# block 1

===== src/rtl/timer_pkg.sv =====
// Shared definitions for the timer sequencer slice.
//   state_t       : sequencer states (IDLE/LOAD/RUN/DONE)
//   MODE_ONESHOT  : stop in DONE after the first expiry
//   MODE_PERIODIC : keep running, re-arming after every expiry
//   CNT_W_DEFAULT : default counter width, must match the counter instance
package timer_pkg;

    typedef enum logic [1:0] {
        IDLE = 2'd0,
        LOAD = 2'd1,
        RUN  = 2'd2,
        DONE = 2'd3
    } state_t;

    localparam logic MODE_ONESHOT  = 1'b0;
    localparam logic MODE_PERIODIC = 1'b1;

    localparam int CNT_W_DEFAULT = 17;

endpackage : timer_pkg


===== src/rtl/timer_ctrl_prescaler.sv =====
// Clock prescaler for the timer sequencer.
// Ports:
//   clk   : system clock
//   clr   : synchronous active-high reset, divider to 0
//   load  : hold the divider at 0 (used outside RUN so each run starts aligned)
//   en    : advance the divider
//   presc : divisor minus 1; tick fires when the divider reaches it
//   tick  : one-cycle strobe every presc+1 enabled cycles
module timer_prescaler #(
    parameter int PRS_W = 8
) (
    input  logic             clk,
    input  logic             clr,
    input  logic             load,
    input  logic             en,
    input  logic [PRS_W-1:0] presc,
    output logic             tick
);

    logic [PRS_W-1:0] div_reg;

    assign tick = en && (div_reg == presc);

    always_ff @(posedge clk) begin
        if (clr || load) begin
            div_reg <= '0;
        end else if (en) begin
            // Wrap on tick so the divider never exceeds presc.
            div_reg <= tick ? '0 : div_reg + {{(PRS_W-1){1'b0}}, 1'b1};
        end
    end

endmodule : timer_prescaler


===== src/rtl/timer_ctrl.sv =====
// Sequencer for an external CNT_W-bit counter: owns the counter's en/clr,
// divides clk by presc+1, detects expiry at a programmable period and runs
// one-shot or periodic. Raises a sticky irq per expiry.
// Ports:
//   clk, clr           : clock, synchronous active-high reset
//   start, stop        : command pulses (stop wins when both asserted)
//   mode/period/presc  : configuration, latched when start is accepted
//   irq_ack            : clears irq (a simultaneous expiry keeps it set)
//   cnt_out, cnt_tcc   : counter value and terminal-count flag
//   cnt_en, cnt_clr    : counter increment / synchronous clear (clr wins)
//   busy               : in LOAD or RUN
//   irq, err           : sticky expiry flag, sticky tcc-in-RUN fault
//   expire_cnt         : saturating count of expiries since reset
module timer_ctrl
    import timer_pkg::*;
#(
    parameter int CNT_W = CNT_W_DEFAULT,
    parameter int PRS_W = 8,
    parameter int EXP_W = 8
) (
    input  logic             clk,
    input  logic             clr,
    input  logic             start,
    input  logic             stop,
    input  logic             mode,
    input  logic [CNT_W-1:0] period,
    input  logic [PRS_W-1:0] presc,
    input  logic             irq_ack,
    input  logic [CNT_W-1:0] cnt_out,
    input  logic             cnt_tcc,
    output logic             cnt_en,
    output logic             cnt_clr,
    output logic             busy,
    output logic             irq,
    output logic             err,
    output logic [EXP_W-1:0] expire_cnt
);

    state_t           state_reg, state_next;
    logic             mode_reg;
    logic [CNT_W-1:0] period_reg;
    logic [PRS_W-1:0] presc_reg;
    logic             irq_reg;
    logic             err_reg;
    logic [EXP_W-1:0] expire_cnt_reg;

    logic             tick;
    logic             expiry;
    logic             fault;
    logic             latch_cfg;
    logic             cnt_en_next;
    logic             cnt_clr_next;

    timer_prescaler #(
        .PRS_W (PRS_W)
    ) u_prescaler (
        .clk   (clk),
        .clr   (clr),
        .load  (state_reg != RUN),
        .en    (state_reg == RUN),
        .presc (presc_reg),
        .tick  (tick)
    );

    always_comb begin
        state_next   = state_reg;
        cnt_en_next  = 1'b0;
        cnt_clr_next = 1'b0;
        expiry       = 1'b0;
        fault        = 1'b0;
        latch_cfg    = 1'b0;

        case (state_reg)
            IDLE: begin
                cnt_clr_next = 1'b1;
                if (start) begin
                    state_next = LOAD;
                    latch_cfg  = 1'b1;
                end
            end
            LOAD: begin
                cnt_clr_next = 1'b1;
                state_next   = RUN;
                if (start) begin
                    state_next = LOAD;
                    latch_cfg  = 1'b1;
                end
            end
            RUN: begin
                if (start) begin
                    // Restart: re-latch and clear the counter immediately.
                    state_next   = LOAD;
                    latch_cfg    = 1'b1;
                    cnt_clr_next = 1'b1;
                end else if (cnt_tcc) begin
                    // Cannot happen with a latched period <= max; guards a
                    // misbehaving counter from wrapping silently.
                    fault        = 1'b1;
                    cnt_clr_next = 1'b1;
                    state_next   = DONE;
                end else if (tick) begin
                    if (cnt_out == period_reg - {{(CNT_W-1){1'b0}}, 1'b1}) begin
                        // Clearing instead of incrementing makes the next
                        // period start from 0 with no gap cycle.
                        expiry       = 1'b1;
                        cnt_clr_next = 1'b1;
                        state_next   = (mode_reg == MODE_PERIODIC) ? RUN : DONE;
                    end else begin
                        cnt_en_next = 1'b1;
                    end
                end
            end
            DONE: begin
                if (start) begin
                    state_next = LOAD;
                    latch_cfg  = 1'b1;
                end
            end
            default: begin
                state_next   = IDLE;
                cnt_clr_next = 1'b1;
            end
        endcase

        // Abort has priority over everything, including a coincident start
        // or expiry; flags are left as they are.
        if (stop) begin
            state_next  = IDLE;
            latch_cfg   = 1'b0;
            expiry      = 1'b0;
            fault       = 1'b0;
            cnt_en_next = 1'b0;
        end

        if (clr) begin
            cnt_en_next  = 1'b0;
            cnt_clr_next = 1'b1;
        end
    end

    always_ff @(posedge clk) begin
        if (clr) begin
            state_reg      <= IDLE;
            mode_reg       <= MODE_ONESHOT;
            period_reg     <= {{(CNT_W-1){1'b0}}, 1'b1};
            presc_reg      <= '0;
            irq_reg        <= 1'b0;
            err_reg        <= 1'b0;
            expire_cnt_reg <= '0;
        end else begin
            state_reg <= state_next;
            if (latch_cfg) begin
                mode_reg   <= mode;
                // A zero period would never match; treat it as one tick.
                period_reg <= (period == '0) ? {{(CNT_W-1){1'b0}}, 1'b1} : period;
                presc_reg  <= presc;
            end
            if (expiry) begin
                irq_reg <= 1'b1;
            end else if (irq_ack) begin
                irq_reg <= 1'b0;
            end
            if (fault) begin
                err_reg <= 1'b1;
            end
            if (expiry && (expire_cnt_reg != {EXP_W{1'b1}})) begin
                expire_cnt_reg <= expire_cnt_reg + {{(EXP_W-1){1'b0}}, 1'b1};
            end
        end
    end

    assign cnt_en     = cnt_en_next;
    assign cnt_clr    = cnt_clr_next;
    assign busy       = !clr && ((state_reg == LOAD) || (state_reg == RUN));
    assign irq        = irq_reg;
    assign err        = err_reg;
    assign expire_cnt = expire_cnt_reg;

endmodule : timer_ctrl


===== config.mk =====
export PLATFORM = sky130hd
export DESIGN_NAME = timer_ctrl
export DESIGN_NICKNAME = d
export VERILOG_FILES = /design/src/rtl/timer_pkg.sv /design/src/rtl/timer_ctrl_prescaler.sv /design/src/rtl/timer_ctrl.sv
export SDC_FILE = /design/constraint.sdc
export NUM_CORES = 1
export LEC_CHECK = 0
export CELL_PAD_IN_SITES_DETAIL_PLACEMENT = 2
export CELL_PAD_IN_SITES_GLOBAL_PLACEMENT = 2
export CORE_UTILIZATION = 32
export CTS_BUF_LIST = sky130_fd_sc_hd__clkbuf_4 sky130_fd_sc_hd__clkbuf_8
export CTS_CLUSTER_DIAMETER = 100
export DETAILED_ROUTE_END_ITERATION = 6
export PLACE_DENSITY = 0.95
export SYNTH_ARGS = -nofsm -noshare
export SYNTH_HDL_FRONTEND = slang
export SYNTH_HIERARCHICAL = 1
export SYNTH_SLANG_ARGS = --single-unit

===== constraint.sdc =====
create_clock -name clk -period 6.16 [get_ports clk]
set_input_delay 0.616 -clock clk [delete_from_list [all_inputs] [get_ports clk]]
set_output_delay 0.616 -clock clk [all_outputs]
set_load 0.01 [all_outputs]

==> results.py <==
# Metrics from the implementation run
metrics = {
    "worst_setup_path": {
        "cpPeakStageDelay_ps": 790,
        "path_delay_family": "simple AND/OR/NAND/NOR gates",
        "r2r-start": "period_reg[0]$_SDFFE_PP1P_",
        "slowest_stage": "nor3b_1",
    },
    "cells_and_area": {
        "nNonClkBuffers": 62,
        "largestClassByArea": "combinational gates",
        "clkbuf_count": 6,
        "buf_share_pct": 17.7,
        "layout.nets": 453,
    },
    "global_routing": {
        "grt_pass1_wl_um": 15600,
        "met1_usage_pct": 27.7,
    },
    "synthesis": {
        "syn_nets": 396,
        "synth-main-ff-cell": "dfxtp_1",
        "logic_family": "simple AND/OR/NAND/NOR gates",
        "synthArstFlopShare_pct": 0,
    },
    "routing": {
        "drc_errors": 0,
        "route.met3.wl_um": 359,
        "vias_per_cell": 5.42,
    },
    "timing": {
        "worstMarginPinSlew_ps": 1230,
        "fin_tns_setup_ps": 0,
        "fin_worst_skew_ps": 8.81,
        "period_used_pct": 79.9,
    },
    "status": {
        "status": "complete, no violations",
    },
    "min_path": {
        "min-delay-start": "presc_reg[6]$_SDFFE_PP0P_",
        "min_to": "presc_reg[6]$_SDFFE_PP0P_",
    },
    "die": {
        "coreArea_um2": 7890,
        "ios": 62,
        "die_w_um": 93.0,
        "die-area_um2": 8660,
    },
    "power_and_ir_drop": {
        "p_comb_share_pct": 16.6,
    },
    "clock_tree": {
        "cts_max_level": 2,
        "cts_sinks": 46,
        "post_cts_buffers": 0,
    },
}
==> block_1/clk_routes.png <==
Drawn at 6 px/µm.
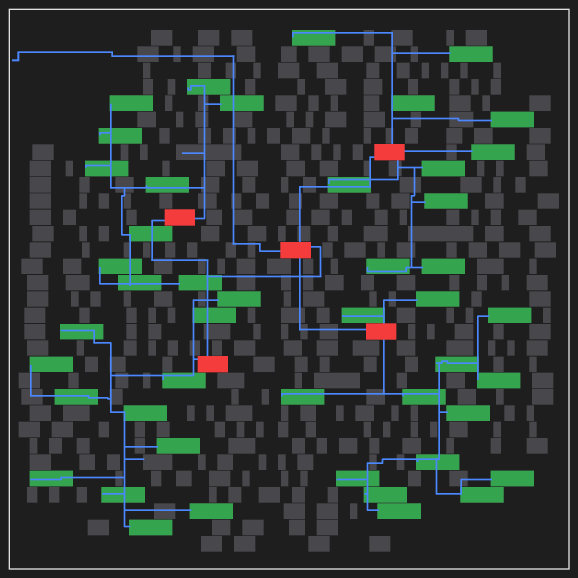
Key: flip-flops = green [count 46]; clock wires = blue [length 708 µm]; clock drivers = red [count 5]
Position of the flops: all over the die.

==> block_1/layer_met2.png <==
Drawn at 4 px/µm. Cells faint in the background.
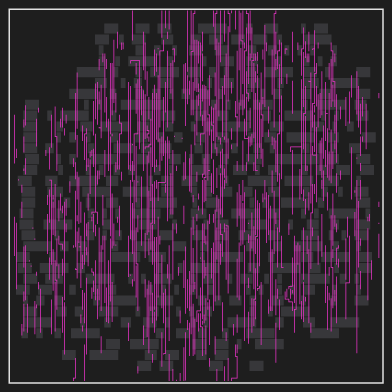
The layer holds 50% of the routed length. The wires run mostly vertical.
Total Wirelength: 9610 µm
DR vias: 2709
met2 usage: 41.2%


# block 2

[config.mk]
export PLATFORM = sky130hd
export DESIGN_NAME = dino_jump_ctrl
export DESIGN_NICKNAME = d
export VERILOG_FILES = /design/src/rtl/dino_jump_ctrl.sv
export SDC_FILE = /design/constraint.sdc
export NUM_CORES = 1
export LEC_CHECK = 0
export ABC_AREA = 1
export CORE_MARGIN = 3
export CORE_UTILIZATION = 59
export CTS_CLUSTER_SIZE = 14
export DETAILED_ROUTE_END_ITERATION = 12
export DONT_BUFFER_PORTS = 1
export GPL_TIMING_DRIVEN = 0
export PLACE_DENSITY = 0.75
export SLEW_MARGIN = 40
export SYNTH_ARGS = -nofsm -noshare
export SYNTH_HDL_FRONTEND = slang
export SYNTH_SLANG_ARGS = --single-unit
[constraint.sdc]
create_clock -name clk -period 2.7 [get_ports clk]
set_input_delay 0.675 -clock clk [delete_from_list [all_inputs] [get_ports clk]]
set_output_delay 0.675 -clock clk [all_outputs]
set_load 0.1 [all_outputs]
[src/rtl/dino_jump_ctrl.sv]
// dino_jump_ctrl: frame-rate jump sequencer for the dino sprite.
// Synchronizes the jump button, runs the jump arc one step per video frame,
// and presents a registered vertical offset plus game-state flags.
module dino_jump_ctrl #(
    parameter int JUMP_HEIGHT   = 50,
    parameter int RISE_STEP     = 2,
    parameter int FALL_STEP     = 2,
    parameter int APEX_HOLD     = 4,
    parameter int BUFFER_FRAMES = 6
) (
    input  logic       clk,
    input  logic       rst_n,
    input  logic       frame_tick,
    input  logic       jmp_btn,
    input  logic       collision,
    output logic [9:0] jump_offset,
    output logic       airborne,
    output logic       game_over,
    output logic       restart,
    output logic [7:0] jump_count
);

    localparam logic [9:0] HEIGHT_C     = 10'(JUMP_HEIGHT);
    localparam logic [9:0] RISE_C       = 10'(RISE_STEP);
    localparam logic [9:0] FALL_C       = 10'(FALL_STEP);
    localparam logic [7:0] HOLD_C       = 8'(APEX_HOLD);
    localparam logic [7:0] BUF_C        = 8'(BUFFER_FRAMES);
    // First rise step out of IDLE, clipped to the apex height.
    localparam logic [9:0] FIRST_STEP_C = (RISE_STEP < JUMP_HEIGHT) ? 10'(RISE_STEP)
                                                                     : 10'(JUMP_HEIGHT);

    typedef enum logic [2:0] {
        ST_IDLE = 3'd0,
        ST_RISE = 3'd1,
        ST_APEX = 3'd2,
        ST_FALL = 3'd3,
        ST_DEAD = 3'd4
    } state_t;

    // Button synchronizer and edge detector
    logic        sync1_r;
    logic        sync2_r;
    logic        btn_d_r;
    logic        press_r;

    // Sequencer state and next-state values
    state_t      state_r;
    state_t      state_s;
    logic [9:0]  offset_r;
    logic [9:0]  offset_s;
    logic        pending_r;
    logic        pending_s;
    logic [7:0]  hold_r;
    logic [7:0]  hold_s;
    logic [7:0]  buf_r;
    logic [7:0]  buf_s;
    logic [7:0]  count_r;
    logic [7:0]  count_s;

    // Arithmetic helpers
    logic [10:0] rise_sum_s;
    logic [9:0]  fall_off_s;

    // Output flag decode and registers
    logic        airborne_s;
    logic        game_over_s;
    logic        restart_s;
    logic        airborne_r;
    logic        game_over_r;
    logic        restart_r;

    // Two-flop synchronizer followed by a registered rising-edge detect.
    always_ff @(posedge clk or negedge rst_n) begin
        if (!rst_n) begin
            sync1_r <= 1'b0;
            sync2_r <= 1'b0;
            btn_d_r <= 1'b0;
            press_r <= 1'b0;
        end else begin
            sync1_r <= jmp_btn;
            sync2_r <= sync1_r;
            btn_d_r <= sync2_r;
            press_r <= sync2_r & ~btn_d_r;
        end
    end

    // Sequencer state register, including the offset and bookkeeping counters.
    always_ff @(posedge clk or negedge rst_n) begin
        if (!rst_n) begin
            state_r   <= ST_IDLE;
            offset_r  <= 10'd0;
            pending_r <= 1'b0;
            hold_r    <= 8'd0;
            buf_r     <= 8'd0;
            count_r   <= 8'd0;
        end else begin
            state_r   <= state_s;
            offset_r  <= offset_s;
            pending_r <= pending_s;
            hold_r    <= hold_s;
            buf_r     <= buf_s;
            count_r   <= count_s;
        end
    end

    // Next-state logic: collision beats frame_tick, which beats press.
    always_comb begin
        state_s    = state_r;
        offset_s   = offset_r;
        pending_s  = pending_r;
        hold_s     = hold_r;
        buf_s      = buf_r;
        count_s    = count_r;
        // Rise sum is one bit wider so the apex compare never sees a wrap.
        rise_sum_s = {1'b0, offset_r} + {1'b0, RISE_C};
        // Fall saturates at ground instead of wrapping.
        fall_off_s = (offset_r < FALL_C) ? 10'd0 : (offset_r - FALL_C);

        case (state_r)
            ST_IDLE: begin
                if (collision) begin
                    state_s   = ST_DEAD;
                    pending_s = 1'b0;
                end else if (frame_tick && pending_r) begin
                    state_s   = ST_RISE;
                    pending_s = 1'b0;
                    count_s   = count_r + 8'd1;
                    offset_s  = FIRST_STEP_C;
                end else if (press_r) begin
                    pending_s = 1'b1;
                end else begin
                    pending_s = pending_r;
                end
            end

            ST_RISE: begin
                if (collision) begin
                    state_s   = ST_DEAD;
                    pending_s = 1'b0;
                end else if (frame_tick) begin
                    if (rise_sum_s >= {1'b0, HEIGHT_C}) begin
                        offset_s = HEIGHT_C;
                        if (HOLD_C == 8'd0) begin
                            state_s = ST_FALL;
                            hold_s  = 8'd0;
                        end else begin
                            state_s = ST_APEX;
                            hold_s  = HOLD_C;
                        end
                    end else begin
                        offset_s = rise_sum_s[9:0];
                    end
                end else begin
                    state_s = ST_RISE;
                end
            end

            ST_APEX: begin
                if (collision) begin
                    state_s   = ST_DEAD;
                    pending_s = 1'b0;
                end else if (frame_tick) begin
                    if (hold_r <= 8'd1) begin
                        state_s = ST_FALL;
                        hold_s  = 8'd0;
                    end else begin
                        hold_s  = hold_r - 8'd1;
                    end
                end else begin
                    state_s = ST_APEX;
                end
            end

            ST_FALL: begin
                if (collision) begin
                    state_s   = ST_DEAD;
                    pending_s = 1'b0;
                    buf_s     = 8'd0;
                end else begin
                    if (frame_tick) begin
                        offset_s = fall_off_s;
                        // The buffer window expires on the tick it reaches 0.
                        if (buf_r != 8'd0) begin
                            buf_s = buf_r - 8'd1;
                            if (buf_r == 8'd1) begin
                                pending_s = 1'b0;
                            end else begin
                                pending_s = pending_r;
                            end
                        end else begin
                            buf_s = buf_r;
                        end
                        if (fall_off_s == 10'd0) begin
                            buf_s = 8'd0;
                            // Buffered press relaunches at ground; first step on the next tick.
                            if (pending_s) begin
                                state_s   = ST_RISE;
                                pending_s = 1'b0;
                                count_s   = count_r + 8'd1;
                            end else begin
                                state_s   = ST_IDLE;
                            end
                        end else begin
                            state_s = ST_FALL;
                        end
                    end else begin
                        state_s = ST_FALL;
                    end
                    // A press already consumed by a same-tick relaunch is dropped.
                    if (press_r && (BUF_C != 8'd0) && (state_s != ST_RISE)) begin
                        pending_s = 1'b1;
                        buf_s     = (state_s == ST_FALL) ? BUF_C : 8'd0;
                    end else begin
                        pending_s = pending_s;
                    end
                end
            end

            ST_DEAD: begin
                if (press_r) begin
                    state_s   = ST_IDLE;
                    offset_s  = 10'd0;
                    pending_s = 1'b0;
                    hold_s    = 8'd0;
                    buf_s     = 8'd0;
                    count_s   = 8'd0;
                end else begin
                    state_s   = ST_DEAD;
                end
            end

            default: begin
                state_s   = ST_IDLE;
                offset_s  = 10'd0;
                pending_s = 1'b0;
                hold_s    = 8'd0;
                buf_s     = 8'd0;
                count_s   = 8'd0;
            end
        endcase
    end

    // Output decode from the upcoming state so flags align with the offset.
    always_comb begin
        airborne_s  = 1'b0;
        game_over_s = 1'b0;
        restart_s   = (state_r == ST_DEAD) && (state_s == ST_IDLE);
        case (state_s)
            ST_RISE, ST_APEX, ST_FALL: begin
                airborne_s  = 1'b1;
                game_over_s = 1'b0;
            end
            ST_DEAD: begin
                airborne_s  = 1'b0;
                game_over_s = 1'b1;
            end
            default: begin
                airborne_s  = 1'b0;
                game_over_s = 1'b0;
            end
        endcase
    end

    // Registered status flags.
    always_ff @(posedge clk or negedge rst_n) begin
        if (!rst_n) begin
            airborne_r  <= 1'b0;
            game_over_r <= 1'b0;
            restart_r   <= 1'b0;
        end else begin
            airborne_r  <= airborne_s;
            game_over_r <= game_over_s;
            restart_r   <= restart_s;
        end
    end

    assign jump_offset = offset_r;
    assign jump_count  = count_r;
    assign airborne    = airborne_r;
    assign game_over   = game_over_r;
    assign restart     = restart_r;

endmodule

==> block_2/clk_routes.png <==
Drawn at 8 px/µm.
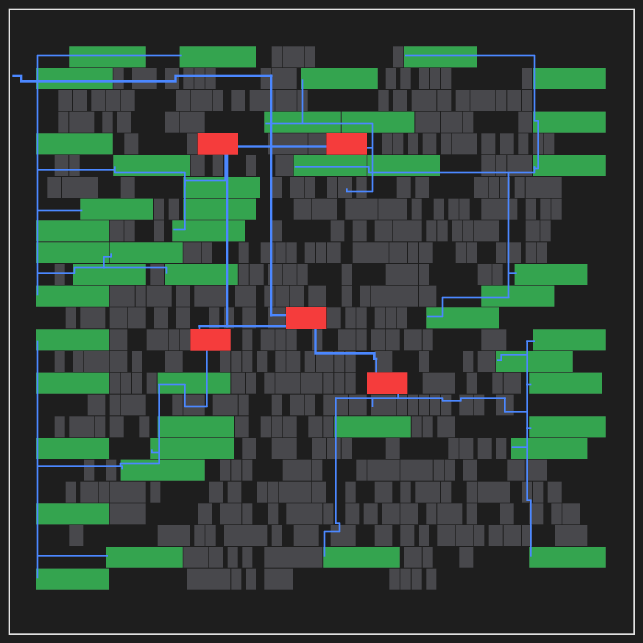
Key: flip-flops = green [count 45]; clock drivers = red [count 5]; clock wires = blue [length 547 µm]
There are 6 routed clock nets.
Clk. pwr: 421 µW
clock power share: 13.9%
Final Skew: 8.63 ps

==> block_2/placement_by_type.png <==
Drawn at 4 px/µm. Fill, decap, tap and diode cells in gray.
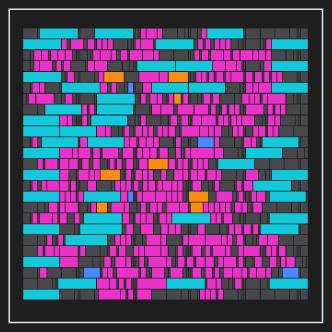
Key: other buffers and delay cells = blue [cells 5]; flops = cyan [cells 45]; combinational and other logic = magenta [cells 356]; clock drivers and dummy loads = orange [cells 8]
final instance area: 3270 µm²
Core ar.: 4850 µm²
Seq/total area: 35.3%
row count: 25
final core utilization: 67.4%

==> results.py <==
# Metrics from the implementation run
metrics = {
    "status": {
        "status": "complete, no violations",
    },
    "worst_setup_path": {
        "worst_setup_path_end_kind": "register",
        "endpoint": "buf_r[5]$_DFFE_PN0P_",
        "path_delay_family": "simple AND/OR/NAND/NOR gates",
        "critPathKind": "reg2reg",
    },
    "synthesis": {
        "topCellsByArea": "dfrtp_1 37%, nand2_1 9.6%, inv_1 6.6%",
        "synth-main-ff-cell": "dfrtp_1",
        "syn_nets": 418,
    },
    "power_and_ir_drop": {
        "switching_share_pct": 53.6,
        "p_leak_uw": 0.00160,
    },
    "timing": {
        "relSlewSlack_pct": 42.1,
        "max_freq_mhz": 396,
        "worstMarginPinSlew_ps": 869,
        "post-route-min-period_ps": 2520,
        "period_used_pct": 93.5,
        "finalHoldViolations": 0,
    },
    "cells_and_area": {
        "clkCellAreaFrac_pct": 2.76,
        "seq_cells": 45,
        "layout.nets": 425,
        "register_area_um2": 1150,
        "multi_input_comb_cells": 298,
    },
    "routing": {
        "routedWlPerCell_um": 13.3,
        "vias": 2616,
        "top_layer": "met4",
        "route.met3.wl_um": 309,
    },
    "die": {
        "dieHeight_um": 77.9,
        "die_w_um": 77.9,
        "tapCellCount": 67,
    },
    "clock_tree": {
        "ctsLongestPathBuffers": 2,
        "clkLatencyLatePin_ps": 300,
        "post_cts_buffers": 0,
        "ctsHoldBuffers": 0,
        "numCtsBuffers": 5,
        "cts_sinks": 45,
        "cts_max_level": 2,
    },
    "global_routing": {
        "met1_usage_pct": 31.6,
        "first_global_vias": 2483,
    },
    "min_path": {
        "hold_path_class": "in2async",
    },
    "placement": {
        "dp_hpwl_um": 4740,
        "placed_cells": 473,
    },
}

# block 3

`src/rtl/exposure_sequencer.sv`:
```
// rtl/exposure_sequencer.sv - erase/expose/two-row readout capture sequencer; optional EXP_CLAMP_EN clamps exposure to [EXP_MIN, EXP_MAX]
module exposure_sequencer #(
  parameter int EXP_W           = 5,
  parameter int EXP_MIN         = 2,
  parameter int EXP_MAX         = 30,
  parameter int CYCLES_PER_UNIT = 1
) (
  input  logic             Clk,
  input  logic             Reset,
  input  logic             Init,
  input  logic [EXP_W-1:0] Exp_time,
  output logic             Erase,
  output logic             Expose,
  output logic             NRE_1,
  output logic             NRE_2,
  output logic             ADC,
  output logic             Busy
);

`ifdef EXP_CLAMP_EN
  localparam int CNT_W = $clog2(EXP_MAX * CYCLES_PER_UNIT + 1);
`else
  localparam int CNT_W = $clog2((2**EXP_W - 1) * CYCLES_PER_UNIT + 1);
`endif

  localparam logic [1:0] ST_IDLE    = 2'd0;
  localparam logic [1:0] ST_EXPOSE  = 2'd1;
  localparam logic [1:0] ST_READOUT = 2'd2;

  logic [1:0]       state;
  logic [CNT_W-1:0] cnt;
  logic [2:0]       phase;
  logic [EXP_W-1:0] e_sel;
  logic [CNT_W-1:0] load_val;

  // Readout strobes for phase q, packed as {NRE_1, NRE_2, ADC}; the two row
  // enables are separated by one all-inactive step so they never overlap.
  function automatic logic [2:0] strobes(input logic [2:0] q);
    case (q)
      3'd0:    strobes = 3'b010;
      3'd1:    strobes = 3'b011;
      3'd2:    strobes = 3'b010;
      3'd4:    strobes = 3'b100;
      3'd5:    strobes = 3'b101;
      3'd6:    strobes = 3'b100;
      default: strobes = 3'b110;
    endcase
  endfunction

  // Effective exposure and counter load value (product formed at counter width)
  always_comb begin
    e_sel = Exp_time;
`ifdef EXP_CLAMP_EN
    if (Exp_time < EXP_W'(EXP_MIN)) begin
      e_sel = EXP_W'(EXP_MIN);
    end else if (Exp_time > EXP_W'(EXP_MAX)) begin
      e_sel = EXP_W'(EXP_MAX);
    end
`else
    if (Exp_time == '0) begin
      e_sel = EXP_W'(1);
    end
`endif
    load_val = CNT_W'(e_sel) * CNT_W'(CYCLES_PER_UNIT);
  end

  // Capture state machine with registered outputs
  always_ff @(posedge Clk or negedge Reset) begin
    if (!Reset) begin
      state  <= ST_IDLE;
      cnt    <= '0;
      phase  <= '0;
      Erase  <= 1'b1;
      Expose <= 1'b0;
      NRE_1  <= 1'b1;
      NRE_2  <= 1'b1;
      ADC    <= 1'b0;
      Busy   <= 1'b0;
    end else begin
      case (state)
        ST_IDLE: begin
          if (Init) begin
            state  <= ST_EXPOSE;
            cnt    <= load_val;
            Erase  <= 1'b0;
            Expose <= 1'b1;
            Busy   <= 1'b1;
          end
        end
        ST_EXPOSE: begin
          if (cnt == CNT_W'(1)) begin
            state                <= ST_READOUT;
            cnt                  <= '0;
            phase                <= 3'd0;
            Expose               <= 1'b0;
            {NRE_1, NRE_2, ADC}  <= strobes(3'd0);
          end else begin
            cnt <= cnt - CNT_W'(1);
          end
        end
        ST_READOUT: begin
          if (phase == 3'd7) begin
            state               <= ST_IDLE;
            phase               <= 3'd0;
            Erase               <= 1'b1;
            Busy                <= 1'b0;
            {NRE_1, NRE_2, ADC} <= 3'b110;
          end else begin
            phase               <= phase + 3'd1;
            {NRE_1, NRE_2, ADC} <= strobes(phase + 3'd1);
          end
        end
        default: begin
          state               <= ST_IDLE;
          cnt                 <= '0;
          phase               <= '0;
          Erase               <= 1'b1;
          Expose              <= 1'b0;
          Busy                <= 1'b0;
          {NRE_1, NRE_2, ADC} <= 3'b110;
        end
      endcase
    end
  end

endmodule
```
`config.mk`:
```
export PLATFORM = sky130hd
export DESIGN_NAME = exposure_sequencer
export DESIGN_NICKNAME = d
export VERILOG_FILES = /design/src/rtl/exposure_sequencer.sv
export SDC_FILE = /design/constraint.sdc
export NUM_CORES = 1
export LEC_CHECK = 0
export ABC_AREA = 1
export CAP_MARGIN = 0
export CORE_AREA = 2 2 45 47
export DETAILED_ROUTE_END_ITERATION = 8
export DIE_AREA = 0 0 47 49
export MAX_ROUTING_LAYER = met4
export PLACE_DENSITY = 0.9
export RECOVER_POWER = 100
export SETUP_SLACK_MARGIN = 0.15
export SKIP_CTS_REPAIR_TIMING = 1
export SLEW_MARGIN = 0
export SYNTH_ARGS = -nofsm -noshare
export SYNTH_HDL_FRONTEND = slang
export SYNTH_SLANG_ARGS = --single-unit
```
`constraint.sdc`:
```
create_clock -name Clk -period 4.2 [get_ports Clk]
set_input_delay 0.84 -clock Clk [delete_from_list [all_inputs] [get_ports Clk]]
set_output_delay 0.84 -clock Clk [all_outputs]
set_load 0.005 [all_outputs]
```
==> block_3/placement_by_type.png <==
Drawn at 8 px/µm. Fill, decap, tap and diode cells in gray.
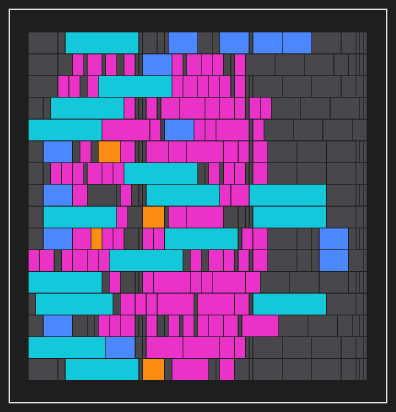
Key: other buffers and delay cells = blue [cells 13]; flops = cyan [cells 16]; combinational and other logic = magenta [cells 105]; clock drivers and dummy loads = orange [cells 4]

==> results.py <==
# Metrics from the implementation run
metrics = {
    "timing": {
        "fin_tns_setup_ps": 0,
        "worstMarginPinSlew_ps": 718,
    },
    "cells_and_area": {
        "top_register": "cnt",
        "final_common_cell": "nand2_1",
        "fin_area_um2": 1150,
    },
    "worst_setup_path": {
        "r2r_setup_slack_ps": 2580,
    },
    "synthesis": {
        "synth_area_um2": 981,
        "synth_top_area_share_pct": 33.2,
    },
    "global_routing": {
        "antenna_found_initial": 0,
        "grt.busiest_layer": "met2",
    },
    "power_and_ir_drop": {
        "vdd_ir_drop_max_v": 0.000434,
        "pg_clk_uw": 90.3,
        "p_clk_share_pct": 11.9,
    },
    "routing": {
        "routedWlPerCell_um": 12.3,
    },
    "status": {
        "status": "complete, no violations",
    },
}

# block 4

==> block_4/clocks.png <==
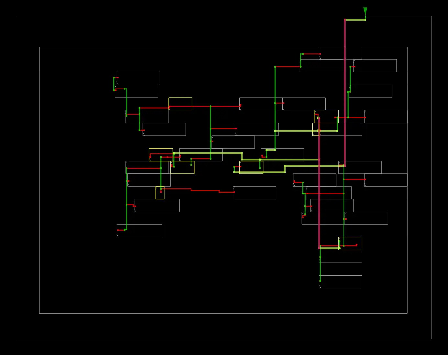
==> block_4/clk_routes.png <==
Drawn at 6 px/µm.
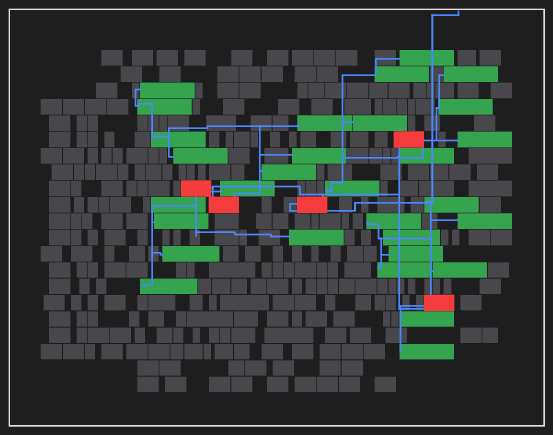
==> block_4/io_placement.png <==
Drawn at 3 px/µm. Pins as bars across the die edge, other pins in gray.
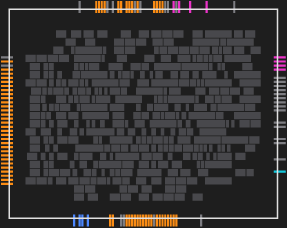
## src/rtl/result_writeback_mux.sv

```systemverilog
// Writeback result mux: picks one of NUM_SRC functional-unit results, either by
// explicit select or by round-robin arbitration, into a registered valid/ready
// output stage feeding the register-file write port.
module result_writeback_mux #(
  parameter int unsigned WIDTH   = 16,
  parameter int unsigned NUM_SRC = 4,
  parameter int unsigned SEL_W   = 2,
  parameter int unsigned CNT_W   = 8
) (
  input  logic                       clk,
  input  logic                       rst_n,
  input  logic [NUM_SRC*WIDTH-1:0]   src_data,
  input  logic [NUM_SRC-1:0]         src_valid,
  output logic [NUM_SRC-1:0]         src_ready,
  input  logic                       arb_mode,
  input  logic [SEL_W-1:0]           sel,
  output logic [WIDTH-1:0]           out_data,
  output logic [SEL_W-1:0]           out_src,
  output logic                       out_zero,
  output logic                       out_valid,
  input  logic                       out_ready,
  output logic [CNT_W-1:0]           stall_cnt
);

  localparam logic [CNT_W-1:0] CNT_MAX = '1;
  localparam logic [SEL_W-1:0] RR_INIT = SEL_W'(NUM_SRC - 1);

  logic                 load_c;
  logic                 grant_vld_c;
  logic [SEL_W-1:0]     grant_idx_c;
  logic [NUM_SRC-1:0]   grant_c;
  logic [WIDTH-1:0]     grant_data_c;
  logic                 hi_vld_c;
  logic                 lo_vld_c;
  logic [SEL_W-1:0]     hi_idx_c;
  logic [SEL_W-1:0]     lo_idx_c;
  logic [SEL_W-1:0]     rr_ptr;

  // Output register can take a new word when empty or being drained this cycle
  always_comb begin
    load_c = !out_valid || out_ready;
  end

  // Grant decision. Round-robin splits the sources into those above rr_ptr
  // (searched first) and those at or below it (wrap-around), lowest index first.
  always_comb begin
    grant_vld_c = 1'b0;
    grant_idx_c = '0;
    hi_vld_c    = 1'b0;
    lo_vld_c    = 1'b0;
    hi_idx_c    = '0;
    lo_idx_c    = '0;
    if (!arb_mode) begin
      for (int unsigned i = 0; i < NUM_SRC; i++) begin
        if (sel == SEL_W'(i) && src_valid[i]) begin
          grant_vld_c = 1'b1;
          grant_idx_c = SEL_W'(i);
        end
      end
    end else begin
      for (int unsigned i = 0; i < NUM_SRC; i++) begin
        if (src_valid[i] && SEL_W'(i) > rr_ptr && !hi_vld_c) begin
          hi_vld_c = 1'b1;
          hi_idx_c = SEL_W'(i);
        end
        if (src_valid[i] && SEL_W'(i) <= rr_ptr && !lo_vld_c) begin
          lo_vld_c = 1'b1;
          lo_idx_c = SEL_W'(i);
        end
      end
      grant_vld_c = hi_vld_c || lo_vld_c;
      grant_idx_c = hi_vld_c ? hi_idx_c : lo_idx_c;
    end
  end

  // One-hot grant vector and granted data
  always_comb begin
    grant_c      = '0;
    grant_data_c = '0;
    for (int unsigned i = 0; i < NUM_SRC; i++) begin
      if (grant_vld_c && grant_idx_c == SEL_W'(i)) begin
        grant_c[i]   = 1'b1;
        grant_data_c = src_data[i*WIDTH +: WIDTH];
      end
    end
  end

  // Accept only the granted source, and only when the output stage can load
  always_comb begin
    src_ready = load_c ? grant_c : '0;
  end

  // Output stage: load on transfer, drain to empty when nothing is granted
  always_ff @(posedge clk or negedge rst_n) begin
    if (!rst_n) begin
      out_data  <= '0;
      out_src   <= '0;
      out_zero  <= 1'b1;
      out_valid <= 1'b0;
    end else if (load_c) begin
      if (grant_vld_c) begin
        out_data  <= grant_data_c;
        out_src   <= grant_idx_c;
        out_zero  <= (grant_data_c == '0);
        out_valid <= 1'b1;
      end else begin
        out_valid <= 1'b0;
      end
    end
  end

  // Round-robin pointer follows round-robin transfers only
  always_ff @(posedge clk or negedge rst_n) begin
    if (!rst_n) begin
      rr_ptr <= RR_INIT;
    end else if (load_c && grant_vld_c && arb_mode) begin
      rr_ptr <= grant_idx_c;
    end
  end

  // Saturating count of back-pressured cycles
  always_ff @(posedge clk or negedge rst_n) begin
    if (!rst_n) begin
      stall_cnt <= '0;
    end else if (out_valid && !out_ready && stall_cnt != CNT_MAX) begin
      stall_cnt <= stall_cnt + CNT_W'(1);
    end
  end

endmodule

```

## config.mk

```make
export PLATFORM = sky130hd
export DESIGN_NAME = result_writeback_mux
export DESIGN_NICKNAME = d
export VERILOG_FILES = /design/src/rtl/result_writeback_mux.sv
export SDC_FILE = /design/constraint.sdc
export NUM_CORES = 1
export LEC_CHECK = 0
export CORE_ASPECT_RATIO = 0.75
export CORE_MARGIN = 5
export CORE_UTILIZATION = 43
export CTS_CLUSTER_SIZE = 12
export DETAILED_ROUTE_END_ITERATION = 10
export PLACE_DENSITY_LB_ADDON = 0.3
export SYNTH_ARGS = -nofsm -noshare
export SYNTH_HDL_FRONTEND = slang
export SYNTH_SLANG_ARGS = --single-unit
```

## constraint.sdc

```tcl
create_clock -name clk -period 4.58 [get_ports clk]
set_input_delay 1.145 -clock clk [delete_from_list [all_inputs] [get_ports clk]]
set_output_delay 1.145 -clock clk [all_outputs]
set_load 0.05 [all_outputs]
```

==> results.py <==
# Metrics from the implementation run
metrics = {
    "timing": {
        "period_used_pct": 92.3,
        "post-route-min-period_ps": 4230,
    },
    "cells_and_area": {
        "buf_share_pct": 35.4,
        "sh_comb_area_pct": 36.1,
        "num-nonclk-inverters": 2,
    },
    "die": {
        "dieHeight_um": 69.2,
        "ios": 106,
    },
    "worst_setup_path": {
        "critPathBufInv": 3,
        "worstSetupStartpointType": "primary input",
        "slowest_stage": "clkdlybuf4s50_1",
    },
    "run": {
        "drv_cap": 0,
    },
    "clock_tree": {
        "numCtsBuffers": 5,
        "ctsHoldBuffers": 0,
    },
    "status": {
        "status": "complete, no violations",
    },
    "synthesis": {
        "ys_sh_xor_pct": 3.05,
    },
    "global_routing": {
        "grtUsageMet2_pct": 36.4,
        "grt.busiest_layer": "met2",
    },
    "routing": {
        "top_layer": "met4",
    },
}
Notes on block_4/clocks.png above:
Clk Latency, worst-skew pair: 280 ps
Clk. pwr: 219 µW
Clock buffer cells: 7

Notes on block_4/clk_routes.png above:
Key: clock drivers = red [count 5]; flip-flops = green [count 30]; clock wires = blue [length 395 µm]
There are 6 routed clock nets.
clock power share: 15.3%
Final Skew: 3.94 ps

Notes on block_4/io_placement.png above:
Key: src_data = orange [pins 64, direction input, edge 30 west, 20 south, 14 north]; stall_cnt = magenta [pins 8, direction output, edge 4 north, 4 east]; rst_n = cyan [pins 1, direction input, edge east]; src_valid = blue [pins 4, direction input, edge south]
All pins by edge: 32 west, 28 south, 27 north, 19 east.


# block 5

==> block_5/placement_by_type.png <==
Drawn at 3 px/µm. Fill, decap, tap and diode cells in gray.
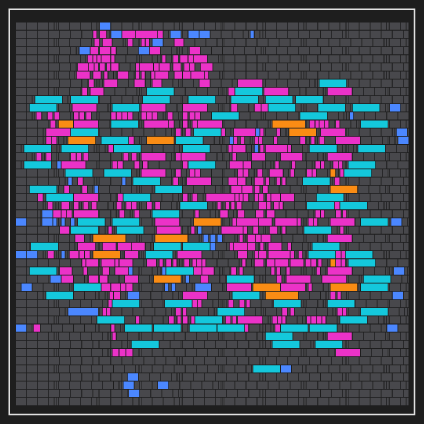
==> block_5/io_placement.png <==
Drawn at 2 px/µm. Pins as bars across the die edge, other pins in gray.
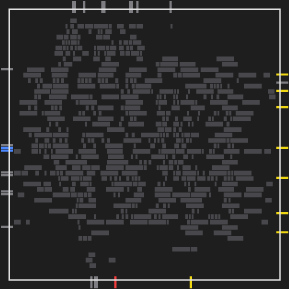
==> block_5/layer_met2.png <==
Drawn at 3 px/µm. Cells faint in the background.
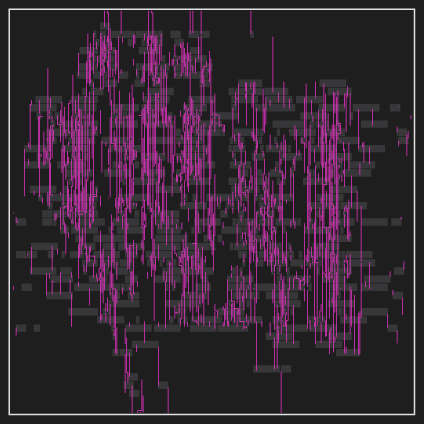
[config.mk]
export PLATFORM = sky130hd
export DESIGN_NAME = lif_neuron_scheduler
export DESIGN_NICKNAME = d
export VERILOG_FILES = /design/src/rtl/lif_pkg.sv /design/src/rtl/lif_update_core.sv /design/src/rtl/lif_neuron_scheduler.sv
export SDC_FILE = /design/constraint.sdc
export NUM_CORES = 1
export LEC_CHECK = 0
export CAP_MARGIN = 40
export CORE_MARGIN = 1.5
export CORE_UTILIZATION = 30
export DETAILED_ROUTE_END_ITERATION = 6
export GPL_TIMING_DRIVEN = 0
export PLACE_DENSITY = 0.53
export SYNTH_ARGS = -nofsm -noshare
export SYNTH_HDL_FRONTEND = slang
export SYNTH_SLANG_ARGS = --single-unit
[constraint.sdc]
create_clock -name clk -period 5.8 [get_ports clk]
set_input_delay 0.58 -clock clk [delete_from_list [all_inputs] [get_ports clk]]
set_output_delay 0.58 -clock clk [all_outputs]
set_load 0.01 [all_outputs]
[src/rtl/lif_pkg.sv]
// Shared types and helpers for the time-multiplexed LIF neuron scheduler.
package lif_pkg;

    localparam int LIF_STATE_W = 8;
    localparam int LIF_IDX_W   = 2;

    typedef enum logic [1:0] {
        IDLE = 2'd0,
        SCAN = 2'd1,
        DONE = 2'd2
    } state_e;

    function automatic logic [LIF_STATE_W-1:0] sat_add(input logic [LIF_STATE_W-1:0] a,
                                                       input logic [LIF_STATE_W-1:0] b);
        logic [LIF_STATE_W:0] s;
        s = {1'b0, a} + {1'b0, b};
        return s[LIF_STATE_W] ? {LIF_STATE_W{1'b1}} : s[LIF_STATE_W-1:0];
    endfunction

endpackage

[src/rtl/lif_update_core.sv]
// Combinational leak/integrate/threshold/refractory update for one neuron.
module lif_update_core
    import lif_pkg::*;
#(
    parameter int STATE_W      = LIF_STATE_W,
    parameter int THRESHOLD    = 128,
    parameter int DECAY_SHIFT  = 1,
    parameter int REFRAC_STEPS = 2,
    parameter int REFRAC_W     = 2
) (
    input  logic [STATE_W-1:0]  v_i,
    input  logic [STATE_W-1:0]  pend_i,
    input  logic [REFRAC_W-1:0] refrac_i,
    output logic [STATE_W-1:0]  v_next_o,
    output logic [REFRAC_W-1:0] refrac_next_o,
    output logic                fire_o
);

    localparam logic [STATE_W:0]  THR         = THRESHOLD[STATE_W:0];
    localparam logic [REFRAC_W-1:0] REFRAC_INIT = REFRAC_STEPS[REFRAC_W-1:0];

    logic [STATE_W:0] v_ext;
    logic [STATE_W:0] sum_raw;
    logic [STATE_W:0] sum_sat;

    always_comb begin
        v_ext   = {1'b0, v_i};
        sum_raw = v_ext - (v_ext >> DECAY_SHIFT) + {1'b0, pend_i};
        sum_sat = sum_raw[STATE_W] ? {1'b0, {STATE_W{1'b1}}} : sum_raw;

        v_next_o      = '0;
        refrac_next_o = '0;
        fire_o        = 1'b0;
        // A refractory neuron is held at rest and its input is dropped.
        if (refrac_i != '0) begin
            refrac_next_o = refrac_i - REFRAC_W'(1);
        end else if (sum_sat >= THR) begin
            fire_o        = 1'b1;
            refrac_next_o = REFRAC_INIT;
        end else begin
            v_next_o = sum_sat[STATE_W-1:0];
        end
    end

endmodule

[src/rtl/lif_neuron_scheduler.sv]
// Scans N_NEURONS virtual LIF neurons one per cycle per step strobe, emitting
// spikes in index order through a valid/ready port with stall on backpressure.
module lif_neuron_scheduler
    import lif_pkg::*;
#(
    parameter int N_NEURONS    = 4,
    parameter int IDX_W        = $clog2(N_NEURONS),
    parameter int STATE_W      = LIF_STATE_W,
    parameter int THRESHOLD    = 128,
    parameter int DECAY_SHIFT  = 1,
    parameter int REFRAC_STEPS = 2
) (
    input  logic               clk,
    input  logic               rst,
    input  logic               cur_valid_i,
    input  logic [IDX_W-1:0]   cur_idx_i,
    input  logic [STATE_W-1:0] cur_i,
    input  logic               step_i,
    output logic               spike_valid_o,
    output logic [IDX_W-1:0]   spike_idx_o,
    input  logic               spike_ready_i,
    output logic               busy_o,
    output logic               done_o,
    output logic               overrun_o,
    input  logic [IDX_W-1:0]   rd_idx_i,
    output logic [STATE_W-1:0] rd_state_o
);

    localparam int REFRAC_W = (REFRAC_STEPS > 0) ? $clog2(REFRAC_STEPS + 1) : 1;
    localparam logic [IDX_W-1:0] LAST_IDX = IDX_W'(N_NEURONS - 1);

    state_e state_q, state_d;
    logic [IDX_W-1:0]    k_q, k_d;
    logic [STATE_W-1:0]  v_q      [N_NEURONS];
    logic [STATE_W-1:0]  pend_q   [N_NEURONS];
    logic [REFRAC_W-1:0] refrac_q [N_NEURONS];
    logic                spike_valid_q, spike_valid_d;
    logic [IDX_W-1:0]    spike_idx_q, spike_idx_d;
    logic                overrun_q, overrun_d;
    logic [STATE_W-1:0]  rd_q;

    logic [STATE_W-1:0]  core_v_next;
    logic [REFRAC_W-1:0] core_refrac_next;
    logic                core_fire;
    logic                commit;

    lif_update_core #(
        .STATE_W      (STATE_W),
        .THRESHOLD    (THRESHOLD),
        .DECAY_SHIFT  (DECAY_SHIFT),
        .REFRAC_STEPS (REFRAC_STEPS),
        .REFRAC_W     (REFRAC_W)
    ) u_core (
        .v_i           (v_q[k_q]),
        .pend_i        (pend_q[k_q]),
        .refrac_i      (refrac_q[k_q]),
        .v_next_o      (core_v_next),
        .refrac_next_o (core_refrac_next),
        .fire_o        (core_fire)
    );

    // Valid/ready: an event transfers on a cycle where spike_valid_o and
    // spike_ready_i are both high; valid and index stay stable until then.
    always_comb begin
        state_d       = state_q;
        k_d           = k_q;
        commit        = 1'b0;
        spike_valid_d = spike_valid_q && !spike_ready_i;
        spike_idx_d   = spike_idx_q;
        overrun_d     = step_i && (state_q != IDLE);
        case (state_q)
            IDLE: begin
                if (step_i) begin
                    state_d = SCAN;
                    k_d     = '0;
                end
            end
            SCAN: begin
                // A firing neuron may only commit when the output slot frees up.
                commit = !core_fire || !spike_valid_q || spike_ready_i;
                if (commit) begin
                    if (core_fire) begin
                        spike_valid_d = 1'b1;
                        spike_idx_d   = k_q;
                    end
                    if (k_q == LAST_IDX) state_d = DONE;
                    else                 k_d     = k_q + 1'b1;
                end
            end
            DONE:    state_d = IDLE;
            default: state_d = IDLE;
        endcase
    end

    always_ff @(posedge clk or posedge rst) begin
        if (rst) begin
            state_q       <= IDLE;
            k_q           <= '0;
            spike_valid_q <= 1'b0;
            spike_idx_q   <= '0;
            overrun_q     <= 1'b0;
            rd_q          <= '0;
        end else begin
            state_q       <= state_d;
            k_q           <= k_d;
            spike_valid_q <= spike_valid_d;
            spike_idx_q   <= spike_idx_d;
            overrun_q     <= overrun_d;
            rd_q          <= v_q[rd_idx_i];
        end
    end

    always_ff @(posedge clk or posedge rst) begin
        if (rst) begin
            for (int i = 0; i < N_NEURONS; i++) begin
                v_q[i]      <= '0;
                pend_q[i]   <= '0;
                refrac_q[i] <= '0;
            end
        end else begin
            if (commit) begin
                v_q[k_q]      <= core_v_next;
                refrac_q[k_q] <= core_refrac_next;
                pend_q[k_q]   <= '0;
            end
            // Injection landing on the neuron being committed seeds the next step.
            if (cur_valid_i) begin
                if (commit && (cur_idx_i == k_q)) pend_q[cur_idx_i] <= cur_i;
                else pend_q[cur_idx_i] <= sat_add(pend_q[cur_idx_i], cur_i);
            end
        end
    end

    assign spike_valid_o = spike_valid_q;
    assign spike_idx_o   = spike_idx_q;
    assign busy_o        = (state_q != IDLE);
    assign done_o        = (state_q == DONE);
    assign overrun_o     = overrun_q;
    assign rd_state_o    = rd_q;

endmodule
==> results.py <==
# Metrics from the implementation run
metrics = {
    "status": {
        "status": "complete, no violations",
    },
    "worst_setup_path": {
        "cp_data_arrival_time_ps": 5310,
        "r2r_setup_slack_ps": 690,
    },
    "clock_tree": {
        "post_cts_resized": 0,
    },
    "synthesis": {
        "logic_family": "multiplexers",
        "synthAoiAreaFrac_pct": 13.8,
        "yosys_area_um2": 5190,
        "yosys.area.top_type": "dfrtp_1",
    },
    "routing": {
        "first_iter_violations": 218,
        "routedWlPerCell_um": 17.7,
        "ant_nets": 0,
    },
    "cells_and_area": {
        "final_common_cell": "dfrtp_1",
        "sh_comb_area_pct": 44.3,
    },
    "timing": {
        "relSlewSlack_pct": 45.0,
        "rsz0062_at_grt": "no",
        "period_used_pct": 88.1,
    },
    "die": {
        "die-area_um2": 18100,
        "fp-utilization_pct": 31.0,
    },
    "min_path": {
        "hold_path_class": "reg2reg",
    },
}
About block_5/placement_by_type.png:
Key: clock drivers and dummy loads = orange [cells 16]; combinational and other logic = magenta [cells 372]; other buffers and delay cells = blue [cells 54]; flops = cyan [cells 88]
final core utilization: 36.8%
final instance area: 6160 µm²
Seq/total area: 35.7%
row count: 47
Core ar.: 16800 µm²

About block_5/io_placement.png:
Key: cur_idx_i = blue [pins 2, direction input, edge west]; overrun_o = red [pins 1, direction output, edge south]; rd_state_o = yellow [pins 8, direction output, edge 7 east, 1 south]
All pins by edge: 9 west, 9 north, 8 east, 5 south.

About block_5/layer_met2.png:
The longest straight run is 53.4 µm. The layer holds 49% of the routed length. 487 nets have wire on it.


# block 6

==> block_6/clk_routes.png <==
Drawn at 3 px/µm.
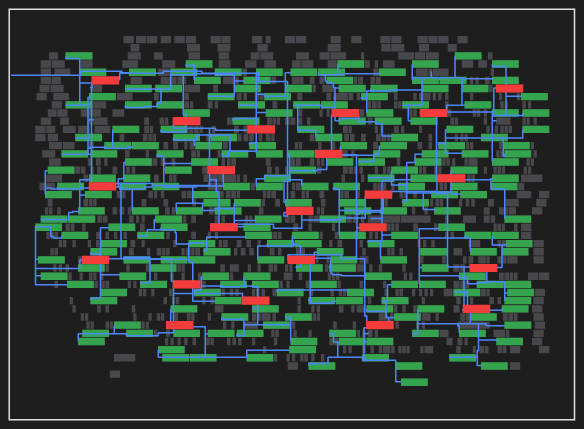
File: src/rtl/ks_adder_pipe.sv
// Pipelined Kogge-Stone adder/subtractor with valid/ready flow control.
// One operand register, one register per prefix level, one result register.
module ks_adder_pipe #(
    parameter int WIDTH = 16
) (
    input  logic             clk,
    input  logic             rst,
    input  logic             in_valid,
    output logic             in_ready,
    input  logic [WIDTH-1:0] a,
    input  logic [WIDTH-1:0] b,
    input  logic             cin,
    input  logic             sub,
    output logic             out_valid,
    input  logic             out_ready,
    output logic [WIDTH-1:0] sum,
    output logic             cout,
    output logic             ovf,
    output logic             zero
);

    localparam int LEVELS = $clog2(WIDTH);

    // Prefix vectors are offset by one: position 0 carries c_in, position i holds bit i-1.
    logic             r_v    [0:LEVELS];
    logic [WIDTH-1:0] r_g    [0:LEVELS];
    logic [WIDTH-1:0] r_p    [0:LEVELS-1];
    logic [WIDTH-1:0] r_praw [0:LEVELS];
    logic             r_sa   [0:LEVELS];
    logic             r_sb   [0:LEVELS];

    logic             w_adv;
    logic [WIDTH-1:0] w_bx;
    logic [WIDTH-1:0] w_sum;
    logic             w_cout;

    logic             r_out_valid;
    logic [WIDTH-1:0] r_sum;
    logic             r_cout;
    logic             r_ovf;
    logic             r_zero;

    assign w_adv    = !r_out_valid || out_ready;
    assign in_ready = w_adv;
    assign w_bx     = sub ? ~b : b;

    always_ff @(posedge clk or posedge rst) begin
        if (rst) begin
            r_v[0]    <= 1'b0;
            r_g[0]    <= '0;
            r_p[0]    <= '0;
            r_praw[0] <= '0;
            r_sa[0]   <= 1'b0;
            r_sb[0]   <= 1'b0;
        end else if (w_adv) begin
            r_v[0] <= in_valid;
            if (in_valid) begin
                r_g[0]    <= {a[WIDTH-2:0] & w_bx[WIDTH-2:0], sub | cin};
                r_p[0]    <= {a[WIDTH-2:0] ^ w_bx[WIDTH-2:0], 1'b0};
                r_praw[0] <= a ^ w_bx;
                r_sa[0]   <= a[WIDTH-1];
                r_sb[0]   <= w_bx[WIDTH-1];
            end
        end
    end

    for (genvar k = 1; k <= LEVELS; k++) begin : g_lvl
        localparam int SPAN = 2 ** (k - 1);
        logic [WIDTH-1:0] w_g;

        assign w_g[SPAN-1:0]     = r_g[k-1][SPAN-1:0];
        assign w_g[WIDTH-1:SPAN] = r_g[k-1][WIDTH-1:SPAN]
                                 | (r_p[k-1][WIDTH-1:SPAN] & r_g[k-1][WIDTH-1-SPAN:0]);

        always_ff @(posedge clk or posedge rst) begin
            if (rst) begin
                r_v[k]    <= 1'b0;
                r_g[k]    <= '0;
                r_praw[k] <= '0;
                r_sa[k]   <= 1'b0;
                r_sb[k]   <= 1'b0;
            end else if (w_adv) begin
                r_v[k]    <= r_v[k-1];
                r_g[k]    <= w_g;
                r_praw[k] <= r_praw[k-1];
                r_sa[k]   <= r_sa[k-1];
                r_sb[k]   <= r_sb[k-1];
            end
        end

        // The last level's propagate terms feed nothing, so they are not kept.
        if (k < LEVELS) begin : g_prop
            logic [WIDTH-1:0] w_p;

            assign w_p[SPAN-1:0]     = r_p[k-1][SPAN-1:0];
            assign w_p[WIDTH-1:SPAN] = r_p[k-1][WIDTH-1:SPAN] & r_p[k-1][WIDTH-1-SPAN:0];

            always_ff @(posedge clk or posedge rst) begin
                if (rst) begin
                    r_p[k] <= '0;
                end else if (w_adv) begin
                    r_p[k] <= w_p;
                end
            end
        end
    end

    // Top bit's g/p are rebuilt from the sign bits to close the carry-out.
    assign w_sum  = r_praw[LEVELS] ^ r_g[LEVELS];
    assign w_cout = (r_sa[LEVELS] & r_sb[LEVELS])
                  | (r_praw[LEVELS][WIDTH-1] & r_g[LEVELS][WIDTH-1]);

    always_ff @(posedge clk or posedge rst) begin
        if (rst) begin
            r_out_valid <= 1'b0;
            r_sum       <= '0;
            r_cout      <= 1'b0;
            r_ovf       <= 1'b0;
            r_zero      <= 1'b0;
        end else if (w_adv) begin
            r_out_valid <= r_v[LEVELS];
            if (r_v[LEVELS]) begin
                r_sum  <= w_sum;
                r_cout <= w_cout;
                r_ovf  <= (r_sa[LEVELS] == r_sb[LEVELS]) && (w_sum[WIDTH-1] != r_sa[LEVELS]);
                r_zero <= (w_sum == '0);
            end
        end
    end

    assign out_valid = r_out_valid;
    assign sum       = r_sum;
    assign cout      = r_cout;
    assign ovf       = r_ovf;
    assign zero      = r_zero;

endmodule

File: config.mk
export PLATFORM = sky130hd
export DESIGN_NAME = ks_adder_pipe
export DESIGN_NICKNAME = d
export VERILOG_FILES = /design/src/rtl/ks_adder_pipe.sv
export SDC_FILE = /design/constraint.sdc
export NUM_CORES = 1
export LEC_CHECK = 0
export CAP_MARGIN = 20
export CORE_ASPECT_RATIO = 0.7
export CORE_MARGIN = 8
export CORE_UTILIZATION = 45
export DETAILED_ROUTE_END_ITERATION = 16
export GPL_ROUTABILITY_DRIVEN = 0
export HOLD_SLACK_MARGIN = 0.12
export PLACE_DENSITY = 0.59
export SLEW_MARGIN = 40
export SYNTH_ARGS = -nofsm -noshare
export SYNTH_HDL_FRONTEND = slang
export SYNTH_SLANG_ARGS = --single-unit
File: constraint.sdc
create_clock -name clk -period 8.7 [get_ports clk]
set_input_delay 1.74 -clock clk [delete_from_list [all_inputs] [get_ports clk]]
set_output_delay 1.74 -clock clk [all_outputs]
set_load 0.01 [all_outputs]
==> results.py <==
# Metrics from the implementation run
metrics = {
    "clock_tree": {
        "clk_pin_slew_ps": 60,
        "numCtsBuffers": 22,
        "ctsLongestPathBuffers": 3,
        "post_cts_buffers": 0,
        "cts_sinks": 229,
    },
    "worst_setup_path": {
        "r2r_setup_slack_ps": 6550,
        "cp_max_fo": 29,
        "critPathBufInv": 3,
        "worstSetupStartpointType": "primary input",
        "r2r_cells": 5,
        "crit_start": "out_ready",
        "path_delay_family": "buffers and inverters",
        "worst_path_most_repeated_cell": "clkdlybuf4s50_1",
        "crit_required_ps": 6960,
    },
    "synthesis": {
        "ys_sh_xor_pct": 3.10,
        "synth.most_common_cell": "nand2_1",
        "syn_nets": 995,
        "synth.distinct_cells": 25,
        "adder_share_pct": 2.28,
        "ys_warn_count": 0,
    },
    "timing": {
        "worst_slack_ps": 3730,
        "rsz0062_at_grt": "no",
        "worstMarginPinSlew_ps": 702,
        "holdWs_ps": 464,
    },
    "global_routing": {
        "grt_pass1_wl_um": 31300,
        "grt_max_degree": 225,
    },
    "status": {
        "status": "complete, no violations",
    },
    "min_path": {
        "min-delay-start": "r_praw[46]$_DFFE_PP0N_",
        "hold_depth": 2,
    },
    "run": {
        "drv_cap": 0,
    },
    "power_and_ir_drop": {
        "p_seq_uw": 1870,
        "p_leak_uw": 0.00528,
        "switching_share_pct": 33.7,
    },
    "cells_and_area": {
        "multi_input_comb_cells": 661,
        "syn2layout_area_growth_pct": 16.0,
        "top_register": "r_praw",
        "final.fill_count": 1901,
        "nNonClkBuffers": 63,
        "fin_area_um2": 10800,
    },
    "routing": {
        "vias_per_cell": 4.92,
        "ant_nets": 0,
    },
    "die": {
        "fp-utilization_pct": 45.3,
    },
}
Notes on block_6/clk_routes.png above:
Key: flip-flops = green [count 229]; clock drivers = red [count 22]; clock wires = blue [length 2710 µm]
There are 23 routed clock nets.
Clk Latency, worst-skew pair: 500 ps
clock power share: 25.4%


# block 7

`config.mk`:
```
export PLATFORM = sky130hd
export DESIGN_NAME = shift_add_mul_ctrl
export DESIGN_NICKNAME = d
export VERILOG_FILES = /design/src/rtl/mul_pkg.sv /design/src/rtl/adder_32bit.sv /design/src/rtl/shift_add_mul_ctrl.sv
export SDC_FILE = /design/constraint.sdc
export NUM_CORES = 1
export LEC_CHECK = 0
export CORE_AREA = 2 2 120 122
export DETAILED_ROUTE_END_ITERATION = 8
export DIE_AREA = 0 0 122 124
export PLACE_DENSITY_LB_ADDON = 0.3
export SLEW_MARGIN = 10
export SYNTH_ARGS = -nofsm -noshare
export SYNTH_HDL_FRONTEND = slang
export SYNTH_SLANG_ARGS = --single-unit
```
`constraint.sdc`:
```
create_clock -name clk_i -period 6 [get_ports clk_i]
set_input_delay 1.2 -clock clk_i [delete_from_list [all_inputs] [get_ports clk_i]]
set_output_delay 1.2 -clock clk_i [all_outputs]
set_load 0.05 [all_outputs]
```
`src/rtl/mul_pkg.sv`:
```
`default_nettype none
// ============================================================================
// Module      : mul_pkg
// Description : Shared types and constants for the shift-and-add multiplier.
// Revision    : 1.0 - initial release
// ============================================================================
package mul_pkg;

    typedef enum logic [1:0] {
        IDLE = 2'd0,
        BUSY = 2'd1,
        DONE = 2'd2
    } mul_state_e;

    localparam int MUL_STEPS = 32;
    localparam int CNT_W     = 5;

endpackage
`default_nettype wire

```
`src/rtl/adder_32bit.sv`:
```
`default_nettype none
// ============================================================================
// Module      : adder_32bit
// Description : Combinational 32-bit unsigned adder with carry-out, no carry-in.
// Revision    : 1.0 - initial release
// ============================================================================
module adder_32bit (
    input  logic [31:0] a_i,
    input  logic [31:0] b_i,
    output logic [31:0] s_o,
    output logic        c_o
);

    assign {c_o, s_o} = {1'b0, a_i} + {1'b0, b_i};

endmodule
`default_nettype wire

```
`src/rtl/shift_add_mul_ctrl.sv`:
```
`default_nettype none
// ============================================================================
// Module      : shift_add_mul_ctrl
// Description : Multi-cycle unsigned WIDTHxWIDTH multiplier, one add per cycle.
// Revision    : 1.0 - initial release
// ============================================================================
module shift_add_mul_ctrl
    import mul_pkg::*;
#(
    parameter int WIDTH = 32
) (
    input  logic             clk_i,
    input  logic             rst_ni,
    input  logic             flush_i,
    input  logic             in_valid_i,
    output logic             in_ready_o,
    input  logic [WIDTH-1:0] a_i,
    input  logic [WIDTH-1:0] b_i,
    output logic             out_valid_o,
    input  logic             out_ready_i,
    output logic [WIDTH-1:0] prod_lo_o,
    output logic [WIDTH-1:0] prod_hi_o,
    output logic             busy_o
);

    localparam logic [CNT_W-1:0] c_last_step = CNT_W'(MUL_STEPS - 1);

    mul_state_e       r_state;
    mul_state_e       w_state_next;
    logic [WIDTH-1:0] r_mcand;
    logic [WIDTH-1:0] r_acc;
    logic [WIDTH-1:0] r_lo;
    logic [CNT_W-1:0] r_cnt;

    logic [WIDTH-1:0] w_addend;
    logic [WIDTH-1:0] w_sum;
    logic             w_carry;

    assign w_addend = r_lo[0] ? r_mcand : '0;

    adder_32bit u_adder (
        .a_i (r_acc),
        .b_i (w_addend),
        .s_o (w_sum),
        .c_o (w_carry)
    );

    always_ff @(posedge clk_i) begin
        if (!rst_ni) begin
            r_state <= IDLE;
        end else begin
            r_state <= w_state_next;
        end
    end

    always_comb begin
        w_state_next = r_state;
        case (r_state)
            IDLE:    if (in_valid_i) w_state_next = BUSY;
            BUSY:    if (r_cnt == c_last_step) w_state_next = DONE;
            DONE:    if (out_ready_i) w_state_next = IDLE;
            default: w_state_next = IDLE;
        endcase
        if (flush_i) begin
            w_state_next = IDLE;
        end
    end

    // Flush only resets control; datapath contents become don't-care.
    always_ff @(posedge clk_i) begin
        if (!rst_ni) begin
            r_mcand <= '0;
            r_acc   <= '0;
            r_lo    <= '0;
            r_cnt   <= '0;
        end else if (flush_i) begin
            r_cnt <= '0;
        end else begin
            case (r_state)
                IDLE: begin
                    if (in_valid_i) begin
                        r_mcand <= a_i;
                        r_lo    <= b_i;
                        r_acc   <= '0;
                        r_cnt   <= '0;
                    end
                end
                BUSY: begin
                    // Carry lands in acc's MSB, so the 2*WIDTH product never overflows.
                    {r_acc, r_lo} <= {w_carry, w_sum, r_lo[WIDTH-1:1]};
                    r_cnt         <= r_cnt + CNT_W'(1);
                end
                default: begin
                end
            endcase
        end
    end

    assign in_ready_o  = (r_state == IDLE);
    assign out_valid_o = (r_state == DONE);
    assign busy_o      = (r_state == BUSY) || (r_state == DONE);
    assign prod_hi_o   = r_acc;
    assign prod_lo_o   = r_lo;

    always_ff @(posedge clk_i) begin
        if (rst_ni) begin
            assert (!(out_valid_o && in_ready_o));
            assert (r_cnt <= c_last_step);
        end
    end

endmodule
`default_nettype wire

```
==> block_7/clocks.png <==
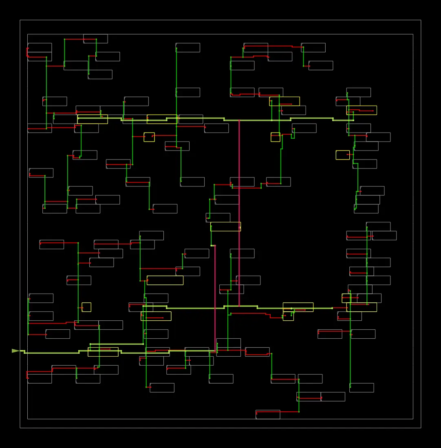
flop count: 103
Clk Latency, worst-skew pair: 360 ps
CTS Buf Count: 9

==> block_7/io_placement.png <==
Drawn at 2 px/µm. Pins as bars across the die edge, other pins in gray.
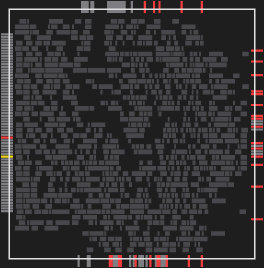
Key: prod_hi_o = red [pins 32, direction output, edge 15 east, 11 south, 5 north, 1 west]; flush_i = yellow [pins 1, direction input, edge west]

==> results.py <==
# Metrics from the implementation run
metrics = {
    "power_and_ir_drop": {
        "power_density_nw_per_um2": 205,
        "p_leak_uw": 0.00326,
        "p_comb_share_pct": 17.0,
        "pg_comb_uw": 274,
    },
    "global_routing": {
        "grt_overflow": 0,
        "met1_usage_pct": 25.4,
        "grt_max_degree": 79,
        "antenna_found_initial": 0,
    },
    "run": {
        "drv_cap": 0,
    },
    "worst_setup_path": {
        "path_delay_family": "simple AND/OR/NAND/NOR gates",
        "rr_endpoint": "prod_hi_o[27]$_SDFFE_PN0P_",
    },
    "cells_and_area": {
        "clkCellAreaFrac_pct": 3.89,
        "nNonClkBuffers": 140,
        "layout.area.comb_um2": 3860,
    },
    "synthesis": {
        "edf_count": 0,
        "topCellsByArea": "dfxtp_1 34%, nand2_1 8.9%, ha_1 7.6%",
    },
    "status": {
        "status": "complete, no violations",
    },
    "routing": {
        "first_iter_violations": 219,
    },
    "timing": {
        "fin_worst_skew_ps": 13.1,
    },
}

# block 8

## config.mk

```make
export PLATFORM = sky130hd
export DESIGN_NAME = uart_rx_axis_fifo
export DESIGN_NICKNAME = d
export VERILOG_FILES = /design/src/rtl/uart_rx_axis_fifo.sv
export SDC_FILE = /design/constraint.sdc
export NUM_CORES = 1
export LEC_CHECK = 0
export ABC_CLOCK_PERIOD_IN_PS = 9900
export CORE_ASPECT_RATIO = 1.2
export CORE_MARGIN = 2
export CORE_UTILIZATION = 30
export DETAILED_ROUTE_END_ITERATION = 16
export PLACE_DENSITY_LB_ADDON = 0.15
export SLEW_MARGIN = 20
export SYNTH_ARGS = -nofsm -noshare
export SYNTH_HDL_FRONTEND = slang
export SYNTH_SLANG_ARGS = --single-unit
```

## constraint.sdc

```tcl
create_clock -name aclk -period 9.9 [get_ports aclk]
set_clock_uncertainty 0.1 [all_clocks]
set_input_delay 1.98 -clock aclk [delete_from_list [all_inputs] [get_ports aclk]]
set_output_delay 1.98 -clock aclk [all_outputs]
set_load 0.02 [all_outputs]
```

## src/rtl/uart_rx_axis_fifo.sv

```systemverilog
// UART receiver that deframes the RX line and buffers {status, data} words in a show-ahead
// FIFO drained over AXI-Stream. Define UART_RX_MAJORITY_EN to vote each bit over three mid-bit samples.
module uart_rx_axis_fifo #(
  parameter int CLK_FREQ      = 100,
  parameter int BIT_RATE      = 115200,
  parameter int BIT_PER_WORD  = 8,
  parameter int PARITY_BIT    = 0,
  parameter int STOP_BITS_NUM = 1,
  parameter int FIFO_DEPTH    = 16
) (
  input  logic                          aclk,
  input  logic                          areset,
  input  logic                          RX,
  output logic [7:0]                    out_tdata,
  output logic [1:0]                    out_tuser,
  output logic                          out_tvalid,
  input  logic                          out_tready,
  output logic                          overrun,
  output logic [$clog2(FIFO_DEPTH):0]   fifo_count
);
  localparam int BIT_DIV = int'((longint'(CLK_FREQ) * 1000000 + BIT_RATE / 2) / BIT_RATE);
  localparam int HALF    = BIT_DIV / 2;
  localparam int PW      = $clog2(BIT_DIV);
  localparam int AW      = $clog2(FIFO_DEPTH);
  localparam int CW      = AW + 1;

  typedef enum logic [2:0] {IDLE, START, DATA, PARITY, STOP, BREAK} state_t;
  state_t state, state_n;

  logic          sync0, rxs, rxs_d;
  logic [PW-1:0] phase;
  logic [2:0]    bit_cnt;
  logic [7:0]    data;
  logic          perr, ferr;
  logic          smp_mid, bit_v, dec, push;

  always_ff @(posedge aclk or posedge areset)
    if (areset) {sync0, rxs, rxs_d} <= 3'b111;
    else        {sync0, rxs, rxs_d} <= {RX, sync0, rxs};

`ifdef UART_RX_MAJORITY_EN
  logic smp_pre;
  always_ff @(posedge aclk or posedge areset)
    if (areset)                     smp_pre <= 1'b1;
    else if (phase == PW'(HALF - 1)) smp_pre <= rxs;
  assign bit_v = (smp_pre & smp_mid) | (smp_pre & rxs) | (smp_mid & rxs);
`else
  assign bit_v = smp_mid;
`endif

  // Decisions land one phase after mid-bit so both builds share the same timing.
  assign dec = (state != IDLE) && (state != BREAK) && (phase == PW'(HALF + 1));

  always_ff @(posedge aclk or posedge areset)
    if (areset) state <= IDLE;
    else        state <= state_n;

  always_comb begin
    state_n = state;
    push    = 1'b0;
    case (state)
      IDLE:    if (rxs_d && !rxs) state_n = START;
      START:   if (dec) state_n = bit_v ? IDLE : DATA;
      DATA:    if (dec && bit_cnt == 3'(BIT_PER_WORD - 1))
                 state_n = (PARITY_BIT != 0) ? PARITY : STOP;
      PARITY:  if (dec) state_n = STOP;
      STOP:    if (dec && bit_cnt == 3'(STOP_BITS_NUM - 1)) begin
                 push    = 1'b1;
                 state_n = (ferr || !bit_v) ? BREAK : IDLE;
               end
      BREAK:   if (rxs) state_n = IDLE;
      default: state_n = IDLE;
    endcase
  end

  always_ff @(posedge aclk or posedge areset)
    if (areset) begin
      phase   <= '0;
      bit_cnt <= '0;
      data    <= '0;
      perr    <= 1'b0;
      ferr    <= 1'b0;
      smp_mid <= 1'b1;
    end else begin
      if (state == IDLE || phase == PW'(BIT_DIV - 1)) phase <= '0;
      else                                            phase <= phase + 1'b1;
      if (phase == PW'(HALF)) smp_mid <= rxs;
      if (state_n != state) bit_cnt <= '0;
      else if (dec)         bit_cnt <= bit_cnt + 1'b1;
      if (state == START) begin
        data <= '0;
        perr <= 1'b0;
        ferr <= 1'b0;
      end
      if (dec)
        case (state)
          DATA:    data[bit_cnt] <= bit_v;
          PARITY:  perr <= (PARITY_BIT == 1) ? ~(^data ^ bit_v) : (^data ^ bit_v);
          STOP:    if (!bit_v) ferr <= 1'b1;
          default: ;
        endcase
    end

  // Show-ahead FIFO: head entry is driven straight from the array.
  logic [9:0]    mem [FIFO_DEPTH];
  logic [AW-1:0] wr_ptr, rd_ptr;
  logic          pop, accept;

  assign out_tvalid = (fifo_count != '0);
  assign pop        = out_tvalid && out_tready;
  assign accept     = push && ((fifo_count < CW'(FIFO_DEPTH)) || pop);
  assign {out_tuser, out_tdata} = mem[rd_ptr];

  always_ff @(posedge aclk or posedge areset)
    if (areset) begin
      wr_ptr     <= '0;
      rd_ptr     <= '0;
      fifo_count <= '0;
      overrun    <= 1'b0;
      for (int i = 0; i < FIFO_DEPTH; i++) mem[i] <= '0;
    end else begin
      if (accept) begin
        mem[wr_ptr] <= {ferr | ~bit_v, perr, data};
        wr_ptr      <= wr_ptr + 1'b1;
      end
      if (pop) rd_ptr <= rd_ptr + 1'b1;
      case ({accept, pop})
        2'b10:   fifo_count <= fifo_count + CW'(1);
        2'b01:   fifo_count <= fifo_count - CW'(1);
        default: ;
      endcase
      overrun <= push && !accept;
    end
endmodule

```

==> results.py <==
# Metrics from the implementation run
metrics = {
    "status": {
        "status": "complete, no violations",
    },
    "cells_and_area": {
        "drive_above_1_share_pct": 37.6,
        "seq_cells": 204,
        "layout.cells.non_filler": 1133,
        "antennaDiodeCount": 0,
        "layout.nets": 728,
    },
    "clock_tree": {
        "cts_tree": "done",
        "ctsLongestPathBuffers": 3,
        "root_buffer": "clkbuf_16",
    },
    "timing": {
        "finalHoldViolations": 0,
        "rsz0062_at_grt": "no",
        "worst_slack_ps": 4280,
    },
    "routing": {
        "top_layer": "met4",
    },
    "min_path": {
        "min_to": "rxs$_DFF_PP1_",
    },
    "power_and_ir_drop": {
        "p_switching_uw": 607,
        "pg_comb_uw": 311,
    },
    "synthesis": {
        "syn_nets": 729,
        "ys_cells": 710,
        "synth.distinct_cells": 60,
        "synthCells": 710,
        "synth_area_um2": 9840,
        "ys_seq_share_pct": 51.9,
    },
    "global_routing": {
        "grt_pass1_wl_um": 37500,
        "grtUsageMet2_pct": 25.5,
    },
    "worst_setup_path": {
        "critPathKind": "reg2out",
        "r2r_setup_slack_ps": 6560,
        "cp.depth": 4,
        "cpPeakStageDelay_ps": 860,
        "crit_required_ps": 7820,
    },
}
==> block_8/io_placement.png <==
Drawn at 1.5 px/µm. Pins as bars across the die edge, other pins in gray.
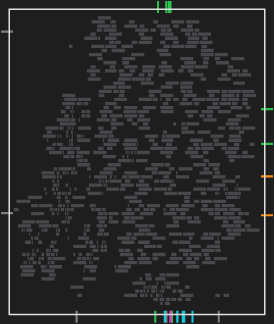
Key: fifo_count = cyan [pins 5, direction output, edge south]; out_tuser = orange [pins 2, direction output, edge east]; out_tvalid = magenta [pins 1, direction output, edge south]; out_tdata = green [pins 8, direction output, edge 4 north, 2 east, 2 south]
All pins by edge: 11 south, 4 east, 4 north, 2 west.


# block 9

<file path="src/rtl/alu_result_serializer_pkg.sv">
// ---------------------------------------------------------------------------
// alu_fifo_pkg
// Shared constants and types for the ALU FIFO and its downstream serializer.
//   RESULT_W    : width of one ALU result (9 bits)
//   DATA_W      : FIFO entry width shared with the ALU FIFO (10 bits)
//   ser_state_t : serializer frame states
//   even_parity : XOR reduction of a result word
// ---------------------------------------------------------------------------
package alu_fifo_pkg;

  localparam int RESULT_W = 9;
  localparam int DATA_W   = 10;

  typedef enum logic [2:0] {
    IDLE,
    START,
    DATA,
    PARITY,
    STOP
  } ser_state_t;

  function automatic logic even_parity(input logic [RESULT_W-1:0] v);
    return ^v;
  endfunction

endpackage

</file>
<file path="src/rtl/alu_result_serializer_if.sv">
// ---------------------------------------------------------------------------
// alu_result_serializer_if
// Valid/ready result channel between the ALU FIFO (master) and the
// serializer (slave).
//   res_data  : ALU result word
//   res_valid : res_data is valid (master -> slave)
//   res_ready : slave can take a word (slave -> master)
// ---------------------------------------------------------------------------
interface alu_result_serializer_if
  import alu_fifo_pkg::*;
#(
  parameter int W = RESULT_W
);

  logic [W-1:0] res_data;
  logic         res_valid;
  logic         res_ready;

  modport master (output res_data, output res_valid, input res_ready);
  modport slave  (input res_data, input res_valid, output res_ready);

endinterface

</file>
<file path="src/rtl/alu_result_serializer_bit_tick_gen.sv">
// ---------------------------------------------------------------------------
// bit_tick_gen
// Bit-time counter for the serializer. Down-counts CLKS_PER_BIT cycles while
// run is high and pulses tick on the last cycle of each bit, then reloads.
// Held at reload while run is low so the first bit after leaving idle is full
// length.
//   clk   : clock
//   reset : asynchronous active-high reset
//   run   : frame in progress
//   tick  : one-cycle pulse on the last cycle of each bit time
// ---------------------------------------------------------------------------
module bit_tick_gen #(
  parameter int CLKS_PER_BIT = 4
) (
  input  logic clk,
  input  logic reset,
  input  logic run,
  output logic tick
);

  localparam int            CW     = (CLKS_PER_BIT > 1) ? $clog2(CLKS_PER_BIT) : 1;
  localparam logic [CW-1:0] RELOAD = CW'(CLKS_PER_BIT - 1);

  logic [CW-1:0] r_cnt;

  // Reset to zero is safe: run cannot rise within one cycle of reset release,
  // so the counter is reloaded before the first bit starts.
  always_ff @(posedge clk or posedge reset) begin
    if (reset) begin
      r_cnt <= '0;
    end else if (!run || r_cnt == '0) begin
      r_cnt <= RELOAD;
    end else begin
      r_cnt <= r_cnt - 1'b1;
    end
  end

  assign tick = run && (r_cnt == '0);

endmodule

</file>
<file path="src/rtl/alu_result_serializer.sv">
// ---------------------------------------------------------------------------
// alu_result_serializer
// Takes 9-bit ALU results over a valid/ready channel into a one-entry holding
// register and sends each one as an asynchronous serial frame on tx:
// start (0), data LSB first, optional even parity, stop (1). Counts completed
// frames.
//
// Build option: define ALU_SER_PARITY_EN to insert an even-parity bit between
// the data bits and the stop bit.
//
// Ports
//   clk         : clock, all state on posedge
//   reset       : asynchronous active-high reset; aborts any frame
//   res_if      : slave side of the result channel (res_data/valid/ready)
//   tx          : serial line, idles high
//   busy        : a frame is in progress
//   frame_count : completed frames, wraps
// ---------------------------------------------------------------------------
module alu_result_serializer #(
  parameter int CLKS_PER_BIT = 4,
  parameter int RESULT_W     = 9,
  parameter int CNT_W        = 16
) (
  input  logic                   clk,
  input  logic                   reset,
  alu_result_serializer_if.slave res_if,
  output logic                   tx,
  output logic                   busy,
  output logic [CNT_W-1:0]       frame_count
);

  import alu_fifo_pkg::*;

  if (CLKS_PER_BIT < 1) begin : g_bad_clks_per_bit
    $error("alu_result_serializer: CLKS_PER_BIT must be >= 1");
  end

  localparam int             BCW      = (RESULT_W > 1) ? $clog2(RESULT_W) : 1;
  localparam logic [BCW-1:0] LAST_BIT = BCW'(RESULT_W - 1);

  ser_state_t          r_state;
  ser_state_t          w_state_next;
  logic [RESULT_W-1:0] r_hold;
  logic                r_hold_full;
  logic [RESULT_W-1:0] r_shift;
  logic [BCW-1:0]      r_bit_cnt;
  logic [CNT_W-1:0]    r_frame_count;
  logic                w_accept;
  logic                w_load;
  logic                w_shift;
  logic                w_frame_done;
  logic                w_run;
  logic                w_tick;

  // Ready is gated by reset so nothing is offered while the block is held.
  assign res_if.res_ready = !r_hold_full && !reset;
  assign w_accept         = res_if.res_valid && res_if.res_ready;
  assign w_run            = (r_state != IDLE);

  bit_tick_gen #(
    .CLKS_PER_BIT(CLKS_PER_BIT)
  ) u_bit_tick_gen (
    .clk  (clk),
    .reset(reset),
    .run  (w_run),
    .tick (w_tick)
  );

  always_ff @(posedge clk or posedge reset) begin
    if (reset) begin
      r_state <= IDLE;
    end else begin
      r_state <= w_state_next;
    end
  end

  always_comb begin
    w_state_next = r_state;
    w_load       = 1'b0;
    w_shift      = 1'b0;
    w_frame_done = 1'b0;
    unique case (r_state)
      IDLE: begin
        if (r_hold_full) begin
          w_load       = 1'b1;
          w_state_next = START;
        end
      end
      START: begin
        if (w_tick) w_state_next = DATA;
      end
      DATA: begin
        if (w_tick) begin
          if (r_bit_cnt == LAST_BIT) begin
`ifdef ALU_SER_PARITY_EN
            w_state_next = PARITY;
`else
            w_state_next = STOP;
`endif
          end else begin
            w_shift = 1'b1;
          end
        end
      end
      PARITY: begin
        if (w_tick) w_state_next = STOP;
      end
      STOP: begin
        if (w_tick) begin
          w_frame_done = 1'b1;
          // A waiting result starts immediately, no idle bit between frames.
          if (r_hold_full) begin
            w_load       = 1'b1;
            w_state_next = START;
          end else begin
            w_state_next = IDLE;
          end
        end
      end
      default: w_state_next = IDLE;
    endcase
  end

  // Accept and load never coincide: accept needs the register empty, load
  // needs it full.
  always_ff @(posedge clk or posedge reset) begin
    if (reset) begin
      r_hold      <= '0;
      r_hold_full <= 1'b0;
    end else if (w_accept) begin
      r_hold      <= res_if.res_data;
      r_hold_full <= 1'b1;
    end else if (w_load) begin
      r_hold_full <= 1'b0;
    end
  end

  always_ff @(posedge clk or posedge reset) begin
    if (reset) begin
      r_shift   <= '0;
      r_bit_cnt <= '0;
    end else if (w_load) begin
      r_shift   <= r_hold;
      r_bit_cnt <= '0;
    end else if (w_shift) begin
      r_shift   <= r_shift >> 1;
      r_bit_cnt <= r_bit_cnt + 1'b1;
    end
  end

`ifdef ALU_SER_PARITY_EN
  logic r_parity;

  // Parity is taken from the whole word at load, before shifting destroys it.
  always_ff @(posedge clk or posedge reset) begin
    if (reset) begin
      r_parity <= 1'b0;
    end else if (w_load) begin
      r_parity <= even_parity(r_hold);
    end
  end
`endif

  always_ff @(posedge clk or posedge reset) begin
    if (reset) begin
      r_frame_count <= '0;
    end else if (w_frame_done) begin
      r_frame_count <= r_frame_count + 1'b1;
    end
  end

  // tx decodes straight from the state register, so an asynchronous reset
  // forces the line high without waiting for a clock edge.
  always_comb begin
    tx = 1'b1;
    case (r_state)
      START: tx = 1'b0;
      DATA:  tx = r_shift[0];
`ifdef ALU_SER_PARITY_EN
      PARITY: tx = r_parity;
`endif
      default: tx = 1'b1;
    endcase
  end

  assign busy        = (r_state != IDLE);
  assign frame_count = r_frame_count;

endmodule
</file>
<file path="src/flat_wrapper.sv">
// flat-port wrapper written by rule: the top's interface ports become plain ports
module alu_result_serializer_flat import alu_fifo_pkg::*;
#(
  parameter int CLKS_PER_BIT = 4,
  parameter int RESULT_W     = 9,
  parameter int CNT_W        = 16
)
  (clk, reset, tx, busy, frame_count, res_if_res_data, res_if_res_valid, res_if_res_ready);
  alu_result_serializer_if res_if_i ();
  input  logic clk;
  input  logic reset;
  output logic tx;
  output logic busy;
  output logic [CNT_W-1:0] frame_count;
  input wire logic [$bits(res_if_i.res_data)-1:0] res_if_res_data;
  input wire logic [$bits(res_if_i.res_valid)-1:0] res_if_res_valid;
  output wire logic [$bits(res_if_i.res_ready)-1:0] res_if_res_ready;
  assign res_if_i.res_data = res_if_res_data;
  assign res_if_i.res_valid = res_if_res_valid;
  assign res_if_res_ready = res_if_i.res_ready;
  alu_result_serializer #(.CLKS_PER_BIT(CLKS_PER_BIT), .RESULT_W(RESULT_W), .CNT_W(CNT_W)) u_core (.clk(clk), .reset(reset), .res_if(res_if_i), .tx(tx), .busy(busy), .frame_count(frame_count));
endmodule
</file>
<file path="config.mk">
export PLATFORM = sky130hd
export DESIGN_NAME = alu_result_serializer_flat
export DESIGN_NICKNAME = d
export VERILOG_FILES = /design/src/rtl/alu_result_serializer_pkg.sv /design/src/rtl/alu_result_serializer_if.sv /design/src/rtl/alu_result_serializer_bit_tick_gen.sv /design/src/rtl/alu_result_serializer.sv /design/src/flat_wrapper.sv
export SDC_FILE = /design/constraint.sdc
export NUM_CORES = 1
export LEC_CHECK = 0
export CAP_MARGIN = 10
export CELL_PAD_IN_SITES_DETAIL_PLACEMENT = 2
export CELL_PAD_IN_SITES_GLOBAL_PLACEMENT = 2
export CORE_AREA = 2 2 63 94
export CTS_CLUSTER_SIZE = 24
export DETAILED_ROUTE_END_ITERATION = 8
export DIE_AREA = 0 0 65 96
export GPL_TIMING_DRIVEN = 1
export PLACE_DENSITY = 0.82
export RECOVER_POWER = 25
export SYNTH_ARGS = -nofsm -noshare
export SYNTH_HDL_FRONTEND = slang
export SYNTH_SLANG_ARGS = --single-unit
</file>
<file path="constraint.sdc">
create_clock -name clk -period 5.3 [get_ports clk]
set_input_delay 1.06 -clock clk [delete_from_list [all_inputs] [get_ports clk]]
set_output_delay 1.06 -clock clk [all_outputs]
set_load 0.1 [all_outputs]
</file>
==> results.py <==
# Metrics from the implementation run
metrics = {
    "synthesis": {
        "synthCells": 171,
        "synthAoiAreaFrac_pct": 5.13,
        "ys_cells": 171,
    },
    "timing": {
        "fin_worst_skew_ps": 6.06,
        "drv_slew": 45,
    },
    "global_routing": {
        "grtUsageMet2_pct": 32.2,
    },
    "cells_and_area": {
        "final_layout_top_logic_cells": "44 x dfrtp_1, 29 x clkdlybuf4s50_1, 19 x nand2_1",
        "nNonClkBuffers": 31,
        "clkCellAreaFrac_pct": 3.69,
        "syn2layout_area_growth_pct": 21.8,
    },
    "status": {
        "status": "finished with violations",
        "violations": "max-capacitance violations, max-slew violations",
    },
    "worst_setup_path": {
        "endpoint": "res_if_res_ready",
        "cpPeakStageDelay_ps": 1170,
    },
    "routing": {
        "vias_per_cell": 5.07,
    },
    "die": {
        "die_w_um": 65,
    },
    "run": {
        "drv_cap": 1,
    },
    "min_path": {
        "min_to": "u_core.u_bit_tick_gen.r_cnt[0]$_DFF_PP0_",
    },
}
==> block_9/io_placement.png <==
Drawn at 3 px/µm. Pins as bars across the die edge, other pins in gray.
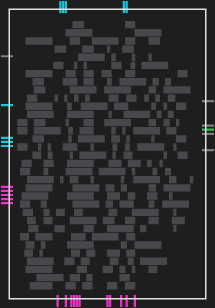
Key: res_if_res_ready = green [pins 1, direction output, edge east]; res_if_res_data = cyan [pins 9, direction input, edge 5 north, 4 west]; frame_count = magenta [pins 16, direction output, edge 11 south, 5 west]
All pins by edge: 11 south, 10 west, 5 east, 5 north.

==> block_9/placement_by_type.png <==
Drawn at 4 px/µm. Fill, decap, tap and diode cells in gray.
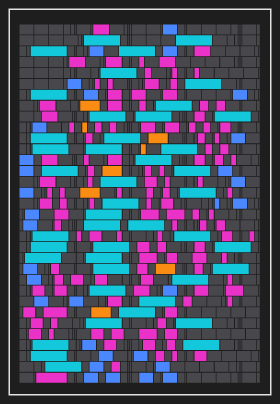
Key: other buffers and delay cells = blue [cells 31]; clock drivers and dummy loads = orange [cells 8]; combinational and other logic = magenta [cells 119]; flops = cyan [cells 44]
final instance area: 2440 µm²
final core utilization: 45.1%
Core ar.: 5410 µm²
Seq/total area: 45.2%
row count: 33


# block 10

==> block_10/io_placement.png <==
Drawn at 6 px/µm. Pins as bars across the die edge, other pins in gray.
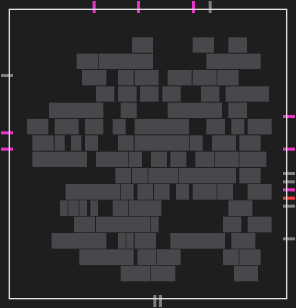
File: config.mk
export PLATFORM = sky130hd
export DESIGN_NAME = serial_bit_feeder_flat
export DESIGN_NICKNAME = d
export VERILOG_FILES = /design/src/rtl/feeder_pkg.sv /design/src/rtl/serial_bit_feeder_if.sv /design/src/rtl/serial_bit_feeder.sv /design/src/flat_wrapper.sv
export SDC_FILE = /design/constraint.sdc
export NUM_CORES = 1
export LEC_CHECK = 0
export CORE_AREA = 2 2 44 46
export DETAILED_ROUTE_END_ITERATION = 8
export DIE_AREA = 0 0 46 48
export PLACE_DENSITY = 0.65
export SLEW_MARGIN = 20
export SYNTH_ARGS = -nofsm -noshare
export SYNTH_HDL_FRONTEND = slang
export SYNTH_SLANG_ARGS = --single-unit
File: constraint.sdc
create_clock -name clk -period 1.5 [get_ports clk]
set_clock_uncertainty 0.2 [all_clocks]
set_input_delay 0.375 -clock clk [delete_from_list [all_inputs] [get_ports clk]]
set_output_delay 0.375 -clock clk [all_outputs]
set_load 0.02 [all_outputs]
File: src/rtl/feeder_pkg.sv
`default_nettype none
// ============================================================================
// Module      : feeder_pkg
// Description : Shared types and legal parameter ranges for the serial bit
//               feeder that drives the sequence-detector x input.
//               Contents:
//                 state_t     - FSM state encoding (IDLE, SHIFT, GAP), 2 bits
//                 c_WIDTH_MIN - smallest legal word width
//                 c_WIDTH_MAX - largest legal word width
//                 c_GAP_MIN   - smallest legal inter-word gap
//                 c_GAP_MAX   - largest legal inter-word gap (4-bit counter)
// Revision    : 1.0 - initial release
// ============================================================================
package feeder_pkg;

    typedef enum logic [1:0] {
        IDLE  = 2'd0,
        SHIFT = 2'd1,
        GAP   = 2'd2
    } state_t;

    localparam int c_WIDTH_MIN = 2;
    localparam int c_WIDTH_MAX = 32;
    localparam int c_GAP_MIN   = 0;
    localparam int c_GAP_MAX   = 15;

endpackage : feeder_pkg
`default_nettype wire

File: src/rtl/serial_bit_feeder_if.sv
`default_nettype none
// ============================================================================
// Module      : serial_bit_feeder_if
// Description : Word handshake plus serial output bundle of the bit feeder.
//               Signals:
//                 din       [WIDTH] parallel word to serialize
//                 din_valid         din holds a word
//                 din_ready         feeder can accept a word this cycle
//                 x                 serial bit to the detector
//                 x_valid           x carries a data bit this cycle
//                 sof               x is the first bit of a word
//                 eof               x is the last bit of a word
//                 busy              feeder is not idle
//               Modports:
//                 master - word source / serial observer
//                 slave  - the feeder itself
// Revision    : 1.0 - initial release
// ============================================================================
interface serial_bit_feeder_if #(
    parameter int WIDTH = 8
) ();

    logic [WIDTH-1:0] din;
    logic             din_valid;
    logic             din_ready;
    logic             x;
    logic             x_valid;
    logic             sof;
    logic             eof;
    logic             busy;

    modport master (
        output din,
        output din_valid,
        input  din_ready,
        input  x,
        input  x_valid,
        input  sof,
        input  eof,
        input  busy
    );

    modport slave (
        input  din,
        input  din_valid,
        output din_ready,
        output x,
        output x_valid,
        output sof,
        output eof,
        output busy
    );

endinterface : serial_bit_feeder_if
`default_nettype wire

File: src/rtl/serial_bit_feeder.sv
`default_nettype none
// ============================================================================
// Module      : serial_bit_feeder
// Description : Accepts parallel words over valid/ready and shifts them out
//               one bit per clock on x, with bit-valid, start-of-frame and
//               end-of-frame strobes. x idles at 0 between words. An optional
//               fixed gap of idle cycles follows every word.
//               Ports:
//                 clk  - rising-edge clock
//                 rst  - asynchronous, active-low reset
//                 bus  - serial_bit_feeder_if.slave (din, din_valid,
//                        din_ready, x, x_valid, sof, eof, busy)
//               Parameters:
//                 WIDTH     - bits per word (2..32), must match bus WIDTH
//                 MSB_FIRST - 1: din[WIDTH-1] first, 0: din[0] first
//                 GAP       - idle cycles after each word (0..15)
// Revision    : 1.0 - initial release
// ============================================================================
module serial_bit_feeder #(
    parameter int WIDTH     = 8,
    parameter int MSB_FIRST = 1,
    parameter int GAP       = 0
) (
    input  wire                 clk,
    input  wire                 rst,
    serial_bit_feeder_if.slave  bus
);

    import feeder_pkg::*;

    // The parameter GAP shadows the state name, so that state is always
    // referenced with its package qualifier in this module.

    localparam int                 c_CNT_W    = $clog2(WIDTH);
    localparam logic [c_CNT_W-1:0] c_CNT_LAST = c_CNT_W'(WIDTH - 1);
    localparam logic [c_CNT_W-1:0] c_CNT_ONE  = c_CNT_W'(1);
    localparam bit                 c_HAS_GAP  = (GAP > 0);
    localparam logic [3:0]         c_GAP_LAST = (GAP > 0) ? 4'(GAP - 1) : 4'd0;

    state_t               r_state;
    state_t               w_state_nxt;
    logic [WIDTH-1:0]     r_shift;
    logic [WIDTH-1:0]     w_shift_nxt;
    logic [c_CNT_W-1:0]   r_cnt;
    logic [3:0]           r_gap_cnt;

    logic                 w_in_shift;
    logic                 w_last;
    logic                 w_ready;
    logic                 w_accept;
    logic                 w_head;

    assign w_in_shift = (r_state == SHIFT);
    assign w_last     = w_in_shift && (r_cnt == c_CNT_LAST);

    // Ready in IDLE, and on the final bit when there is no gap so that the
    // next word follows with no bubble. Never a function of din_valid.
    assign w_ready  = (r_state == IDLE) || (w_last && !c_HAS_GAP);
    assign w_accept = bus.din_valid && w_ready;

    // Head bit selection and shift direction: the register always moves
    // toward the head so the next bit to send sits in a fixed position.
    generate
        if (MSB_FIRST != 0) begin : g_msb_first
            assign w_head      = r_shift[WIDTH-1];
            assign w_shift_nxt = {r_shift[WIDTH-2:0], 1'b0};
        end else begin : g_lsb_first
            assign w_head      = r_shift[0];
            assign w_shift_nxt = {1'b0, r_shift[WIDTH-1:1]};
        end
    endgenerate

    // ------------------------------------------------------------------
    // Next-state logic
    // ------------------------------------------------------------------
    always_comb begin
        w_state_nxt = r_state;
        case (r_state)
            IDLE: begin
                if (w_accept) begin
                    w_state_nxt = SHIFT;
                end
            end
            SHIFT: begin
                if (w_last) begin
                    if (c_HAS_GAP) begin
                        w_state_nxt = feeder_pkg::GAP;
                    end else if (!w_accept) begin
                        w_state_nxt = IDLE;
                    end
                end
            end
            feeder_pkg::GAP: begin
                if (r_gap_cnt == c_GAP_LAST) begin
                    w_state_nxt = IDLE;
                end
            end
            default: begin
                w_state_nxt = IDLE;
            end
        endcase
    end

    // ------------------------------------------------------------------
    // State, shift register and counters
    // ------------------------------------------------------------------
    always_ff @(posedge clk or negedge rst) begin
        if (!rst) begin
            r_state   <= IDLE;
            r_shift   <= '0;
            r_cnt     <= '0;
            r_gap_cnt <= '0;
        end else begin
            r_state <= w_state_nxt;

            // A reload on the final bit takes priority over the shift so a
            // back-to-back word starts cleanly at bit 0.
            if (w_accept) begin
                r_shift <= bus.din;
                r_cnt   <= '0;
            end else if (w_in_shift) begin
                r_shift <= w_shift_nxt;
                r_cnt   <= r_cnt + c_CNT_ONE;
            end

            // Cleared outside GAP, so it is always zero on entry.
            if (r_state == feeder_pkg::GAP) begin
                r_gap_cnt <= r_gap_cnt + 4'd1;
            end else begin
                r_gap_cnt <= '0;
            end
        end
    end

    // ------------------------------------------------------------------
    // Outputs: decoded from registers only, except din_ready
    // ------------------------------------------------------------------
    assign bus.din_ready = w_ready;
    assign bus.x         = w_in_shift && w_head;
    assign bus.x_valid   = w_in_shift;
    assign bus.sof       = w_in_shift && (r_cnt == '0);
    assign bus.eof       = w_last;
    assign bus.busy      = (r_state != IDLE);

endmodule : serial_bit_feeder
`default_nettype wire

File: src/flat_wrapper.sv
// flat-port wrapper written by rule: the top's interface ports become plain ports
module serial_bit_feeder_flat import feeder_pkg::*;
#(
    parameter int WIDTH     = 8,
    parameter int MSB_FIRST = 1,
    parameter int GAP       = 0
)
  (clk, rst, bus_din, bus_din_valid, bus_din_ready, bus_x, bus_x_valid, bus_sof, bus_eof, bus_busy);
  serial_bit_feeder_if #(.WIDTH(WIDTH)) bus_i ();
  input  wire clk;
  input  wire rst;
  input wire logic [$bits(bus_i.din)-1:0] bus_din;
  input wire logic [$bits(bus_i.din_valid)-1:0] bus_din_valid;
  output wire logic [$bits(bus_i.din_ready)-1:0] bus_din_ready;
  output wire logic [$bits(bus_i.x)-1:0] bus_x;
  output wire logic [$bits(bus_i.x_valid)-1:0] bus_x_valid;
  output wire logic [$bits(bus_i.sof)-1:0] bus_sof;
  output wire logic [$bits(bus_i.eof)-1:0] bus_eof;
  output wire logic [$bits(bus_i.busy)-1:0] bus_busy;
  assign bus_i.din = bus_din;
  assign bus_i.din_valid = bus_din_valid;
  assign bus_din_ready = bus_i.din_ready;
  assign bus_x = bus_i.x;
  assign bus_x_valid = bus_i.x_valid;
  assign bus_sof = bus_i.sof;
  assign bus_eof = bus_i.eof;
  assign bus_busy = bus_i.busy;
  serial_bit_feeder #(.WIDTH(WIDTH), .MSB_FIRST(MSB_FIRST), .GAP(GAP)) u_core (.clk(clk), .rst(rst), .bus(bus_i));
endmodule
==> results.py <==
# Metrics from the implementation run
metrics = {
    "die": {
        "ios": 17,
        "tapCellCount": 17,
    },
    "cells_and_area": {
        "top_register": "u_core.r_shift",
        "drive_above_1_share_pct": 46.5,
        "layout.cells.non_filler": 103,
        "top_regs": "u_core.r_shift (8), u_core.r_cnt (3), u_core.r_state (1)",
        "antennaDiodeCount": 0,
    },
    "timing": {
        "holdWs_ps": 206,
        "relSlewSlack_pct": 87.7,
        "post-route-min-period_ps": 1870,
        "setup_viol": 14,
        "finalHoldViolations": 0,
        "worst_slack_ps": -367,
    },
    "synthesis": {
        "synth_flops": 12,
        "ys_warn_count": 0,
        "simple_gate_share_pct": 18.0,
        "edf_count": 0,
        "ys_sh_xor_pct": 0,
        "ys_seq_share_pct": 44.0,
        "synthCells": 61,
    },
    "placement": {
        "dp_hpwl_um": 995,
    },
    "routing": {
        "ant_nets": 0,
        "drc_errors": 0,
    },
    "worst_setup_path": {
        "worst_setup_path_end_kind": "output pin",
        "critPathKind": "reg2out",
        "critPathBufInv": 1,
        "worstSetupStartpointType": "register",
    },
    "min_path": {
        "hold_path_class": "in2async",
    },
    "global_routing": {
        "grtUsageMet2_pct": 28.3,
        "met3_usage_pct": 2.26,
    },
    "clock_tree": {
        "ctsHoldBuffers": 0,
        "clk_pin_slew_ps": 80,
    },
    "status": {
        "status": "finished with violations",
        "violations": "negative setup slack",
    },
    "power_and_ir_drop": {
        "vdd_ir_drop_max_v": 0.000809,
    },
}
## Picture notes: block_10/io_placement.png
Key: bus_x_valid = red [pins 1, direction output, edge east]; bus_din = magenta [pins 8, direction input, edge 3 north, 3 east, 2 west]
port bufs: 16
die height: 48 µm


# block 11

File: src/rtl/sens_uart_rx.sv
// 16x-oversampling 8N1 serial byte receiver feeding the sensor frame parser.
// Synchronises rx, rejects short start glitches, votes 2-of-3 mid-bit and checks the stop bit.
module sens_uart_rx #(
  parameter int DATA_BITS  = 8,
  parameter int OVERSAMPLE = 16
) (
  input  logic                 clk_in_i,
  input  logic                 reset_i,
  input  logic                 clk_en_i,
  input  logic                 rx_i,
  output logic [DATA_BITS-1:0] data_o,
  output logic                 data_rdy_o,
  output logic                 frame_err_o
);

  localparam int TW = (OVERSAMPLE > 2) ? $clog2(OVERSAMPLE) : 1;
  localparam int BW = (DATA_BITS > 1) ? $clog2(DATA_BITS) : 1;
  localparam logic [TW-1:0] T_S0   = TW'(OVERSAMPLE / 2 - 1);
  localparam logic [TW-1:0] T_S1   = TW'(OVERSAMPLE / 2);
  localparam logic [TW-1:0] T_S2   = TW'(OVERSAMPLE / 2 + 1);
  localparam logic [TW-1:0] T_LAST = TW'(OVERSAMPLE - 1);
  localparam logic [BW-1:0] B_LAST = BW'(DATA_BITS - 1);

  typedef enum logic [2:0] {IDLE, START, DATA, STOP, BRK} state_t;

  function automatic logic maj3(input logic a, input logic b, input logic c);
    return (a & b) | (a & c) | (b & c);
  endfunction

  state_t                 state, state_n;
  logic [TW-1:0]          tick, tick_n;
  logic [BW-1:0]          bit_cnt, bit_n;
  logic                   rx_p0, rx_p1;
  logic                   samp_a, samp_b;
  logic                   maj;
  logic                   shift_en, rdy_n, err_n;
  logic [DATA_BITS-1:0]   shift_q;

  // Stage p0/p1: two-flop synchroniser, runs every clock regardless of clk_en_i
  always_ff @(posedge clk_in_i) begin
    if (reset_i) begin
      rx_p0 <= 1'b1;
      rx_p1 <= 1'b1;
    end else begin
      rx_p0 <= rx_i;
      rx_p1 <= rx_p0;
    end
  end

  // The third vote is the live synced value at the decision tick
  always_ff @(posedge clk_in_i) begin
    if (clk_en_i && tick == T_S0) samp_a <= rx_p1;
    if (clk_en_i && tick == T_S1) samp_b <= rx_p1;
    if (shift_en) shift_q <= {maj, shift_q[DATA_BITS-1:1]};
  end

  assign maj = maj3(samp_a, samp_b, rx_p1);

  always_ff @(posedge clk_in_i) begin
    if (reset_i) begin
      state       <= IDLE;
      tick        <= '0;
      bit_cnt     <= '0;
      data_o      <= '0;
      data_rdy_o  <= 1'b0;
      frame_err_o <= 1'b0;
    end else begin
      state       <= state_n;
      tick        <= tick_n;
      bit_cnt     <= bit_n;
      data_rdy_o  <= rdy_n;
      frame_err_o <= err_n;
      if (rdy_n) data_o <= shift_q;
    end
  end

  always_comb begin
    state_n  = state;
    tick_n   = tick;
    bit_n    = bit_cnt;
    shift_en = 1'b0;
    rdy_n    = 1'b0;
    err_n    = 1'b0;
    if (clk_en_i) begin
      case (state)
        IDLE: begin
          if (!rx_p1) begin
            state_n = START;
            tick_n  = '0;
          end
        end
        START: begin
          tick_n = tick + 1'b1;
          if (tick == T_S2 && maj) begin
            state_n = IDLE;
            tick_n  = '0;
          end else if (tick == T_LAST) begin
            state_n = DATA;
            tick_n  = '0;
            bit_n   = '0;
          end
        end
        DATA: begin
          tick_n = tick + 1'b1;
          if (tick == T_S2) shift_en = 1'b1;
          if (tick == T_LAST) begin
            tick_n = '0;
            if (bit_cnt == B_LAST) begin
              state_n = STOP;
              bit_n   = '0;
            end else begin
              bit_n = bit_cnt + 1'b1;
            end
          end
        end
        STOP: begin
          tick_n = tick + 1'b1;
          // Leave at the decision tick so a start bit right after the stop bit is caught
          if (tick == T_S2) begin
            tick_n = '0;
            if (maj) begin
              rdy_n   = 1'b1;
              state_n = IDLE;
            end else begin
              err_n   = 1'b1;
              state_n = BRK;
            end
          end
        end
        BRK: begin
          if (rx_p1) begin
            state_n = IDLE;
            tick_n  = '0;
          end
        end
        default: state_n = IDLE;
      endcase
    end
  end

endmodule

File: config.mk
export PLATFORM = sky130hd
export DESIGN_NAME = sens_uart_rx
export DESIGN_NICKNAME = d
export VERILOG_FILES = /design/src/rtl/sens_uart_rx.sv
export SDC_FILE = /design/constraint.sdc
export NUM_CORES = 1
export LEC_CHECK = 0
export CAP_MARGIN = 15
export CORE_MARGIN = 3
export CORE_UTILIZATION = 25
export CTS_BUF_LIST = sky130_fd_sc_hd__clkbuf_8
export CTS_CLUSTER_DIAMETER = 30
export DETAILED_ROUTE_END_ITERATION = 7
export PLACE_DENSITY_LB_ADDON = 0.2
export SYNTH_ARGS = -nofsm -noshare
export SYNTH_HDL_FRONTEND = slang
export SYNTH_SLANG_ARGS = --single-unit
File: constraint.sdc
create_clock -name clk_in_i -period 3.02 [get_ports clk_in_i]
set_input_delay 0.755 -clock clk_in_i [delete_from_list [all_inputs] [get_ports clk_in_i]]
set_output_delay 0.755 -clock clk_in_i [all_outputs]
set_load 0.01 [all_outputs]
==> block_11/layer_met2.png <==
Drawn at 4 px/µm. Cells faint in the background.
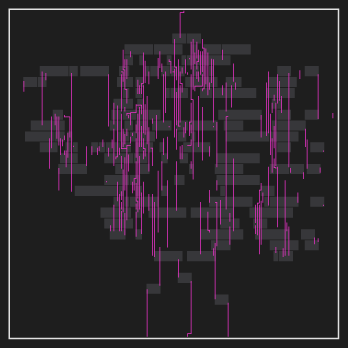
129 nets have wire on it. The layer carries 1350 µm of wire.
DR vias: 1041
Total Wirelength: 2850 µm

==> block_11/placement_by_type.png <==
Drawn at 4 px/µm. Fill, decap, tap and diode cells in gray.
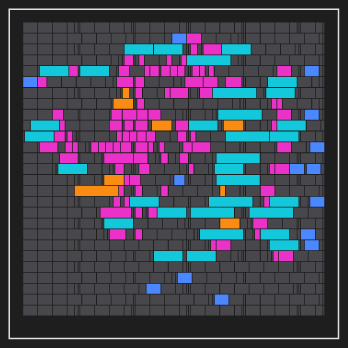
Key: combinational and other logic = magenta [cells 96]; clock drivers and dummy loads = orange [cells 8]; other buffers and delay cells = blue [cells 14]; flops = cyan [cells 32]
Core ar.: 5540 µm²
final instance area: 1740 µm²
final core utilization: 31.4%
Seq/total area: 42.6%
row count: 27

==> results.py <==
# Metrics from the implementation run
metrics = {
    "global_routing": {
        "first_global_vias": 1068,
        "track_usage_pct": 10.0,
        "met3_usage_pct": 2.96,
        "grtUsageMet2_pct": 17.0,
        "met1_usage_pct": 11.4,
    },
    "timing": {
        "holdWs_ps": 408,
        "worst_slack_ps": 919,
        "post-route-min-period_ps": 2100,
        "drv_slew": 0,
    },
    "synthesis": {
        "yosys.area.top_type": "dfxtp_1",
        "common_cells": "22 x dfxtp_1, 16 x nor2_1, 10 x edfxtp_1",
        "topCellsByArea": "dfxtp_1 31%, edfxtp_1 21%, mux2i_1 5.6%",
        "synth_area_um2": 1440,
        "synth_top_area_share_pct": 30.6,
        "ys_sh_xor_pct": 1.22,
    },
    "worst_setup_path": {
        "rr_endpoint": "state[0]$_SDFFE_PP0P_",
        "critPathKind": "in2reg",
        "slowest_stage": "clkdlybuf4s50_1",
        "cp_data_arrival_time_ps": 2050,
        "crit_chain": "clkdlybuf4s50_1 > nor2b_1 > and3_1",
    },
    "status": {
        "status": "complete, no violations",
    },
    "power_and_ir_drop": {
        "sequentialPowerShare_pct": 50.7,
        "p_seq_uw": 448,
        "pg_comb_uw": 39.5,
        "fin_total_pwr_uw": 884,
    },
    "clock_tree": {
        "post_cts_resized": 0,
        "post_cts_buffers": 0,
        "root_buffer": "clkbuf_8",
    },
    "cells_and_area": {
        "largestClassByArea": "sequential cells",
        "seq_cells": 32,
        "syn2layout_area_growth_pct": 20.7,
        "final_layout_top_logic_cells": "22 x dfxtp_1, 16 x nor2_1, 13 x clkdlybuf4s50_1",
        "register_area_um2": 741,
        "drive_above_1_share_pct": 11.3,
        "nNonClkBuffers": 14,
    },
    "min_path": {
        "hold_path_class": "reg2reg",
    },
    "routing": {
        "ant_nets": 0,
        "dr.pass1.iters": 4,
        "drc_errors": 0,
        "met2RoutedLength_um": 1350,
    },
    "placement": {
        "dp_hpwl_um": 2030,
    },
}

# block 12

==> block_12/clocks.png <==
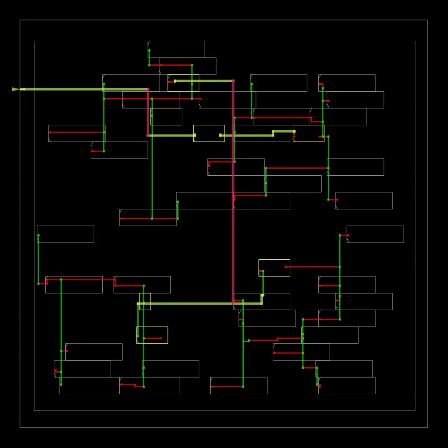
==> block_12/io_placement.png <==
Drawn at 4 px/µm. Pins as bars across the die edge, other pins in gray.
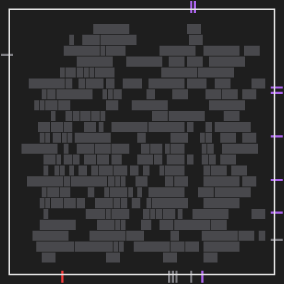
File: src/rtl/ua_receive_if.sv
// rtl/ua_receive_if.sv - byte output channel of the UART receiver
//
// Carries the received byte on a ready/valid handshake plus the two error pulses.
//   data          received byte, stable while valid=1
//   valid         byte available in the holding register
//   ready         consumer accepts the byte when valid && ready at a rising edge
//   framing_error one-cycle pulse: stop bit sampled low, byte dropped
//   overrun       one-cycle pulse: byte completed while the holding register was full
// master = receiver side, slave = consumer side.
interface ua_receive_if;
   logic [7:0] data;
   logic       valid;
   logic       ready;
   logic       framing_error;
   logic       overrun;

   modport master (output data, output valid, output framing_error, output overrun,
                   input ready);
   modport slave  (input data, input valid, input framing_error, input overrun,
                   output ready);
endinterface

File: src/rtl/ua_receive.sv
// rtl/ua_receive.sv - 8N1 UART receiver with ready/valid byte output
//
// Recovers 1 start, 8 data (LSB first), 1 stop frames from an asynchronous serial
// line and holds each byte until the consumer takes it.
//   clk_i   system clock, all state on the rising edge
//   rst_ni  asynchronous active-low reset
//   sin_i   serial input, idle high, asynchronous to clk_i
//   rx_o    byte channel and error pulses (ua_receive_if master)
module ua_receive #(
   parameter int unsigned CLOCK_FREQ = 100_000_000,
   parameter int unsigned BAUD_RATE  = 115_200
) (
   input  logic         clk_i,
   input  logic         rst_ni,
   input  logic         sin_i,
   ua_receive_if.master rx_o
);
   localparam int unsigned SYMBOL_EDGE_TIME = CLOCK_FREQ / BAUD_RATE;
   localparam int unsigned SAMPLE_TIME      = SYMBOL_EDGE_TIME / 2;
   localparam int unsigned CNT_W = (SYMBOL_EDGE_TIME > 1) ? $clog2(SYMBOL_EDGE_TIME) : 1;
   localparam logic [CNT_W-1:0] SAMPLE_LAST = CNT_W'(SAMPLE_TIME - 1);
   localparam logic [CNT_W-1:0] SYMBOL_LAST = CNT_W'(SYMBOL_EDGE_TIME - 1);

   typedef enum logic [1:0] {ST_IDLE, ST_START, ST_DATA, ST_STOP} state_e;

   logic             sync1_q, sync2_q, prev_q;
   logic [1:0]       fill_q;
   state_e           state_q;
   logic [CNT_W-1:0] cnt_q;
   logic [2:0]       bit_idx_q;
   logic [7:0]       shift_q;
   logic [7:0]       data_q;
   logic             valid_q, ferr_q, ovr_q;

   logic             fall_d, byte_done_d;

   // Two-flop synchronizer. fill_q marks when sync2_q holds a sample taken after
   // reset release; prev_q is only allowed to read high from such a sample, so a
   // line held low through reset never looks like a start edge.
   always_ff @(posedge clk_i or negedge rst_ni) begin
      if (!rst_ni) begin
         sync1_q <= 1'b1;
         sync2_q <= 1'b1;
         fill_q  <= 2'b00;
         prev_q  <= 1'b0;
      end else begin
         sync1_q <= sin_i;
         sync2_q <= sync1_q;
         fill_q  <= {fill_q[0], 1'b1};
         prev_q  <= sync2_q & fill_q[1];
      end
   end

   assign fall_d      = prev_q & ~sync2_q;
   assign byte_done_d = (state_q == ST_STOP) && (cnt_q == SYMBOL_LAST) && sync2_q;

   always_ff @(posedge clk_i or negedge rst_ni) begin
      if (!rst_ni) begin
         state_q   <= ST_IDLE;
         cnt_q     <= '0;
         bit_idx_q <= '0;
         shift_q   <= '0;
         data_q    <= '0;
         valid_q   <= 1'b0;
         ferr_q    <= 1'b0;
         ovr_q     <= 1'b0;
      end else begin
         ferr_q <= 1'b0;
         ovr_q  <= 1'b0;
         case (state_q)
            ST_IDLE: begin
               if (fall_d) begin
                  state_q <= ST_START;
                  cnt_q   <= '0;
               end
            end
            ST_START: begin
               if (cnt_q == SAMPLE_LAST) begin
                  cnt_q     <= '0;
                  bit_idx_q <= '0;
                  // a high line at mid start bit was a glitch: drop silently
                  state_q   <= sync2_q ? ST_IDLE : ST_DATA;
               end else begin
                  cnt_q <= cnt_q + 1'b1;
               end
            end
            ST_DATA: begin
               if (cnt_q == SYMBOL_LAST) begin
                  cnt_q              <= '0;
                  shift_q[bit_idx_q] <= sync2_q;
                  bit_idx_q          <= bit_idx_q + 3'd1;
                  if (bit_idx_q == 3'd7) begin
                     state_q <= ST_STOP;
                  end
               end else begin
                  cnt_q <= cnt_q + 1'b1;
               end
            end
            ST_STOP: begin
               if (cnt_q == SYMBOL_LAST) begin
                  // back to idle mid stop bit so a following start edge is not missed
                  cnt_q   <= '0;
                  state_q <= ST_IDLE;
                  ferr_q  <= ~sync2_q;
               end else begin
                  cnt_q <= cnt_q + 1'b1;
               end
            end
            default: state_q <= ST_IDLE;
         endcase

         // Holding register: a completing byte may replace one being accepted in
         // the same cycle; otherwise a full register keeps the old byte.
         if (byte_done_d) begin
            if (!valid_q || rx_o.ready) begin
               data_q  <= shift_q;
               valid_q <= 1'b1;
            end else begin
               ovr_q <= 1'b1;
            end
         end else if (valid_q && rx_o.ready) begin
            valid_q <= 1'b0;
         end
      end
   end

   assign rx_o.data          = data_q;
   assign rx_o.valid         = valid_q;
   assign rx_o.framing_error = ferr_q;
   assign rx_o.overrun       = ovr_q;
endmodule

File: src/flat_wrapper.sv
// flat-port wrapper written by rule: the top's interface ports become plain ports
module ua_receive_flat 
#(
   parameter int unsigned CLOCK_FREQ = 100_000_000,
   parameter int unsigned BAUD_RATE  = 115_200
)
  (clk_i, rst_ni, sin_i, rx_o_data, rx_o_valid, rx_o_framing_error, rx_o_overrun, rx_o_ready);
  ua_receive_if rx_o_i ();
  input  logic clk_i;
  input  logic rst_ni;
  input  logic sin_i;
  output wire logic [$bits(rx_o_i.data)-1:0] rx_o_data;
  output wire logic [$bits(rx_o_i.valid)-1:0] rx_o_valid;
  output wire logic [$bits(rx_o_i.framing_error)-1:0] rx_o_framing_error;
  output wire logic [$bits(rx_o_i.overrun)-1:0] rx_o_overrun;
  input wire logic [$bits(rx_o_i.ready)-1:0] rx_o_ready;
  assign rx_o_data = rx_o_i.data;
  assign rx_o_valid = rx_o_i.valid;
  assign rx_o_framing_error = rx_o_i.framing_error;
  assign rx_o_overrun = rx_o_i.overrun;
  assign rx_o_i.ready = rx_o_ready;
  ua_receive #(.CLOCK_FREQ(CLOCK_FREQ), .BAUD_RATE(BAUD_RATE)) u_core (.clk_i(clk_i), .rst_ni(rst_ni), .sin_i(sin_i), .rx_o(rx_o_i));
endmodule
File: config.mk
export PLATFORM = sky130hd
export DESIGN_NAME = ua_receive_flat
export DESIGN_NICKNAME = d
export VERILOG_FILES = /design/src/rtl/ua_receive_if.sv /design/src/rtl/ua_receive.sv /design/src/flat_wrapper.sv
export SDC_FILE = /design/constraint.sdc
export NUM_CORES = 1
export LEC_CHECK = 0
export CAP_MARGIN = 20
export CORE_MARGIN = 2
export CORE_UTILIZATION = 50
export DETAILED_ROUTE_END_ITERATION = 12
export GPL_TIMING_DRIVEN = 0
export PLACE_DENSITY = 0.73
export SKIP_LAST_GASP = 1
export SLEW_MARGIN = 5
export SYNTH_ARGS = -nofsm -noshare
export SYNTH_HDL_FRONTEND = slang
export SYNTH_SLANG_ARGS = --single-unit
File: constraint.sdc
create_clock -name clk_i -period 3.8 [get_ports clk_i]
set_input_delay 0.76 -clock clk_i [delete_from_list [all_inputs] [get_ports clk_i]]
set_output_delay 0.76 -clock clk_i [all_outputs]
set_load 0.005 [all_outputs]
==> results.py <==
# Metrics from the implementation run
metrics = {
    "cells_and_area": {
        "largestClassByArea": "sequential cells",
        "postLayoutCoreUtil_pct": 59.7,
        "fin_area_um2": 2200,
        "register_area_um2": 978,
        "num-nonclk-inverters": 9,
        "sh_comb_area_pct": 40.3,
        "clkCellAreaFrac_pct": 3.98,
    },
    "synthesis": {
        "synth.avg_cell_area_um2": 10.9,
        "synth.area.mux_share_pct": 12.1,
        "simple_gate_share_pct": 20.2,
        "common_cells": "37 x dfrtp_1, 26 x nand2_1, 17 x mux2_1",
    },
    "timing": {
        "worstMarginPinSlew_ps": 849,
        "post-route-min-period_ps": 2210,
        "rsz0062_at_grt": "no",
    },
    "power_and_ir_drop": {
        "p_switching_uw": 344,
        "p_leak_uw": 0.00104,
        "p_int_uw": 685,
    },
    "die": {
        "ios": 15,
        "coreArea_um2": 3690,
        "tapCellCount": 48,
        "rows": 22,
    },
    "clock_tree": {
        "clk_pin_slew_ps": 70,
        "ctsLongestPathBuffers": 2,
        "root_buffer": "clkbuf_8",
    },
    "global_routing": {
        "met3_usage_pct": 5.11,
    },
    "worst_setup_path": {
        "rr_endpoint": "u_core.rx_o.data[3]$_DFFE_PN0P_",
        "cp.depth": 6,
        "cp_data_arrival_time_ps": 2380,
        "worstSetupStartpointType": "register",
        "crit_chain": "ha_1 > and4bb_1 > nand3_1 > or3b_1 > clkbuf_1 > mux2_1",
    },
    "status": {
        "status": "complete, no violations",
    },
}
About block_12/clocks.png:
flop count: 39
Clk Latency, worst-skew pair: 290 ps
clock sink count: 39
Final Skew: 4.13 ps

About block_12/io_placement.png:
Key: rx_o_data = purple [pins 8, direction output, edge 5 east, 2 north, 1 south]; sin_i = red [pins 1, direction input, edge south]
All pins by edge: 6 east, 6 south, 2 north, 1 west.


# block 13

==> block_13/io_placement.png <==
Drawn at 4 px/µm. Pins as bars across the die edge, other pins in gray.
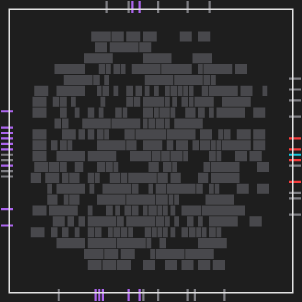
==> block_13/clocks.png <==
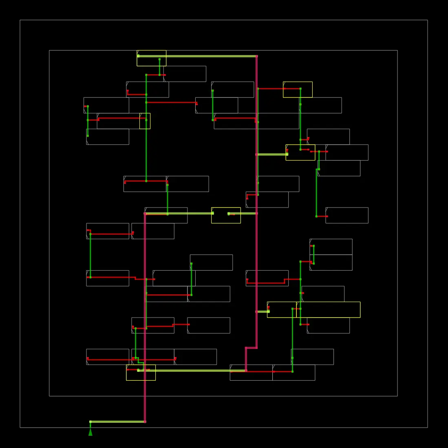
<file path="src/rtl/dyn_trunc_select_gen_pkg.sv">
`default_nettype none
// ============================================================================
//  Module      : dyn_trunc_pkg
//  Description : Shared constants and helpers for the dynamic-truncation
//                datapath. The select-range clamp lives here so that the
//                conditioner and the truncation mux agree on which select
//                codes are legal.
//  Revision    : 1.0  initial release
// ============================================================================
package dyn_trunc_pkg;

  // Default operand width and truncation window (window = MULT_DW+1 bits).
  localparam int DEF_BW      = 16;
  localparam int DEF_MULT_DW = 6;

  // Width of a select code able to index any bit of a BW-bit operand.
  // A 1-bit operand still needs a 1-bit code.
  function automatic int sel_width(input int bw);
    if (bw <= 2) begin
      return 1;
    end
    return $clog2(bw);
  endfunction

  // Map a leading-one index into the legal select window [mult_dw, BW-1].
  // Operands whose leading one sits below the window (or that are zero)
  // use the narrowest window, which starts at mult_dw.
  function automatic int unsigned clamp_select(input int unsigned p,
                                               input logic        zero,
                                               input int unsigned mult_dw);
    if (zero || (p < mult_dw)) begin
      return mult_dw;
    end
    return p;
  endfunction

endpackage : dyn_trunc_pkg
`default_nettype wire

</file>
<file path="src/rtl/dyn_trunc_select_gen_lod.sv">
`default_nettype none
// ============================================================================
//  Module      : leading_one_detector
//  Description : Purely combinational leading-one detector. Reports the
//                index of the highest set bit of vec and flags an all-zero
//                vector (index reads 0 in that case).
//  Revision    : 1.0  initial release
// ============================================================================
module leading_one_detector
  import dyn_trunc_pkg::*;
#(
  parameter int BW    = DEF_BW,
  parameter int SEL_W = sel_width(BW)
) (
  input  logic [BW-1:0]    vec,
  output logic [SEL_W-1:0] idx,
  output logic             zero
);

  // Scan from LSB to MSB; the last set bit seen is the leading one.
  always_comb begin
    idx  = '0;
    zero = 1'b1;
    for (int i = 0; i < BW; i++) begin
      if (vec[i]) begin
        idx  = SEL_W'(i);
        zero = 1'b0;
      end
    end
  end

endmodule : leading_one_detector
`default_nettype wire

</file>
<file path="src/rtl/dyn_trunc_select_gen.sv">
`default_nettype none
// ============================================================================
//  Module      : dyn_trunc_select_gen
//  Description : Two-stage valid/ready operand conditioner in front of the
//                dynamic-truncation mux. S1 registers the operand (and its
//                magnitude/sign when signed input is enabled); S2 finds the
//                leading one, clamps it into the truncation window and
//                registers operand, select code and zero flag.
//  Options     : SIGNED_IN_EN - treat in_a as two's complement; out_a then
//                carries |in_a| and out_sign the original sign. Without it
//                in_a is unsigned and out_sign is tied low.
//  Revision    : 1.0  initial release
// ============================================================================
module dyn_trunc_select_gen
  import dyn_trunc_pkg::*;
#(
  parameter int BW      = DEF_BW,
  parameter int MULT_DW = DEF_MULT_DW
) (
  input  logic                      clk,
  input  logic                      rst_n,
  input  logic                      in_valid,
  output logic                      in_ready,
  input  logic [BW-1:0]             in_a,
  output logic                      out_valid,
  input  logic                      out_ready,
  output logic [BW-1:0]             out_a,
  output logic [sel_width(BW)-1:0]  out_select,
  output logic                      out_zero,
  output logic                      out_sign
);

  localparam int SEL_W = sel_width(BW);

  // --------------------------------------------------------------------------
  // Handshake: each stage may load when it is empty or its contents leave
  // this cycle. in_ready therefore depends only on state and out_ready.
  // --------------------------------------------------------------------------
  logic s1_valid;
  logic s2_valid;
  logic s1_adv;
  logic s2_adv;

  assign s2_adv    = !s2_valid || out_ready;
  assign s1_adv    = !s1_valid || s2_adv;
  assign in_ready  = s1_adv;
  assign out_valid = s2_valid;

  // --------------------------------------------------------------------------
  // Input magnitude. In signed mode the most negative value negates to
  // itself, which read as unsigned is exactly 2^(BW-1) - the right answer.
  // --------------------------------------------------------------------------
  logic [BW-1:0] in_mag;
  logic [BW-1:0] s1_mag;

`ifdef SIGNED_IN_EN
  logic in_sign;
  logic s1_sign;

  assign in_sign = in_a[BW-1];
  assign in_mag  = in_sign ? (~in_a + BW'(1)) : in_a;
`else
  assign in_mag  = in_a;
`endif

  // S1: capture operand magnitude (and sign) on an accepted transfer.
  always_ff @(posedge clk) begin
    if (!rst_n) begin
      s1_valid <= 1'b0;
      s1_mag   <= '0;
    end else if (s1_adv) begin
      s1_valid <= in_valid;
      if (in_valid) begin
        s1_mag <= in_mag;
      end
    end
  end

`ifdef SIGNED_IN_EN
  // S1 sign register, loaded alongside the magnitude.
  always_ff @(posedge clk) begin
    if (!rst_n) begin
      s1_sign <= 1'b0;
    end else if (s1_adv && in_valid) begin
      s1_sign <= in_sign;
    end
  end
`endif

  // --------------------------------------------------------------------------
  // S2 combinational: leading one of the S1 magnitude, clamped to window.
  // --------------------------------------------------------------------------
  logic [SEL_W-1:0] lod_idx;
  logic             lod_zero;
  logic [SEL_W-1:0] sel_next;

  leading_one_detector #(
    .BW    (BW),
    .SEL_W (SEL_W)
  ) u_lod (
    .vec  (s1_mag),
    .idx  (lod_idx),
    .zero (lod_zero)
  );

  assign sel_next = SEL_W'(clamp_select(32'(lod_idx), lod_zero,
                                        unsigned'(MULT_DW)));

  // S2: register outputs; they hold while the downstream stalls.
  always_ff @(posedge clk) begin
    if (!rst_n) begin
      s2_valid   <= 1'b0;
      out_a      <= '0;
      out_select <= SEL_W'(MULT_DW);
      out_zero   <= 1'b0;
    end else if (s2_adv) begin
      s2_valid <= s1_valid;
      if (s1_valid) begin
        out_a      <= s1_mag;
        out_select <= sel_next;
        out_zero   <= lod_zero;
      end
    end
  end

`ifdef SIGNED_IN_EN
  // S2 sign register, travelling with the operand.
  always_ff @(posedge clk) begin
    if (!rst_n) begin
      out_sign <= 1'b0;
    end else if (s2_adv && s1_valid) begin
      out_sign <= s1_sign;
    end
  end
`else
  assign out_sign = 1'b0;
`endif

endmodule : dyn_trunc_select_gen
`default_nettype wire

</file>
<file path="config.mk">
export PLATFORM = sky130hd
export DESIGN_NAME = dyn_trunc_select_gen
export DESIGN_NICKNAME = d
export VERILOG_FILES = /design/src/rtl/dyn_trunc_select_gen_pkg.sv /design/src/rtl/dyn_trunc_select_gen_lod.sv /design/src/rtl/dyn_trunc_select_gen.sv
export SDC_FILE = /design/constraint.sdc
export NUM_CORES = 1
export LEC_CHECK = 0
export CORE_MARGIN = 5
export CORE_UTILIZATION = 42
export DETAILED_ROUTE_END_ITERATION = 8
export PLACE_DENSITY = 0.79
export SLEW_MARGIN = 15
export SYNTH_ARGS = -nofsm -noshare
export SYNTH_HDL_FRONTEND = slang
export SYNTH_SLANG_ARGS = --single-unit
</file>
<file path="constraint.sdc">
create_clock -name clk -period 1.65 [get_ports clk]
set_clock_uncertainty 0.1 [all_clocks]
set_input_delay 0.2475 -clock clk [delete_from_list [all_inputs] [get_ports clk]]
set_output_delay 0.2475 -clock clk [all_outputs]
set_load 0.03 [all_outputs]
</file>
==> results.py <==
# Metrics from the implementation run
metrics = {
    "worst_setup_path": {
        "r2r_cells": 4,
        "endpoint": "out_zero$_SDFFE_PN0P_",
        "crit_required_ps": 1780,
        "crit_start": "s1_mag[9]$_SDFFE_PN0P_",
        "critPathKind": "reg2reg",
        "cp_data_arrival_time_ps": 1670,
    },
    "min_path": {
        "hold_path_class": "reg2reg",
        "min_to": "out_a[6]$_SDFFE_PN0P_",
        "min-delay-start": "out_a[6]$_SDFFE_PN0P_",
    },
    "synthesis": {
        "yosys.area.top_type": "dfxtp_1",
        "edf_count": 0,
        "synth_area_um2": 1540,
        "synthCells": 192,
        "syn_nets": 212,
        "synthArstFlopShare_pct": 0,
        "common_cells": "52 x nand2_1, 39 x dfxtp_1, 34 x a21oi_1",
    },
    "placement": {
        "dp_hpwl_um": 2650,
        "place_area_um2": 2070,
        "dp_slack_ps": -182,
    },
    "routing": {
        "drc_errors": 0,
        "wirelength_um": 3590,
    },
    "power_and_ir_drop": {
        "switching_share_pct": 24.1,
        "pg_comb_uw": 287,
        "p_leak_uw": 0.000888,
        "power_density_nw_per_um2": 976,
        "vdd_ir_drop_max_v": 0.000446,
        "p_seq_uw": 1020,
        "fin_total_pwr_uw": 2120,
        "p_clk_share_pct": 38.1,
    },
    "cells_and_area": {
        "sh_comb_area_pct": 31.9,
        "nNonClkBuffers": 55,
        "postLayoutCoreUtil_pct": 60.2,
        "buf_share_pct": 23.1,
        "antennaDiodeCount": 0,
        "fin_area_um2": 2170,
    },
    "timing": {
        "holdWs_ps": 352,
        "worst_slack_ps": 112,
    },
    "global_routing": {
        "first_global_vias": 1330,
        "grtUsageMet2_pct": 23.7,
    },
    "die": {
        "ios": 44,
        "die_w_um": 70.5,
        "fp-utilization_pct": 42.7,
    },
    "status": {
        "status": "complete, no violations",
    },
    "clock_tree": {
        "post_cts_resized": 22,
    },
}
Notes on block_13/io_placement.png above:
Key: out_select = red [pins 4, direction output, edge east]; rst_n = cyan [pins 1, direction input, edge east]; in_a = purple [pins 16, direction input, edge 9 west, 5 south, 2 north]

Notes on block_13/clocks.png above:
Clock buffer cells: 6
clock sink count: 39
flop count: 39
CTS Buf Count: 5
Clk. pwr: 808 µW


# block 14

--- config.mk ---
export PLATFORM = sky130hd
export DESIGN_NAME = band_sampler
export DESIGN_NICKNAME = d
export VERILOG_FILES = /design/src/rtl/band_sampler.sv
export SDC_FILE = /design/constraint.sdc
export NUM_CORES = 1
export LEC_CHECK = 0
export ABC_AREA = 0
export CAP_MARGIN = 20
export CELL_PAD_IN_SITES_DETAIL_PLACEMENT = 2
export CELL_PAD_IN_SITES_GLOBAL_PLACEMENT = 2
export CORE_ASPECT_RATIO = 0.5
export CORE_MARGIN = 3
export CORE_UTILIZATION = 44
export CTS_CLUSTER_DIAMETER = 50
export DETAILED_ROUTE_END_ITERATION = 8
export PLACE_DENSITY_LB_ADDON = 0.12
export REMOVE_ABC_BUFFERS = 1
export SYNTH_ARGS = -nofsm -noshare
export SYNTH_HDL_FRONTEND = slang
export SYNTH_SLANG_ARGS = --single-unit
export TNS_END_PERCENT = 1
--- constraint.sdc ---
create_clock -name clk -period 14.6 [get_ports clk]
set_clock_uncertainty 0.1 [all_clocks]
set_input_delay 2.92 -clock clk [delete_from_list [all_inputs] [get_ports clk]]
set_output_delay 2.92 -clock clk [all_outputs]
set_load 0.02 [all_outputs]
--- src/rtl/band_sampler.sv ---
// Passive tap on the processed video stream: averages RGB over fixed-width pixel
// windows of one selected row per frame and streams the averages out on valid/ready.
module band_sampler #(
    parameter int unsigned H_ACTIVE = 1280,
    parameter int unsigned V_ACTIVE = 720,
    parameter int unsigned WIN      = 32,
    parameter int unsigned FIFO_D   = 4
) (
    input  logic        clk,
    input  logic        rst,
    input  logic [23:0] data_i,
    input  logic        vde_i,
    input  logic        hsync_i,
    input  logic        vsync_i,
    input  logic [9:0]  row_i,
    output logic [23:0] avg_o,
    output logic [5:0]  idx_o,
    output logic        vld_o,
    input  logic        rdy_i,
    output logic        done_o,
    output logic        ovf_o
);
    localparam int unsigned NWIN = H_ACTIVE / WIN;
    localparam int unsigned LW   = $clog2(WIN);
    localparam int unsigned AW   = 8 + LW;
    localparam int unsigned XW   = $clog2(H_ACTIVE + 1);
    localparam int unsigned YW   = 10;
    localparam int unsigned PW   = $clog2(FIFO_D);
    localparam int unsigned CW   = PW + 1;

    typedef enum logic [1:0] {IDLE, WAIT_ROW, SAMPLE, DONE} state_t;

    state_t          state, state_d;
    logic            vde_q, vsync_q;
    logic [XW-1:0]   x;
    logic [YW-1:0]   y;
    logic [9:0]      row_q;
    logic [AW-1:0]   acc_r, acc_g, acc_b;
    logic [AW-1:0]   sum_r, sum_g, sum_b;
    logic            pend_vld;
    logic [23:0]     pend_avg;
    logic [5:0]      pend_idx;
    logic [23:0]     avg_mem [FIFO_D];
    logic [5:0]      idx_mem [FIFO_D];
    logic [PW-1:0]   wr_ptr, rd_ptr;
    logic [CW-1:0]   count, count_d;
    logic            vs_rise, vde_fall, row_hit, take, first, last, last_win;
    logic            pop, full, push;

    // hsync is not needed: line boundaries come from vde edges
    logic unused_hsync;
    assign unused_hsync = hsync_i;

    assign vs_rise  = vsync_i & ~vsync_q;
    assign vde_fall = vde_q & ~vde_i;
    assign row_hit  = (y == row_q) && (row_q < 10'(V_ACTIVE));
    assign take     = vde_i && !vs_rise && (state == SAMPLE || (state == WAIT_ROW && row_hit));
    assign first    = (x[LW-1:0] == '0);
    assign last     = (x[LW-1:0] == '1);
    assign last_win = last && ((x >> LW) == XW'(NWIN - 1));

    // first pixel of a window loads rather than adds
    always_comb begin
        sum_r = (first ? '0 : acc_r) + AW'(data_i[23:16]);
        sum_g = (first ? '0 : acc_g) + AW'(data_i[15:8]);
        sum_b = (first ? '0 : acc_b) + AW'(data_i[7:0]);
    end

    always_ff @(posedge clk or posedge rst) begin
        if (rst) state <= IDLE;
        else     state <= state_d;
    end

    always_comb begin
        state_d = state;
        if (vs_rise) begin
            state_d = WAIT_ROW;
        end else begin
            case (state)
                IDLE:     state_d = IDLE;
                WAIT_ROW: if (take) state_d = SAMPLE;
                SAMPLE: begin
                    if (take && last_win) state_d = DONE;
                    else if (vde_fall)    state_d = IDLE;
                end
                DONE:     state_d = DONE;
            endcase
        end
    end

    // Coordinates, accumulation and the one-cycle push staging register
    always_ff @(posedge clk or posedge rst) begin
        if (rst) begin
            vde_q    <= 1'b0;
            vsync_q  <= 1'b0;
            x        <= '0;
            y        <= '0;
            row_q    <= '0;
            acc_r    <= '0;
            acc_g    <= '0;
            acc_b    <= '0;
            pend_vld <= 1'b0;
            pend_avg <= '0;
            pend_idx <= '0;
            done_o   <= 1'b0;
        end else begin
            vde_q   <= vde_i;
            vsync_q <= vsync_i;
            x       <= vde_i ? x + XW'(1) : '0;
            if (vs_rise) begin
                y     <= '0;
                row_q <= row_i;
            end else if (vde_fall && y != YW'(V_ACTIVE - 1)) begin
                y <= y + YW'(1);
            end
            if (vs_rise) begin
                acc_r <= '0;
                acc_g <= '0;
                acc_b <= '0;
            end else if (take) begin
                acc_r <= sum_r;
                acc_g <= sum_g;
                acc_b <= sum_b;
            end
            pend_vld <= take && last;
            if (take && last) begin
                pend_avg <= {sum_r[AW-1:LW], sum_g[AW-1:LW], sum_b[AW-1:LW]};
                pend_idx <= 6'(x >> LW);
            end
            done_o <= take && last_win;
        end
    end

    assign pop  = vld_o & rdy_i;
    assign full = (count == CW'(FIFO_D));
    assign push = pend_vld && (!full || pop);

    always_comb begin
        count_d = count;
        if (push && !pop)      count_d = count + CW'(1);
        else if (!push && pop) count_d = count - CW'(1);
    end

    // Output FIFO; its head drives avg_o/idx_o directly
    always_ff @(posedge clk or posedge rst) begin
        if (rst) begin
            for (int i = 0; i < FIFO_D; i++) begin
                avg_mem[i] <= '0;
                idx_mem[i] <= '0;
            end
            wr_ptr <= '0;
            rd_ptr <= '0;
            count  <= '0;
            vld_o  <= 1'b0;
            ovf_o  <= 1'b0;
        end else begin
            if (push) begin
                avg_mem[wr_ptr] <= pend_avg;
                idx_mem[wr_ptr] <= pend_idx;
                wr_ptr          <= wr_ptr + PW'(1);
            end
            if (pop) rd_ptr <= rd_ptr + PW'(1);
            count <= count_d;
            vld_o <= (count_d != '0);
            if (pend_vld && full && !pop) ovf_o <= 1'b1;
        end
    end

    assign avg_o = avg_mem[rd_ptr];
    assign idx_o = idx_mem[rd_ptr];

endmodule

==> block_14/placement_by_type.png <==
Drawn at 2 px/µm. Fill, decap, tap and diode cells in gray.
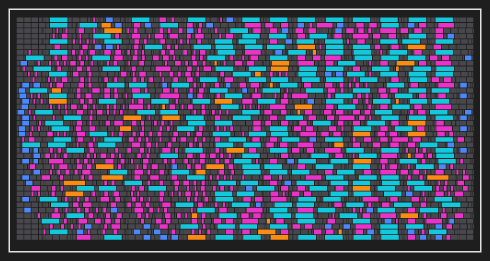
Key: flops = cyan [cells 235]; clock drivers and dummy loads = orange [cells 44]; other buffers and delay cells = blue [cells 80]; combinational and other logic = magenta [cells 687]

==> block_14/clocks.png <==
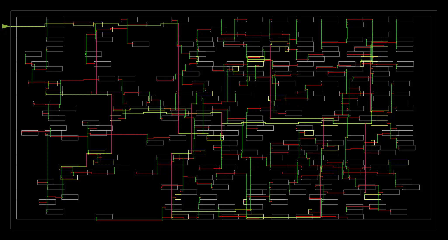
CTS Buf Count: 24
Clock buffer cells: 29
flop count: 235

==> block_14/io_placement.png <==
Drawn at 1.5 px/µm. Pins as bars across the die edge, other pins in gray.
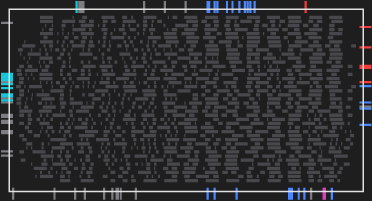
Key: vld_o = magenta [pins 1, direction output, edge south]; idx_o = red [pins 6, direction output, edge 5 east, 1 north]; avg_o = blue [pins 24, direction output, edge 11 north, 9 south, 4 east]; row_i = cyan [pins 10, direction input, edge 9 west, 1 north]

==> results.py <==
# Metrics from the implementation run
metrics = {
    "die": {
        "die-area_um2": 28300,
        "dieHeight_um": 120,
        "ios": 73,
        "fp-utilization_pct": 45.2,
    },
    "synthesis": {
        "synth_top_area_share_pct": 51.0,
        "synth.distinct_cells": 54,
        "ys_cells": 972,
        "common_cells": "235 x dfrtp_1, 121 x mux2_2, 99 x nand2_1",
        "synth_flops": 235,
        "synthArstFlopShare_pct": 100,
        "ys_warn_count": 0,
        "adder_share_pct": 4.32,
        "synth.avg_cell_area_um2": 11.9,
        "yosys_area_um2": 11500,
        "synth_area_um2": 11500,
    },
    "min_path": {
        "hold_path_class": "reg2reg",
    },
    "global_routing": {
        "antenna_found_initial": 0,
        "grt_pass1_wl_um": 53800,
        "track_usage_pct": 24.1,
    },
    "status": {
        "status": "complete, no violations",
    },
    "timing": {
        "drv_slew": 0,
        "setup_viol": 0,
    },
    "power_and_ir_drop": {
        "p_int_uw": 1120,
        "power.group.top": "registers",
        "p_comb_share_pct": 11.5,
        "p_clk_share_pct": 43.0,
        "p_seq_uw": 702,
    },
    "routing": {
        "vias": 7916,
        "met2RoutedLength_um": 16200,
    },
    "cells_and_area": {
        "fin_area_um2": 13400,
        "layout.area.comb_um2": 5370,
        "final.fill_count": 2475,
        "largest_reg_flops": 96,
    },
    "clock_tree": {
        "cts_tree": "done",
        "post_cts_resized": 0,
        "cts_sinks": 235,
    },
    "worst_setup_path": {
        "cp_data_arrival_time_ps": 2680,
    },
}

# block 15

## src/rtl/seq_mult_div.sv

```systemverilog
`default_nettype none
// ============================================================================
// Module   : seq_mult_div
// Brief    : Sequential signed multiply (radix-2 Booth) / divide (restoring)
//            unit producing HI/LO results over WIDTH iterations.
// Revision : 1.0 - initial release
// ============================================================================
module seq_mult_div #(
    parameter int WIDTH = 32
) (
    input  logic             clock,
    input  logic             reset,
    input  logic             start,
    input  logic             op,
    input  logic [WIDTH-1:0] a,
    input  logic [WIDTH-1:0] b,
    output logic [WIDTH-1:0] hi,
    output logic [WIDTH-1:0] lo,
    output logic             busy,
    output logic             done,
    output logic             div_by_zero
);
    localparam int CW = $clog2(WIDTH);

    typedef enum logic [1:0] {
        S_IDLE = 2'd0,
        S_RUN  = 2'd1,
        S_DONE = 2'd2
    } state_t;

    state_t           state, state_next;
    logic [CW-1:0]    count;
    logic             op_r, neg_q, neg_r, qm1;
    logic [WIDTH-1:0] mcand, acc_hi, acc_lo;

    logic             accept, b_zero, last;
    logic [WIDTH-1:0] a_mag, b_mag;
    logic [WIDTH:0]   booth_sum;
    logic [WIDTH:0]   div_trial;
    logic [WIDTH-1:0] div_diff;
    logic [WIDTH-1:0] step_hi, step_lo, res_hi, res_lo;
    logic             step_qm1;

    assign accept = (state == S_IDLE) && start;
    assign b_zero = (b == '0);
    assign last   = (count == '0);
    assign a_mag  = a[WIDTH-1] ? ('0 - a) : a;
    assign b_mag  = b[WIDTH-1] ? ('0 - b) : b;

    // One iteration: Booth add/sub with a sign-extended sum so the arithmetic
    // shift stays exact even for the most negative multiplicand.
    always_comb begin
        booth_sum = {acc_hi[WIDTH-1], acc_hi};
        div_trial = {acc_hi, acc_lo[WIDTH-1]};
        div_diff  = div_trial[WIDTH-1:0] - mcand;
        step_hi   = acc_hi;
        step_lo   = acc_lo;
        step_qm1  = qm1;
        if (!op_r) begin
            case ({acc_lo[0], qm1})
                2'b01:   booth_sum = {acc_hi[WIDTH-1], acc_hi} + {mcand[WIDTH-1], mcand};
                2'b10:   booth_sum = {acc_hi[WIDTH-1], acc_hi} - {mcand[WIDTH-1], mcand};
                default: booth_sum = {acc_hi[WIDTH-1], acc_hi};
            endcase
            step_hi  = booth_sum[WIDTH:1];
            step_lo  = {booth_sum[0], acc_lo[WIDTH-1:1]};
            step_qm1 = acc_lo[0];
        end else if (div_trial >= {1'b0, mcand}) begin
            step_hi = div_diff;
            step_lo = {acc_lo[WIDTH-2:0], 1'b1};
        end else begin
            step_hi = div_trial[WIDTH-1:0];
            step_lo = {acc_lo[WIDTH-2:0], 1'b0};
        end
    end

    assign res_hi = (op_r && neg_r) ? ('0 - step_hi) : step_hi;
    assign res_lo = (op_r && neg_q) ? ('0 - step_lo) : step_lo;

    always_ff @(posedge clock or posedge reset) begin
        if (reset) begin
            state <= S_IDLE;
        end else begin
            state <= state_next;
        end
    end

    always_comb begin
        state_next = state;
        case (state)
            S_IDLE:  if (start) state_next = (op && b_zero) ? S_DONE : S_RUN;
            S_RUN:   if (last) state_next = S_DONE;
            S_DONE:  state_next = S_IDLE;
            default: state_next = S_IDLE;
        endcase
    end

    always_ff @(posedge clock or posedge reset) begin
        if (reset) begin
            count       <= '0;
            op_r        <= 1'b0;
            neg_q       <= 1'b0;
            neg_r       <= 1'b0;
            qm1         <= 1'b0;
            mcand       <= '0;
            acc_hi      <= '0;
            acc_lo      <= '0;
            hi          <= '0;
            lo          <= '0;
            div_by_zero <= 1'b0;
        end else if (accept) begin
            op_r        <= op;
            count       <= CW'(WIDTH - 1);
            div_by_zero <= op && b_zero;
            acc_hi      <= '0;
            qm1         <= 1'b0;
            if (op) begin
                mcand  <= b_mag;
                acc_lo <= a_mag;
                neg_q  <= a[WIDTH-1] ^ b[WIDTH-1];
                neg_r  <= a[WIDTH-1];
            end else begin
                mcand  <= a;
                acc_lo <= b;
                neg_q  <= 1'b0;
                neg_r  <= 1'b0;
            end
        end else if (state == S_RUN) begin
            acc_hi <= step_hi;
            acc_lo <= step_lo;
            qm1    <= step_qm1;
            if (last) begin
                hi <= res_hi;
                lo <= res_lo;
            end else begin
                count <= count - CW'(1);
            end
        end
    end

    assign busy = (state == S_RUN);
    assign done = (state == S_DONE);

endmodule
`default_nettype wire

```

## config.mk

```make
export PLATFORM = sky130hd
export DESIGN_NAME = seq_mult_div
export DESIGN_NICKNAME = d
export VERILOG_FILES = /design/src/rtl/seq_mult_div.sv
export SDC_FILE = /design/constraint.sdc
export NUM_CORES = 1
export LEC_CHECK = 0
export CORE_ASPECT_RATIO = 0.6
export CORE_MARGIN = 2
export CORE_UTILIZATION = 40
export DETAILED_ROUTE_END_ITERATION = 12
export GPL_TIMING_DRIVEN = 0
export PLACE_DENSITY = 0.7
export SKIP_LAST_GASP = 1
export SYNTH_ARGS = -nofsm -noshare
export SYNTH_HDL_FRONTEND = slang
export SYNTH_SLANG_ARGS = --single-unit
```

## constraint.sdc

```tcl
create_clock -name clock -period 6.45 [get_ports clock]
set_input_delay 1.29 -clock clock [delete_from_list [all_inputs] [get_ports clock]]
set_output_delay 1.29 -clock clock [all_outputs]
set_load 0.02 [all_outputs]
```

==> block_15/placement_by_type.png <==
Drawn at 2 px/µm. Fill, decap, tap and diode cells in gray.
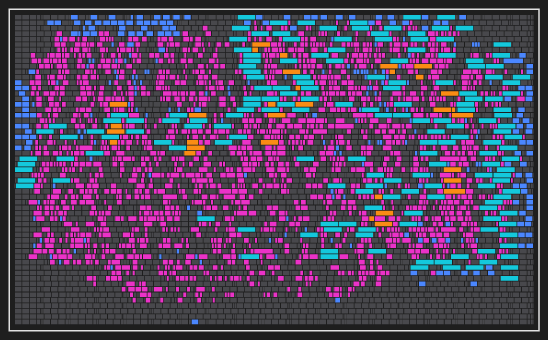
Key: flops = cyan [cells 172]; other buffers and delay cells = blue [cells 271]; clock drivers and dummy loads = orange [cells 32]; combinational and other logic = magenta [cells 1806]

==> results.py <==
# Metrics from the implementation run
metrics = {
    "worst_setup_path": {
        "r2r-start": "mcand[1]$_DFFE_PP0P_",
        "crit_chain": "inv_1 > ha_1 > nor3b_2 > and3_2 > nand2_1 > nor3b_4 > nor2_1 > xnor2_1 > ha_1 > clkbuf_1 > a21o_1 > a311o_1 > a211oi_2 > nor2_1 > o311ai_4 > o211ai_1 > a21oi_2 > nand4_1 > nor4_4 > mux2i_1 > o211ai_1",
        "cp_max_fo": 7,
        "endpoint": "hi[27]$_DFFE_PP0P_",
        "worst_setup_path_end_kind": "register",
        "critPathKind": "reg2reg",
        "r2r_setup_slack_ps": 190,
    },
    "timing": {
        "drv_slew": 0,
        "setup_viol": 0,
        "finalHoldViolations": 0,
        "period_used_pct": 97.1,
        "holdWs_ps": 480,
        "rsz0062_at_grt": "no",
    },
    "cells_and_area": {
        "layout.nets": 2410,
        "antennaDiodeCount": 0,
        "final.fill_count": 4000,
        "final_layout_top_logic_cells": "290 x nand2_1, 202 x o21ai_0, 171 x dfrtp_1",
        "clkCellAreaFrac_pct": 3.30,
        "seq_cells": 172,
    },
    "synthesis": {
        "ys_warn_count": 0,
        "common_cells": "290 x nand2_1, 203 x o21ai_0, 172 x dfrtp_1",
        "synthAoiAreaFrac_pct": 29.3,
        "synthArstFlopShare_pct": 100,
        "yosys.area.top_type": "dfrtp_1",
        "synth.area.mux_share_pct": 2.94,
        "adder_share_pct": 5.80,
        "logic_family": "AND-OR/OR-AND gates",
    },
    "clock_tree": {
        "post_cts_resized": 8,
        "cts_tree": "done",
    },
    "placement": {
        "placed_cells": 2773,
    },
    "status": {
        "status": "complete, no violations",
    },
    "global_routing": {
        "antenna_found_initial": 3,
        "met1_usage_pct": 52.3,
        "grt_overflow": 0,
    },
    "run": {
        "drv_cap": 0,
    },
    "routing": {
        "routedWlPerCell_um": 26.1,
        "wl_met1_um": 33900,
        "met2RoutedLength_um": 26500,
    },
    "die": {
        "rows": 57,
    },
    "min_path": {
        "hold_path_class": "reg2reg",
    },
}

# block 16

==> block_16/placement_by_type.png <==
Drawn at 3 px/µm. Fill, decap, tap and diode cells in gray.
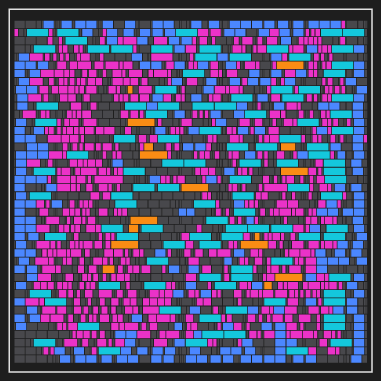
===== src/rtl/load_store_unit_if.sv =====
// Data-memory port of the load/store unit: valid/ready request channel plus
// a response channel carrying read data or a write acknowledge.
interface load_store_unit_if #(
  parameter int XLEN     = 32,
  parameter int BE_WIDTH = XLEN / 8
) ();

  logic                o_Mem_Req_Valid;
  logic                i_Mem_Req_Ready;
  logic [XLEN-1:0]     o_Mem_Addr;
  logic                o_Mem_Write_Enable;
  logic [BE_WIDTH-1:0] o_Mem_Byte_Enable;
  logic [XLEN-1:0]     o_Mem_Write_Data;
  logic                i_Mem_Resp_Valid;
  logic [XLEN-1:0]     i_Mem_Read_Data;

  // The unit issues requests; the memory answers them.
  modport master (
    output o_Mem_Req_Valid,
    output o_Mem_Addr,
    output o_Mem_Write_Enable,
    output o_Mem_Byte_Enable,
    output o_Mem_Write_Data,
    input  i_Mem_Req_Ready,
    input  i_Mem_Resp_Valid,
    input  i_Mem_Read_Data
  );

  modport slave (
    input  o_Mem_Req_Valid,
    input  o_Mem_Addr,
    input  o_Mem_Write_Enable,
    input  o_Mem_Byte_Enable,
    input  o_Mem_Write_Data,
    output i_Mem_Req_Ready,
    output i_Mem_Resp_Valid,
    output i_Mem_Read_Data
  );

endinterface


===== src/rtl/load_store_unit.sv =====
// Multi-cycle RV32/RV64 load/store unit: effective address, alignment and
// funct3 checks, valid/ready memory request, and load lane extraction.
module load_store_unit #(
  parameter int XLEN     = 32,
  parameter int BE_WIDTH = XLEN / 8
) (
  input  logic            i_Clock,
  input  logic            i_Reset,
  input  logic            i_Start,
  input  logic            i_Is_Store,
  input  logic [2:0]      i_Funct3,
  input  logic [XLEN-1:0] i_Base,
  input  logic [XLEN-1:0] i_Offset,
  input  logic [XLEN-1:0] i_Store_Data,
  output logic            o_Busy,
  output logic            o_Done,
  output logic            o_Fault,
  output logic [XLEN-1:0] o_Load_Data,
  load_store_unit_if.master mem
);

  localparam int OFF_W = $clog2(BE_WIDTH);

  localparam logic [2:0] ST_IDLE      = 3'd0;
  localparam logic [2:0] ST_REQUEST   = 3'd1;
  localparam logic [2:0] ST_WAIT_RESP = 3'd2;
  localparam logic [2:0] ST_DONE      = 3'd3;
  localparam logic [2:0] ST_FAULT     = 3'd4;

  logic [2:0]          state_q,     state_d;
  logic [XLEN-1:0]     addr_q,      addr_d;
  logic [OFF_W-1:0]    off_q,       off_d;
  logic [2:0]          funct3_q,    funct3_d;
  logic                store_q,     store_d;
  logic [BE_WIDTH-1:0] be_q,        be_d;
  logic [XLEN-1:0]     wdata_q,     wdata_d;
  logic [XLEN-1:0]     load_data_q, load_data_d;

  logic [XLEN-1:0]     ea;
  logic [OFF_W-1:0]    ea_off;
  logic                f3_legal;
  logic                misaligned;
  logic [BE_WIDTH-1:0] size_mask;
  logic [XLEN-1:0]     wdata_rep;
  logic [XLEN-1:0]     rd_shifted;
  logic [XLEN-1:0]     load_ext;

  // Effective address wraps modulo 2^XLEN by construction of the adder width.
  assign ea     = i_Base + i_Offset;
  assign ea_off = ea[OFF_W-1:0];

  // Store-only restrictions: the unsigned variants exist for loads only.
  always_comb begin
    case (i_Funct3)
      3'b000, 3'b001, 3'b010: f3_legal = 1'b1;
      3'b100, 3'b101:         f3_legal = !i_Is_Store;
      3'b011:                 f3_legal = (XLEN == 64);
      3'b110:                 f3_legal = (XLEN == 64) && !i_Is_Store;
      default:                f3_legal = 1'b0;
    endcase
  end

  always_comb begin
    case (i_Funct3[1:0])
      2'b01:   misaligned = ea[0];
      2'b10:   misaligned = |ea[1:0];
      2'b11:   misaligned = |ea[2:0];
      default: misaligned = 1'b0;
    endcase
  end

  always_comb begin
    case (i_Funct3[1:0])
      2'b00:   size_mask = BE_WIDTH'(8'h01);
      2'b01:   size_mask = BE_WIDTH'(8'h03);
      2'b10:   size_mask = BE_WIDTH'(8'h0F);
      default: size_mask = BE_WIDTH'(8'hFF);
    endcase
  end

  always_comb begin
    case (i_Funct3[1:0])
      2'b00:   wdata_rep = {BE_WIDTH{i_Store_Data[7:0]}};
      2'b01:   wdata_rep = {(XLEN/16){i_Store_Data[15:0]}};
      2'b10:   wdata_rep = {(XLEN/32){i_Store_Data[31:0]}};
      default: wdata_rep = i_Store_Data;
    endcase
  end

  // Addressed lanes moved to bit 0, then sign- or zero-extended by funct3.
  assign rd_shifted = mem.i_Mem_Read_Data >> {off_q, 3'b000};

  always_comb begin
    case (funct3_q)
      3'b000:  load_ext = XLEN'($signed(rd_shifted[7:0]));
      3'b001:  load_ext = XLEN'($signed(rd_shifted[15:0]));
      3'b010:  load_ext = XLEN'($signed(rd_shifted[31:0]));
      3'b100:  load_ext = XLEN'(rd_shifted[7:0]);
      3'b101:  load_ext = XLEN'(rd_shifted[15:0]);
      3'b110:  load_ext = XLEN'(rd_shifted[31:0]);
      default: load_ext = rd_shifted;
    endcase
  end

  always_comb begin
    // NOTE: every _d starts from its _q so no path through the case infers a latch.
    state_d     = state_q;
    addr_d      = addr_q;
    off_d       = off_q;
    funct3_d    = funct3_q;
    store_d     = store_q;
    be_d        = be_q;
    wdata_d     = wdata_q;
    load_data_d = load_data_q;

    case (state_q)
      ST_IDLE: begin
        if (i_Start) begin
          addr_d   = {ea[XLEN-1:OFF_W], {OFF_W{1'b0}}};
          off_d    = ea_off;
          funct3_d = i_Funct3;
          store_d  = i_Is_Store;
          be_d     = size_mask << ea_off;
          wdata_d  = wdata_rep;
          state_d  = (!f3_legal || misaligned) ? ST_FAULT : ST_REQUEST;
        end
      end
      ST_REQUEST: begin
        if (mem.i_Mem_Req_Ready) state_d = ST_WAIT_RESP;
      end
      ST_WAIT_RESP: begin
        if (mem.i_Mem_Resp_Valid) begin
          if (!store_q) load_data_d = load_ext;
          state_d = ST_DONE;
        end
      end
      ST_DONE, ST_FAULT: state_d = ST_IDLE;
      default:           state_d = ST_IDLE;
    endcase
  end

  always_ff @(posedge i_Clock) begin
    // NOTE: state uses non-blocking assignments so every register samples pre-edge values.
    if (i_Reset) begin
      state_q     <= ST_IDLE;
      addr_q      <= '0;
      off_q       <= '0;
      funct3_q    <= '0;
      store_q     <= 1'b0;
      be_q        <= '0;
      wdata_q     <= '0;
      load_data_q <= '0;
    end else begin
      state_q     <= state_d;
      addr_q      <= addr_d;
      off_q       <= off_d;
      funct3_q    <= funct3_d;
      store_q     <= store_d;
      be_q        <= be_d;
      wdata_q     <= wdata_d;
      load_data_q <= load_data_d;
    end
  end

  assign o_Busy      = (state_q != ST_IDLE);
  assign o_Done      = (state_q == ST_DONE) || (state_q == ST_FAULT);
  assign o_Fault     = (state_q == ST_FAULT);
  assign o_Load_Data = load_data_q;

  // Request fields come straight from registers, so they hold while ready is low.
  assign mem.o_Mem_Req_Valid    = (state_q == ST_REQUEST);
  assign mem.o_Mem_Addr         = addr_q;
  assign mem.o_Mem_Write_Enable = store_q;
  assign mem.o_Mem_Byte_Enable  = be_q;
  assign mem.o_Mem_Write_Data   = wdata_q;

endmodule


===== src/flat_wrapper.sv =====
// flat-port wrapper written by rule: the top's interface ports become plain ports
module load_store_unit_flat 
#(
  parameter int XLEN     = 32,
  parameter int BE_WIDTH = XLEN / 8
)
  (i_Clock, i_Reset, i_Start, i_Is_Store, i_Funct3, i_Base, i_Offset, i_Store_Data, o_Busy, o_Done, o_Fault, o_Load_Data, mem_o_Mem_Req_Valid, mem_o_Mem_Addr, mem_o_Mem_Write_Enable, mem_o_Mem_Byte_Enable, mem_o_Mem_Write_Data, mem_i_Mem_Req_Ready, mem_i_Mem_Resp_Valid, mem_i_Mem_Read_Data);
  load_store_unit_if #(.XLEN(XLEN), .BE_WIDTH(BE_WIDTH)) mem_i ();
  input  logic i_Clock;
  input  logic i_Reset;
  input  logic i_Start;
  input  logic i_Is_Store;
  input  logic [2:0] i_Funct3;
  input  logic [XLEN-1:0] i_Base;
  input  logic [XLEN-1:0] i_Offset;
  input  logic [XLEN-1:0] i_Store_Data;
  output logic o_Busy;
  output logic o_Done;
  output logic o_Fault;
  output logic [XLEN-1:0] o_Load_Data;
  output wire logic [$bits(mem_i.o_Mem_Req_Valid)-1:0] mem_o_Mem_Req_Valid;
  output wire logic [$bits(mem_i.o_Mem_Addr)-1:0] mem_o_Mem_Addr;
  output wire logic [$bits(mem_i.o_Mem_Write_Enable)-1:0] mem_o_Mem_Write_Enable;
  output wire logic [$bits(mem_i.o_Mem_Byte_Enable)-1:0] mem_o_Mem_Byte_Enable;
  output wire logic [$bits(mem_i.o_Mem_Write_Data)-1:0] mem_o_Mem_Write_Data;
  input wire logic [$bits(mem_i.i_Mem_Req_Ready)-1:0] mem_i_Mem_Req_Ready;
  input wire logic [$bits(mem_i.i_Mem_Resp_Valid)-1:0] mem_i_Mem_Resp_Valid;
  input wire logic [$bits(mem_i.i_Mem_Read_Data)-1:0] mem_i_Mem_Read_Data;
  assign mem_o_Mem_Req_Valid = mem_i.o_Mem_Req_Valid;
  assign mem_o_Mem_Addr = mem_i.o_Mem_Addr;
  assign mem_o_Mem_Write_Enable = mem_i.o_Mem_Write_Enable;
  assign mem_o_Mem_Byte_Enable = mem_i.o_Mem_Byte_Enable;
  assign mem_o_Mem_Write_Data = mem_i.o_Mem_Write_Data;
  assign mem_i.i_Mem_Req_Ready = mem_i_Mem_Req_Ready;
  assign mem_i.i_Mem_Resp_Valid = mem_i_Mem_Resp_Valid;
  assign mem_i.i_Mem_Read_Data = mem_i_Mem_Read_Data;
  load_store_unit #(.XLEN(XLEN), .BE_WIDTH(BE_WIDTH)) u_core (.i_Clock(i_Clock), .i_Reset(i_Reset), .i_Start(i_Start), .i_Is_Store(i_Is_Store), .i_Funct3(i_Funct3), .i_Base(i_Base), .i_Offset(i_Offset), .i_Store_Data(i_Store_Data), .o_Busy(o_Busy), .o_Done(o_Done), .o_Fault(o_Fault), .o_Load_Data(o_Load_Data), .mem(mem_i));
endmodule

===== config.mk =====
export PLATFORM = sky130hd
export DESIGN_NAME = load_store_unit_flat
export DESIGN_NICKNAME = d
export VERILOG_FILES = /design/src/rtl/load_store_unit_if.sv /design/src/rtl/load_store_unit.sv /design/src/flat_wrapper.sv
export SDC_FILE = /design/constraint.sdc
export NUM_CORES = 1
export LEC_CHECK = 0
export CORE_UTILIZATION = 45
export CTS_CLUSTER_DIAMETER = 40
export DETAILED_ROUTE_END_ITERATION = 12
export PLACE_DENSITY_LB_ADDON = 0.1
export SYNTH_ARGS = -nofsm -noshare
export SYNTH_HDL_FRONTEND = slang
export SYNTH_SLANG_ARGS = --single-unit
export TNS_END_PERCENT = 100

===== constraint.sdc =====
create_clock -name i_Clock -period 6.6 [get_ports i_Clock]
set_input_delay 1.65 -clock i_Clock [delete_from_list [all_inputs] [get_ports i_Clock]]
set_output_delay 1.65 -clock i_Clock [all_outputs]
set_load 0.05 [all_outputs]

==> results.py <==
# Metrics from the implementation run
metrics = {
    "routing": {
        "wirelength_um": 18700,
        "route.met3.wl_um": 886,
        "drc_errors": 0,
    },
    "synthesis": {
        "synth.most_common_cell": "nand2_1",
        "synth_flops": 107,
        "synth-main-ff-cell": "dfxtp_1",
    },
    "power_and_ir_drop": {
        "vdd_ir_drop_max_v": 0.000120,
        "sequentialPowerShare_pct": 36.2,
        "p_switching_uw": 757,
    },
    "worst_setup_path": {
        "rr_endpoint": "u_core.o_Load_Data[23]$_SDFFE_PP0P_",
        "cp_max_fo": 4,
    },
    "min_path": {
        "hold_path_class": "reg2reg",
        "min_to": "u_core.mem.o_Mem_Addr[5]$_SDFFE_PP0P_",
    },
    "clock_tree": {
        "root_buffer": "clkbuf_16",
    },
    "global_routing": {
        "grt.busiest_layer": "met2",
        "grtUsageMet2_pct": 42.9,
    },
    "status": {
        "status": "complete, no violations",
    },
    "run": {
        "tool_warnings": 26,
    },
    "cells_and_area": {
        "buf_share_pct": 26.9,
        "num-nonclk-inverters": 5,
    },
    "die": {
        "die-area_um2": 14500,
    },
}
Notes on block_16/placement_by_type.png above:
Key: clock drivers and dummy loads = orange [cells 16]; other buffers and delay cells = blue [cells 245]; combinational and other logic = magenta [cells 653]; flops = cyan [cells 107]
Core ar.: 13500 µm²
row count: 42
final instance area: 9050 µm²


# block 17

==> block_17/io_placement.png <==
Drawn at 2 px/µm. Pins as bars across the die edge, other pins in gray.
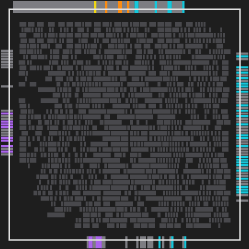
==> block_17/layer_met2.png <==
Drawn at 3 px/µm. Cells faint in the background.
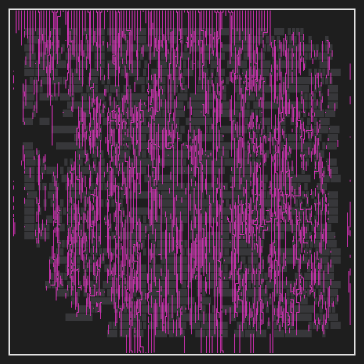
==> block_17/clocks.png <==
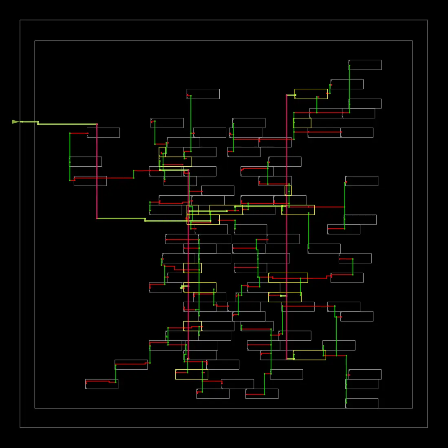
`src/rtl/sram_bist_pkg.sv`:
```
// -----------------------------------------------------------------------------
// sram_bist_pkg
// Shared definitions for the SRAM March C- BIST controller:
//   - bist_state_t : FSM state encoding (IDLE, M0..M5, DONE)
//   - march_elem_t : one March element (address direction and its operations)
//   - march_elem() : the March C- element table, indexed by FSM state
//   - next_elem()  : element sequencing, M5 is followed by DONE
// -----------------------------------------------------------------------------
package sram_bist_pkg;

    typedef enum logic [2:0] {
        IDLE = 3'd0,
        M0   = 3'd1,
        M1   = 3'd2,
        M2   = 3'd3,
        M3   = 3'd4,
        M4   = 3'd5,
        M5   = 3'd6,
        DONE = 3'd7
    } bist_state_t;

    // Each element is an optional read followed by an optional write.
    // rd_val/wr_val select the data background: 0 = PATTERN, 1 = ~PATTERN.
    typedef struct packed {
        logic down;
        logic has_rd;
        logic rd_val;
        logic has_wr;
        logic wr_val;
    } march_elem_t;

    // Address direction on its own, so the controller can preload the
    // counter for the element it is about to enter.
    function automatic logic elem_down(input bist_state_t s);
        return (s == M3) || (s == M4);
    endfunction

    // March C-: M0 up(w0); M1 up(r0,w1); M2 up(r1,w0);
    //           M3 down(r0,w1); M4 down(r1,w0); M5 up(r0)
    function automatic march_elem_t march_elem(input bist_state_t s);
        march_elem_t e;
        e = '0;
        case (s)
            M0:      e = '{down: 1'b0, has_rd: 1'b0, rd_val: 1'b0, has_wr: 1'b1, wr_val: 1'b0};
            M1:      e = '{down: 1'b0, has_rd: 1'b1, rd_val: 1'b0, has_wr: 1'b1, wr_val: 1'b1};
            M2:      e = '{down: 1'b0, has_rd: 1'b1, rd_val: 1'b1, has_wr: 1'b1, wr_val: 1'b0};
            M3:      e = '{down: 1'b1, has_rd: 1'b1, rd_val: 1'b0, has_wr: 1'b1, wr_val: 1'b1};
            M4:      e = '{down: 1'b1, has_rd: 1'b1, rd_val: 1'b1, has_wr: 1'b1, wr_val: 1'b0};
            M5:      e = '{down: 1'b0, has_rd: 1'b1, rd_val: 1'b0, has_wr: 1'b0, wr_val: 1'b0};
            default: e = '0;
        endcase
        e.down = elem_down(s);
        return e;
    endfunction

    function automatic bist_state_t next_elem(input bist_state_t s);
        case (s)
            M0:      return M1;
            M1:      return M2;
            M2:      return M3;
            M3:      return M4;
            M4:      return M5;
            M5:      return DONE;
            default: return IDLE;
        endcase
    endfunction

endpackage

```
`src/rtl/sram_bist_cmp.sv`:
```
// -----------------------------------------------------------------------------
// sram_bist_cmp
// Read-compare pipeline. When a BIST read is issued, the expected data and
// address are registered at the same edge the SRAM samples the access; on the
// following cycle the returned data of both banks is compared against it.
//
// Ports:
//   hclk, hrstn        clock, asynchronous active-low reset
//   rd_en              a BIST read is being issued this cycle
//   rd_exp, rd_addr    expected data / address of that read
//   rdata0, rdata1     bank0 / bank1 read data (valid the cycle after the read)
//   mismatch[1:0]      per-bank miscompare, valid in the compare cycle
//   cmp_addr           address of the read being compared
// -----------------------------------------------------------------------------
module sram_bist_cmp
    import sram_bist_pkg::*;
#(
    parameter int ADDR_W = 13
) (
    input  logic              hclk,
    input  logic              hrstn,
    input  logic              rd_en,
    input  logic [31:0]       rd_exp,
    input  logic [ADDR_W-1:0] rd_addr,
    input  logic [31:0]       rdata0,
    input  logic [31:0]       rdata1,
    output logic [1:0]        mismatch,
    output logic [ADDR_W-1:0] cmp_addr
);

    logic        cmp_vld;
    logic [31:0] exp_q;

    // NOTE: state is updated with non-blocking assignments so every register
    // samples the pre-edge values, independent of block evaluation order.
    always_ff @(posedge hclk or negedge hrstn) begin
        if (!hrstn) begin
            cmp_vld  <= 1'b0;
            exp_q    <= '0;
            cmp_addr <= '0;
        end else begin
            cmp_vld <= rd_en;
            if (rd_en) begin
                exp_q    <= rd_exp;
                cmp_addr <= rd_addr;
            end
        end
    end

    assign mismatch = cmp_vld ? {(rdata1 != exp_q), (rdata0 != exp_q)} : 2'b00;

endmodule

```
`src/rtl/sram_bist_ctrl.sv`:
```
// -----------------------------------------------------------------------------
// sram_bist_ctrl
// March C- BIST controller for two 32-bit SRAM banks tested in parallel, with a
// functional pass-through mux in front of the SRAM controls.
//
// Parameters:
//   ADDR_W   word-address width per bank (2**ADDR_W words)
//   PATTERN  data background "0"; ~PATTERN is background "1"
//
// Ports:
//   hclk, hrstn                       clock, asynchronous active-low reset
//   bist_start                        start request (ignored while busy)
//   func_bank0_csn, func_bank1_csn    functional byte-lane chip selects
//   func_we, func_addr, func_wdata    functional write enable/address/data
//   sram_rdata0, sram_rdata1          bank read data, one cycle after a read
//   bank0_csn, bank1_csn, sram_we,
//   sram_addr, sram_wdata             muxed SRAM controls
//   bist_busy, bist_done, bist_fail   run status
//   fail_bank, fail_addr              banks and address of the first miscompare
//
// Build option:
//   SRAM_BIST_STOP_ON_FAIL_EN  when defined, the run ends at the edge that
//                              registers the first miscompare.
// -----------------------------------------------------------------------------
module sram_bist_ctrl
    import sram_bist_pkg::*;
#(
    parameter int          ADDR_W  = 13,
    parameter logic [31:0] PATTERN = 32'h5555_AAAA
) (
    input  logic              hclk,
    input  logic              hrstn,
    input  logic              bist_start,
    input  logic [3:0]        func_bank0_csn,
    input  logic [3:0]        func_bank1_csn,
    input  logic              func_we,
    input  logic [ADDR_W-1:0] func_addr,
    input  logic [31:0]       func_wdata,
    input  logic [31:0]       sram_rdata0,
    input  logic [31:0]       sram_rdata1,
    output logic [3:0]        bank0_csn,
    output logic [3:0]        bank1_csn,
    output logic              sram_we,
    output logic [ADDR_W-1:0] sram_addr,
    output logic [31:0]       sram_wdata,
    output logic              bist_busy,
    output logic              bist_done,
    output logic              bist_fail,
    output logic [1:0]        fail_bank,
    output logic [ADDR_W-1:0] fail_addr
);

    localparam logic [ADDR_W-1:0] LAST_ADDR = '1;

    bist_state_t       state;
    logic [ADDR_W-1:0] addr_cnt;
    logic              phase;   // 0: first op of a two-op element, 1: its write
    logic              drain;   // M5 reads done, waiting for the final compare

    march_elem_t       elem;
    logic              access;
    logic              op_rd;
    logic              op_wr;
    logic              last_op;
    logic              at_end;
    logic [1:0]        cmp_mismatch;
    logic [ADDR_W-1:0] cmp_addr;
    logic              abort;

    assign elem    = march_elem(state);
    assign access  = bist_busy & ~drain;
    assign op_rd   = access & elem.has_rd & ~phase;
    assign op_wr   = access & elem.has_wr & (phase | ~elem.has_rd);
    assign last_op = ~elem.has_rd | ~elem.has_wr | phase;
    assign at_end  = elem.down ? (addr_cnt == '0) : (addr_cnt == LAST_ADDR);

`ifdef SRAM_BIST_STOP_ON_FAIL_EN
    assign abort = |cmp_mismatch;
`else
    assign abort = 1'b0;
`endif

    // The mux select is a reset-cleared register, so reset returns the SRAM
    // to functional control immediately, even mid-test.
    // NOTE: every output gets a value on every path through this block, so no
    // latch can be inferred.
    always_comb begin
        bank0_csn  = func_bank0_csn;
        bank1_csn  = func_bank1_csn;
        sram_we    = func_we;
        sram_addr  = func_addr;
        sram_wdata = func_wdata;
        if (bist_busy) begin
            bank0_csn  = access ? 4'b0000 : 4'b1111;
            bank1_csn  = access ? 4'b0000 : 4'b1111;
            sram_we    = op_wr;
            sram_addr  = addr_cnt;
            sram_wdata = elem.wr_val ? ~PATTERN : PATTERN;
        end
    end

    sram_bist_cmp #(
        .ADDR_W (ADDR_W)
    ) u_cmp (
        .hclk     (hclk),
        .hrstn    (hrstn),
        .rd_en    (op_rd),
        .rd_exp   (elem.rd_val ? ~PATTERN : PATTERN),
        .rd_addr  (addr_cnt),
        .rdata0   (sram_rdata0),
        .rdata1   (sram_rdata1),
        .mismatch (cmp_mismatch),
        .cmp_addr (cmp_addr)
    );

    always_ff @(posedge hclk or negedge hrstn) begin
        if (!hrstn) begin
            state     <= IDLE;
            addr_cnt  <= '0;
            phase     <= 1'b0;
            drain     <= 1'b0;
            bist_busy <= 1'b0;
            bist_done <= 1'b0;
            bist_fail <= 1'b0;
            fail_bank <= 2'b00;
            fail_addr <= '0;
        end else begin
            case (state)
                IDLE, DONE: begin
                    if (bist_start) begin
                        state     <= M0;
                        addr_cnt  <= '0;
                        phase     <= 1'b0;
                        drain     <= 1'b0;
                        bist_busy <= 1'b1;
                        bist_done <= 1'b0;
                        bist_fail <= 1'b0;
                        fail_bank <= 2'b00;
                        fail_addr <= '0;
                    end
                end
                default: begin
                    // Only the first miscompare of a run is localised.
                    if (|cmp_mismatch) begin
                        bist_fail <= 1'b1;
                        if (!bist_fail) begin
                            fail_bank <= cmp_mismatch;
                            fail_addr <= cmp_addr;
                        end
                    end

                    if (drain || abort) begin
                        state     <= DONE;
                        drain     <= 1'b0;
                        phase     <= 1'b0;
                        bist_busy <= 1'b0;
                        bist_done <= 1'b1;
                    end else if (!last_op) begin
                        phase <= 1'b1;
                    end else begin
                        phase <= 1'b0;
                        if (!at_end) begin
                            addr_cnt <= elem.down ? addr_cnt - 1'b1 : addr_cnt + 1'b1;
                        end else if (state == M5) begin
                            // The last read's data still has to be compared.
                            drain <= 1'b1;
                        end else begin
                            state    <= next_elem(state);
                            addr_cnt <= elem_down(next_elem(state)) ? LAST_ADDR : '0;
                        end
                    end
                end
            endcase
        end
    end

endmodule
```
`config.mk`:
```
export PLATFORM = sky130hd
export DESIGN_NAME = sram_bist_ctrl
export DESIGN_NICKNAME = d
export VERILOG_FILES = /design/src/rtl/sram_bist_pkg.sv /design/src/rtl/sram_bist_cmp.sv /design/src/rtl/sram_bist_ctrl.sv
export SDC_FILE = /design/constraint.sdc
export NUM_CORES = 1
export LEC_CHECK = 0
export ABC_AREA = 1
export CAP_MARGIN = 15
export CORE_MARGIN = 4
export CORE_UTILIZATION = 51
export DETAILED_ROUTE_END_ITERATION = 10
export GPL_TIMING_DRIVEN = 0
export MAX_ROUTING_LAYER = met4
export PLACE_DENSITY = 0.85
export SYNTH_ARGS = -nofsm -noshare
export SYNTH_HDL_FRONTEND = slang
export SYNTH_HIERARCHICAL = 1
export SYNTH_SLANG_ARGS = --single-unit
```
`constraint.sdc`:
```
create_clock -name hclk -period 4.2 [get_ports hclk]
set_input_delay 0.63 -clock hclk [delete_from_list [all_inputs] [get_ports hclk]]
set_output_delay 0.63 -clock hclk [all_outputs]
set_load 0.02 [all_outputs]
```
==> results.py <==
# Metrics from the implementation run
metrics = {
    "cells_and_area": {
        "buf_share_pct": 25.3,
        "layout.area.comb_um2": 3060,
        "final.fill_count": 860,
    },
    "synthesis": {
        "logic_family": "simple AND/OR/NAND/NOR gates",
        "synth.most_common_cell": "nand2_1",
        "synth.distinct_cells": 35,
    },
    "power_and_ir_drop": {
        "vdd_ir_drop_max_v": 0.000392,
    },
    "worst_setup_path": {
        "crit_start": "state[1]$_DFFE_PN0P_",
        "crit_chain": "inv_2 > nand2_4 > inv_4 > nor2_2 > o21ai_1 > clkbuf_1 > nand2_1 > clkdlybuf4s50_1",
    },
    "timing": {
        "holdWs_ps": 165,
        "rsz0062_at_grt": "no",
    },
    "placement": {
        "dp_slack_ps": 1220,
    },
    "status": {
        "status": "complete, no violations",
    },
    "routing": {
        "ant_nets": 0,
    },
    "die": {
        "tapCellCount": 140,
    },
    "global_routing": {
        "met3_usage_pct": 3.17,
    },
}
Notes on block_17/io_placement.png above:
Key: sram_addr = purple [pins 13, direction output, edge 8 west, 5 south]; func_we = yellow [pins 1, direction input, edge north]; sram_rdata0 = cyan [pins 32, direction input, edge 23 east, 6 north, 3 south]; func_bank1_csn = orange [pins 4, direction input, edge north]
All pins by edge: 93 north, 52 east, 24 west, 24 south.
die height: 115 µm
port bufs: 192

Notes on block_17/layer_met2.png above:
The layer holds 50% of the routed length. The longest straight run is 52.7 µm.
DR vias: 6381
met2 usage: 46.1%
Total Wirelength: 17400 µm

Notes on block_17/clocks.png above:
flop count: 82
Clk. pwr: 817 µW
Final Skew: 8.49 ps


# block 18

File: src/rtl/rr_arb4_pkg.sv
// rr_arb4_pkg: shared constants and state encoding for the round-robin arbiter
package rr_arb4_pkg;
  localparam int N_REQ = 4;
  localparam int DEF_MAX_HOLD = 15;
  typedef enum logic {ST_IDLE = 1'b0, ST_GRANT = 1'b1} state_t;
endpackage

File: src/rtl/prenc.sv
// prenc: 4-input priority encoder, d_i[0] highest priority, code 11 for D0 down to 00 for D3
module prenc (
  input  logic [3:0] d_i,
  output logic       a_o,
  output logic       b_o,
  output logic       y_o
);
  assign y_o = |d_i;
  assign {a_o, b_o} = d_i[0] ? 2'b11 : d_i[1] ? 2'b10 : d_i[2] ? 2'b01 : 2'b00;
endmodule

File: src/rtl/rr_arb4.sv
// rr_arb4: four-requester round-robin arbiter with registered one-hot grant and hold timeout
module rr_arb4
  import rr_arb4_pkg::*;
#(
  parameter int MAX_HOLD = DEF_MAX_HOLD,
  parameter int CNT_W = 4
) (
  input  logic             clk,
  input  logic             rst,
  input  logic [N_REQ-1:0] req,
  output logic [N_REQ-1:0] gnt,
  output logic [1:0]       gnt_id,
  output logic             busy,
  output logic             hold_to
);
  state_t state_q, state_d;
  logic [1:0] ptr_q, ptr_d, id_q, id_d, code, win;
  logic [CNT_W-1:0] cnt_q, cnt_d;
  logic [N_REQ-1:0] gnt_q, gnt_d, rv;
  logic hold_to_q, hold_to_d, any;
  for (genvar k = 0; k < N_REQ; k++) begin : g_rot
    assign rv[k] = req[ptr_q + 2'(k)];
  end
  prenc u_prenc (.d_i(rv), .a_o(code[1]), .b_o(code[0]), .y_o(any));
  // encoder code 11 means rotated slot 0, so the slot offset is 3 - code
  assign win = ptr_q + (2'd3 - code);
  always_comb begin
    state_d = state_q;
    ptr_d = ptr_q;
    id_d = id_q;
    cnt_d = cnt_q;
    gnt_d = gnt_q;
    hold_to_d = 1'b0;
    if (state_q == ST_IDLE) begin
      if (any) begin
        state_d = ST_GRANT;
        gnt_d = 4'b0001 << win;
        id_d = win;
        cnt_d = CNT_W'(1);
      end
    end else if (!req[id_q] || cnt_q == CNT_W'(MAX_HOLD)) begin
      state_d = ST_IDLE;
      gnt_d = '0;
      ptr_d = id_q + 2'd1;
      hold_to_d = req[id_q];
    end else begin
      cnt_d = cnt_q + CNT_W'(1);
    end
  end
  always_ff @(posedge clk) begin
    if (rst) begin
      state_q <= ST_IDLE;
      ptr_q <= '0;
      id_q <= '0;
      cnt_q <= '0;
      gnt_q <= '0;
      hold_to_q <= 1'b0;
    end else begin
      state_q <= state_d;
      ptr_q <= ptr_d;
      id_q <= id_d;
      cnt_q <= cnt_d;
      gnt_q <= gnt_d;
      hold_to_q <= hold_to_d;
    end
  end
  assign gnt = gnt_q;
  assign gnt_id = id_q;
  assign busy = state_q == ST_GRANT;
  assign hold_to = hold_to_q;
endmodule

File: config.mk
export PLATFORM = sky130hd
export DESIGN_NAME = rr_arb4
export DESIGN_NICKNAME = d
export VERILOG_FILES = /design/src/rtl/rr_arb4_pkg.sv /design/src/rtl/prenc.sv /design/src/rtl/rr_arb4.sv
export SDC_FILE = /design/constraint.sdc
export NUM_CORES = 1
export LEC_CHECK = 0
export CORE_UTILIZATION = 45
export CTS_CLUSTER_DIAMETER = 50
export CTS_CLUSTER_SIZE = 20
export DETAILED_ROUTE_END_ITERATION = 10
export PLACE_DENSITY = 0.76
export SLEW_MARGIN = 20
export SYNTH_ARGS = -nofsm -noshare
export SYNTH_HDL_FRONTEND = slang
export SYNTH_SLANG_ARGS = --single-unit
File: constraint.sdc
create_clock -name clk -period 1.81 [get_ports clk]
set_input_delay 0.362 -clock clk [delete_from_list [all_inputs] [get_ports clk]]
set_output_delay 0.362 -clock clk [all_outputs]
set_load 0.1 [all_outputs]
==> block_18/clk_routes.png <==
Drawn at 12 px/µm.
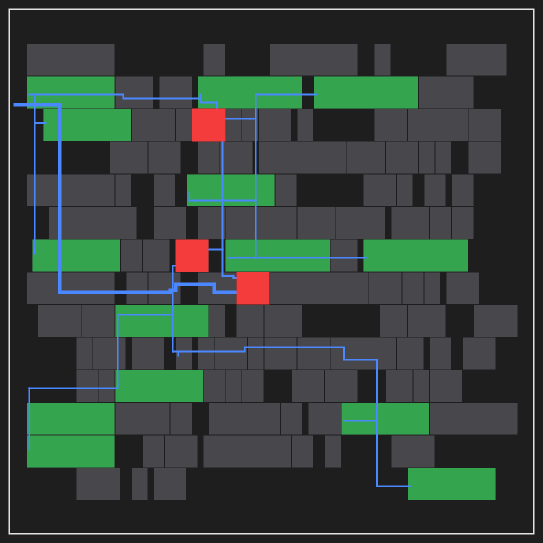
Key: clock drivers = red [count 3]; clock wires = blue [length 196 µm]; flip-flops = green [count 14]
Position of the flops: all over the die. There are 4 routed clock nets.
Clk Latency, worst-skew pair: 270 ps
clock power share: 17.1%
Clk. pwr: 183 µW

==> block_18/layer_met2.png <==
Drawn at 8 px/µm. Cells faint in the background.
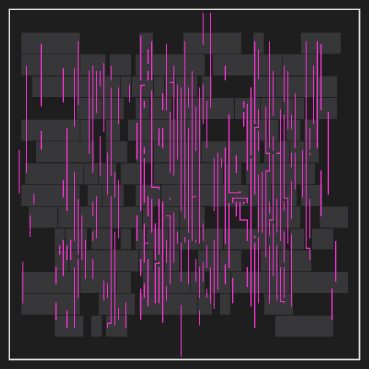
The wires run mostly vertical. The layer carries 1030 µm of wire.

==> results.py <==
# Metrics from the implementation run
metrics = {
    "worst_setup_path": {
        "rr_endpoint": "gnt[2]$_SDFFE_PP0P_",
        "slowest_stage": "dfxtp_4",
        "r2r_setup_slack_ps": 10,
        "endpoint": "gnt[2]$_SDFFE_PP0P_",
    },
    "timing": {
        "fin_worst_skew_ps": 0.608,
    },
    "status": {
        "status": "finished with violations",
        "violations": "design-rule violations",
    },
    "synthesis": {
        "ys_seq_share_pct": 36.0,
        "ys_cells": 92,
        "ys_sh_xor_pct": 1.13,
    },
    "routing": {
        "route.met3.wl_um": 68,
        "drc_errors": 2,
    },
    "cells_and_area": {
        "final_common_cell": "buf_4",
        "seq_cells": 14,
        "clkCellAreaFrac_pct": 2.26,
    },
    "global_routing": {
        "met3_usage_pct": 2.50,
    },
    "clock_tree": {
        "post_cts_buffers": 0,
    },
    "power_and_ir_drop": {
        "pg_comb_uw": 499,
    },
}

# block 19

## src/rtl/ro_puf_race_engine_pkg.sv

```systemverilog
// ro_puf_pkg: shared FSM/result encodings, default parameters and the race-result decoder
//   state_t       engine FSM states
//   result_t      outcome of one RO-pair race
//   *_D           default parameter values for the engine
//   race_result   maps the two finish flags onto a race outcome
package ro_puf_pkg;
    typedef enum logic [2:0] {IDLE, CLEAR, RACE, RECORD, DONE} state_t;
    typedef enum logic [1:0] {WIN_A, WIN_B, TIE, TIMEOUT} result_t;
    localparam int N_RO_D = 16;
    localparam int SEL_W_D = 4;
    localparam int RESP_BITS_D = 8;
    localparam int CNT_W_D = 16;
    localparam int WIN_W_D = 24;
    localparam logic [CNT_W_D-1:0] THRESH_D = 16'hFFFF;
    function automatic result_t race_result(input logic fin_a, input logic fin_b);
        return (fin_a && fin_b) ? TIE : fin_a ? WIN_A : fin_b ? WIN_B : TIMEOUT;
    endfunction
endpackage

```

## src/rtl/ro_puf_race_engine_if.sv

```systemverilog
// ro_puf_race_engine_if: start/busy/valid handshake and response bus of the PUF engine
//   start, challenge            requester -> engine
//   busy, resp_valid            engine status
//   response, tie_mask, timeout_mask  per-bit race results
interface ro_puf_race_engine_if
    import ro_puf_pkg::*;
#(
    parameter int SEL_W = SEL_W_D,
    parameter int RESP_BITS = RESP_BITS_D
);
    logic start;
    logic [RESP_BITS*2*SEL_W-1:0] challenge;
    logic busy;
    logic resp_valid;
    logic [RESP_BITS-1:0] response;
    logic [RESP_BITS-1:0] tie_mask;
    logic [RESP_BITS-1:0] timeout_mask;
    modport master (output start, challenge, input busy, resp_valid, response, tie_mask, timeout_mask);
    modport slave (input start, challenge, output busy, resp_valid, response, tie_mask, timeout_mask);
endinterface

```

## src/rtl/ro_puf_race_engine_counter.sv

```systemverilog
// ro_edge_counter: synchronizes one RO output, detects rising edges and counts them up to THRESH
//   clk, reset_n  clock, async active-low reset
//   clr           sync clear of synchronizer, edge register and counter
//   en            count enable
//   ro            raw RO output, asynchronous to clk
//   fin           counter has reached THRESH
module ro_edge_counter
    import ro_puf_pkg::*;
#(
    parameter int CNT_W = CNT_W_D,
    parameter logic [CNT_W-1:0] THRESH = THRESH_D
) (
    input  logic clk,
    input  logic reset_n,
    input  logic clr,
    input  logic en,
    input  logic ro,
    output logic fin
);
    // sync[1:0] is the 2-FF synchronizer, sync[2] the previous sample for edge detect
    logic [2:0] sync;
    logic [CNT_W-1:0] cnt;
    assign fin = cnt == THRESH;
    always_ff @(posedge clk or negedge reset_n) begin
        if (!reset_n) begin
            sync <= '0;
            cnt <= '0;
        end else if (clr) begin
            sync <= '0;
            cnt <= '0;
        end else begin
            sync <= {sync[1:0], ro};
            if (en && sync[1] && !sync[2] && !fin) cnt <= cnt + 1'b1;
        end
    end
endmodule

```

## src/rtl/ro_puf_race_engine.sv

```systemverilog
// ro_puf_race_engine: races RO pairs selected by a challenge and shifts out one response bit per pair
//   clk, reset_n  clock, async active-low reset
//   ro_out        raw RO bank outputs
//   bus           handshake/response interface (slave side)
module ro_puf_race_engine
    import ro_puf_pkg::*;
#(
    parameter int N_RO = N_RO_D,
    parameter int SEL_W = SEL_W_D,
    parameter int RESP_BITS = RESP_BITS_D,
    parameter int CNT_W = CNT_W_D,
    parameter logic [CNT_W-1:0] THRESH = THRESH_D,
    parameter int WIN_W = WIN_W_D
) (
    input logic clk,
    input logic reset_n,
    input logic [N_RO-1:0] ro_out,
    ro_puf_race_engine_if.slave bus
);
    localparam int PAIR_W = 2 * SEL_W;
    localparam int IDX_W = RESP_BITS > 1 ? $clog2(RESP_BITS) : 1;
    // Leaving RACE when the timer shows 2**WIN_W-2 gives a window of 2**WIN_W-1 RACE cycles
    localparam logic [WIN_W-1:0] WIN_LAST = {{(WIN_W-1){1'b1}}, 1'b0};
    state_t state, state_nx;
    result_t res;
    logic [RESP_BITS*PAIR_W-1:0] chal;
    logic [IDX_W-1:0] idx;
    logic [WIN_W-1:0] timer;
    logic [SEL_W-1:0] sel_a, sel_b;
    logic [RESP_BITS-1:0] resp, tie, tmo;
    logic ro_a, ro_b, fin_a, fin_b, clr, en, accept;
    assign sel_a = chal[idx*PAIR_W +: SEL_W];
    assign sel_b = chal[idx*PAIR_W+SEL_W +: SEL_W];
    // Indices past the RO bank select a constant 0, so that side never finishes
    assign ro_a = 32'(sel_a) < N_RO ? ro_out[sel_a] : 1'b0;
    assign ro_b = 32'(sel_b) < N_RO ? ro_out[sel_b] : 1'b0;
    assign clr = state == CLEAR;
    // Counting freezes once either side finishes so RECORD sees the finishing cycle only
    assign en = state == RACE && !fin_a && !fin_b;
    assign accept = state == IDLE && bus.start;
    assign res = race_result(fin_a, fin_b);
    assign bus.busy = state != IDLE;
    assign bus.resp_valid = state == DONE;
    assign bus.response = resp;
    assign bus.tie_mask = tie;
    assign bus.timeout_mask = tmo;
    ro_edge_counter #(.CNT_W(CNT_W), .THRESH(THRESH)) u_cnt_a (
        .clk(clk), .reset_n(reset_n), .clr(clr), .en(en), .ro(ro_a), .fin(fin_a));
    ro_edge_counter #(.CNT_W(CNT_W), .THRESH(THRESH)) u_cnt_b (
        .clk(clk), .reset_n(reset_n), .clr(clr), .en(en), .ro(ro_b), .fin(fin_b));
    always_comb begin
        state_nx = state;
        case (state)
            IDLE: state_nx = bus.start ? CLEAR : IDLE;
            CLEAR: state_nx = RACE;
            RACE: state_nx = (fin_a || fin_b || timer == WIN_LAST) ? RECORD : RACE;
            RECORD: state_nx = idx == IDX_W'(RESP_BITS - 1) ? DONE : CLEAR;
            default: state_nx = IDLE;
        endcase
    end
    always_ff @(posedge clk or negedge reset_n) begin
        if (!reset_n) begin
            state <= IDLE;
            chal <= '0;
            idx <= '0;
            timer <= '0;
            resp <= '0;
            tie <= '0;
            tmo <= '0;
        end else begin
            state <= state_nx;
            if (accept) begin
                chal <= bus.challenge;
                idx <= '0;
                resp <= '0;
                tie <= '0;
                tmo <= '0;
            end
            if (clr) timer <= '0;
            else if (state == RACE) timer <= timer + 1'b1;
            if (state == RECORD) begin
                resp[idx] <= res == WIN_A;
                tie[idx] <= res == TIE;
                tmo[idx] <= res == TIMEOUT;
                idx <= idx + 1'b1;
            end
        end
    end
endmodule

```

## src/flat_wrapper.sv

```systemverilog
// flat-port wrapper written by rule: the top's interface ports become plain ports
module ro_puf_race_engine_flat import ro_puf_pkg::*;
#(
    parameter int N_RO = N_RO_D,
    parameter int SEL_W = SEL_W_D,
    parameter int RESP_BITS = RESP_BITS_D,
    parameter int CNT_W = CNT_W_D,
    parameter logic [CNT_W-1:0] THRESH = THRESH_D,
    parameter int WIN_W = WIN_W_D
)
  (clk, reset_n, ro_out, bus_start, bus_challenge, bus_busy, bus_resp_valid, bus_response, bus_tie_mask, bus_timeout_mask);
  ro_puf_race_engine_if #(.SEL_W(SEL_W), .RESP_BITS(RESP_BITS)) bus_i ();
  input logic clk;
  input logic reset_n;
  input logic [N_RO-1:0] ro_out;
  input wire logic [$bits(bus_i.start)-1:0] bus_start;
  input wire logic [$bits(bus_i.challenge)-1:0] bus_challenge;
  output wire logic [$bits(bus_i.busy)-1:0] bus_busy;
  output wire logic [$bits(bus_i.resp_valid)-1:0] bus_resp_valid;
  output wire logic [$bits(bus_i.response)-1:0] bus_response;
  output wire logic [$bits(bus_i.tie_mask)-1:0] bus_tie_mask;
  output wire logic [$bits(bus_i.timeout_mask)-1:0] bus_timeout_mask;
  assign bus_i.start = bus_start;
  assign bus_i.challenge = bus_challenge;
  assign bus_busy = bus_i.busy;
  assign bus_resp_valid = bus_i.resp_valid;
  assign bus_response = bus_i.response;
  assign bus_tie_mask = bus_i.tie_mask;
  assign bus_timeout_mask = bus_i.timeout_mask;
  ro_puf_race_engine #(.N_RO(N_RO), .SEL_W(SEL_W), .RESP_BITS(RESP_BITS), .CNT_W(CNT_W), .THRESH(THRESH), .WIN_W(WIN_W)) u_core (.clk(clk), .reset_n(reset_n), .ro_out(ro_out), .bus(bus_i));
endmodule
```

## config.mk

```make
export PLATFORM = sky130hd
export DESIGN_NAME = ro_puf_race_engine_flat
export DESIGN_NICKNAME = d
export VERILOG_FILES = /design/src/rtl/ro_puf_race_engine_pkg.sv /design/src/rtl/ro_puf_race_engine_if.sv /design/src/rtl/ro_puf_race_engine_counter.sv /design/src/rtl/ro_puf_race_engine.sv /design/src/flat_wrapper.sv
export SDC_FILE = /design/constraint.sdc
export NUM_CORES = 1
export LEC_CHECK = 0
export CAP_MARGIN = 15
export CORE_UTILIZATION = 42
export DETAILED_ROUTE_END_ITERATION = 16
export PLACE_DENSITY = 0.69
export RECOVER_POWER = 100
export SETUP_SLACK_MARGIN = 0.02
export SLEW_MARGIN = 15
export SYNTH_ARGS = -nofsm -noshare
export SYNTH_HDL_FRONTEND = slang
export SYNTH_SLANG_ARGS = --single-unit
```

## constraint.sdc

```tcl
create_clock -name clk -period 2.31 [get_ports clk]
set_input_delay 0.462 -clock clk [delete_from_list [all_inputs] [get_ports clk]]
set_output_delay 0.462 -clock clk [all_outputs]
set_load 0.05 [all_outputs]
```

==> block_19/clk_routes.png <==
Drawn at 4 px/µm.
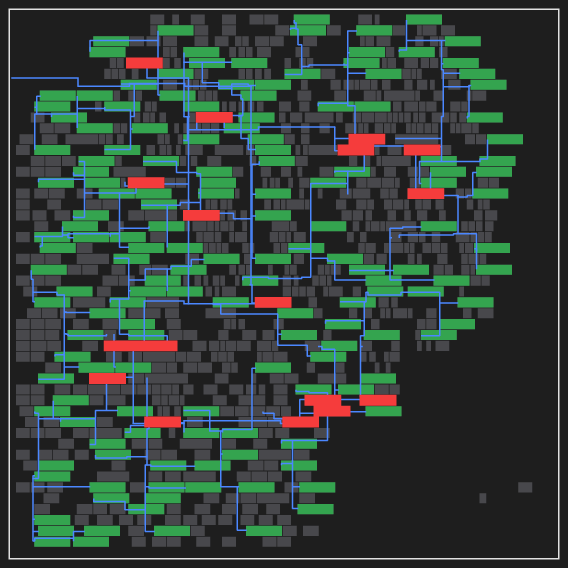
Key: clock wires = blue [length 1940 µm]; clock drivers = red [count 17]; flip-flops = green [count 156]
There are 18 routed clock nets.

==> results.py <==
# Metrics from the implementation run
metrics = {
    "status": {
        "status": "complete, no violations",
    },
    "clock_tree": {
        "post_cts_resized": 1,
        "cts_tree": "done",
        "root_buffer": "clkbuf_16",
    },
    "power_and_ir_drop": {
        "p_seq_uw": 2880,
    },
    "worst_setup_path": {
        "worst_setup_path_end_kind": "register",
        "cp_data_arrival_time_ps": 2550,
        "cpPeakStageDelay_ps": 520,
        "cp_max_fo": 43,
    },
    "cells_and_area": {
        "syn2layout_area_growth_pct": 26.5,
        "register_area_um2": 3900,
        "buf_share_pct": 13.6,
        "drive_above_1_share_pct": 17.1,
        "final.fill_count": 1513,
    },
    "global_routing": {
        "grt_pass1_wl_um": 29300,
        "grt.busiest_layer": "met2",
    },
    "synthesis": {
        "adder_share_pct": 0.981,
        "ys_cells": 682,
        "synth.most_common_cell": "dfrtp_1",
        "synth.area.mux_share_pct": 19.2,
    },
    "run": {
        "drv_cap": 0,
    },
    "timing": {
        "max_freq_mhz": 455,
        "worst_slack_ps": 112,
        "fin_worst_skew_ps": 7.55,
        "relSlewSlack_pct": 13.7,
    },
    "min_path": {
        "min_to": "u_core.u_cnt_b.sync[1]$_DFF_PN0_",
    },
    "routing": {
        "met2RoutedLength_um": 9170,
    },
}

# block 20

==> block_20/io_placement.png <==
Drawn at 2 px/µm. Pins as bars across the die edge, other pins in gray.
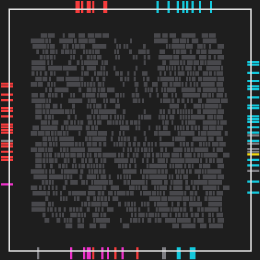
==> block_20/clocks.png <==
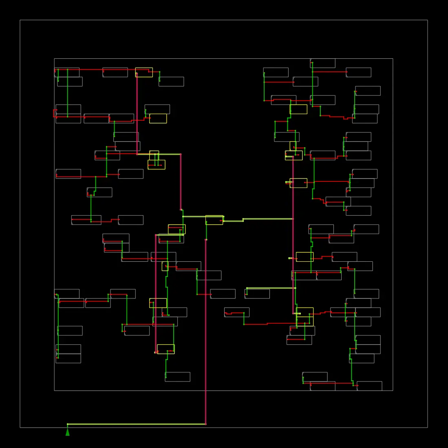
==> block_20/clk_routes.png <==
Drawn at 4 px/µm.
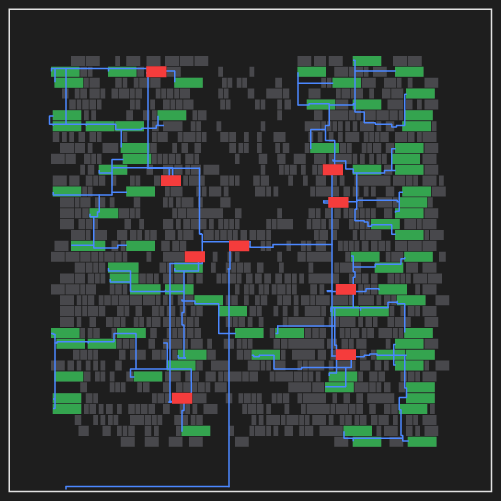
==> config.mk <==
export PLATFORM = sky130hd
export DESIGN_NAME = fp_norm_round_pack_flat
export DESIGN_NICKNAME = d
export VERILOG_FILES = /design/src/rtl/fp_norm_round_pack_pkg.sv /design/src/rtl/fp_norm_round_pack_if.sv /design/src/rtl/fp_round_nearest_even.sv /design/src/rtl/fp_norm_round_pack.sv /design/src/flat_wrapper.sv
export SDC_FILE = /design/constraint.sdc
export NUM_CORES = 1
export LEC_CHECK = 0
export ABC_AREA = 1
export CORE_MARGIN = 10
export CORE_UTILIZATION = 50
export CTS_CLUSTER_SIZE = 30
export DETAILED_ROUTE_END_ITERATION = 10
export GPL_TIMING_DRIVEN = 0
export PLACE_DENSITY = 0.78
export SLEW_MARGIN = 20
export SYNTH_ARGS = -nofsm -noshare
export SYNTH_HDL_FRONTEND = slang
export SYNTH_SLANG_ARGS = --single-unit
==> constraint.sdc <==
create_clock -name clk -period 3.05 [get_ports clk]
set_input_delay 0.61 -clock clk [delete_from_list [all_inputs] [get_ports clk]]
set_output_delay 0.61 -clock clk [all_outputs]
set_load 0.01 [all_outputs]
==> src/rtl/fp_norm_round_pack_pkg.sv <==
// Shared widths, in_mant bit positions, FSM encoding and result payload for the FP-32 adder back end.
package fp_norm_round_pack_pkg;

    localparam int unsigned DATA_WIDTH         = 32;
    localparam int unsigned EXP_WIDTH          = 8;
    localparam int unsigned SIGNIFICANDS_WIDTH = 23;
    localparam int unsigned ADDER_WIDTH        = 25;

    // in_mant carries guard and sticky below the adder result
    localparam int unsigned MANT_WIDTH    = ADDER_WIDTH + 2;
    // one extra exponent bit so a carry past 254 is still visible
    localparam int unsigned EXP_INT_WIDTH = EXP_WIDTH + 1;
    // hidden bit + fraction
    localparam int unsigned SIG_WIDTH     = SIGNIFICANDS_WIDTH + 1;

    localparam int unsigned EXP_BIAS = 127;
    localparam int unsigned EXP_MAX  = 255;

    localparam int unsigned CARRY_BIT  = 26;
    localparam int unsigned HIDDEN_BIT = 25;
    localparam int unsigned FRAC_MSB   = 24;
    localparam int unsigned FRAC_LSB   = 2;
    localparam int unsigned GUARD_BIT  = 1;
    localparam int unsigned STICKY_BIT = 0;

    typedef enum logic [1:0] {
        ST_IDLE  = 2'd0,
        ST_NORM  = 2'd1,
        ST_ROUND = 2'd2,
        ST_DONE  = 2'd3
    } state_t;

    typedef struct packed {
        logic                          sign;
        logic [EXP_WIDTH-1:0]          exp;
        logic [SIGNIFICANDS_WIDTH-1:0] frac;
    } fp32_t;

endpackage

==> src/rtl/fp_norm_round_pack_if.sv <==
// Valid/ready handshake bundle: raw sum in, packed IEEE-754 single plus flags out.
interface fp_norm_round_pack_if;
    import fp_norm_round_pack_pkg::*;

    logic                  in_valid;
    logic                  in_ready;
    logic                  in_sign;
    logic [EXP_WIDTH-1:0]  in_exp;
    logic [MANT_WIDTH-1:0] in_mant;

    logic                  out_valid;
    logic                  out_ready;
    logic [DATA_WIDTH-1:0] out_data;
    logic                  out_overflow;
    logic                  out_inexact;
    logic                  out_zero;

    modport master (
        output in_valid, in_sign, in_exp, in_mant, out_ready,
        input  in_ready, out_valid, out_data, out_overflow, out_inexact, out_zero
    );

    modport slave (
        input  in_valid, in_sign, in_exp, in_mant, out_ready,
        output in_ready, out_valid, out_data, out_overflow, out_inexact, out_zero
    );

endinterface

==> src/rtl/fp_round_nearest_even.sv <==
// Combinational round-to-nearest-even of a hidden+fraction significand.
module fp_round_nearest_even
    import fp_norm_round_pack_pkg::*;
(
    input  logic [SIG_WIDTH-1:0] sig,
    input  logic                 guard,
    input  logic                 sticky,
    output logic [SIG_WIDTH-1:0] rounded_c,
    output logic                 carry_c,
    output logic                 inexact_c
);

    logic round_up;

    // Round up on more-than-half, or exactly half with an odd LSB
    always_comb begin
        round_up               = guard & (sticky | sig[0]);
        {carry_c, rounded_c}   = {1'b0, sig} + (SIG_WIDTH + 1)'(round_up);
        inexact_c              = guard | sticky;
    end

endmodule

==> src/rtl/fp_norm_round_pack.sv <==
// FP-32 adder back end: iterative normalize, round-nearest-even, pack with zero/denormal/overflow handling.
module fp_norm_round_pack
    import fp_norm_round_pack_pkg::*;
(
    input  logic                 clk,
    input  logic                 rst,
    fp_norm_round_pack_if.slave  bus
);

    state_t                     state_q, state_d;
    logic                       sign_q, sign_d;
    logic [EXP_INT_WIDTH-1:0]   exp_q, exp_d;
    logic [MANT_WIDTH-1:0]      mant_q, mant_d;
    logic                       zero_q, zero_d;

    logic                       in_ready_q, in_ready_d;
    logic                       out_valid_q, out_valid_d;
    fp32_t                      out_data_q, out_data_d;
    logic                       out_overflow_q, out_overflow_d;
    logic                       out_inexact_q, out_inexact_d;
    logic                       out_zero_q, out_zero_d;

    logic [SIG_WIDTH-1:0]       rounded_c;
    logic                       rnd_carry_c;
    logic                       rnd_inexact_c;

    logic [SIG_WIDTH-1:0]       sig_fin;
    logic [EXP_INT_WIDTH-1:0]   exp_fin;
    logic                       hidden_fin;

    fp_round_nearest_even u_round (
        .sig       (mant_q[HIDDEN_BIT:FRAC_LSB]),
        .guard     (mant_q[GUARD_BIT]),
        .sticky    (mant_q[STICKY_BIT]),
        .rounded_c (rounded_c),
        .carry_c   (rnd_carry_c),
        .inexact_c (rnd_inexact_c)
    );

    // State and datapath registers; reset aborts any operation in flight
    always_ff @(posedge clk) begin
        if (rst) begin
            state_q        <= ST_IDLE;
            sign_q         <= 1'b0;
            exp_q          <= '0;
            mant_q         <= '0;
            zero_q         <= 1'b0;
            in_ready_q     <= 1'b1;
            out_valid_q    <= 1'b0;
            out_data_q     <= '0;
            out_overflow_q <= 1'b0;
            out_inexact_q  <= 1'b0;
            out_zero_q     <= 1'b0;
        end else begin
            state_q        <= state_d;
            sign_q         <= sign_d;
            exp_q          <= exp_d;
            mant_q         <= mant_d;
            zero_q         <= zero_d;
            in_ready_q     <= in_ready_d;
            out_valid_q    <= out_valid_d;
            out_data_q     <= out_data_d;
            out_overflow_q <= out_overflow_d;
            out_inexact_q  <= out_inexact_d;
            out_zero_q     <= out_zero_d;
        end
    end

    // Next-state, normalization step, rounding/packing and handshake control
    always_comb begin
        state_d        = state_q;
        sign_d         = sign_q;
        exp_d          = exp_q;
        mant_d         = mant_q;
        zero_d         = zero_q;
        out_valid_d    = out_valid_q;
        out_data_d     = out_data_q;
        out_overflow_d = out_overflow_q;
        out_inexact_d  = out_inexact_q;
        out_zero_d     = out_zero_q;

        // A rounding carry leaves 1.000...0 and bumps the exponent
        sig_fin    = rnd_carry_c ? {1'b1, {SIGNIFICANDS_WIDTH{1'b0}}} : rounded_c;
        exp_fin    = exp_q + EXP_INT_WIDTH'(rnd_carry_c);
        hidden_fin = sig_fin[SIG_WIDTH-1];

        case (state_q)
            ST_IDLE: begin
                if (bus.in_valid && in_ready_q) begin
                    sign_d  = bus.in_sign;
                    exp_d   = EXP_INT_WIDTH'(bus.in_exp);
                    mant_d  = bus.in_mant;
                    zero_d  = 1'b0;
                    state_d = ST_NORM;
                end
            end

            ST_NORM: begin
                if (mant_q[CARRY_BIT]) begin
                    // Dropped guard folds into sticky
                    mant_d  = {1'b0, mant_q[CARRY_BIT:FRAC_LSB],
                               mant_q[GUARD_BIT] | mant_q[STICKY_BIT]};
                    exp_d   = exp_q + EXP_INT_WIDTH'(1);
                    state_d = ST_ROUND;
                end else if (mant_q == '0) begin
                    zero_d  = 1'b1;
                    state_d = ST_ROUND;
                end else if (mant_q[HIDDEN_BIT] || (exp_q == EXP_INT_WIDTH'(1))) begin
                    state_d = ST_ROUND;
                end else begin
                    mant_d  = {mant_q[MANT_WIDTH-2:0], 1'b0};
                    exp_d   = exp_q - EXP_INT_WIDTH'(1);
                end
            end

            ST_ROUND: begin
                out_inexact_d  = rnd_inexact_c;
                out_overflow_d = 1'b0;
                out_zero_d     = 1'b0;
                if (zero_q) begin
                    out_data_d = '{sign: sign_q, exp: '0, frac: '0};
                    out_zero_d = 1'b1;
                end else if (hidden_fin && (exp_fin >= EXP_INT_WIDTH'(EXP_MAX))) begin
                    out_data_d     = '{sign: sign_q, exp: '1, frac: '0};
                    out_overflow_d = 1'b1;
                end else begin
                    out_data_d.sign = sign_q;
                    out_data_d.exp  = hidden_fin ? exp_fin[EXP_WIDTH-1:0] : '0;
                    out_data_d.frac = sig_fin[SIGNIFICANDS_WIDTH-1:0];
                    out_zero_d      = !hidden_fin && (sig_fin == '0);
                end
                state_d = ST_DONE;
            end

            ST_DONE: begin
                if (!out_valid_q) begin
                    out_valid_d = 1'b1;
                end else if (bus.out_ready) begin
                    out_valid_d = 1'b0;
                    state_d     = ST_IDLE;
                end
            end

            default: state_d = ST_IDLE;
        endcase

        in_ready_d = (state_d == ST_IDLE);
    end

    assign bus.in_ready     = in_ready_q;
    assign bus.out_valid    = out_valid_q;
    assign bus.out_data     = out_data_q;
    assign bus.out_overflow = out_overflow_q;
    assign bus.out_inexact  = out_inexact_q;
    assign bus.out_zero     = out_zero_q;

endmodule

==> src/flat_wrapper.sv <==
// flat-port wrapper written by rule: the top's interface ports become plain ports
module fp_norm_round_pack_flat import fp_norm_round_pack_pkg::*;
  (clk, rst, bus_in_valid, bus_in_sign, bus_in_exp, bus_in_mant, bus_out_ready, bus_in_ready, bus_out_valid, bus_out_data, bus_out_overflow, bus_out_inexact, bus_out_zero);
  fp_norm_round_pack_if bus_i ();
  input  logic clk;
  input  logic rst;
  input wire logic [$bits(bus_i.in_valid)-1:0] bus_in_valid;
  input wire logic [$bits(bus_i.in_sign)-1:0] bus_in_sign;
  input wire logic [$bits(bus_i.in_exp)-1:0] bus_in_exp;
  input wire logic [$bits(bus_i.in_mant)-1:0] bus_in_mant;
  input wire logic [$bits(bus_i.out_ready)-1:0] bus_out_ready;
  output wire logic [$bits(bus_i.in_ready)-1:0] bus_in_ready;
  output wire logic [$bits(bus_i.out_valid)-1:0] bus_out_valid;
  output wire logic [$bits(bus_i.out_data)-1:0] bus_out_data;
  output wire logic [$bits(bus_i.out_overflow)-1:0] bus_out_overflow;
  output wire logic [$bits(bus_i.out_inexact)-1:0] bus_out_inexact;
  output wire logic [$bits(bus_i.out_zero)-1:0] bus_out_zero;
  assign bus_i.in_valid = bus_in_valid;
  assign bus_i.in_sign = bus_in_sign;
  assign bus_i.in_exp = bus_in_exp;
  assign bus_i.in_mant = bus_in_mant;
  assign bus_i.out_ready = bus_out_ready;
  assign bus_in_ready = bus_i.in_ready;
  assign bus_out_valid = bus_i.out_valid;
  assign bus_out_data = bus_i.out_data;
  assign bus_out_overflow = bus_i.out_overflow;
  assign bus_out_inexact = bus_i.out_inexact;
  assign bus_out_zero = bus_i.out_zero;
  fp_norm_round_pack u_core (.clk(clk), .rst(rst), .bus(bus_i));
endmodule
==> results.py <==
# Metrics from the implementation run
metrics = {
    "status": {
        "status": "complete, no violations",
    },
    "routing": {
        "first_iter_violations": 455,
        "ant_nets": 0,
        "dr.pass1.iters": 8,
        "route.met3.wl_um": 1400,
    },
    "synthesis": {
        "yosys.area.top_type": "dfxtp_1",
        "synth_flops": 77,
        "ys_cells": 793,
        "yosys_area_um2": 5020,
    },
    "cells_and_area": {
        "seq-cell-share_pct": 23.9,
        "largestClassByArea": "combinational gates",
        "final_layout_top_logic_cells": "230 x nand2_1, 75 x nor2_1, 75 x clkdlybuf4s50_1",
        "clkCellAreaFrac_pct": 3.04,
        "layout.area.comb_um2": 3180,
        "sh_comb_area_pct": 49.3,
    },
    "min_path": {
        "hold_path_class": "reg2reg",
        "hold_depth": 2,
    },
    "clock_tree": {
        "ctsLongestPathBuffers": 2,
        "ctsHoldBuffers": 0,
    },
    "timing": {
        "period_used_pct": 99.5,
    },
    "die": {
        "coreArea_um2": 9770,
    },
    "global_routing": {
        "grt_pass1_wl_um": 27200,
        "grt.busiest_layer": "met2",
        "grtUsageMet2_pct": 36.0,
    },
    "worst_setup_path": {
        "r2r-start": "u_core.mant_q[0]$_SDFFE_PP0P_",
        "path_delay_family": "simple AND/OR/NAND/NOR gates",
        "worst_setup_path_end_kind": "register",
    },
    "run": {
        "drv_cap": 0,
    },
    "power_and_ir_drop": {
        "sequentialPowerShare_pct": 30.3,
    },
}
Notes on block_20/io_placement.png above:
Key: bus_out_data = cyan [pins 32, direction output, edge 19 east, 8 north, 5 south]; bus_in_exp = magenta [pins 8, direction input, edge 7 south, 1 west]; bus_out_ready = yellow [pins 1, direction input, edge east]; bus_in_mant = red [pins 27, direction input, edge 16 west, 8 north, 3 south]
All pins by edge: 25 east, 18 south, 18 west, 16 north.
port bufs: 75
die width: 120 µm
die height: 120 µm

Notes on block_20/clocks.png above:
Final Skew: 8.22 ps
clock sink count: 77
CTS Buf Count: 9
Clock buffer cells: 13

Notes on block_20/clk_routes.png above:
Key: clock drivers = red [count 9]; clock wires = blue [length 1070 µm]; flip-flops = green [count 77]
Position of the flops: all over the die.


# block 21

==> block_21/clk_routes.png <==
Drawn at 1 px/µm.
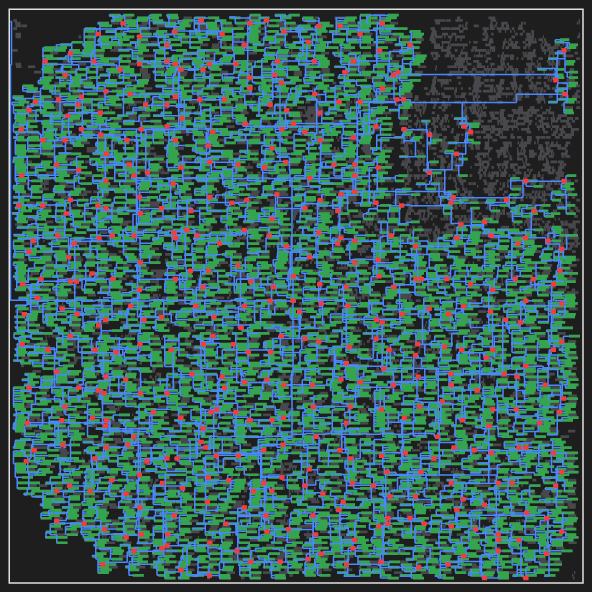
**src/rtl/kyber_pkg.sv**
```systemverilog
// Shared Kyber constants, legal compression widths and the decompressor state encoding.
package kyber_pkg;

   localparam int KYBER_Q = 3329;
   localparam int KYBER_N = 256;

   localparam logic [3:0] D_1  = 4'd1;
   localparam logic [3:0] D_4  = 4'd4;
   localparam logic [3:0] D_5  = 4'd5;
   localparam logic [3:0] D_10 = 4'd10;
   localparam logic [3:0] D_11 = 4'd11;

   typedef enum logic [1:0] {S_IDLE, S_LOAD, S_UNPACK, S_DRAIN} state_e;

   function automatic logic d_legal(input logic [3:0] d);
      return (d == D_1) || (d == D_4) || (d == D_5) || (d == D_10) || (d == D_11);
   endfunction

   function automatic int bytes_for_d(input logic [3:0] d);
      return KYBER_N * int'(d) / 8;
   endfunction

endpackage

```
**src/rtl/decompress_d_cal.sv**
```systemverilog
// One decompression lane: y = round(x * Q / 2^d), registered under a load enable.
module decompress_d_cal import kyber_pkg::*; #(
   parameter int CW = 16,
   parameter int Q  = KYBER_Q
) (
   input  logic          clk,
   input  logic          reset,
   input  logic          en,
   input  logic [3:0]    d,
   input  logic [10:0]   x,
   output logic [CW-1:0] y
);
   // The 23-bit product covers x < 2^11; adding half an output LSB rounds half-up.
   function automatic logic [11:0] round_mul(input logic [10:0] xv, input logic [3:0] dv);
      logic [22:0] prod;
      prod = 23'(xv) * 23'(Q) + (23'd1 << (dv - 4'd1));
      return 12'(prod >> dv);
   endfunction

   always_ff @(posedge clk or posedge reset) begin
      if (reset)   y <= '0;
      else if (en) y <= CW'(round_mul(x, d));
   end
endmodule

```
**src/rtl/dual_ram.sv**
```systemverilog
// Simple dual-port RAM: port 2 writes, port 1 reads with one cycle of latency.
module dual_ram #(
   parameter int DW = 8,
   parameter int AW = 9
) (
   input  logic          clk,
   input  logic          en,
   input  logic [AW-1:0] addr1,
   output logic [DW-1:0] dout1,
   input  logic          we2,
   input  logic [AW-1:0] addr2,
   input  logic [DW-1:0] din2
);
   logic [DW-1:0] mem_q [2**AW];

   always_ff @(posedge clk) begin
      if (en) begin
         if (we2) mem_q[addr2] <= din2;
         dout1 <= mem_q[addr1];
      end
   end
endmodule

```
**src/rtl/decompress_d.sv**
```systemverilog
// Kyber decompressor: buffers one packed polynomial of d-bit fields, then streams
// LANES rounded coefficients per beat over a valid/ready interface.
module decompress_d import kyber_pkg::*; #(
   parameter int Q     = KYBER_Q,
   parameter int N     = KYBER_N,
   parameter int LANES = 2,
   parameter int CW    = 16,
   parameter int AW    = 9
) (
   input  logic                clk,
   input  logic                reset,
   input  logic                set,
   input  logic                start,
   input  logic [3:0]          d_sel,
   output logic                in_ready,
   input  logic                din_valid,
   input  logic [7:0]          din,
   input  logic [AW-1:0]       din_index,
   input  logic                din_last,
   output logic                dout_valid,
   input  logic                dout_ready,
   output logic [LANES*CW-1:0] dout_coef,
   output logic [7:0]          dout_index,
   output logic                dout_last,
   output logic                busy,
   output logic                err
);
   // Extra byte of headroom beyond LANES*11+8 lets reads stream every cycle at d=11.
   localparam int ACC_W = LANES*11 + 16;
   localparam int CNT_W = $clog2(ACC_W + 1);
   localparam int BEATS = N / LANES;
   localparam int PW    = $clog2(BEATS + 1);

   state_e              state_q, state_d;
   logic [3:0]          d_q;
   logic                err_q;
   logic [ACC_W-1:0]    acc_q, acc_d, acc_post;
   logic [CNT_W-1:0]    cnt_q, cnt_d, cnt_post, lw;
   logic [AW:0]         rd_addr_q, nbytes;
   logic                rd_pend_q;
   logic [7:0]          rd_byte;
   logic [PW-1:0]       pops_q;
   logic                vld_p1_q, vld_p2_q;
   logic [LANES*CW-1:0] coef_q, coef_p1;
   logic [7:0]          idx_q;
   logic [10:0]         dmask;
   logic [10:0]         x_p0 [LANES];
   logic [CW-1:0]       y_p1 [LANES];
   logic                adv_p1, adv_p2, pop, issue;

   dual_ram #(.DW(8), .AW(AW)) u_ram (
      .clk   (clk),
      .en    (set),
      .addr1 (rd_addr_q[AW-1:0]),
      .dout1 (rd_byte),
      .we2   (din_valid & in_ready),
      .addr2 (din_index),
      .din2  (din)
   );

   always_comb begin
      lw       = CNT_W'(LANES * int'(d_q));
      nbytes   = (AW+1)'(bytes_for_d(d_q));
      adv_p2   = !vld_p2_q || dout_ready;
      adv_p1   = !vld_p1_q || adv_p2;
      pop      = (state_q == S_UNPACK) && adv_p1 && (cnt_q >= lw) && (pops_q < PW'(BEATS));
      cnt_post = pop ? cnt_q - lw : cnt_q;
      acc_post = pop ? acc_q >> lw : acc_q;
      issue    = (state_q == S_UNPACK) && (rd_addr_q < nbytes) &&
                 ((int'(cnt_post) + (rd_pend_q ? 16 : 8)) <= ACC_W);
      acc_d    = acc_post;
      cnt_d    = cnt_post;
      if (rd_pend_q) begin
         acc_d = acc_post | (ACC_W'(rd_byte) << cnt_post);
         cnt_d = cnt_post + CNT_W'(8);
      end
      dmask   = 11'((12'd1 << d_q) - 12'd1);
      coef_p1 = '0;
      for (int k = 0; k < LANES; k++) begin
         x_p0[k] = 11'(acc_q >> (k * int'(d_q))) & dmask;
         coef_p1[k*CW +: CW] = y_p1[k];
      end
   end

   always_comb begin
      state_d = state_q;
      case (state_q)
         S_IDLE:   if (start && d_legal(d_sel)) state_d = S_LOAD;
         S_LOAD:   if (din_valid && din_last) state_d = S_UNPACK;
         S_UNPACK: if (pop && pops_q == PW'(BEATS - 1)) state_d = S_DRAIN;
         S_DRAIN:  if (vld_p2_q && dout_ready && dout_last) state_d = S_IDLE;
         default:  state_d = S_IDLE;
      endcase
   end

   // p0 -> p1: popped fields are rounded in the lane calculators
   for (genvar k = 0; k < LANES; k++) begin : g_lane
      decompress_d_cal #(.CW(CW), .Q(Q)) u_cal (
         .clk   (clk),
         .reset (reset),
         .en    (set & pop),
         .d     (d_q),
         .x     (x_p0[k]),
         .y     (y_p1[k])
      );
   end

   always_ff @(posedge clk or posedge reset) begin
      if (reset) begin
         state_q   <= S_IDLE;
         d_q       <= '0;
         err_q     <= 1'b0;
         acc_q     <= '0;
         cnt_q     <= '0;
         rd_addr_q <= '0;
         rd_pend_q <= 1'b0;
         pops_q    <= '0;
         vld_p1_q  <= 1'b0;
         vld_p2_q  <= 1'b0;
         coef_q    <= '0;
         idx_q     <= '0;
      end else if (set) begin
         state_q   <= state_d;
         acc_q     <= acc_d;
         cnt_q     <= cnt_d;
         rd_pend_q <= issue;
         if (issue)  rd_addr_q <= rd_addr_q + (AW+1)'(1);
         if (pop)    pops_q    <= pops_q + PW'(1);
         if (adv_p1) vld_p1_q  <= pop;
         // p1 -> p2: output register, frozen while the consumer stalls
         if (adv_p2) begin
            vld_p2_q <= vld_p1_q;
            if (vld_p1_q) coef_q <= coef_p1;
         end
         if (vld_p2_q && dout_ready) idx_q <= idx_q + 8'(LANES);
         if (state_q == S_IDLE && start) begin
            err_q <= !d_legal(d_sel);
            if (d_legal(d_sel)) begin
               d_q       <= d_sel;
               acc_q     <= '0;
               cnt_q     <= '0;
               rd_addr_q <= '0;
               pops_q    <= '0;
               idx_q     <= '0;
            end
         end
      end
   end

   assign in_ready   = (state_q == S_LOAD);
   assign dout_valid = vld_p2_q;
   assign dout_coef  = coef_q;
   assign dout_index = idx_q;
   assign dout_last  = vld_p2_q && (idx_q == 8'(N - LANES));
   assign busy       = (state_q != S_IDLE);
   assign err        = err_q;

endmodule
```
**config.mk**
```make
export PLATFORM = sky130hd
export DESIGN_NAME = decompress_d
export DESIGN_NICKNAME = d
export VERILOG_FILES = /design/src/rtl/kyber_pkg.sv /design/src/rtl/decompress_d_cal.sv /design/src/rtl/dual_ram.sv /design/src/rtl/decompress_d.sv
export SDC_FILE = /design/constraint.sdc
export NUM_CORES = 2
export LEC_CHECK = 0
export CAP_MARGIN = 20
export CORE_MARGIN = 2
export CORE_UTILIZATION = 54
export CTS_BUF_LIST = sky130_fd_sc_hd__clkbuf_2 sky130_fd_sc_hd__clkbuf_4 sky130_fd_sc_hd__clkbuf_8
export CTS_CLUSTER_DIAMETER = 50
export CTS_CLUSTER_SIZE = 40
export DETAILED_ROUTE_END_ITERATION = 10
export PLACE_DENSITY_LB_ADDON = 0.05
export SYNTH_ARGS = -nofsm -noshare
export SYNTH_HDL_FRONTEND = slang
export SYNTH_SLANG_ARGS = --single-unit
```
**constraint.sdc**
```tcl
create_clock -name clk -period 7.3 [get_ports clk]
set_input_delay 0.73 -clock clk [delete_from_list [all_inputs] [get_ports clk]]
set_output_delay 0.73 -clock clk [all_outputs]
set_load 0.1 [all_outputs]
```
==> results.py <==
# Metrics from the implementation run
metrics = {
    "timing": {
        "fin_tns_setup_ps": 0,
        "rsz0062_at_grt": "no",
        "period_used_pct": 93.6,
    },
    "placement": {
        "placed_cells": 12900,
        "dp_slack_ps": 523,
    },
    "global_routing": {
        "grt_max_degree": 181,
        "first_global_vias": 89300,
    },
    "die": {
        "coreArea_um2": 321000,
    },
    "run": {
        "drv_cap": 0,
        "tool_warnings": 98,
    },
    "cells_and_area": {
        "antennaDiodeCount": 15,
        "top_register": "u_ram.mem_q",
        "largest_reg_flops": 4096,
    },
    "status": {
        "status": "complete, no violations",
    },
    "synthesis": {
        "ys_seq_share_pct": 72.5,
        "synth-main-ff-cell": "edfxtp_1",
        "topCellsByArea": "edfxtp_1 71%, mux4_2 15%, dfrtp_1 1.8%",
        "synth.most_common_cell": "edfxtp_1",
    },
    "routing": {
        "top_layer": "met5",
        "vias": 90200,
        "first_iter_violations": 11900,
        "routedWlPerCell_um": 34.8,
    },
    "worst_setup_path": {
        "path_delay_family": "AND-OR/OR-AND gates",
        "r2r-start": "d_q[0]$_DFFE_PP0P_",
        "cpPeakStageDelay_ps": 550,
        "worst_path_most_repeated_cell": "ha_1",
    },
    "power_and_ir_drop": {
        "pg_clk_uw": 17500,
        "power_density_nw_per_um2": 373,
    },
    "min_path": {
        "min_to": "u_ram.mem_q[430][5]$_DFFE_PP_",
    },
}
Notes on block_21/clk_routes.png above:
Key: clock wires = blue [length 47.6 mm]; clock drivers = red [count 429]; flip-flops = green [count 4230]
There are 430 routed clock nets. Position of the flops: all over the die.


# block 22

==> block_22/clocks.png <==
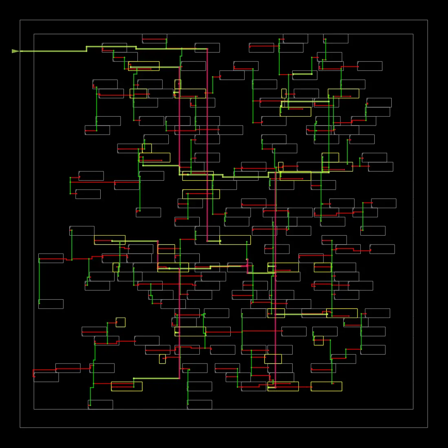
==> block_22/placement_by_type.png <==
Drawn at 3 px/µm. Fill, decap, tap and diode cells in gray.
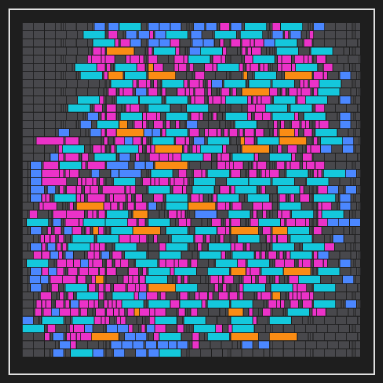
<file path="src/rtl/xosera_pkg.sv">
// Shared copper types and sizing constants.
//   copp_instr_t      : one 32-bit copper instruction {hi word, lo word}
//   COPP_FETCH_DEPTH  : instructions the fetch stage may hold or have in flight
//   COPP_CNT_W        : width of a 0..COPP_FETCH_DEPTH occupancy count
//   COPP_WORD_W       : copper memory word width
package xosera_pkg;

  typedef logic [31:0] copp_instr_t;

  localparam int unsigned COPP_FETCH_DEPTH = 2;
  localparam int unsigned COPP_CNT_W       = $clog2(COPP_FETCH_DEPTH + 1);
  localparam int unsigned COPP_WORD_W      = 16;

endpackage

</file>
<file path="src/rtl/copper_fetch_buf.sv">
// Two-entry instruction FIFO between fetch assembly and the copper executor.
// The head entry is its own register, so the head outputs are registered and
// hold steady until a pop or a flush.
//   clk, reset_n_i        : clock, synchronous active-low reset
//   flush                 : drop all entries (beats push and pop)
//   push, push_instr/addr : enqueue one instruction and its hi-word address
//   pop                   : dequeue the head (ignored when empty)
//   head_valid/instr/addr : registered head of queue
//   count                 : entries held (0..2)
module copper_fetch_buf
  import xosera_pkg::*;
#(
  parameter int unsigned AWIDTH = 10
) (
  input  logic                  clk,
  input  logic                  reset_n_i,
  input  logic                  flush,
  input  logic                  push,
  input  copp_instr_t           push_instr,
  input  logic [AWIDTH-1:0]     push_addr,
  input  logic                  pop,
  output logic                  head_valid,
  output copp_instr_t           head_instr,
  output logic [AWIDTH-1:0]     head_addr,
  output logic [COPP_CNT_W-1:0] count
);

  localparam logic [COPP_CNT_W-1:0] FULL = COPP_CNT_W'(COPP_FETCH_DEPTH);

  copp_instr_t           tail_instr;
  logic [AWIDTH-1:0]     tail_addr;
  logic                  do_pop;
  logic                  do_push;
  logic [COPP_CNT_W-1:0] count_nxt;

  // Accept a push when full only if the head leaves in the same cycle.
  always_comb begin
    do_pop    = pop & (count != '0);
    do_push   = push & ((count != FULL) | do_pop);
    count_nxt = count + COPP_CNT_W'(do_push) - COPP_CNT_W'(do_pop);
  end

  always_ff @(posedge clk) begin
    if (!reset_n_i) begin
      count      <= '0;
      head_valid <= 1'b0;
      head_instr <= '0;
      head_addr  <= '0;
      tail_instr <= '0;
      tail_addr  <= '0;
    end else if (flush) begin
      count      <= '0;
      head_valid <= 1'b0;
    end else begin
      if (do_pop) begin
        if (count == FULL) begin
          head_instr <= tail_instr;
          head_addr  <= tail_addr;
          if (do_push) begin
            tail_instr <= push_instr;
            tail_addr  <= push_addr;
          end
        end else if (do_push) begin
          head_instr <= push_instr;
          head_addr  <= push_addr;
        end
      end else if (do_push) begin
        if (count == '0) begin
          head_instr <= push_instr;
          head_addr  <= push_addr;
        end else begin
          tail_instr <= push_instr;
          tail_addr  <= push_addr;
        end
      end
      count      <= count_nxt;
      head_valid <= (count_nxt != '0);
    end
  end

endmodule

</file>
<file path="src/rtl/copper_fetch.sv">
// Copper instruction fetch: issues word reads to copper memory, absorbs the
// one-cycle read latency, pairs even/odd words into 32-bit instructions and
// hands them to the executor over valid/ready. Restart/jump flush everything.
//   clk, reset_n_i  : clock, synchronous active-low reset
//   enable_i        : allow new reads
//   restart_i       : refetch from START_ADDR (beats jump_i)
//   jump_i, jump_addr_i : redirect to jump_addr_i (bit 0 forced to 0)
//   mem_rd_addr_o   : registered memory read address
//   mem_rd_data_i   : memory data for the address presented last cycle
//   instr_valid_o, instr_ready_i, instr_o, instr_addr_o : executor handshake
module copper_fetch
  import xosera_pkg::*;
#(
  parameter int unsigned       AWIDTH     = 10,
  parameter logic [AWIDTH-1:0] START_ADDR = '0
) (
  input  logic                   clk,
  input  logic                   reset_n_i,
  input  logic                   enable_i,
  input  logic                   restart_i,
  input  logic                   jump_i,
  input  logic [AWIDTH-1:0]      jump_addr_i,
  output logic [AWIDTH-1:0]      mem_rd_addr_o,
  input  logic [COPP_WORD_W-1:0] mem_rd_data_i,
  output logic                   instr_valid_o,
  input  logic                   instr_ready_i,
  output logic [31:0]            instr_o,
  output logic [AWIDTH-1:0]      instr_addr_o
);

  localparam int unsigned       UW         = COPP_CNT_W + 1;
  localparam logic [AWIDTH-1:0] EVEN_MASK  = ~AWIDTH'(1);
  localparam logic [AWIDTH-1:0] START_EVEN = START_ADDR & EVEN_MASK;

  logic [AWIDTH-1:0]      fptr;       // next word address to issue
  logic                   epoch;      // toggles on every redirect
  logic                   rd_v;       // address on mem_rd_addr_o is a live read
  logic                   rd_epoch;
  logic                   dat_v;      // mem_rd_data_i carries a requested word
  logic                   dat_epoch;
  logic [AWIDTH-1:0]      dat_addr;
  logic                   hi_v;
  logic [COPP_WORD_W-1:0] hi_data;
  logic [AWIDTH-1:0]      hi_addr;
  logic [COPP_CNT_W-1:0]  pend;       // instructions started but not yet buffered
  logic [COPP_CNT_W-1:0]  buf_count;

  logic                   redirect;
  logic [AWIDTH-1:0]      target;
  logic                   pop;
  logic                   word_ok;
  logic                   push;
  logic [UW-1:0]          used;
  logic                   issue;
  logic                   issue_hi;

  // Issue control. A lo word always follows its hi word; a new instruction
  // starts only while buffered + pending (less any leaving now) is below depth.
  always_comb begin
    redirect = restart_i | jump_i;
    target   = restart_i ? START_EVEN : (jump_addr_i & EVEN_MASK);
    pop      = instr_valid_o & instr_ready_i;
    word_ok  = dat_v & (dat_epoch == epoch) & ~redirect;
    push     = word_ok & dat_addr[0] & hi_v;
    used     = UW'(buf_count) + UW'(pend) - UW'(pop);
    issue    = enable_i & ~redirect & (fptr[0] | (used < UW'(COPP_FETCH_DEPTH)));
    issue_hi = issue & ~fptr[0];
  end

  // Read pointer, in-flight tags and hi-word staging.
  always_ff @(posedge clk) begin
    if (!reset_n_i) begin
      mem_rd_addr_o <= START_EVEN;
      fptr          <= START_EVEN;
      epoch         <= 1'b0;
      rd_v          <= 1'b0;
      rd_epoch      <= 1'b0;
      dat_v         <= 1'b0;
      dat_epoch     <= 1'b0;
      dat_addr      <= '0;
      hi_v          <= 1'b0;
      hi_data       <= '0;
      hi_addr       <= '0;
      pend          <= '0;
    end else begin
      dat_v     <= rd_v;
      dat_epoch <= rd_epoch;
      dat_addr  <= mem_rd_addr_o;
      if (redirect) begin
        // New epoch: whatever is still in the read pipe is dropped on arrival.
        epoch         <= ~epoch;
        mem_rd_addr_o <= target;
        fptr          <= enable_i ? target + AWIDTH'(1) : target;
        rd_v          <= enable_i;
        rd_epoch      <= ~epoch;
        hi_v          <= 1'b0;
        pend          <= COPP_CNT_W'(enable_i);
      end else begin
        rd_v     <= issue;
        rd_epoch <= epoch;
        if (issue) begin
          mem_rd_addr_o <= fptr;
          fptr          <= fptr + AWIDTH'(1);
        end
        if (word_ok && !dat_addr[0]) begin
          hi_v    <= 1'b1;
          hi_data <= mem_rd_data_i;
          hi_addr <= dat_addr;
        end else if (push) begin
          hi_v <= 1'b0;
        end
        pend <= pend + COPP_CNT_W'(issue_hi) - COPP_CNT_W'(push);
      end
    end
  end

  copper_fetch_buf #(
    .AWIDTH(AWIDTH)
  ) u_buf (
    .clk        (clk),
    .reset_n_i  (reset_n_i),
    .flush      (redirect),
    .push       (push),
    .push_instr ({hi_data, mem_rd_data_i}),
    .push_addr  (hi_addr),
    .pop        (pop),
    .head_valid (instr_valid_o),
    .head_instr (instr_o),
    .head_addr  (instr_addr_o),
    .count      (buf_count)
  );

endmodule

</file>
<file path="config.mk">
export PLATFORM = sky130hd
export DESIGN_NAME = copper_fetch
export DESIGN_NICKNAME = d
export VERILOG_FILES = /design/src/rtl/xosera_pkg.sv /design/src/rtl/copper_fetch_buf.sv /design/src/rtl/copper_fetch.sv
export SDC_FILE = /design/constraint.sdc
export NUM_CORES = 1
export LEC_CHECK = 0
export CORE_MARGIN = 4
export CORE_UTILIZATION = 49
export DETAILED_ROUTE_END_ITERATION = 8
export GPL_ROUTABILITY_DRIVEN = 0
export PLACE_DENSITY = 0.75
export SYNTH_ARGS = -nofsm -noshare
export SYNTH_HDL_FRONTEND = slang
export SYNTH_SLANG_ARGS = --single-unit
</file>
<file path="constraint.sdc">
create_clock -name clk -period 3.7 [get_ports clk]
set_input_delay 1.11 -clock clk [delete_from_list [all_inputs] [get_ports clk]]
set_output_delay 1.11 -clock clk [all_outputs]
set_load 0.05 [all_outputs]
</file>
==> results.py <==
# Metrics from the implementation run
metrics = {
    "synthesis": {
        "synthArstFlopShare_pct": 0,
        "synthCells": 711,
        "ys_warn_count": 0,
        "logic_family": "AND-OR/OR-AND gates",
        "adder_share_pct": 1.72,
        "syn_nets": 751,
    },
    "timing": {
        "max_freq_mhz": 294,
        "holdWs_ps": 430,
        "worst_slack_ps": 302,
    },
    "worst_setup_path": {
        "r2r_setup_slack_ps": 640,
        "cp_max_fo": 2,
        "slowest_stage": "fa_2",
        "rr_endpoint": "pend[1]$_SDFF_PP0_",
    },
    "power_and_ir_drop": {
        "p_comb_share_pct": 5.6,
        "power_density_nw_per_um2": 446,
    },
    "global_routing": {
        "grtUsageMet2_pct": 35.8,
        "track_usage_pct": 22.8,
        "grt.busiest_layer": "met2",
    },
    "routing": {
        "vias": 5653,
        "route.met3.wl_um": 1180,
    },
    "die": {
        "fp-utilization_pct": 49.9,
    },
    "cells_and_area": {
        "final_common_cell": "nand2_1",
        "layout.nets": 819,
        "syn2layout_area_growth_pct": 26.2,
    },
    "status": {
        "status": "complete, no violations",
    },
}
## Picture notes: block_22/clocks.png
CTS Buf Count: 17
Clock buffer cells: 25
Clk Latency, worst-skew pair: 430 ps
Final Skew: 5.46 ps
Clk. pwr: 1680 µW

## Picture notes: block_22/placement_by_type.png
Key: clock drivers and dummy loads = orange [cells 32]; flops = cyan [cells 150]; other buffers and delay cells = blue [cells 109]; combinational and other logic = magenta [cells 501]


# block 23

--- src/rtl/trade_report_tx_if.sv ---
// Trade-report port bundle: matching-engine strobe and trade fields in, UART line and status out.
interface trade_report_tx_if;
  logic       match_flag;
  logic [7:0] trade_price;
  logic [7:0] best_bid;
  logic [7:0] best_ask;
  logic       tx;
  logic       busy;
  logic       overflow;
  logic [7:0] dropped_count;

  modport master (
    output match_flag, trade_price, best_bid, best_ask,
    input  tx, busy, overflow, dropped_count
  );

  modport slave (
    input  match_flag, trade_price, best_bid, best_ask,
    output tx, busy, overflow, dropped_count
  );
endinterface

--- src/rtl/trade_report_tx.sv ---
// Buffers trade events and sends each as a 5-byte 8N1 UART frame (A5, price, bid, ask, xor).
// tx lags the FSM by one register stage; full FIFO drops new trades and counts them.
module trade_report_tx #(
  parameter int CLKS_PER_BIT = 434,
  parameter int FIFO_DEPTH   = 4
) (
  input logic              clk,
  input logic              reset,
  trade_report_tx_if.slave bus
);
  localparam int AW = $clog2(FIFO_DEPTH);
  localparam int BW = (CLKS_PER_BIT > 1) ? $clog2(CLKS_PER_BIT) : 1;
  localparam logic [BW-1:0] BAUD_LAST = BW'(CLKS_PER_BIT - 1);
  localparam logic [AW:0]   FIFO_FULL = (AW+1)'(FIFO_DEPTH);

  typedef struct packed {
    logic [7:0] price;
    logic [7:0] bid;
    logic [7:0] ask;
  } trade_t;

  typedef enum logic [1:0] {IDLE, START, DATA, STOP} state_t;

  trade_t        fifo_mem [FIFO_DEPTH];
  logic [AW-1:0] wr_ptr;
  logic [AW-1:0] rd_ptr;
  logic [AW:0]   count;
  logic          fifo_full;
  logic          fifo_empty;
  logic          push;
  logic          pop;
  logic          drop;

  state_t        state;
  state_t        state_nxt;
  logic [BW-1:0] baud_cnt;
  logic [BW-1:0] baud_nxt;
  logic [2:0]    bit_cnt;
  logic [2:0]    bit_nxt;
  logic [2:0]    byte_cnt;
  logic [2:0]    byte_nxt;
  logic          baud_done;
  trade_t        cur;
  logic [7:0]    cur_byte;
  logic          tx_q;
  logic          busy_q;
  logic          overflow_q;
  logic [7:0]    dropped_q;

  // Fullness is judged on the pre-pop count, so a pop never rescues a same-cycle push.
  assign fifo_full  = (count == FIFO_FULL);
  assign fifo_empty = (count == '0);
  assign push       = bus.match_flag & ~fifo_full;
  assign drop       = bus.match_flag & fifo_full;
  assign pop        = (state == IDLE) & ~fifo_empty;

  always_ff @(posedge clk) begin
    if (push) begin
      fifo_mem[wr_ptr] <= '{price: bus.trade_price, bid: bus.best_bid, ask: bus.best_ask};
    end
  end

  always_ff @(posedge clk) begin
    if (reset) begin
      wr_ptr     <= '0;
      rd_ptr     <= '0;
      count      <= '0;
      overflow_q <= 1'b0;
      dropped_q  <= '0;
    end else begin
      if (push) wr_ptr <= wr_ptr + 1'b1;
      if (pop)  rd_ptr <= rd_ptr + 1'b1;
      case ({push, pop})
        2'b10:   count <= count + 1'b1;
        2'b01:   count <= count - 1'b1;
        default: count <= count;
      endcase
      if (drop) begin
        overflow_q <= 1'b1;
        if (dropped_q != 8'hFF) dropped_q <= dropped_q + 1'b1;
      end
    end
  end

  assign baud_done = (baud_cnt == BAUD_LAST);

  always_comb begin
    state_nxt = state;
    baud_nxt  = baud_cnt;
    bit_nxt   = bit_cnt;
    byte_nxt  = byte_cnt;
    case (state)
      IDLE: begin
        if (!fifo_empty) begin
          state_nxt = START;
          baud_nxt  = '0;
          bit_nxt   = '0;
          byte_nxt  = '0;
        end
      end
      START: begin
        if (baud_done) begin
          state_nxt = DATA;
          baud_nxt  = '0;
        end else begin
          baud_nxt = baud_cnt + 1'b1;
        end
      end
      DATA: begin
        if (baud_done) begin
          baud_nxt = '0;
          if (bit_cnt == 3'd7) begin
            state_nxt = STOP;
            bit_nxt   = '0;
          end else begin
            bit_nxt = bit_cnt + 3'd1;
          end
        end else begin
          baud_nxt = baud_cnt + 1'b1;
        end
      end
      STOP: begin
        if (baud_done) begin
          baud_nxt = '0;
          if (byte_cnt == 3'd4) begin
            state_nxt = IDLE;
            byte_nxt  = '0;
          end else begin
            state_nxt = START;
            byte_nxt  = byte_cnt + 3'd1;
          end
        end else begin
          baud_nxt = baud_cnt + 1'b1;
        end
      end
      default: state_nxt = IDLE;
    endcase
  end

  always_comb begin
    cur_byte = cur.price ^ cur.bid ^ cur.ask;
    case (byte_cnt)
      3'd0:    cur_byte = 8'hA5;
      3'd1:    cur_byte = cur.price;
      3'd2:    cur_byte = cur.bid;
      3'd3:    cur_byte = cur.ask;
      default: cur_byte = cur.price ^ cur.bid ^ cur.ask;
    endcase
  end

  // tx and busy are both registered from the current state, so they stay aligned with each other.
  always_ff @(posedge clk) begin
    if (reset) begin
      state    <= IDLE;
      baud_cnt <= '0;
      bit_cnt  <= '0;
      byte_cnt <= '0;
      cur      <= '0;
      tx_q     <= 1'b1;
      busy_q   <= 1'b0;
    end else begin
      state    <= state_nxt;
      baud_cnt <= baud_nxt;
      bit_cnt  <= bit_nxt;
      byte_cnt <= byte_nxt;
      if (pop) cur <= fifo_mem[rd_ptr];
      case (state)
        START:   tx_q <= 1'b0;
        DATA:    tx_q <= cur_byte[bit_cnt];
        default: tx_q <= 1'b1;
      endcase
      busy_q <= (state != IDLE) | ~fifo_empty;
    end
  end

  assign bus.tx            = tx_q;
  assign bus.busy          = busy_q;
  assign bus.overflow      = overflow_q;
  assign bus.dropped_count = dropped_q;
endmodule

--- src/flat_wrapper.sv ---
// flat-port wrapper written by rule: the top's interface ports become plain ports
module trade_report_tx_flat 
#(
  parameter int CLKS_PER_BIT = 434,
  parameter int FIFO_DEPTH   = 4
)
  (clk, reset, bus_match_flag, bus_trade_price, bus_best_bid, bus_best_ask, bus_tx, bus_busy, bus_overflow, bus_dropped_count);
  trade_report_tx_if bus_i ();
  input logic clk;
  input logic reset;
  input wire logic [$bits(bus_i.match_flag)-1:0] bus_match_flag;
  input wire logic [$bits(bus_i.trade_price)-1:0] bus_trade_price;
  input wire logic [$bits(bus_i.best_bid)-1:0] bus_best_bid;
  input wire logic [$bits(bus_i.best_ask)-1:0] bus_best_ask;
  output wire logic [$bits(bus_i.tx)-1:0] bus_tx;
  output wire logic [$bits(bus_i.busy)-1:0] bus_busy;
  output wire logic [$bits(bus_i.overflow)-1:0] bus_overflow;
  output wire logic [$bits(bus_i.dropped_count)-1:0] bus_dropped_count;
  assign bus_i.match_flag = bus_match_flag;
  assign bus_i.trade_price = bus_trade_price;
  assign bus_i.best_bid = bus_best_bid;
  assign bus_i.best_ask = bus_best_ask;
  assign bus_tx = bus_i.tx;
  assign bus_busy = bus_i.busy;
  assign bus_overflow = bus_i.overflow;
  assign bus_dropped_count = bus_i.dropped_count;
  trade_report_tx #(.CLKS_PER_BIT(CLKS_PER_BIT), .FIFO_DEPTH(FIFO_DEPTH)) u_core (.clk(clk), .reset(reset), .bus(bus_i));
endmodule
--- config.mk ---
export PLATFORM = sky130hd
export DESIGN_NAME = trade_report_tx_flat
export DESIGN_NICKNAME = d
export VERILOG_FILES = /design/src/rtl/trade_report_tx_if.sv /design/src/rtl/trade_report_tx.sv /design/src/flat_wrapper.sv
export SDC_FILE = /design/constraint.sdc
export NUM_CORES = 1
export LEC_CHECK = 0
export ABC_AREA = 1
export CORE_MARGIN = 2
export CORE_UTILIZATION = 54
export CTS_BUF_LIST = sky130_fd_sc_hd__clkbuf_4 sky130_fd_sc_hd__clkbuf_8 sky130_fd_sc_hd__clkbuf_16
export CTS_CLUSTER_DIAMETER = 40
export DETAILED_ROUTE_END_ITERATION = 6
export PLACE_DENSITY = 0.87
export SLEW_MARGIN = 20
export SYNTH_ARGS = -nofsm -noshare
export SYNTH_HDL_FRONTEND = slang
export SYNTH_SLANG_ARGS = --single-unit
--- constraint.sdc ---
create_clock -name clk -period 2.1 [get_ports clk]
set_input_delay 0.42 -clock clk [delete_from_list [all_inputs] [get_ports clk]]
set_output_delay 0.42 -clock clk [all_outputs]
set_load 0.005 [all_outputs]
==> results.py <==
# Metrics from the implementation run
metrics = {
    "clock_tree": {
        "clkLatencyLatePin_ps": 430,
        "cts_sinks": 155,
        "ctsHoldBuffers": 0,
        "cts_max_level": 4,
        "post_cts_resized": 0,
        "post_cts_buffers": 0,
    },
    "routing": {
        "ant_nets": 0,
        "vias_per_cell": 5.41,
    },
    "synthesis": {
        "synthArstFlopShare_pct": 0,
        "simple_gate_share_pct": 17.9,
        "ys_cells": 737,
        "synth_flops": 155,
        "syn_nets": 785,
    },
    "worst_setup_path": {
        "rr_endpoint": "u_core.count[2]$_SDFFE_PP0P_",
        "crit_required_ps": 2410,
        "critPathKind": "reg2reg",
        "cp_max_fo": 4,
        "r2r-start": "u_core.state[0]$_SDFFE_PP0P_",
    },
    "cells_and_area": {
        "final.fill_count": 945,
        "multi_input_comb_cells": 476,
        "seq_cells": 155,
        "clkbuf_count": 18,
        "register_area_um2": 4060,
        "postLayoutCoreUtil_pct": 65.2,
        "drive_above_1_share_pct": 9.55,
        "seq-cell-share_pct": 49.8,
        "layout.cells.non_filler": 968,
    },
    "power_and_ir_drop": {
        "sequentialPowerShare_pct": 39.4,
        "switching_share_pct": 35.7,
        "p_comb_share_pct": 30.1,
        "p_leak_uw": 0.00307,
    },
    "min_path": {
        "hold_depth": 2,
    },
    "timing": {
        "relSlewSlack_pct": 69.8,
        "drv_slew": 0,
        "worstMarginPinSlew_ps": 452,
        "period_used_pct": 91.4,
    },
    "global_routing": {
        "grt_pass1_wl_um": 23700,
        "first_global_vias": 4983,
    },
    "die": {
        "tapCellCount": 172,
    },
    "status": {
        "status": "complete, no violations",
    },
    "placement": {
        "dp_slack_ps": -61.9,
    },
}
==> block_23/placement_by_type.png <==
Drawn at 3 px/µm. Fill, decap, tap and diode cells in gray.
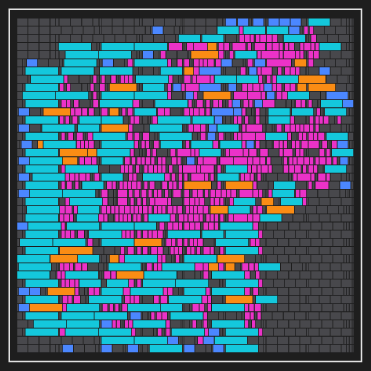
Key: other buffers and delay cells = blue [cells 56]; flops = cyan [cells 155]; clock drivers and dummy loads = orange [cells 32]; combinational and other logic = magenta [cells 553]

==> block_23/layer_met2.png <==
Drawn at 3 px/µm. Cells faint in the background.
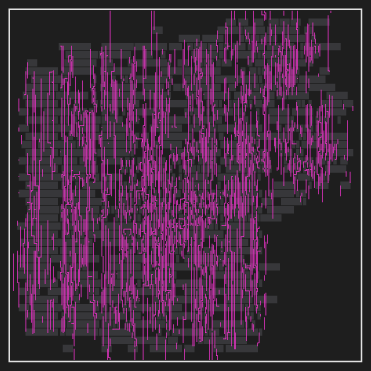
655 nets have wire on it. The layer carries 7490 µm of wire.


# block 24

### config.mk
export PLATFORM = sky130hd
export DESIGN_NAME = dec4_16_rr_arbiter_flat
export DESIGN_NICKNAME = d
export VERILOG_FILES = /design/src/rtl/dec4_16_rr_arbiter_if.sv /design/src/rtl/dec4_16_rr_arbiter.sv /design/src/flat_wrapper.sv
export SDC_FILE = /design/constraint.sdc
export NUM_CORES = 1
export LEC_CHECK = 0
export CORE_ASPECT_RATIO = 1.4
export CORE_UTILIZATION = 63
export DETAILED_ROUTE_END_ITERATION = 10
export PLACE_DENSITY = 0.87
export SYNTH_ARGS = -nofsm -noshare
export SYNTH_HDL_FRONTEND = slang
export SYNTH_SLANG_ARGS = --single-unit
### constraint.sdc
create_clock -name clk -period 10.1 [get_ports clk]
set_input_delay 2.02 -clock clk [delete_from_list [all_inputs] [get_ports clk]]
set_output_delay 2.02 -clock clk [all_outputs]
set_load 0.005 [all_outputs]
### src/rtl/dec4_16_rr_arbiter_if.sv
`default_nettype none
// ============================================================================
// Module   : dec4_16_rr_arbiter_if
// Brief    : Request/grant bundle between 16 requesters and the round-robin
//            4:16 decode arbiter. The master drives requests and enable; the
//            slave (arbiter) returns the one-hot grant and its encoded id.
// Revision : 1.0  initial release
// ============================================================================
interface dec4_16_rr_arbiter_if;
  logic        en;
  logic [15:0] req;
  logic [15:0] grant;
  logic [3:0]  grant_id;
  logic        busy;
  logic        timeout;

  modport master (
    output en,
    output req,
    input  grant,
    input  grant_id,
    input  busy,
    input  timeout
  );

  modport slave (
    input  en,
    input  req,
    output grant,
    output grant_id,
    output busy,
    output timeout
  );
endinterface
`default_nettype wire

### src/rtl/dec4_16_rr_arbiter.sv
`default_nettype none
// ============================================================================
// Module   : dec4_16_rr_arbiter
// Brief    : Round-robin arbiter for 16 requesters sharing one 4:16 decoder
//            select path. One winner per arbitration, searched upward from a
//            rotating pointer. The winner's code is decoded to a registered
//            one-hot grant that is held until the winner drops its request.
//            Optional macro DEC_ARB_TIMEOUT_EN adds a hold counter that forces
//            a release after MAX_HOLD grant cycles and pulses timeout.
// Revision : 1.0  initial release
// ============================================================================
module dec4_16_rr_arbiter #(
  parameter int MAX_HOLD = 15
) (
  input  logic                 clk,
  input  logic                 rst,
  dec4_16_rr_arbiter_if.slave  bus
);

  typedef enum logic [0:0] {
    S_IDLE = 1'b0,
    S_BUSY = 1'b1
  } state_t;

  state_t      state;
  state_t      state_next;

  logic [3:0]  ptr;
  logic [3:0]  winner;
  logic [3:0]  scan_idx;
  logic        req_any;

  logic [15:0] grant_q;
  logic [3:0]  grant_id_q;
  logic        busy_q;

  logic        holder_req;
  logic        force_rel;
  logic        release_now;

  // Out-of-range hold limits are rejected at elaboration.
  if (MAX_HOLD < 1 || MAX_HOLD > 255) begin : g_max_hold_range
    $error("dec4_16_rr_arbiter: MAX_HOLD must be within 1..255");
  end

  // Rotating-priority search: the lowest offset from ptr with a set request wins.
  always_comb begin
    winner   = ptr;
    req_any  = 1'b0;
    scan_idx = ptr;
    for (int i = 15; i >= 0; i--) begin
      scan_idx = ptr + 4'(i);
      if (bus.req[scan_idx]) begin
        winner  = scan_idx;
        req_any = 1'b1;
      end
    end
  end

  assign holder_req  = bus.req[grant_id_q];
  assign release_now = (state == S_BUSY) && (!holder_req || force_rel);

`ifdef DEC_ARB_TIMEOUT_EN
  localparam logic [7:0] HOLD_LIMIT = 8'(MAX_HOLD);

  logic [7:0] hold_cnt;
  logic       timeout_q;

  // A holder that still requests once its budget is used up is forced off.
  assign force_rel = (state == S_BUSY) && holder_req && (hold_cnt == HOLD_LIMIT);

  // Hold counter starts at 1 on the granting edge and saturates at 255.
  always_ff @(posedge clk or posedge rst) begin
    if (rst) begin
      hold_cnt <= 8'd0;
    end else if (state == S_IDLE) begin
      if (bus.en && req_any) begin
        hold_cnt <= 8'd1;
      end
    end else if (!release_now && hold_cnt != 8'hFF) begin
      hold_cnt <= hold_cnt + 8'd1;
    end
  end

  // Timeout pulse lines up with the grant returning to zero.
  always_ff @(posedge clk or posedge rst) begin
    if (rst) begin
      timeout_q <= 1'b0;
    end else begin
      timeout_q <= force_rel;
    end
  end

  assign bus.timeout = timeout_q;
`else
  assign force_rel   = 1'b0;
  assign bus.timeout = 1'b0;
`endif

  // State register.
  always_ff @(posedge clk or posedge rst) begin
    if (rst) begin
      state <= S_IDLE;
    end else begin
      state <= state_next;
    end
  end

  // Next-state: grant from IDLE on any enabled request, leave BUSY on release.
  always_comb begin
    state_next = state;
    case (state)
      S_IDLE: if (bus.en && req_any) state_next = S_BUSY;
      S_BUSY: if (release_now)       state_next = S_IDLE;
      default: state_next = S_IDLE;
    endcase
  end

  // Grant datapath: decode the winner on entry, clear and rotate ptr on release.
  always_ff @(posedge clk or posedge rst) begin
    if (rst) begin
      grant_q    <= 16'h0000;
      grant_id_q <= 4'h0;
      busy_q     <= 1'b0;
      ptr        <= 4'h0;
    end else if (state == S_IDLE) begin
      if (bus.en && req_any) begin
        grant_id_q <= winner;
        grant_q    <= 16'h0001 << winner;
        busy_q     <= 1'b1;
      end
    end else if (release_now) begin
      grant_q <= 16'h0000;
      busy_q  <= 1'b0;
      ptr     <= grant_id_q + 4'd1;
    end
  end

  assign bus.grant    = grant_q;
  assign bus.grant_id = grant_id_q;
  assign bus.busy     = busy_q;

endmodule
`default_nettype wire

### src/flat_wrapper.sv
// flat-port wrapper written by rule: the top's interface ports become plain ports
module dec4_16_rr_arbiter_flat 
#(
  parameter int MAX_HOLD = 15
)
  (clk, rst, bus_en, bus_req, bus_grant, bus_grant_id, bus_busy, bus_timeout);
  dec4_16_rr_arbiter_if bus_i ();
  input  logic clk;
  input  logic rst;
  input wire logic [$bits(bus_i.en)-1:0] bus_en;
  input wire logic [$bits(bus_i.req)-1:0] bus_req;
  output wire logic [$bits(bus_i.grant)-1:0] bus_grant;
  output wire logic [$bits(bus_i.grant_id)-1:0] bus_grant_id;
  output wire logic [$bits(bus_i.busy)-1:0] bus_busy;
  output wire logic [$bits(bus_i.timeout)-1:0] bus_timeout;
  assign bus_i.en = bus_en;
  assign bus_i.req = bus_req;
  assign bus_grant = bus_i.grant;
  assign bus_grant_id = bus_i.grant_id;
  assign bus_busy = bus_i.busy;
  assign bus_timeout = bus_i.timeout;
  dec4_16_rr_arbiter #(.MAX_HOLD(MAX_HOLD)) u_core (.clk(clk), .rst(rst), .bus(bus_i));
endmodule
==> block_24/clk_routes.png <==
Drawn at 6 px/µm.
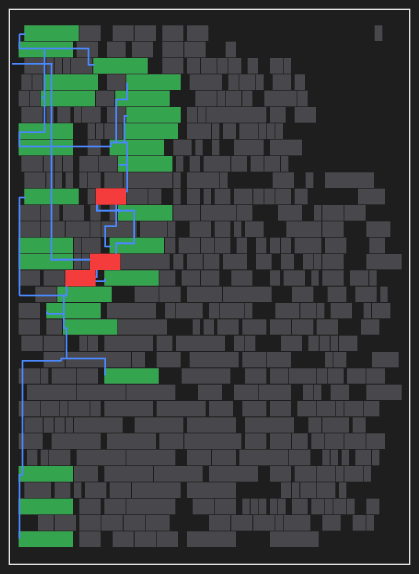
Key: clock drivers = red [count 3]; flip-flops = green [count 26]; clock wires = blue [length 272 µm]
There are 4 routed clock nets.

==> block_24/io_placement.png <==
Drawn at 3 px/µm. Pins as bars across the die edge, other pins in gray.
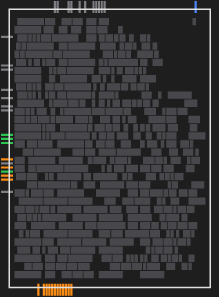
Key: bus_timeout = blue [pins 1, direction output, edge north]; bus_req = orange [pins 16, direction input, edge 12 south, 4 west]; bus_grant_id = green [pins 4, direction output, edge west]
die width: 66.5 µm
die height: 92.3 µm

==> block_24/clocks.png <==
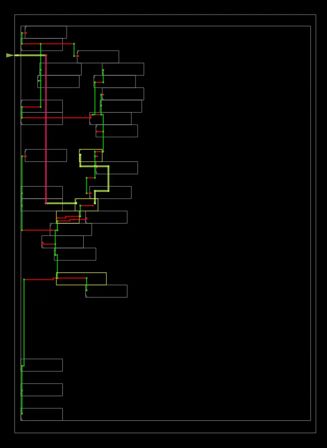
CTS Buf Count: 3
Clock buffer cells: 3

==> results.py <==
# Metrics from the implementation run
metrics = {
    "cells_and_area": {
        "sh_comb_area_pct": 69.3,
        "drive_above_1_share_pct": 20.6,
        "layout.nets": 422,
        "final_layout_top_logic_cells": "39 x clkdlybuf4s50_1, 37 x nand2_1, 35 x mux2i_1",
        "clkCellAreaFrac_pct": 1.73,
        "seq_cells": 26,
        "largestClassByArea": "combinational gates",
    },
    "synthesis": {
        "synthAoiAreaFrac_pct": 19.3,
        "simple_gate_share_pct": 14.5,
        "ys_warn_count": 0,
        "synth.distinct_cells": 73,
        "synthCells": 368,
    },
    "timing": {
        "fin_worst_skew_ps": 4.15,
        "worstMarginPinSlew_ps": 1010,
        "max_freq_mhz": 178,
        "drv_slew": 0,
    },
    "worst_setup_path": {
        "slowest_stage": "nor2b_1",
        "r2r-start": "u_core.ptr[1]$_DFFE_PP0P_",
        "worst_setup_path_end_kind": "register",
        "crit_start": "bus_req[7]",
        "path_delay_family": "multiplexers",
        "r2r_cells": 11,
        "rr_endpoint": "u_core.bus.grant[14]$_DFFE_PP0P_",
        "crit_required_ps": 10310,
        "cp_data_arrival_time_ps": 5830,
        "crit_chain": "clkdlybuf4s50_1 > mux4_1 > mux2i_1 > mux2_2 > nand4_1 > nor3b_1 > a41oi_2 > nor2b_1 > a22o_1",
    },
    "min_path": {
        "min_to": "u_core.bus.grant[0]$_DFFE_PP0P_",
    },
    "routing": {
        "wirelength_um": 10200,
        "routedWlPerCell_um": 22.2,
        "wl_met1_um": 3840,
        "route.met3.wl_um": 677,
        "met2RoutedLength_um": 5240,
    },
    "global_routing": {
        "grtUsageMet2_pct": 59.4,
        "grt_max_degree": 34,
        "grt.busiest_layer": "met2",
    },
    "clock_tree": {
        "cts_sinks": 26,
    },
    "die": {
        "coreArea_um2": 5570,
    },
    "status": {
        "status": "complete, no violations",
    },
    "run": {
        "drv_cap": 0,
    },
    "placement": {
        "gp_congestion": 1.00,
    },
}

# block 25

==> block_25/clocks.png <==
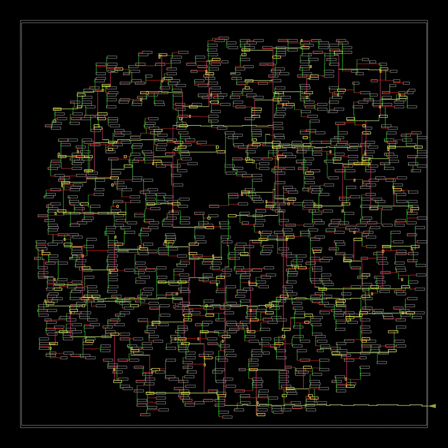
==> block_25/placement_by_type.png <==
Drawn at 1 px/µm. Fill, decap, tap and diode cells in gray.
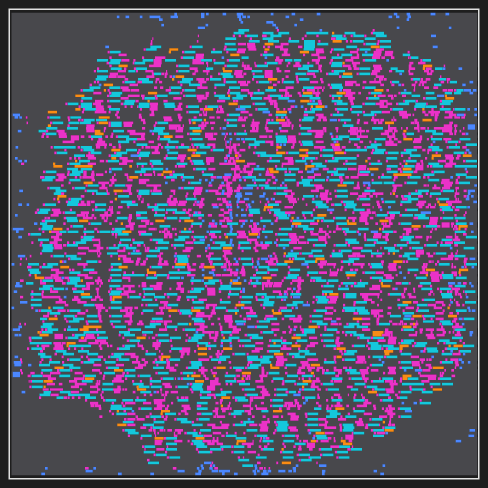
==> block_25/clk_routes.png <==
Drawn at 1 px/µm.
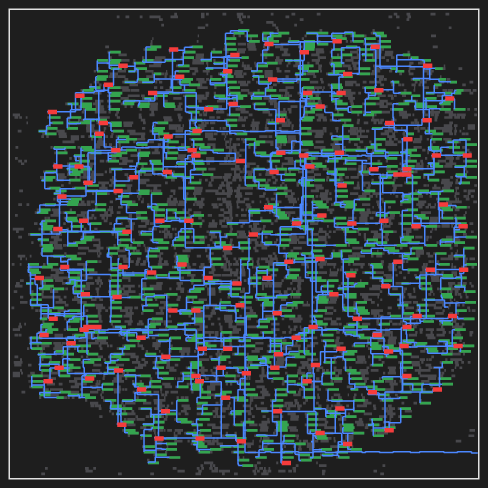
**src/rtl/reg_file_pkg.sv**
```systemverilog
// Shared definitions for the register file and its debug dump engine.
package reg_file_pkg;

  localparam int NUM_REGS = 32;
  localparam int REG_ZERO = 0;

  typedef enum logic [1:0] {
    IDLE = 2'd0,
    SCAN = 2'd1,
    DONE = 2'd2
  } dump_state_t;

endpackage

```
**src/rtl/reg_dump_fsm.sv**
```systemverilog
// Sequential dump engine: walks every register index once and presents one entry per cycle.
module reg_dump_fsm
  import reg_file_pkg::*;
#(
  parameter int ADDR_BITS = 5
) (
  input  logic                 clk,
  input  logic                 rstn,
  input  logic                 start,
  output logic [ADDR_BITS-1:0] scan_addr,
  output logic                 scan_en,
  output logic                 valid,
  output logic [ADDR_BITS-1:0] idx_out,
  output logic                 done,
  output logic                 busy
);

  dump_state_t          state, state_nx;
  logic [ADDR_BITS-1:0] idx, idx_nx;
  logic [ADDR_BITS-1:0] idx_out_nx;
  logic                 valid_nx;
  logic                 done_nx;

  always_ff @(posedge clk) begin
    if (!rstn) begin
      state   <= IDLE;
      idx     <= '0;
      valid   <= 1'b0;
      idx_out <= '0;
      done    <= 1'b0;
    end else begin
      state   <= state_nx;
      idx     <= idx_nx;
      valid   <= valid_nx;
      idx_out <= idx_out_nx;
      done    <= done_nx;
    end
  end

  // The last index parks the scan in DONE rather than wrapping into a second pass.
  always_comb begin
    state_nx   = state;
    idx_nx     = idx;
    valid_nx   = valid;
    idx_out_nx = idx_out;
    done_nx    = 1'b0;
    case (state)
      IDLE: begin
        valid_nx = 1'b0;
        if (start) begin
          state_nx = SCAN;
          idx_nx   = '0;
        end
      end
      SCAN: begin
        valid_nx   = 1'b1;
        idx_out_nx = idx;
        if (idx == {ADDR_BITS{1'b1}}) begin
          state_nx = DONE;
        end else begin
          idx_nx = idx + ADDR_BITS'(1);
        end
      end
      DONE: begin
        valid_nx = 1'b0;
        done_nx  = 1'b1;
        state_nx = IDLE;
      end
      default: begin
        state_nx = IDLE;
        valid_nx = 1'b0;
      end
    endcase
  end

  assign scan_addr = idx;
  assign scan_en   = (state == SCAN);
  assign busy      = (state != IDLE) || done;

endmodule

```
**src/rtl/reg_file.sv**
```systemverilog
// 32-entry MIPS register file: two combinational read ports, one write port, optional write bypass, debug dump.
module reg_file
  import reg_file_pkg::*;
#(
  parameter int WIDTH     = 32,
  parameter int ADDR_BITS = 5,
  parameter int BYPASS    = 1
) (
  input  logic                 clk,
  input  logic                 rstn,
  input  logic [ADDR_BITS-1:0] RA1,
  input  logic [ADDR_BITS-1:0] RA2,
  output logic [WIDTH-1:0]     RD1,
  output logic [WIDTH-1:0]     RD2,
  input  logic                 WE,
  input  logic [ADDR_BITS-1:0] WA,
  input  logic [WIDTH-1:0]     WD,
  input  logic                 DumpStart,
  output logic                 DumpBusy,
  output logic                 DumpValid,
  output logic [ADDR_BITS-1:0] DumpIdx,
  output logic [WIDTH-1:0]     DumpData,
  output logic                 DumpDone
);

  localparam int DEPTH = 2 ** ADDR_BITS;
  localparam logic [ADDR_BITS-1:0] ZERO_ADDR = ADDR_BITS'(REG_ZERO);

  logic [WIDTH-1:0]     regs [DEPTH];
  logic [ADDR_BITS-1:0] scan_addr;
  logic                 scan_en;
  logic                 wr_ok;

  assign wr_ok = WE && (WA != ZERO_ADDR);

  always_ff @(posedge clk) begin
    if (!rstn) begin
      for (int i = 0; i < DEPTH; i++) begin
        regs[i] <= '0;
      end
    end else if (wr_ok) begin
      regs[WA] <= WD;
    end
  end

  // Register 0 reads as zero no matter what; bypass only applies to real registers.
  always_comb begin
    RD1 = '0;
    RD2 = '0;
    if (RA1 != ZERO_ADDR) begin
      RD1 = regs[RA1];
      if ((BYPASS != 0) && wr_ok && (WA == RA1)) begin
        RD1 = WD;
      end
    end
    if (RA2 != ZERO_ADDR) begin
      RD2 = regs[RA2];
      if ((BYPASS != 0) && wr_ok && (WA == RA2)) begin
        RD2 = WD;
      end
    end
  end

  // Dump data is the stored value at the scan edge, so a coincident write is seen only afterwards.
  always_ff @(posedge clk) begin
    if (!rstn) begin
      DumpData <= '0;
    end else if (scan_en) begin
      DumpData <= regs[scan_addr];
    end
  end

  reg_dump_fsm #(
    .ADDR_BITS(ADDR_BITS)
  ) u_dump (
    .clk      (clk),
    .rstn     (rstn),
    .start    (DumpStart),
    .scan_addr(scan_addr),
    .scan_en  (scan_en),
    .valid    (DumpValid),
    .idx_out  (DumpIdx),
    .done     (DumpDone),
    .busy     (DumpBusy)
  );

endmodule

```
**config.mk**
```make
export PLATFORM = sky130hd
export DESIGN_NAME = reg_file
export DESIGN_NICKNAME = d
export VERILOG_FILES = /design/src/rtl/reg_file_pkg.sv /design/src/rtl/reg_dump_fsm.sv /design/src/rtl/reg_file.sv
export SDC_FILE = /design/constraint.sdc
export NUM_CORES = 2
export LEC_CHECK = 0
export CAP_MARGIN = 15
export CELL_PAD_IN_SITES_DETAIL_PLACEMENT = 0
export CELL_PAD_IN_SITES_GLOBAL_PLACEMENT = 1
export CORE_UTILIZATION = 30
export CTS_CLUSTER_DIAMETER = 120
export DETAILED_ROUTE_END_ITERATION = 8
export PLACE_DENSITY_LB_ADDON = 0.15
export REMOVE_ABC_BUFFERS = 1
export SETUP_SLACK_MARGIN = 0.15
export SLEW_MARGIN = 20
export SYNTH_ARGS = -nofsm -noshare
export SYNTH_HDL_FRONTEND = slang
export SYNTH_HIERARCHICAL = 1
export SYNTH_SLANG_ARGS = --single-unit
```
**constraint.sdc**
```tcl
create_clock -name clk -period 11.1 [get_ports clk]
set_input_delay 3.33 -clock clk [delete_from_list [all_inputs] [get_ports clk]]
set_output_delay 3.33 -clock clk [all_outputs]
set_load 0.05 [all_outputs]
```
==> results.py <==
# Metrics from the implementation run
metrics = {
    "status": {
        "status": "complete, no violations",
    },
    "worst_setup_path": {
        "cpPeakStageDelay_ps": 980,
        "cp_data_arrival_time_ps": 6920,
        "r2r-start": "u_dump/scan_addr[0]$_SDFFE_PN0P_",
        "endpoint": "RD2[18]",
        "cp_max_fo": 10,
        "critPathKind": "in2out",
    },
    "synthesis": {
        "simple_gate_share_pct": 12.3,
        "synth.distinct_cells": 62,
        "synth_top_area_share_pct": 47.2,
        "yosys.area.top_type": "edfxtp_1",
        "ys_warn_count": 6,
        "synth.avg_cell_area_um2": 13.8,
        "topCellsByArea": "edfxtp_1 47%, mux4_2 20%, and2_1 9.9%",
    },
    "clock_tree": {
        "post_cts_resized": 0,
        "root_buffer": "clkbuf_16",
    },
    "routing": {
        "drc_errors": 0,
        "vias_per_cell": 6.17,
        "vias": 47700,
    },
    "power_and_ir_drop": {
        "p_comb_share_pct": 17.0,
        "power_density_nw_per_um2": 149,
        "fin_total_pwr_uw": 11200,
        "power.group.top": "registers",
    },
    "cells_and_area": {
        "nNonClkBuffers": 395,
        "final_layout_top_logic_cells": "1025 x and2_1, 1024 x edfxtp_1, 591 x mux4_2",
        "num-nonclk-inverters": 9,
        "syn2layout_area_growth_pct": 15.7,
        "seq-cell-share_pct": 42.1,
        "postLayoutCoreUtil_pct": 35.0,
        "sh_comb_area_pct": 42.2,
    },
    "timing": {
        "setup_viol": 0,
        "period_used_pct": 92.4,
        "worstMarginPinSlew_ps": 1240,
        "finalHoldViolations": 0,
        "drv_slew": 0,
        "fin_tns_setup_ps": 0,
    },
    "global_routing": {
        "grt.busiest_layer": "met2",
        "track_usage_pct": 29.7,
        "grtUsageMet2_pct": 46.8,
    },
    "min_path": {
        "min_to": "DumpData[21]$_SDFFE_PN0P_",
        "hold_depth": 2,
        "min-delay-start": "DumpData[21]$_SDFFE_PN0P_",
    },
    "placement": {
        "dp_slack_ps": 990,
        "dp_hpwl_um": 202000,
    },
}
Notes on block_25/clocks.png above:
Clock buffer cells: 198
Clk Latency, worst-skew pair: 800 ps
flop count: 1070
clock sink count: 1070
Final Skew: 30.9 ps

Notes on block_25/placement_by_type.png above:
Key: combinational and other logic = magenta [cells 3159]; flops = cyan [cells 1070]; other buffers and delay cells = blue [cells 395]; clock drivers and dummy loads = orange [cells 249]

Notes on block_25/clk_routes.png above:
Key: clock drivers = red [count 140]; flip-flops = green [count 1070]; clock wires = blue [length 17700 µm]
Position of the flops: all over the die. There are 141 routed clock nets.
clock power share: 39.9%
Clk. pwr: 4490 µW



## Gallery

Cell classes on the final placement.
panel A
Drawn at 8 px/µm. Fill, decap, tap and diode cells in gray.
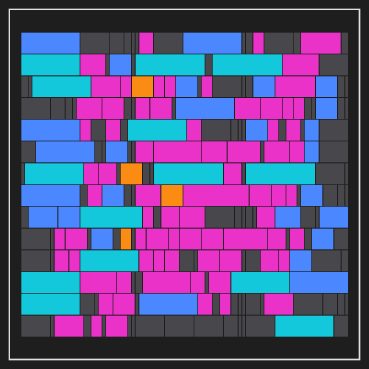
panel B
Drawn at 3 px/µm. Fill, decap, tap and diode cells in gray.
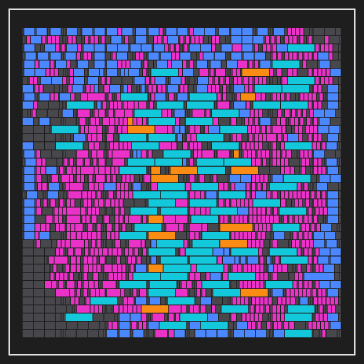
panel C
Drawn at 6 px/µm. Fill, decap, tap and diode cells in gray.
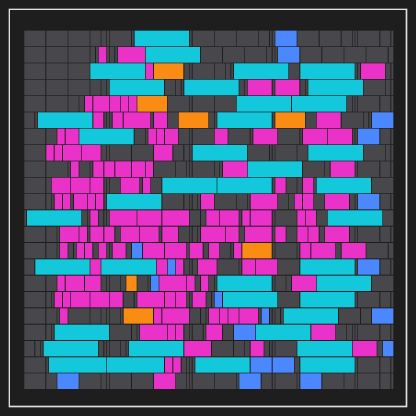
panel D
Drawn at 2 px/µm. Fill, decap, tap and diode cells in gray.
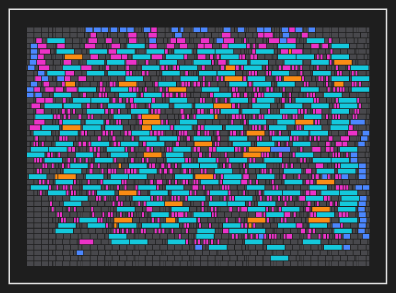
panel E
Drawn at 4 px/µm. Fill, decap, tap and diode cells in gray.
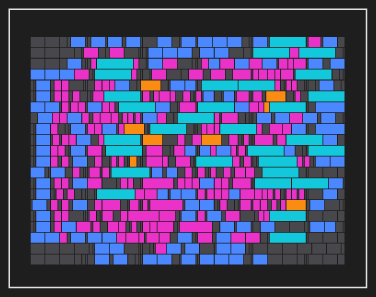
panel F
Drawn at 8 px/µm. Fill, decap, tap and diode cells in gray.
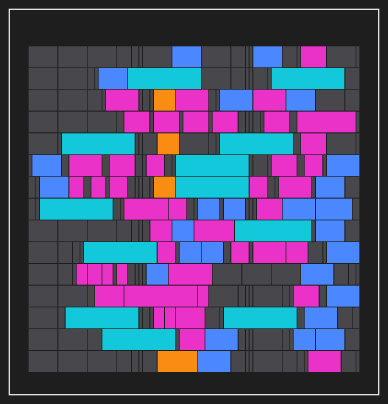
Of these, largest die: panel D
block 12: panel C
block 18: panel A
block 10: panel F
block 6: panel D
block 17: panel B
block 4: panel E

Key to panel C:
Key: clock drivers and dummy loads = orange [cells 7]; combinational and other logic = magenta [cells 132]; other buffers and delay cells = blue [cells 19]; flops = cyan [cells 39]


==> screenshots <==
Signal wires on met2.
(a)
Drawn at 1 px/µm. Cells faint in the background.
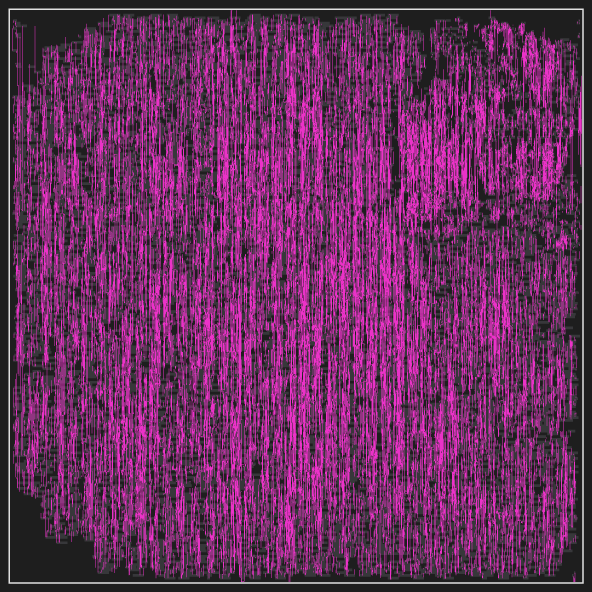
(b)
Drawn at 2 px/µm. Cells faint in the background.
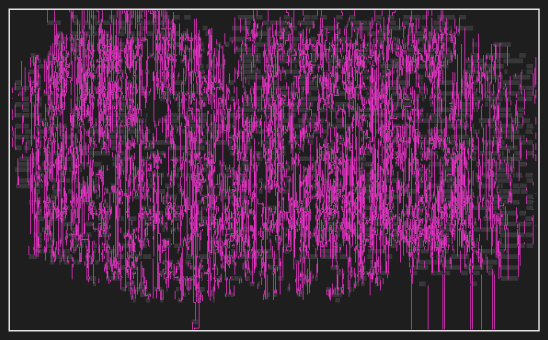
(c)
Drawn at 3 px/µm. Cells faint in the background.
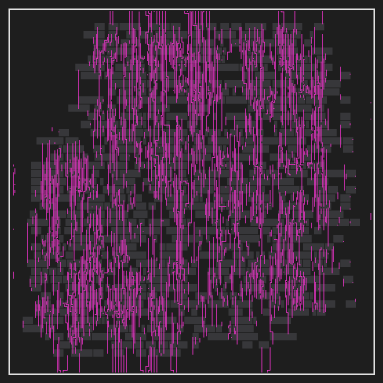
(d)
Drawn at 1 px/µm. Cells faint in the background.
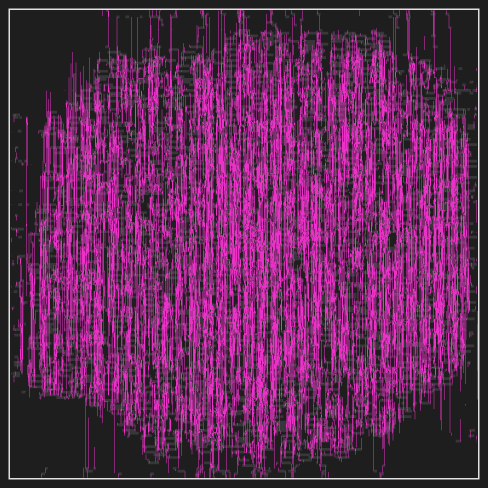
(e)
Drawn at 3 px/µm. Cells faint in the background.
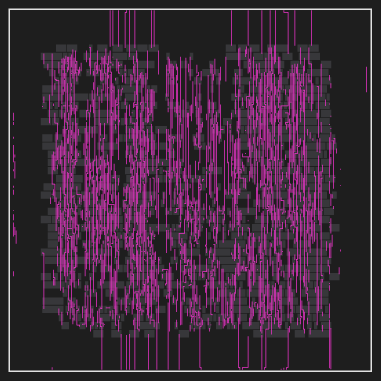
(f)
Drawn at 8 px/µm. Cells faint in the background.
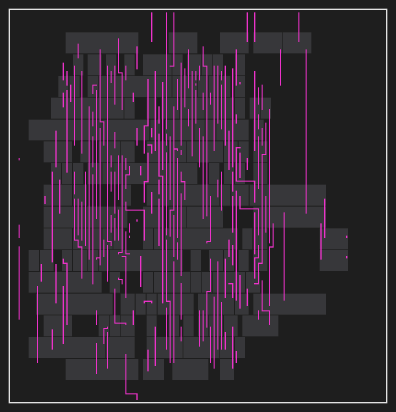
| picture | from |
|---|---|
| (d) | block 25 |
| (e) | block 20 |
| (b) | block 15 |
| (c) | block 22 |
| (f) | block 3 |
| (a) | block 21 |

Power figures rest on the tool's default switching activity, not on a simulated workload.
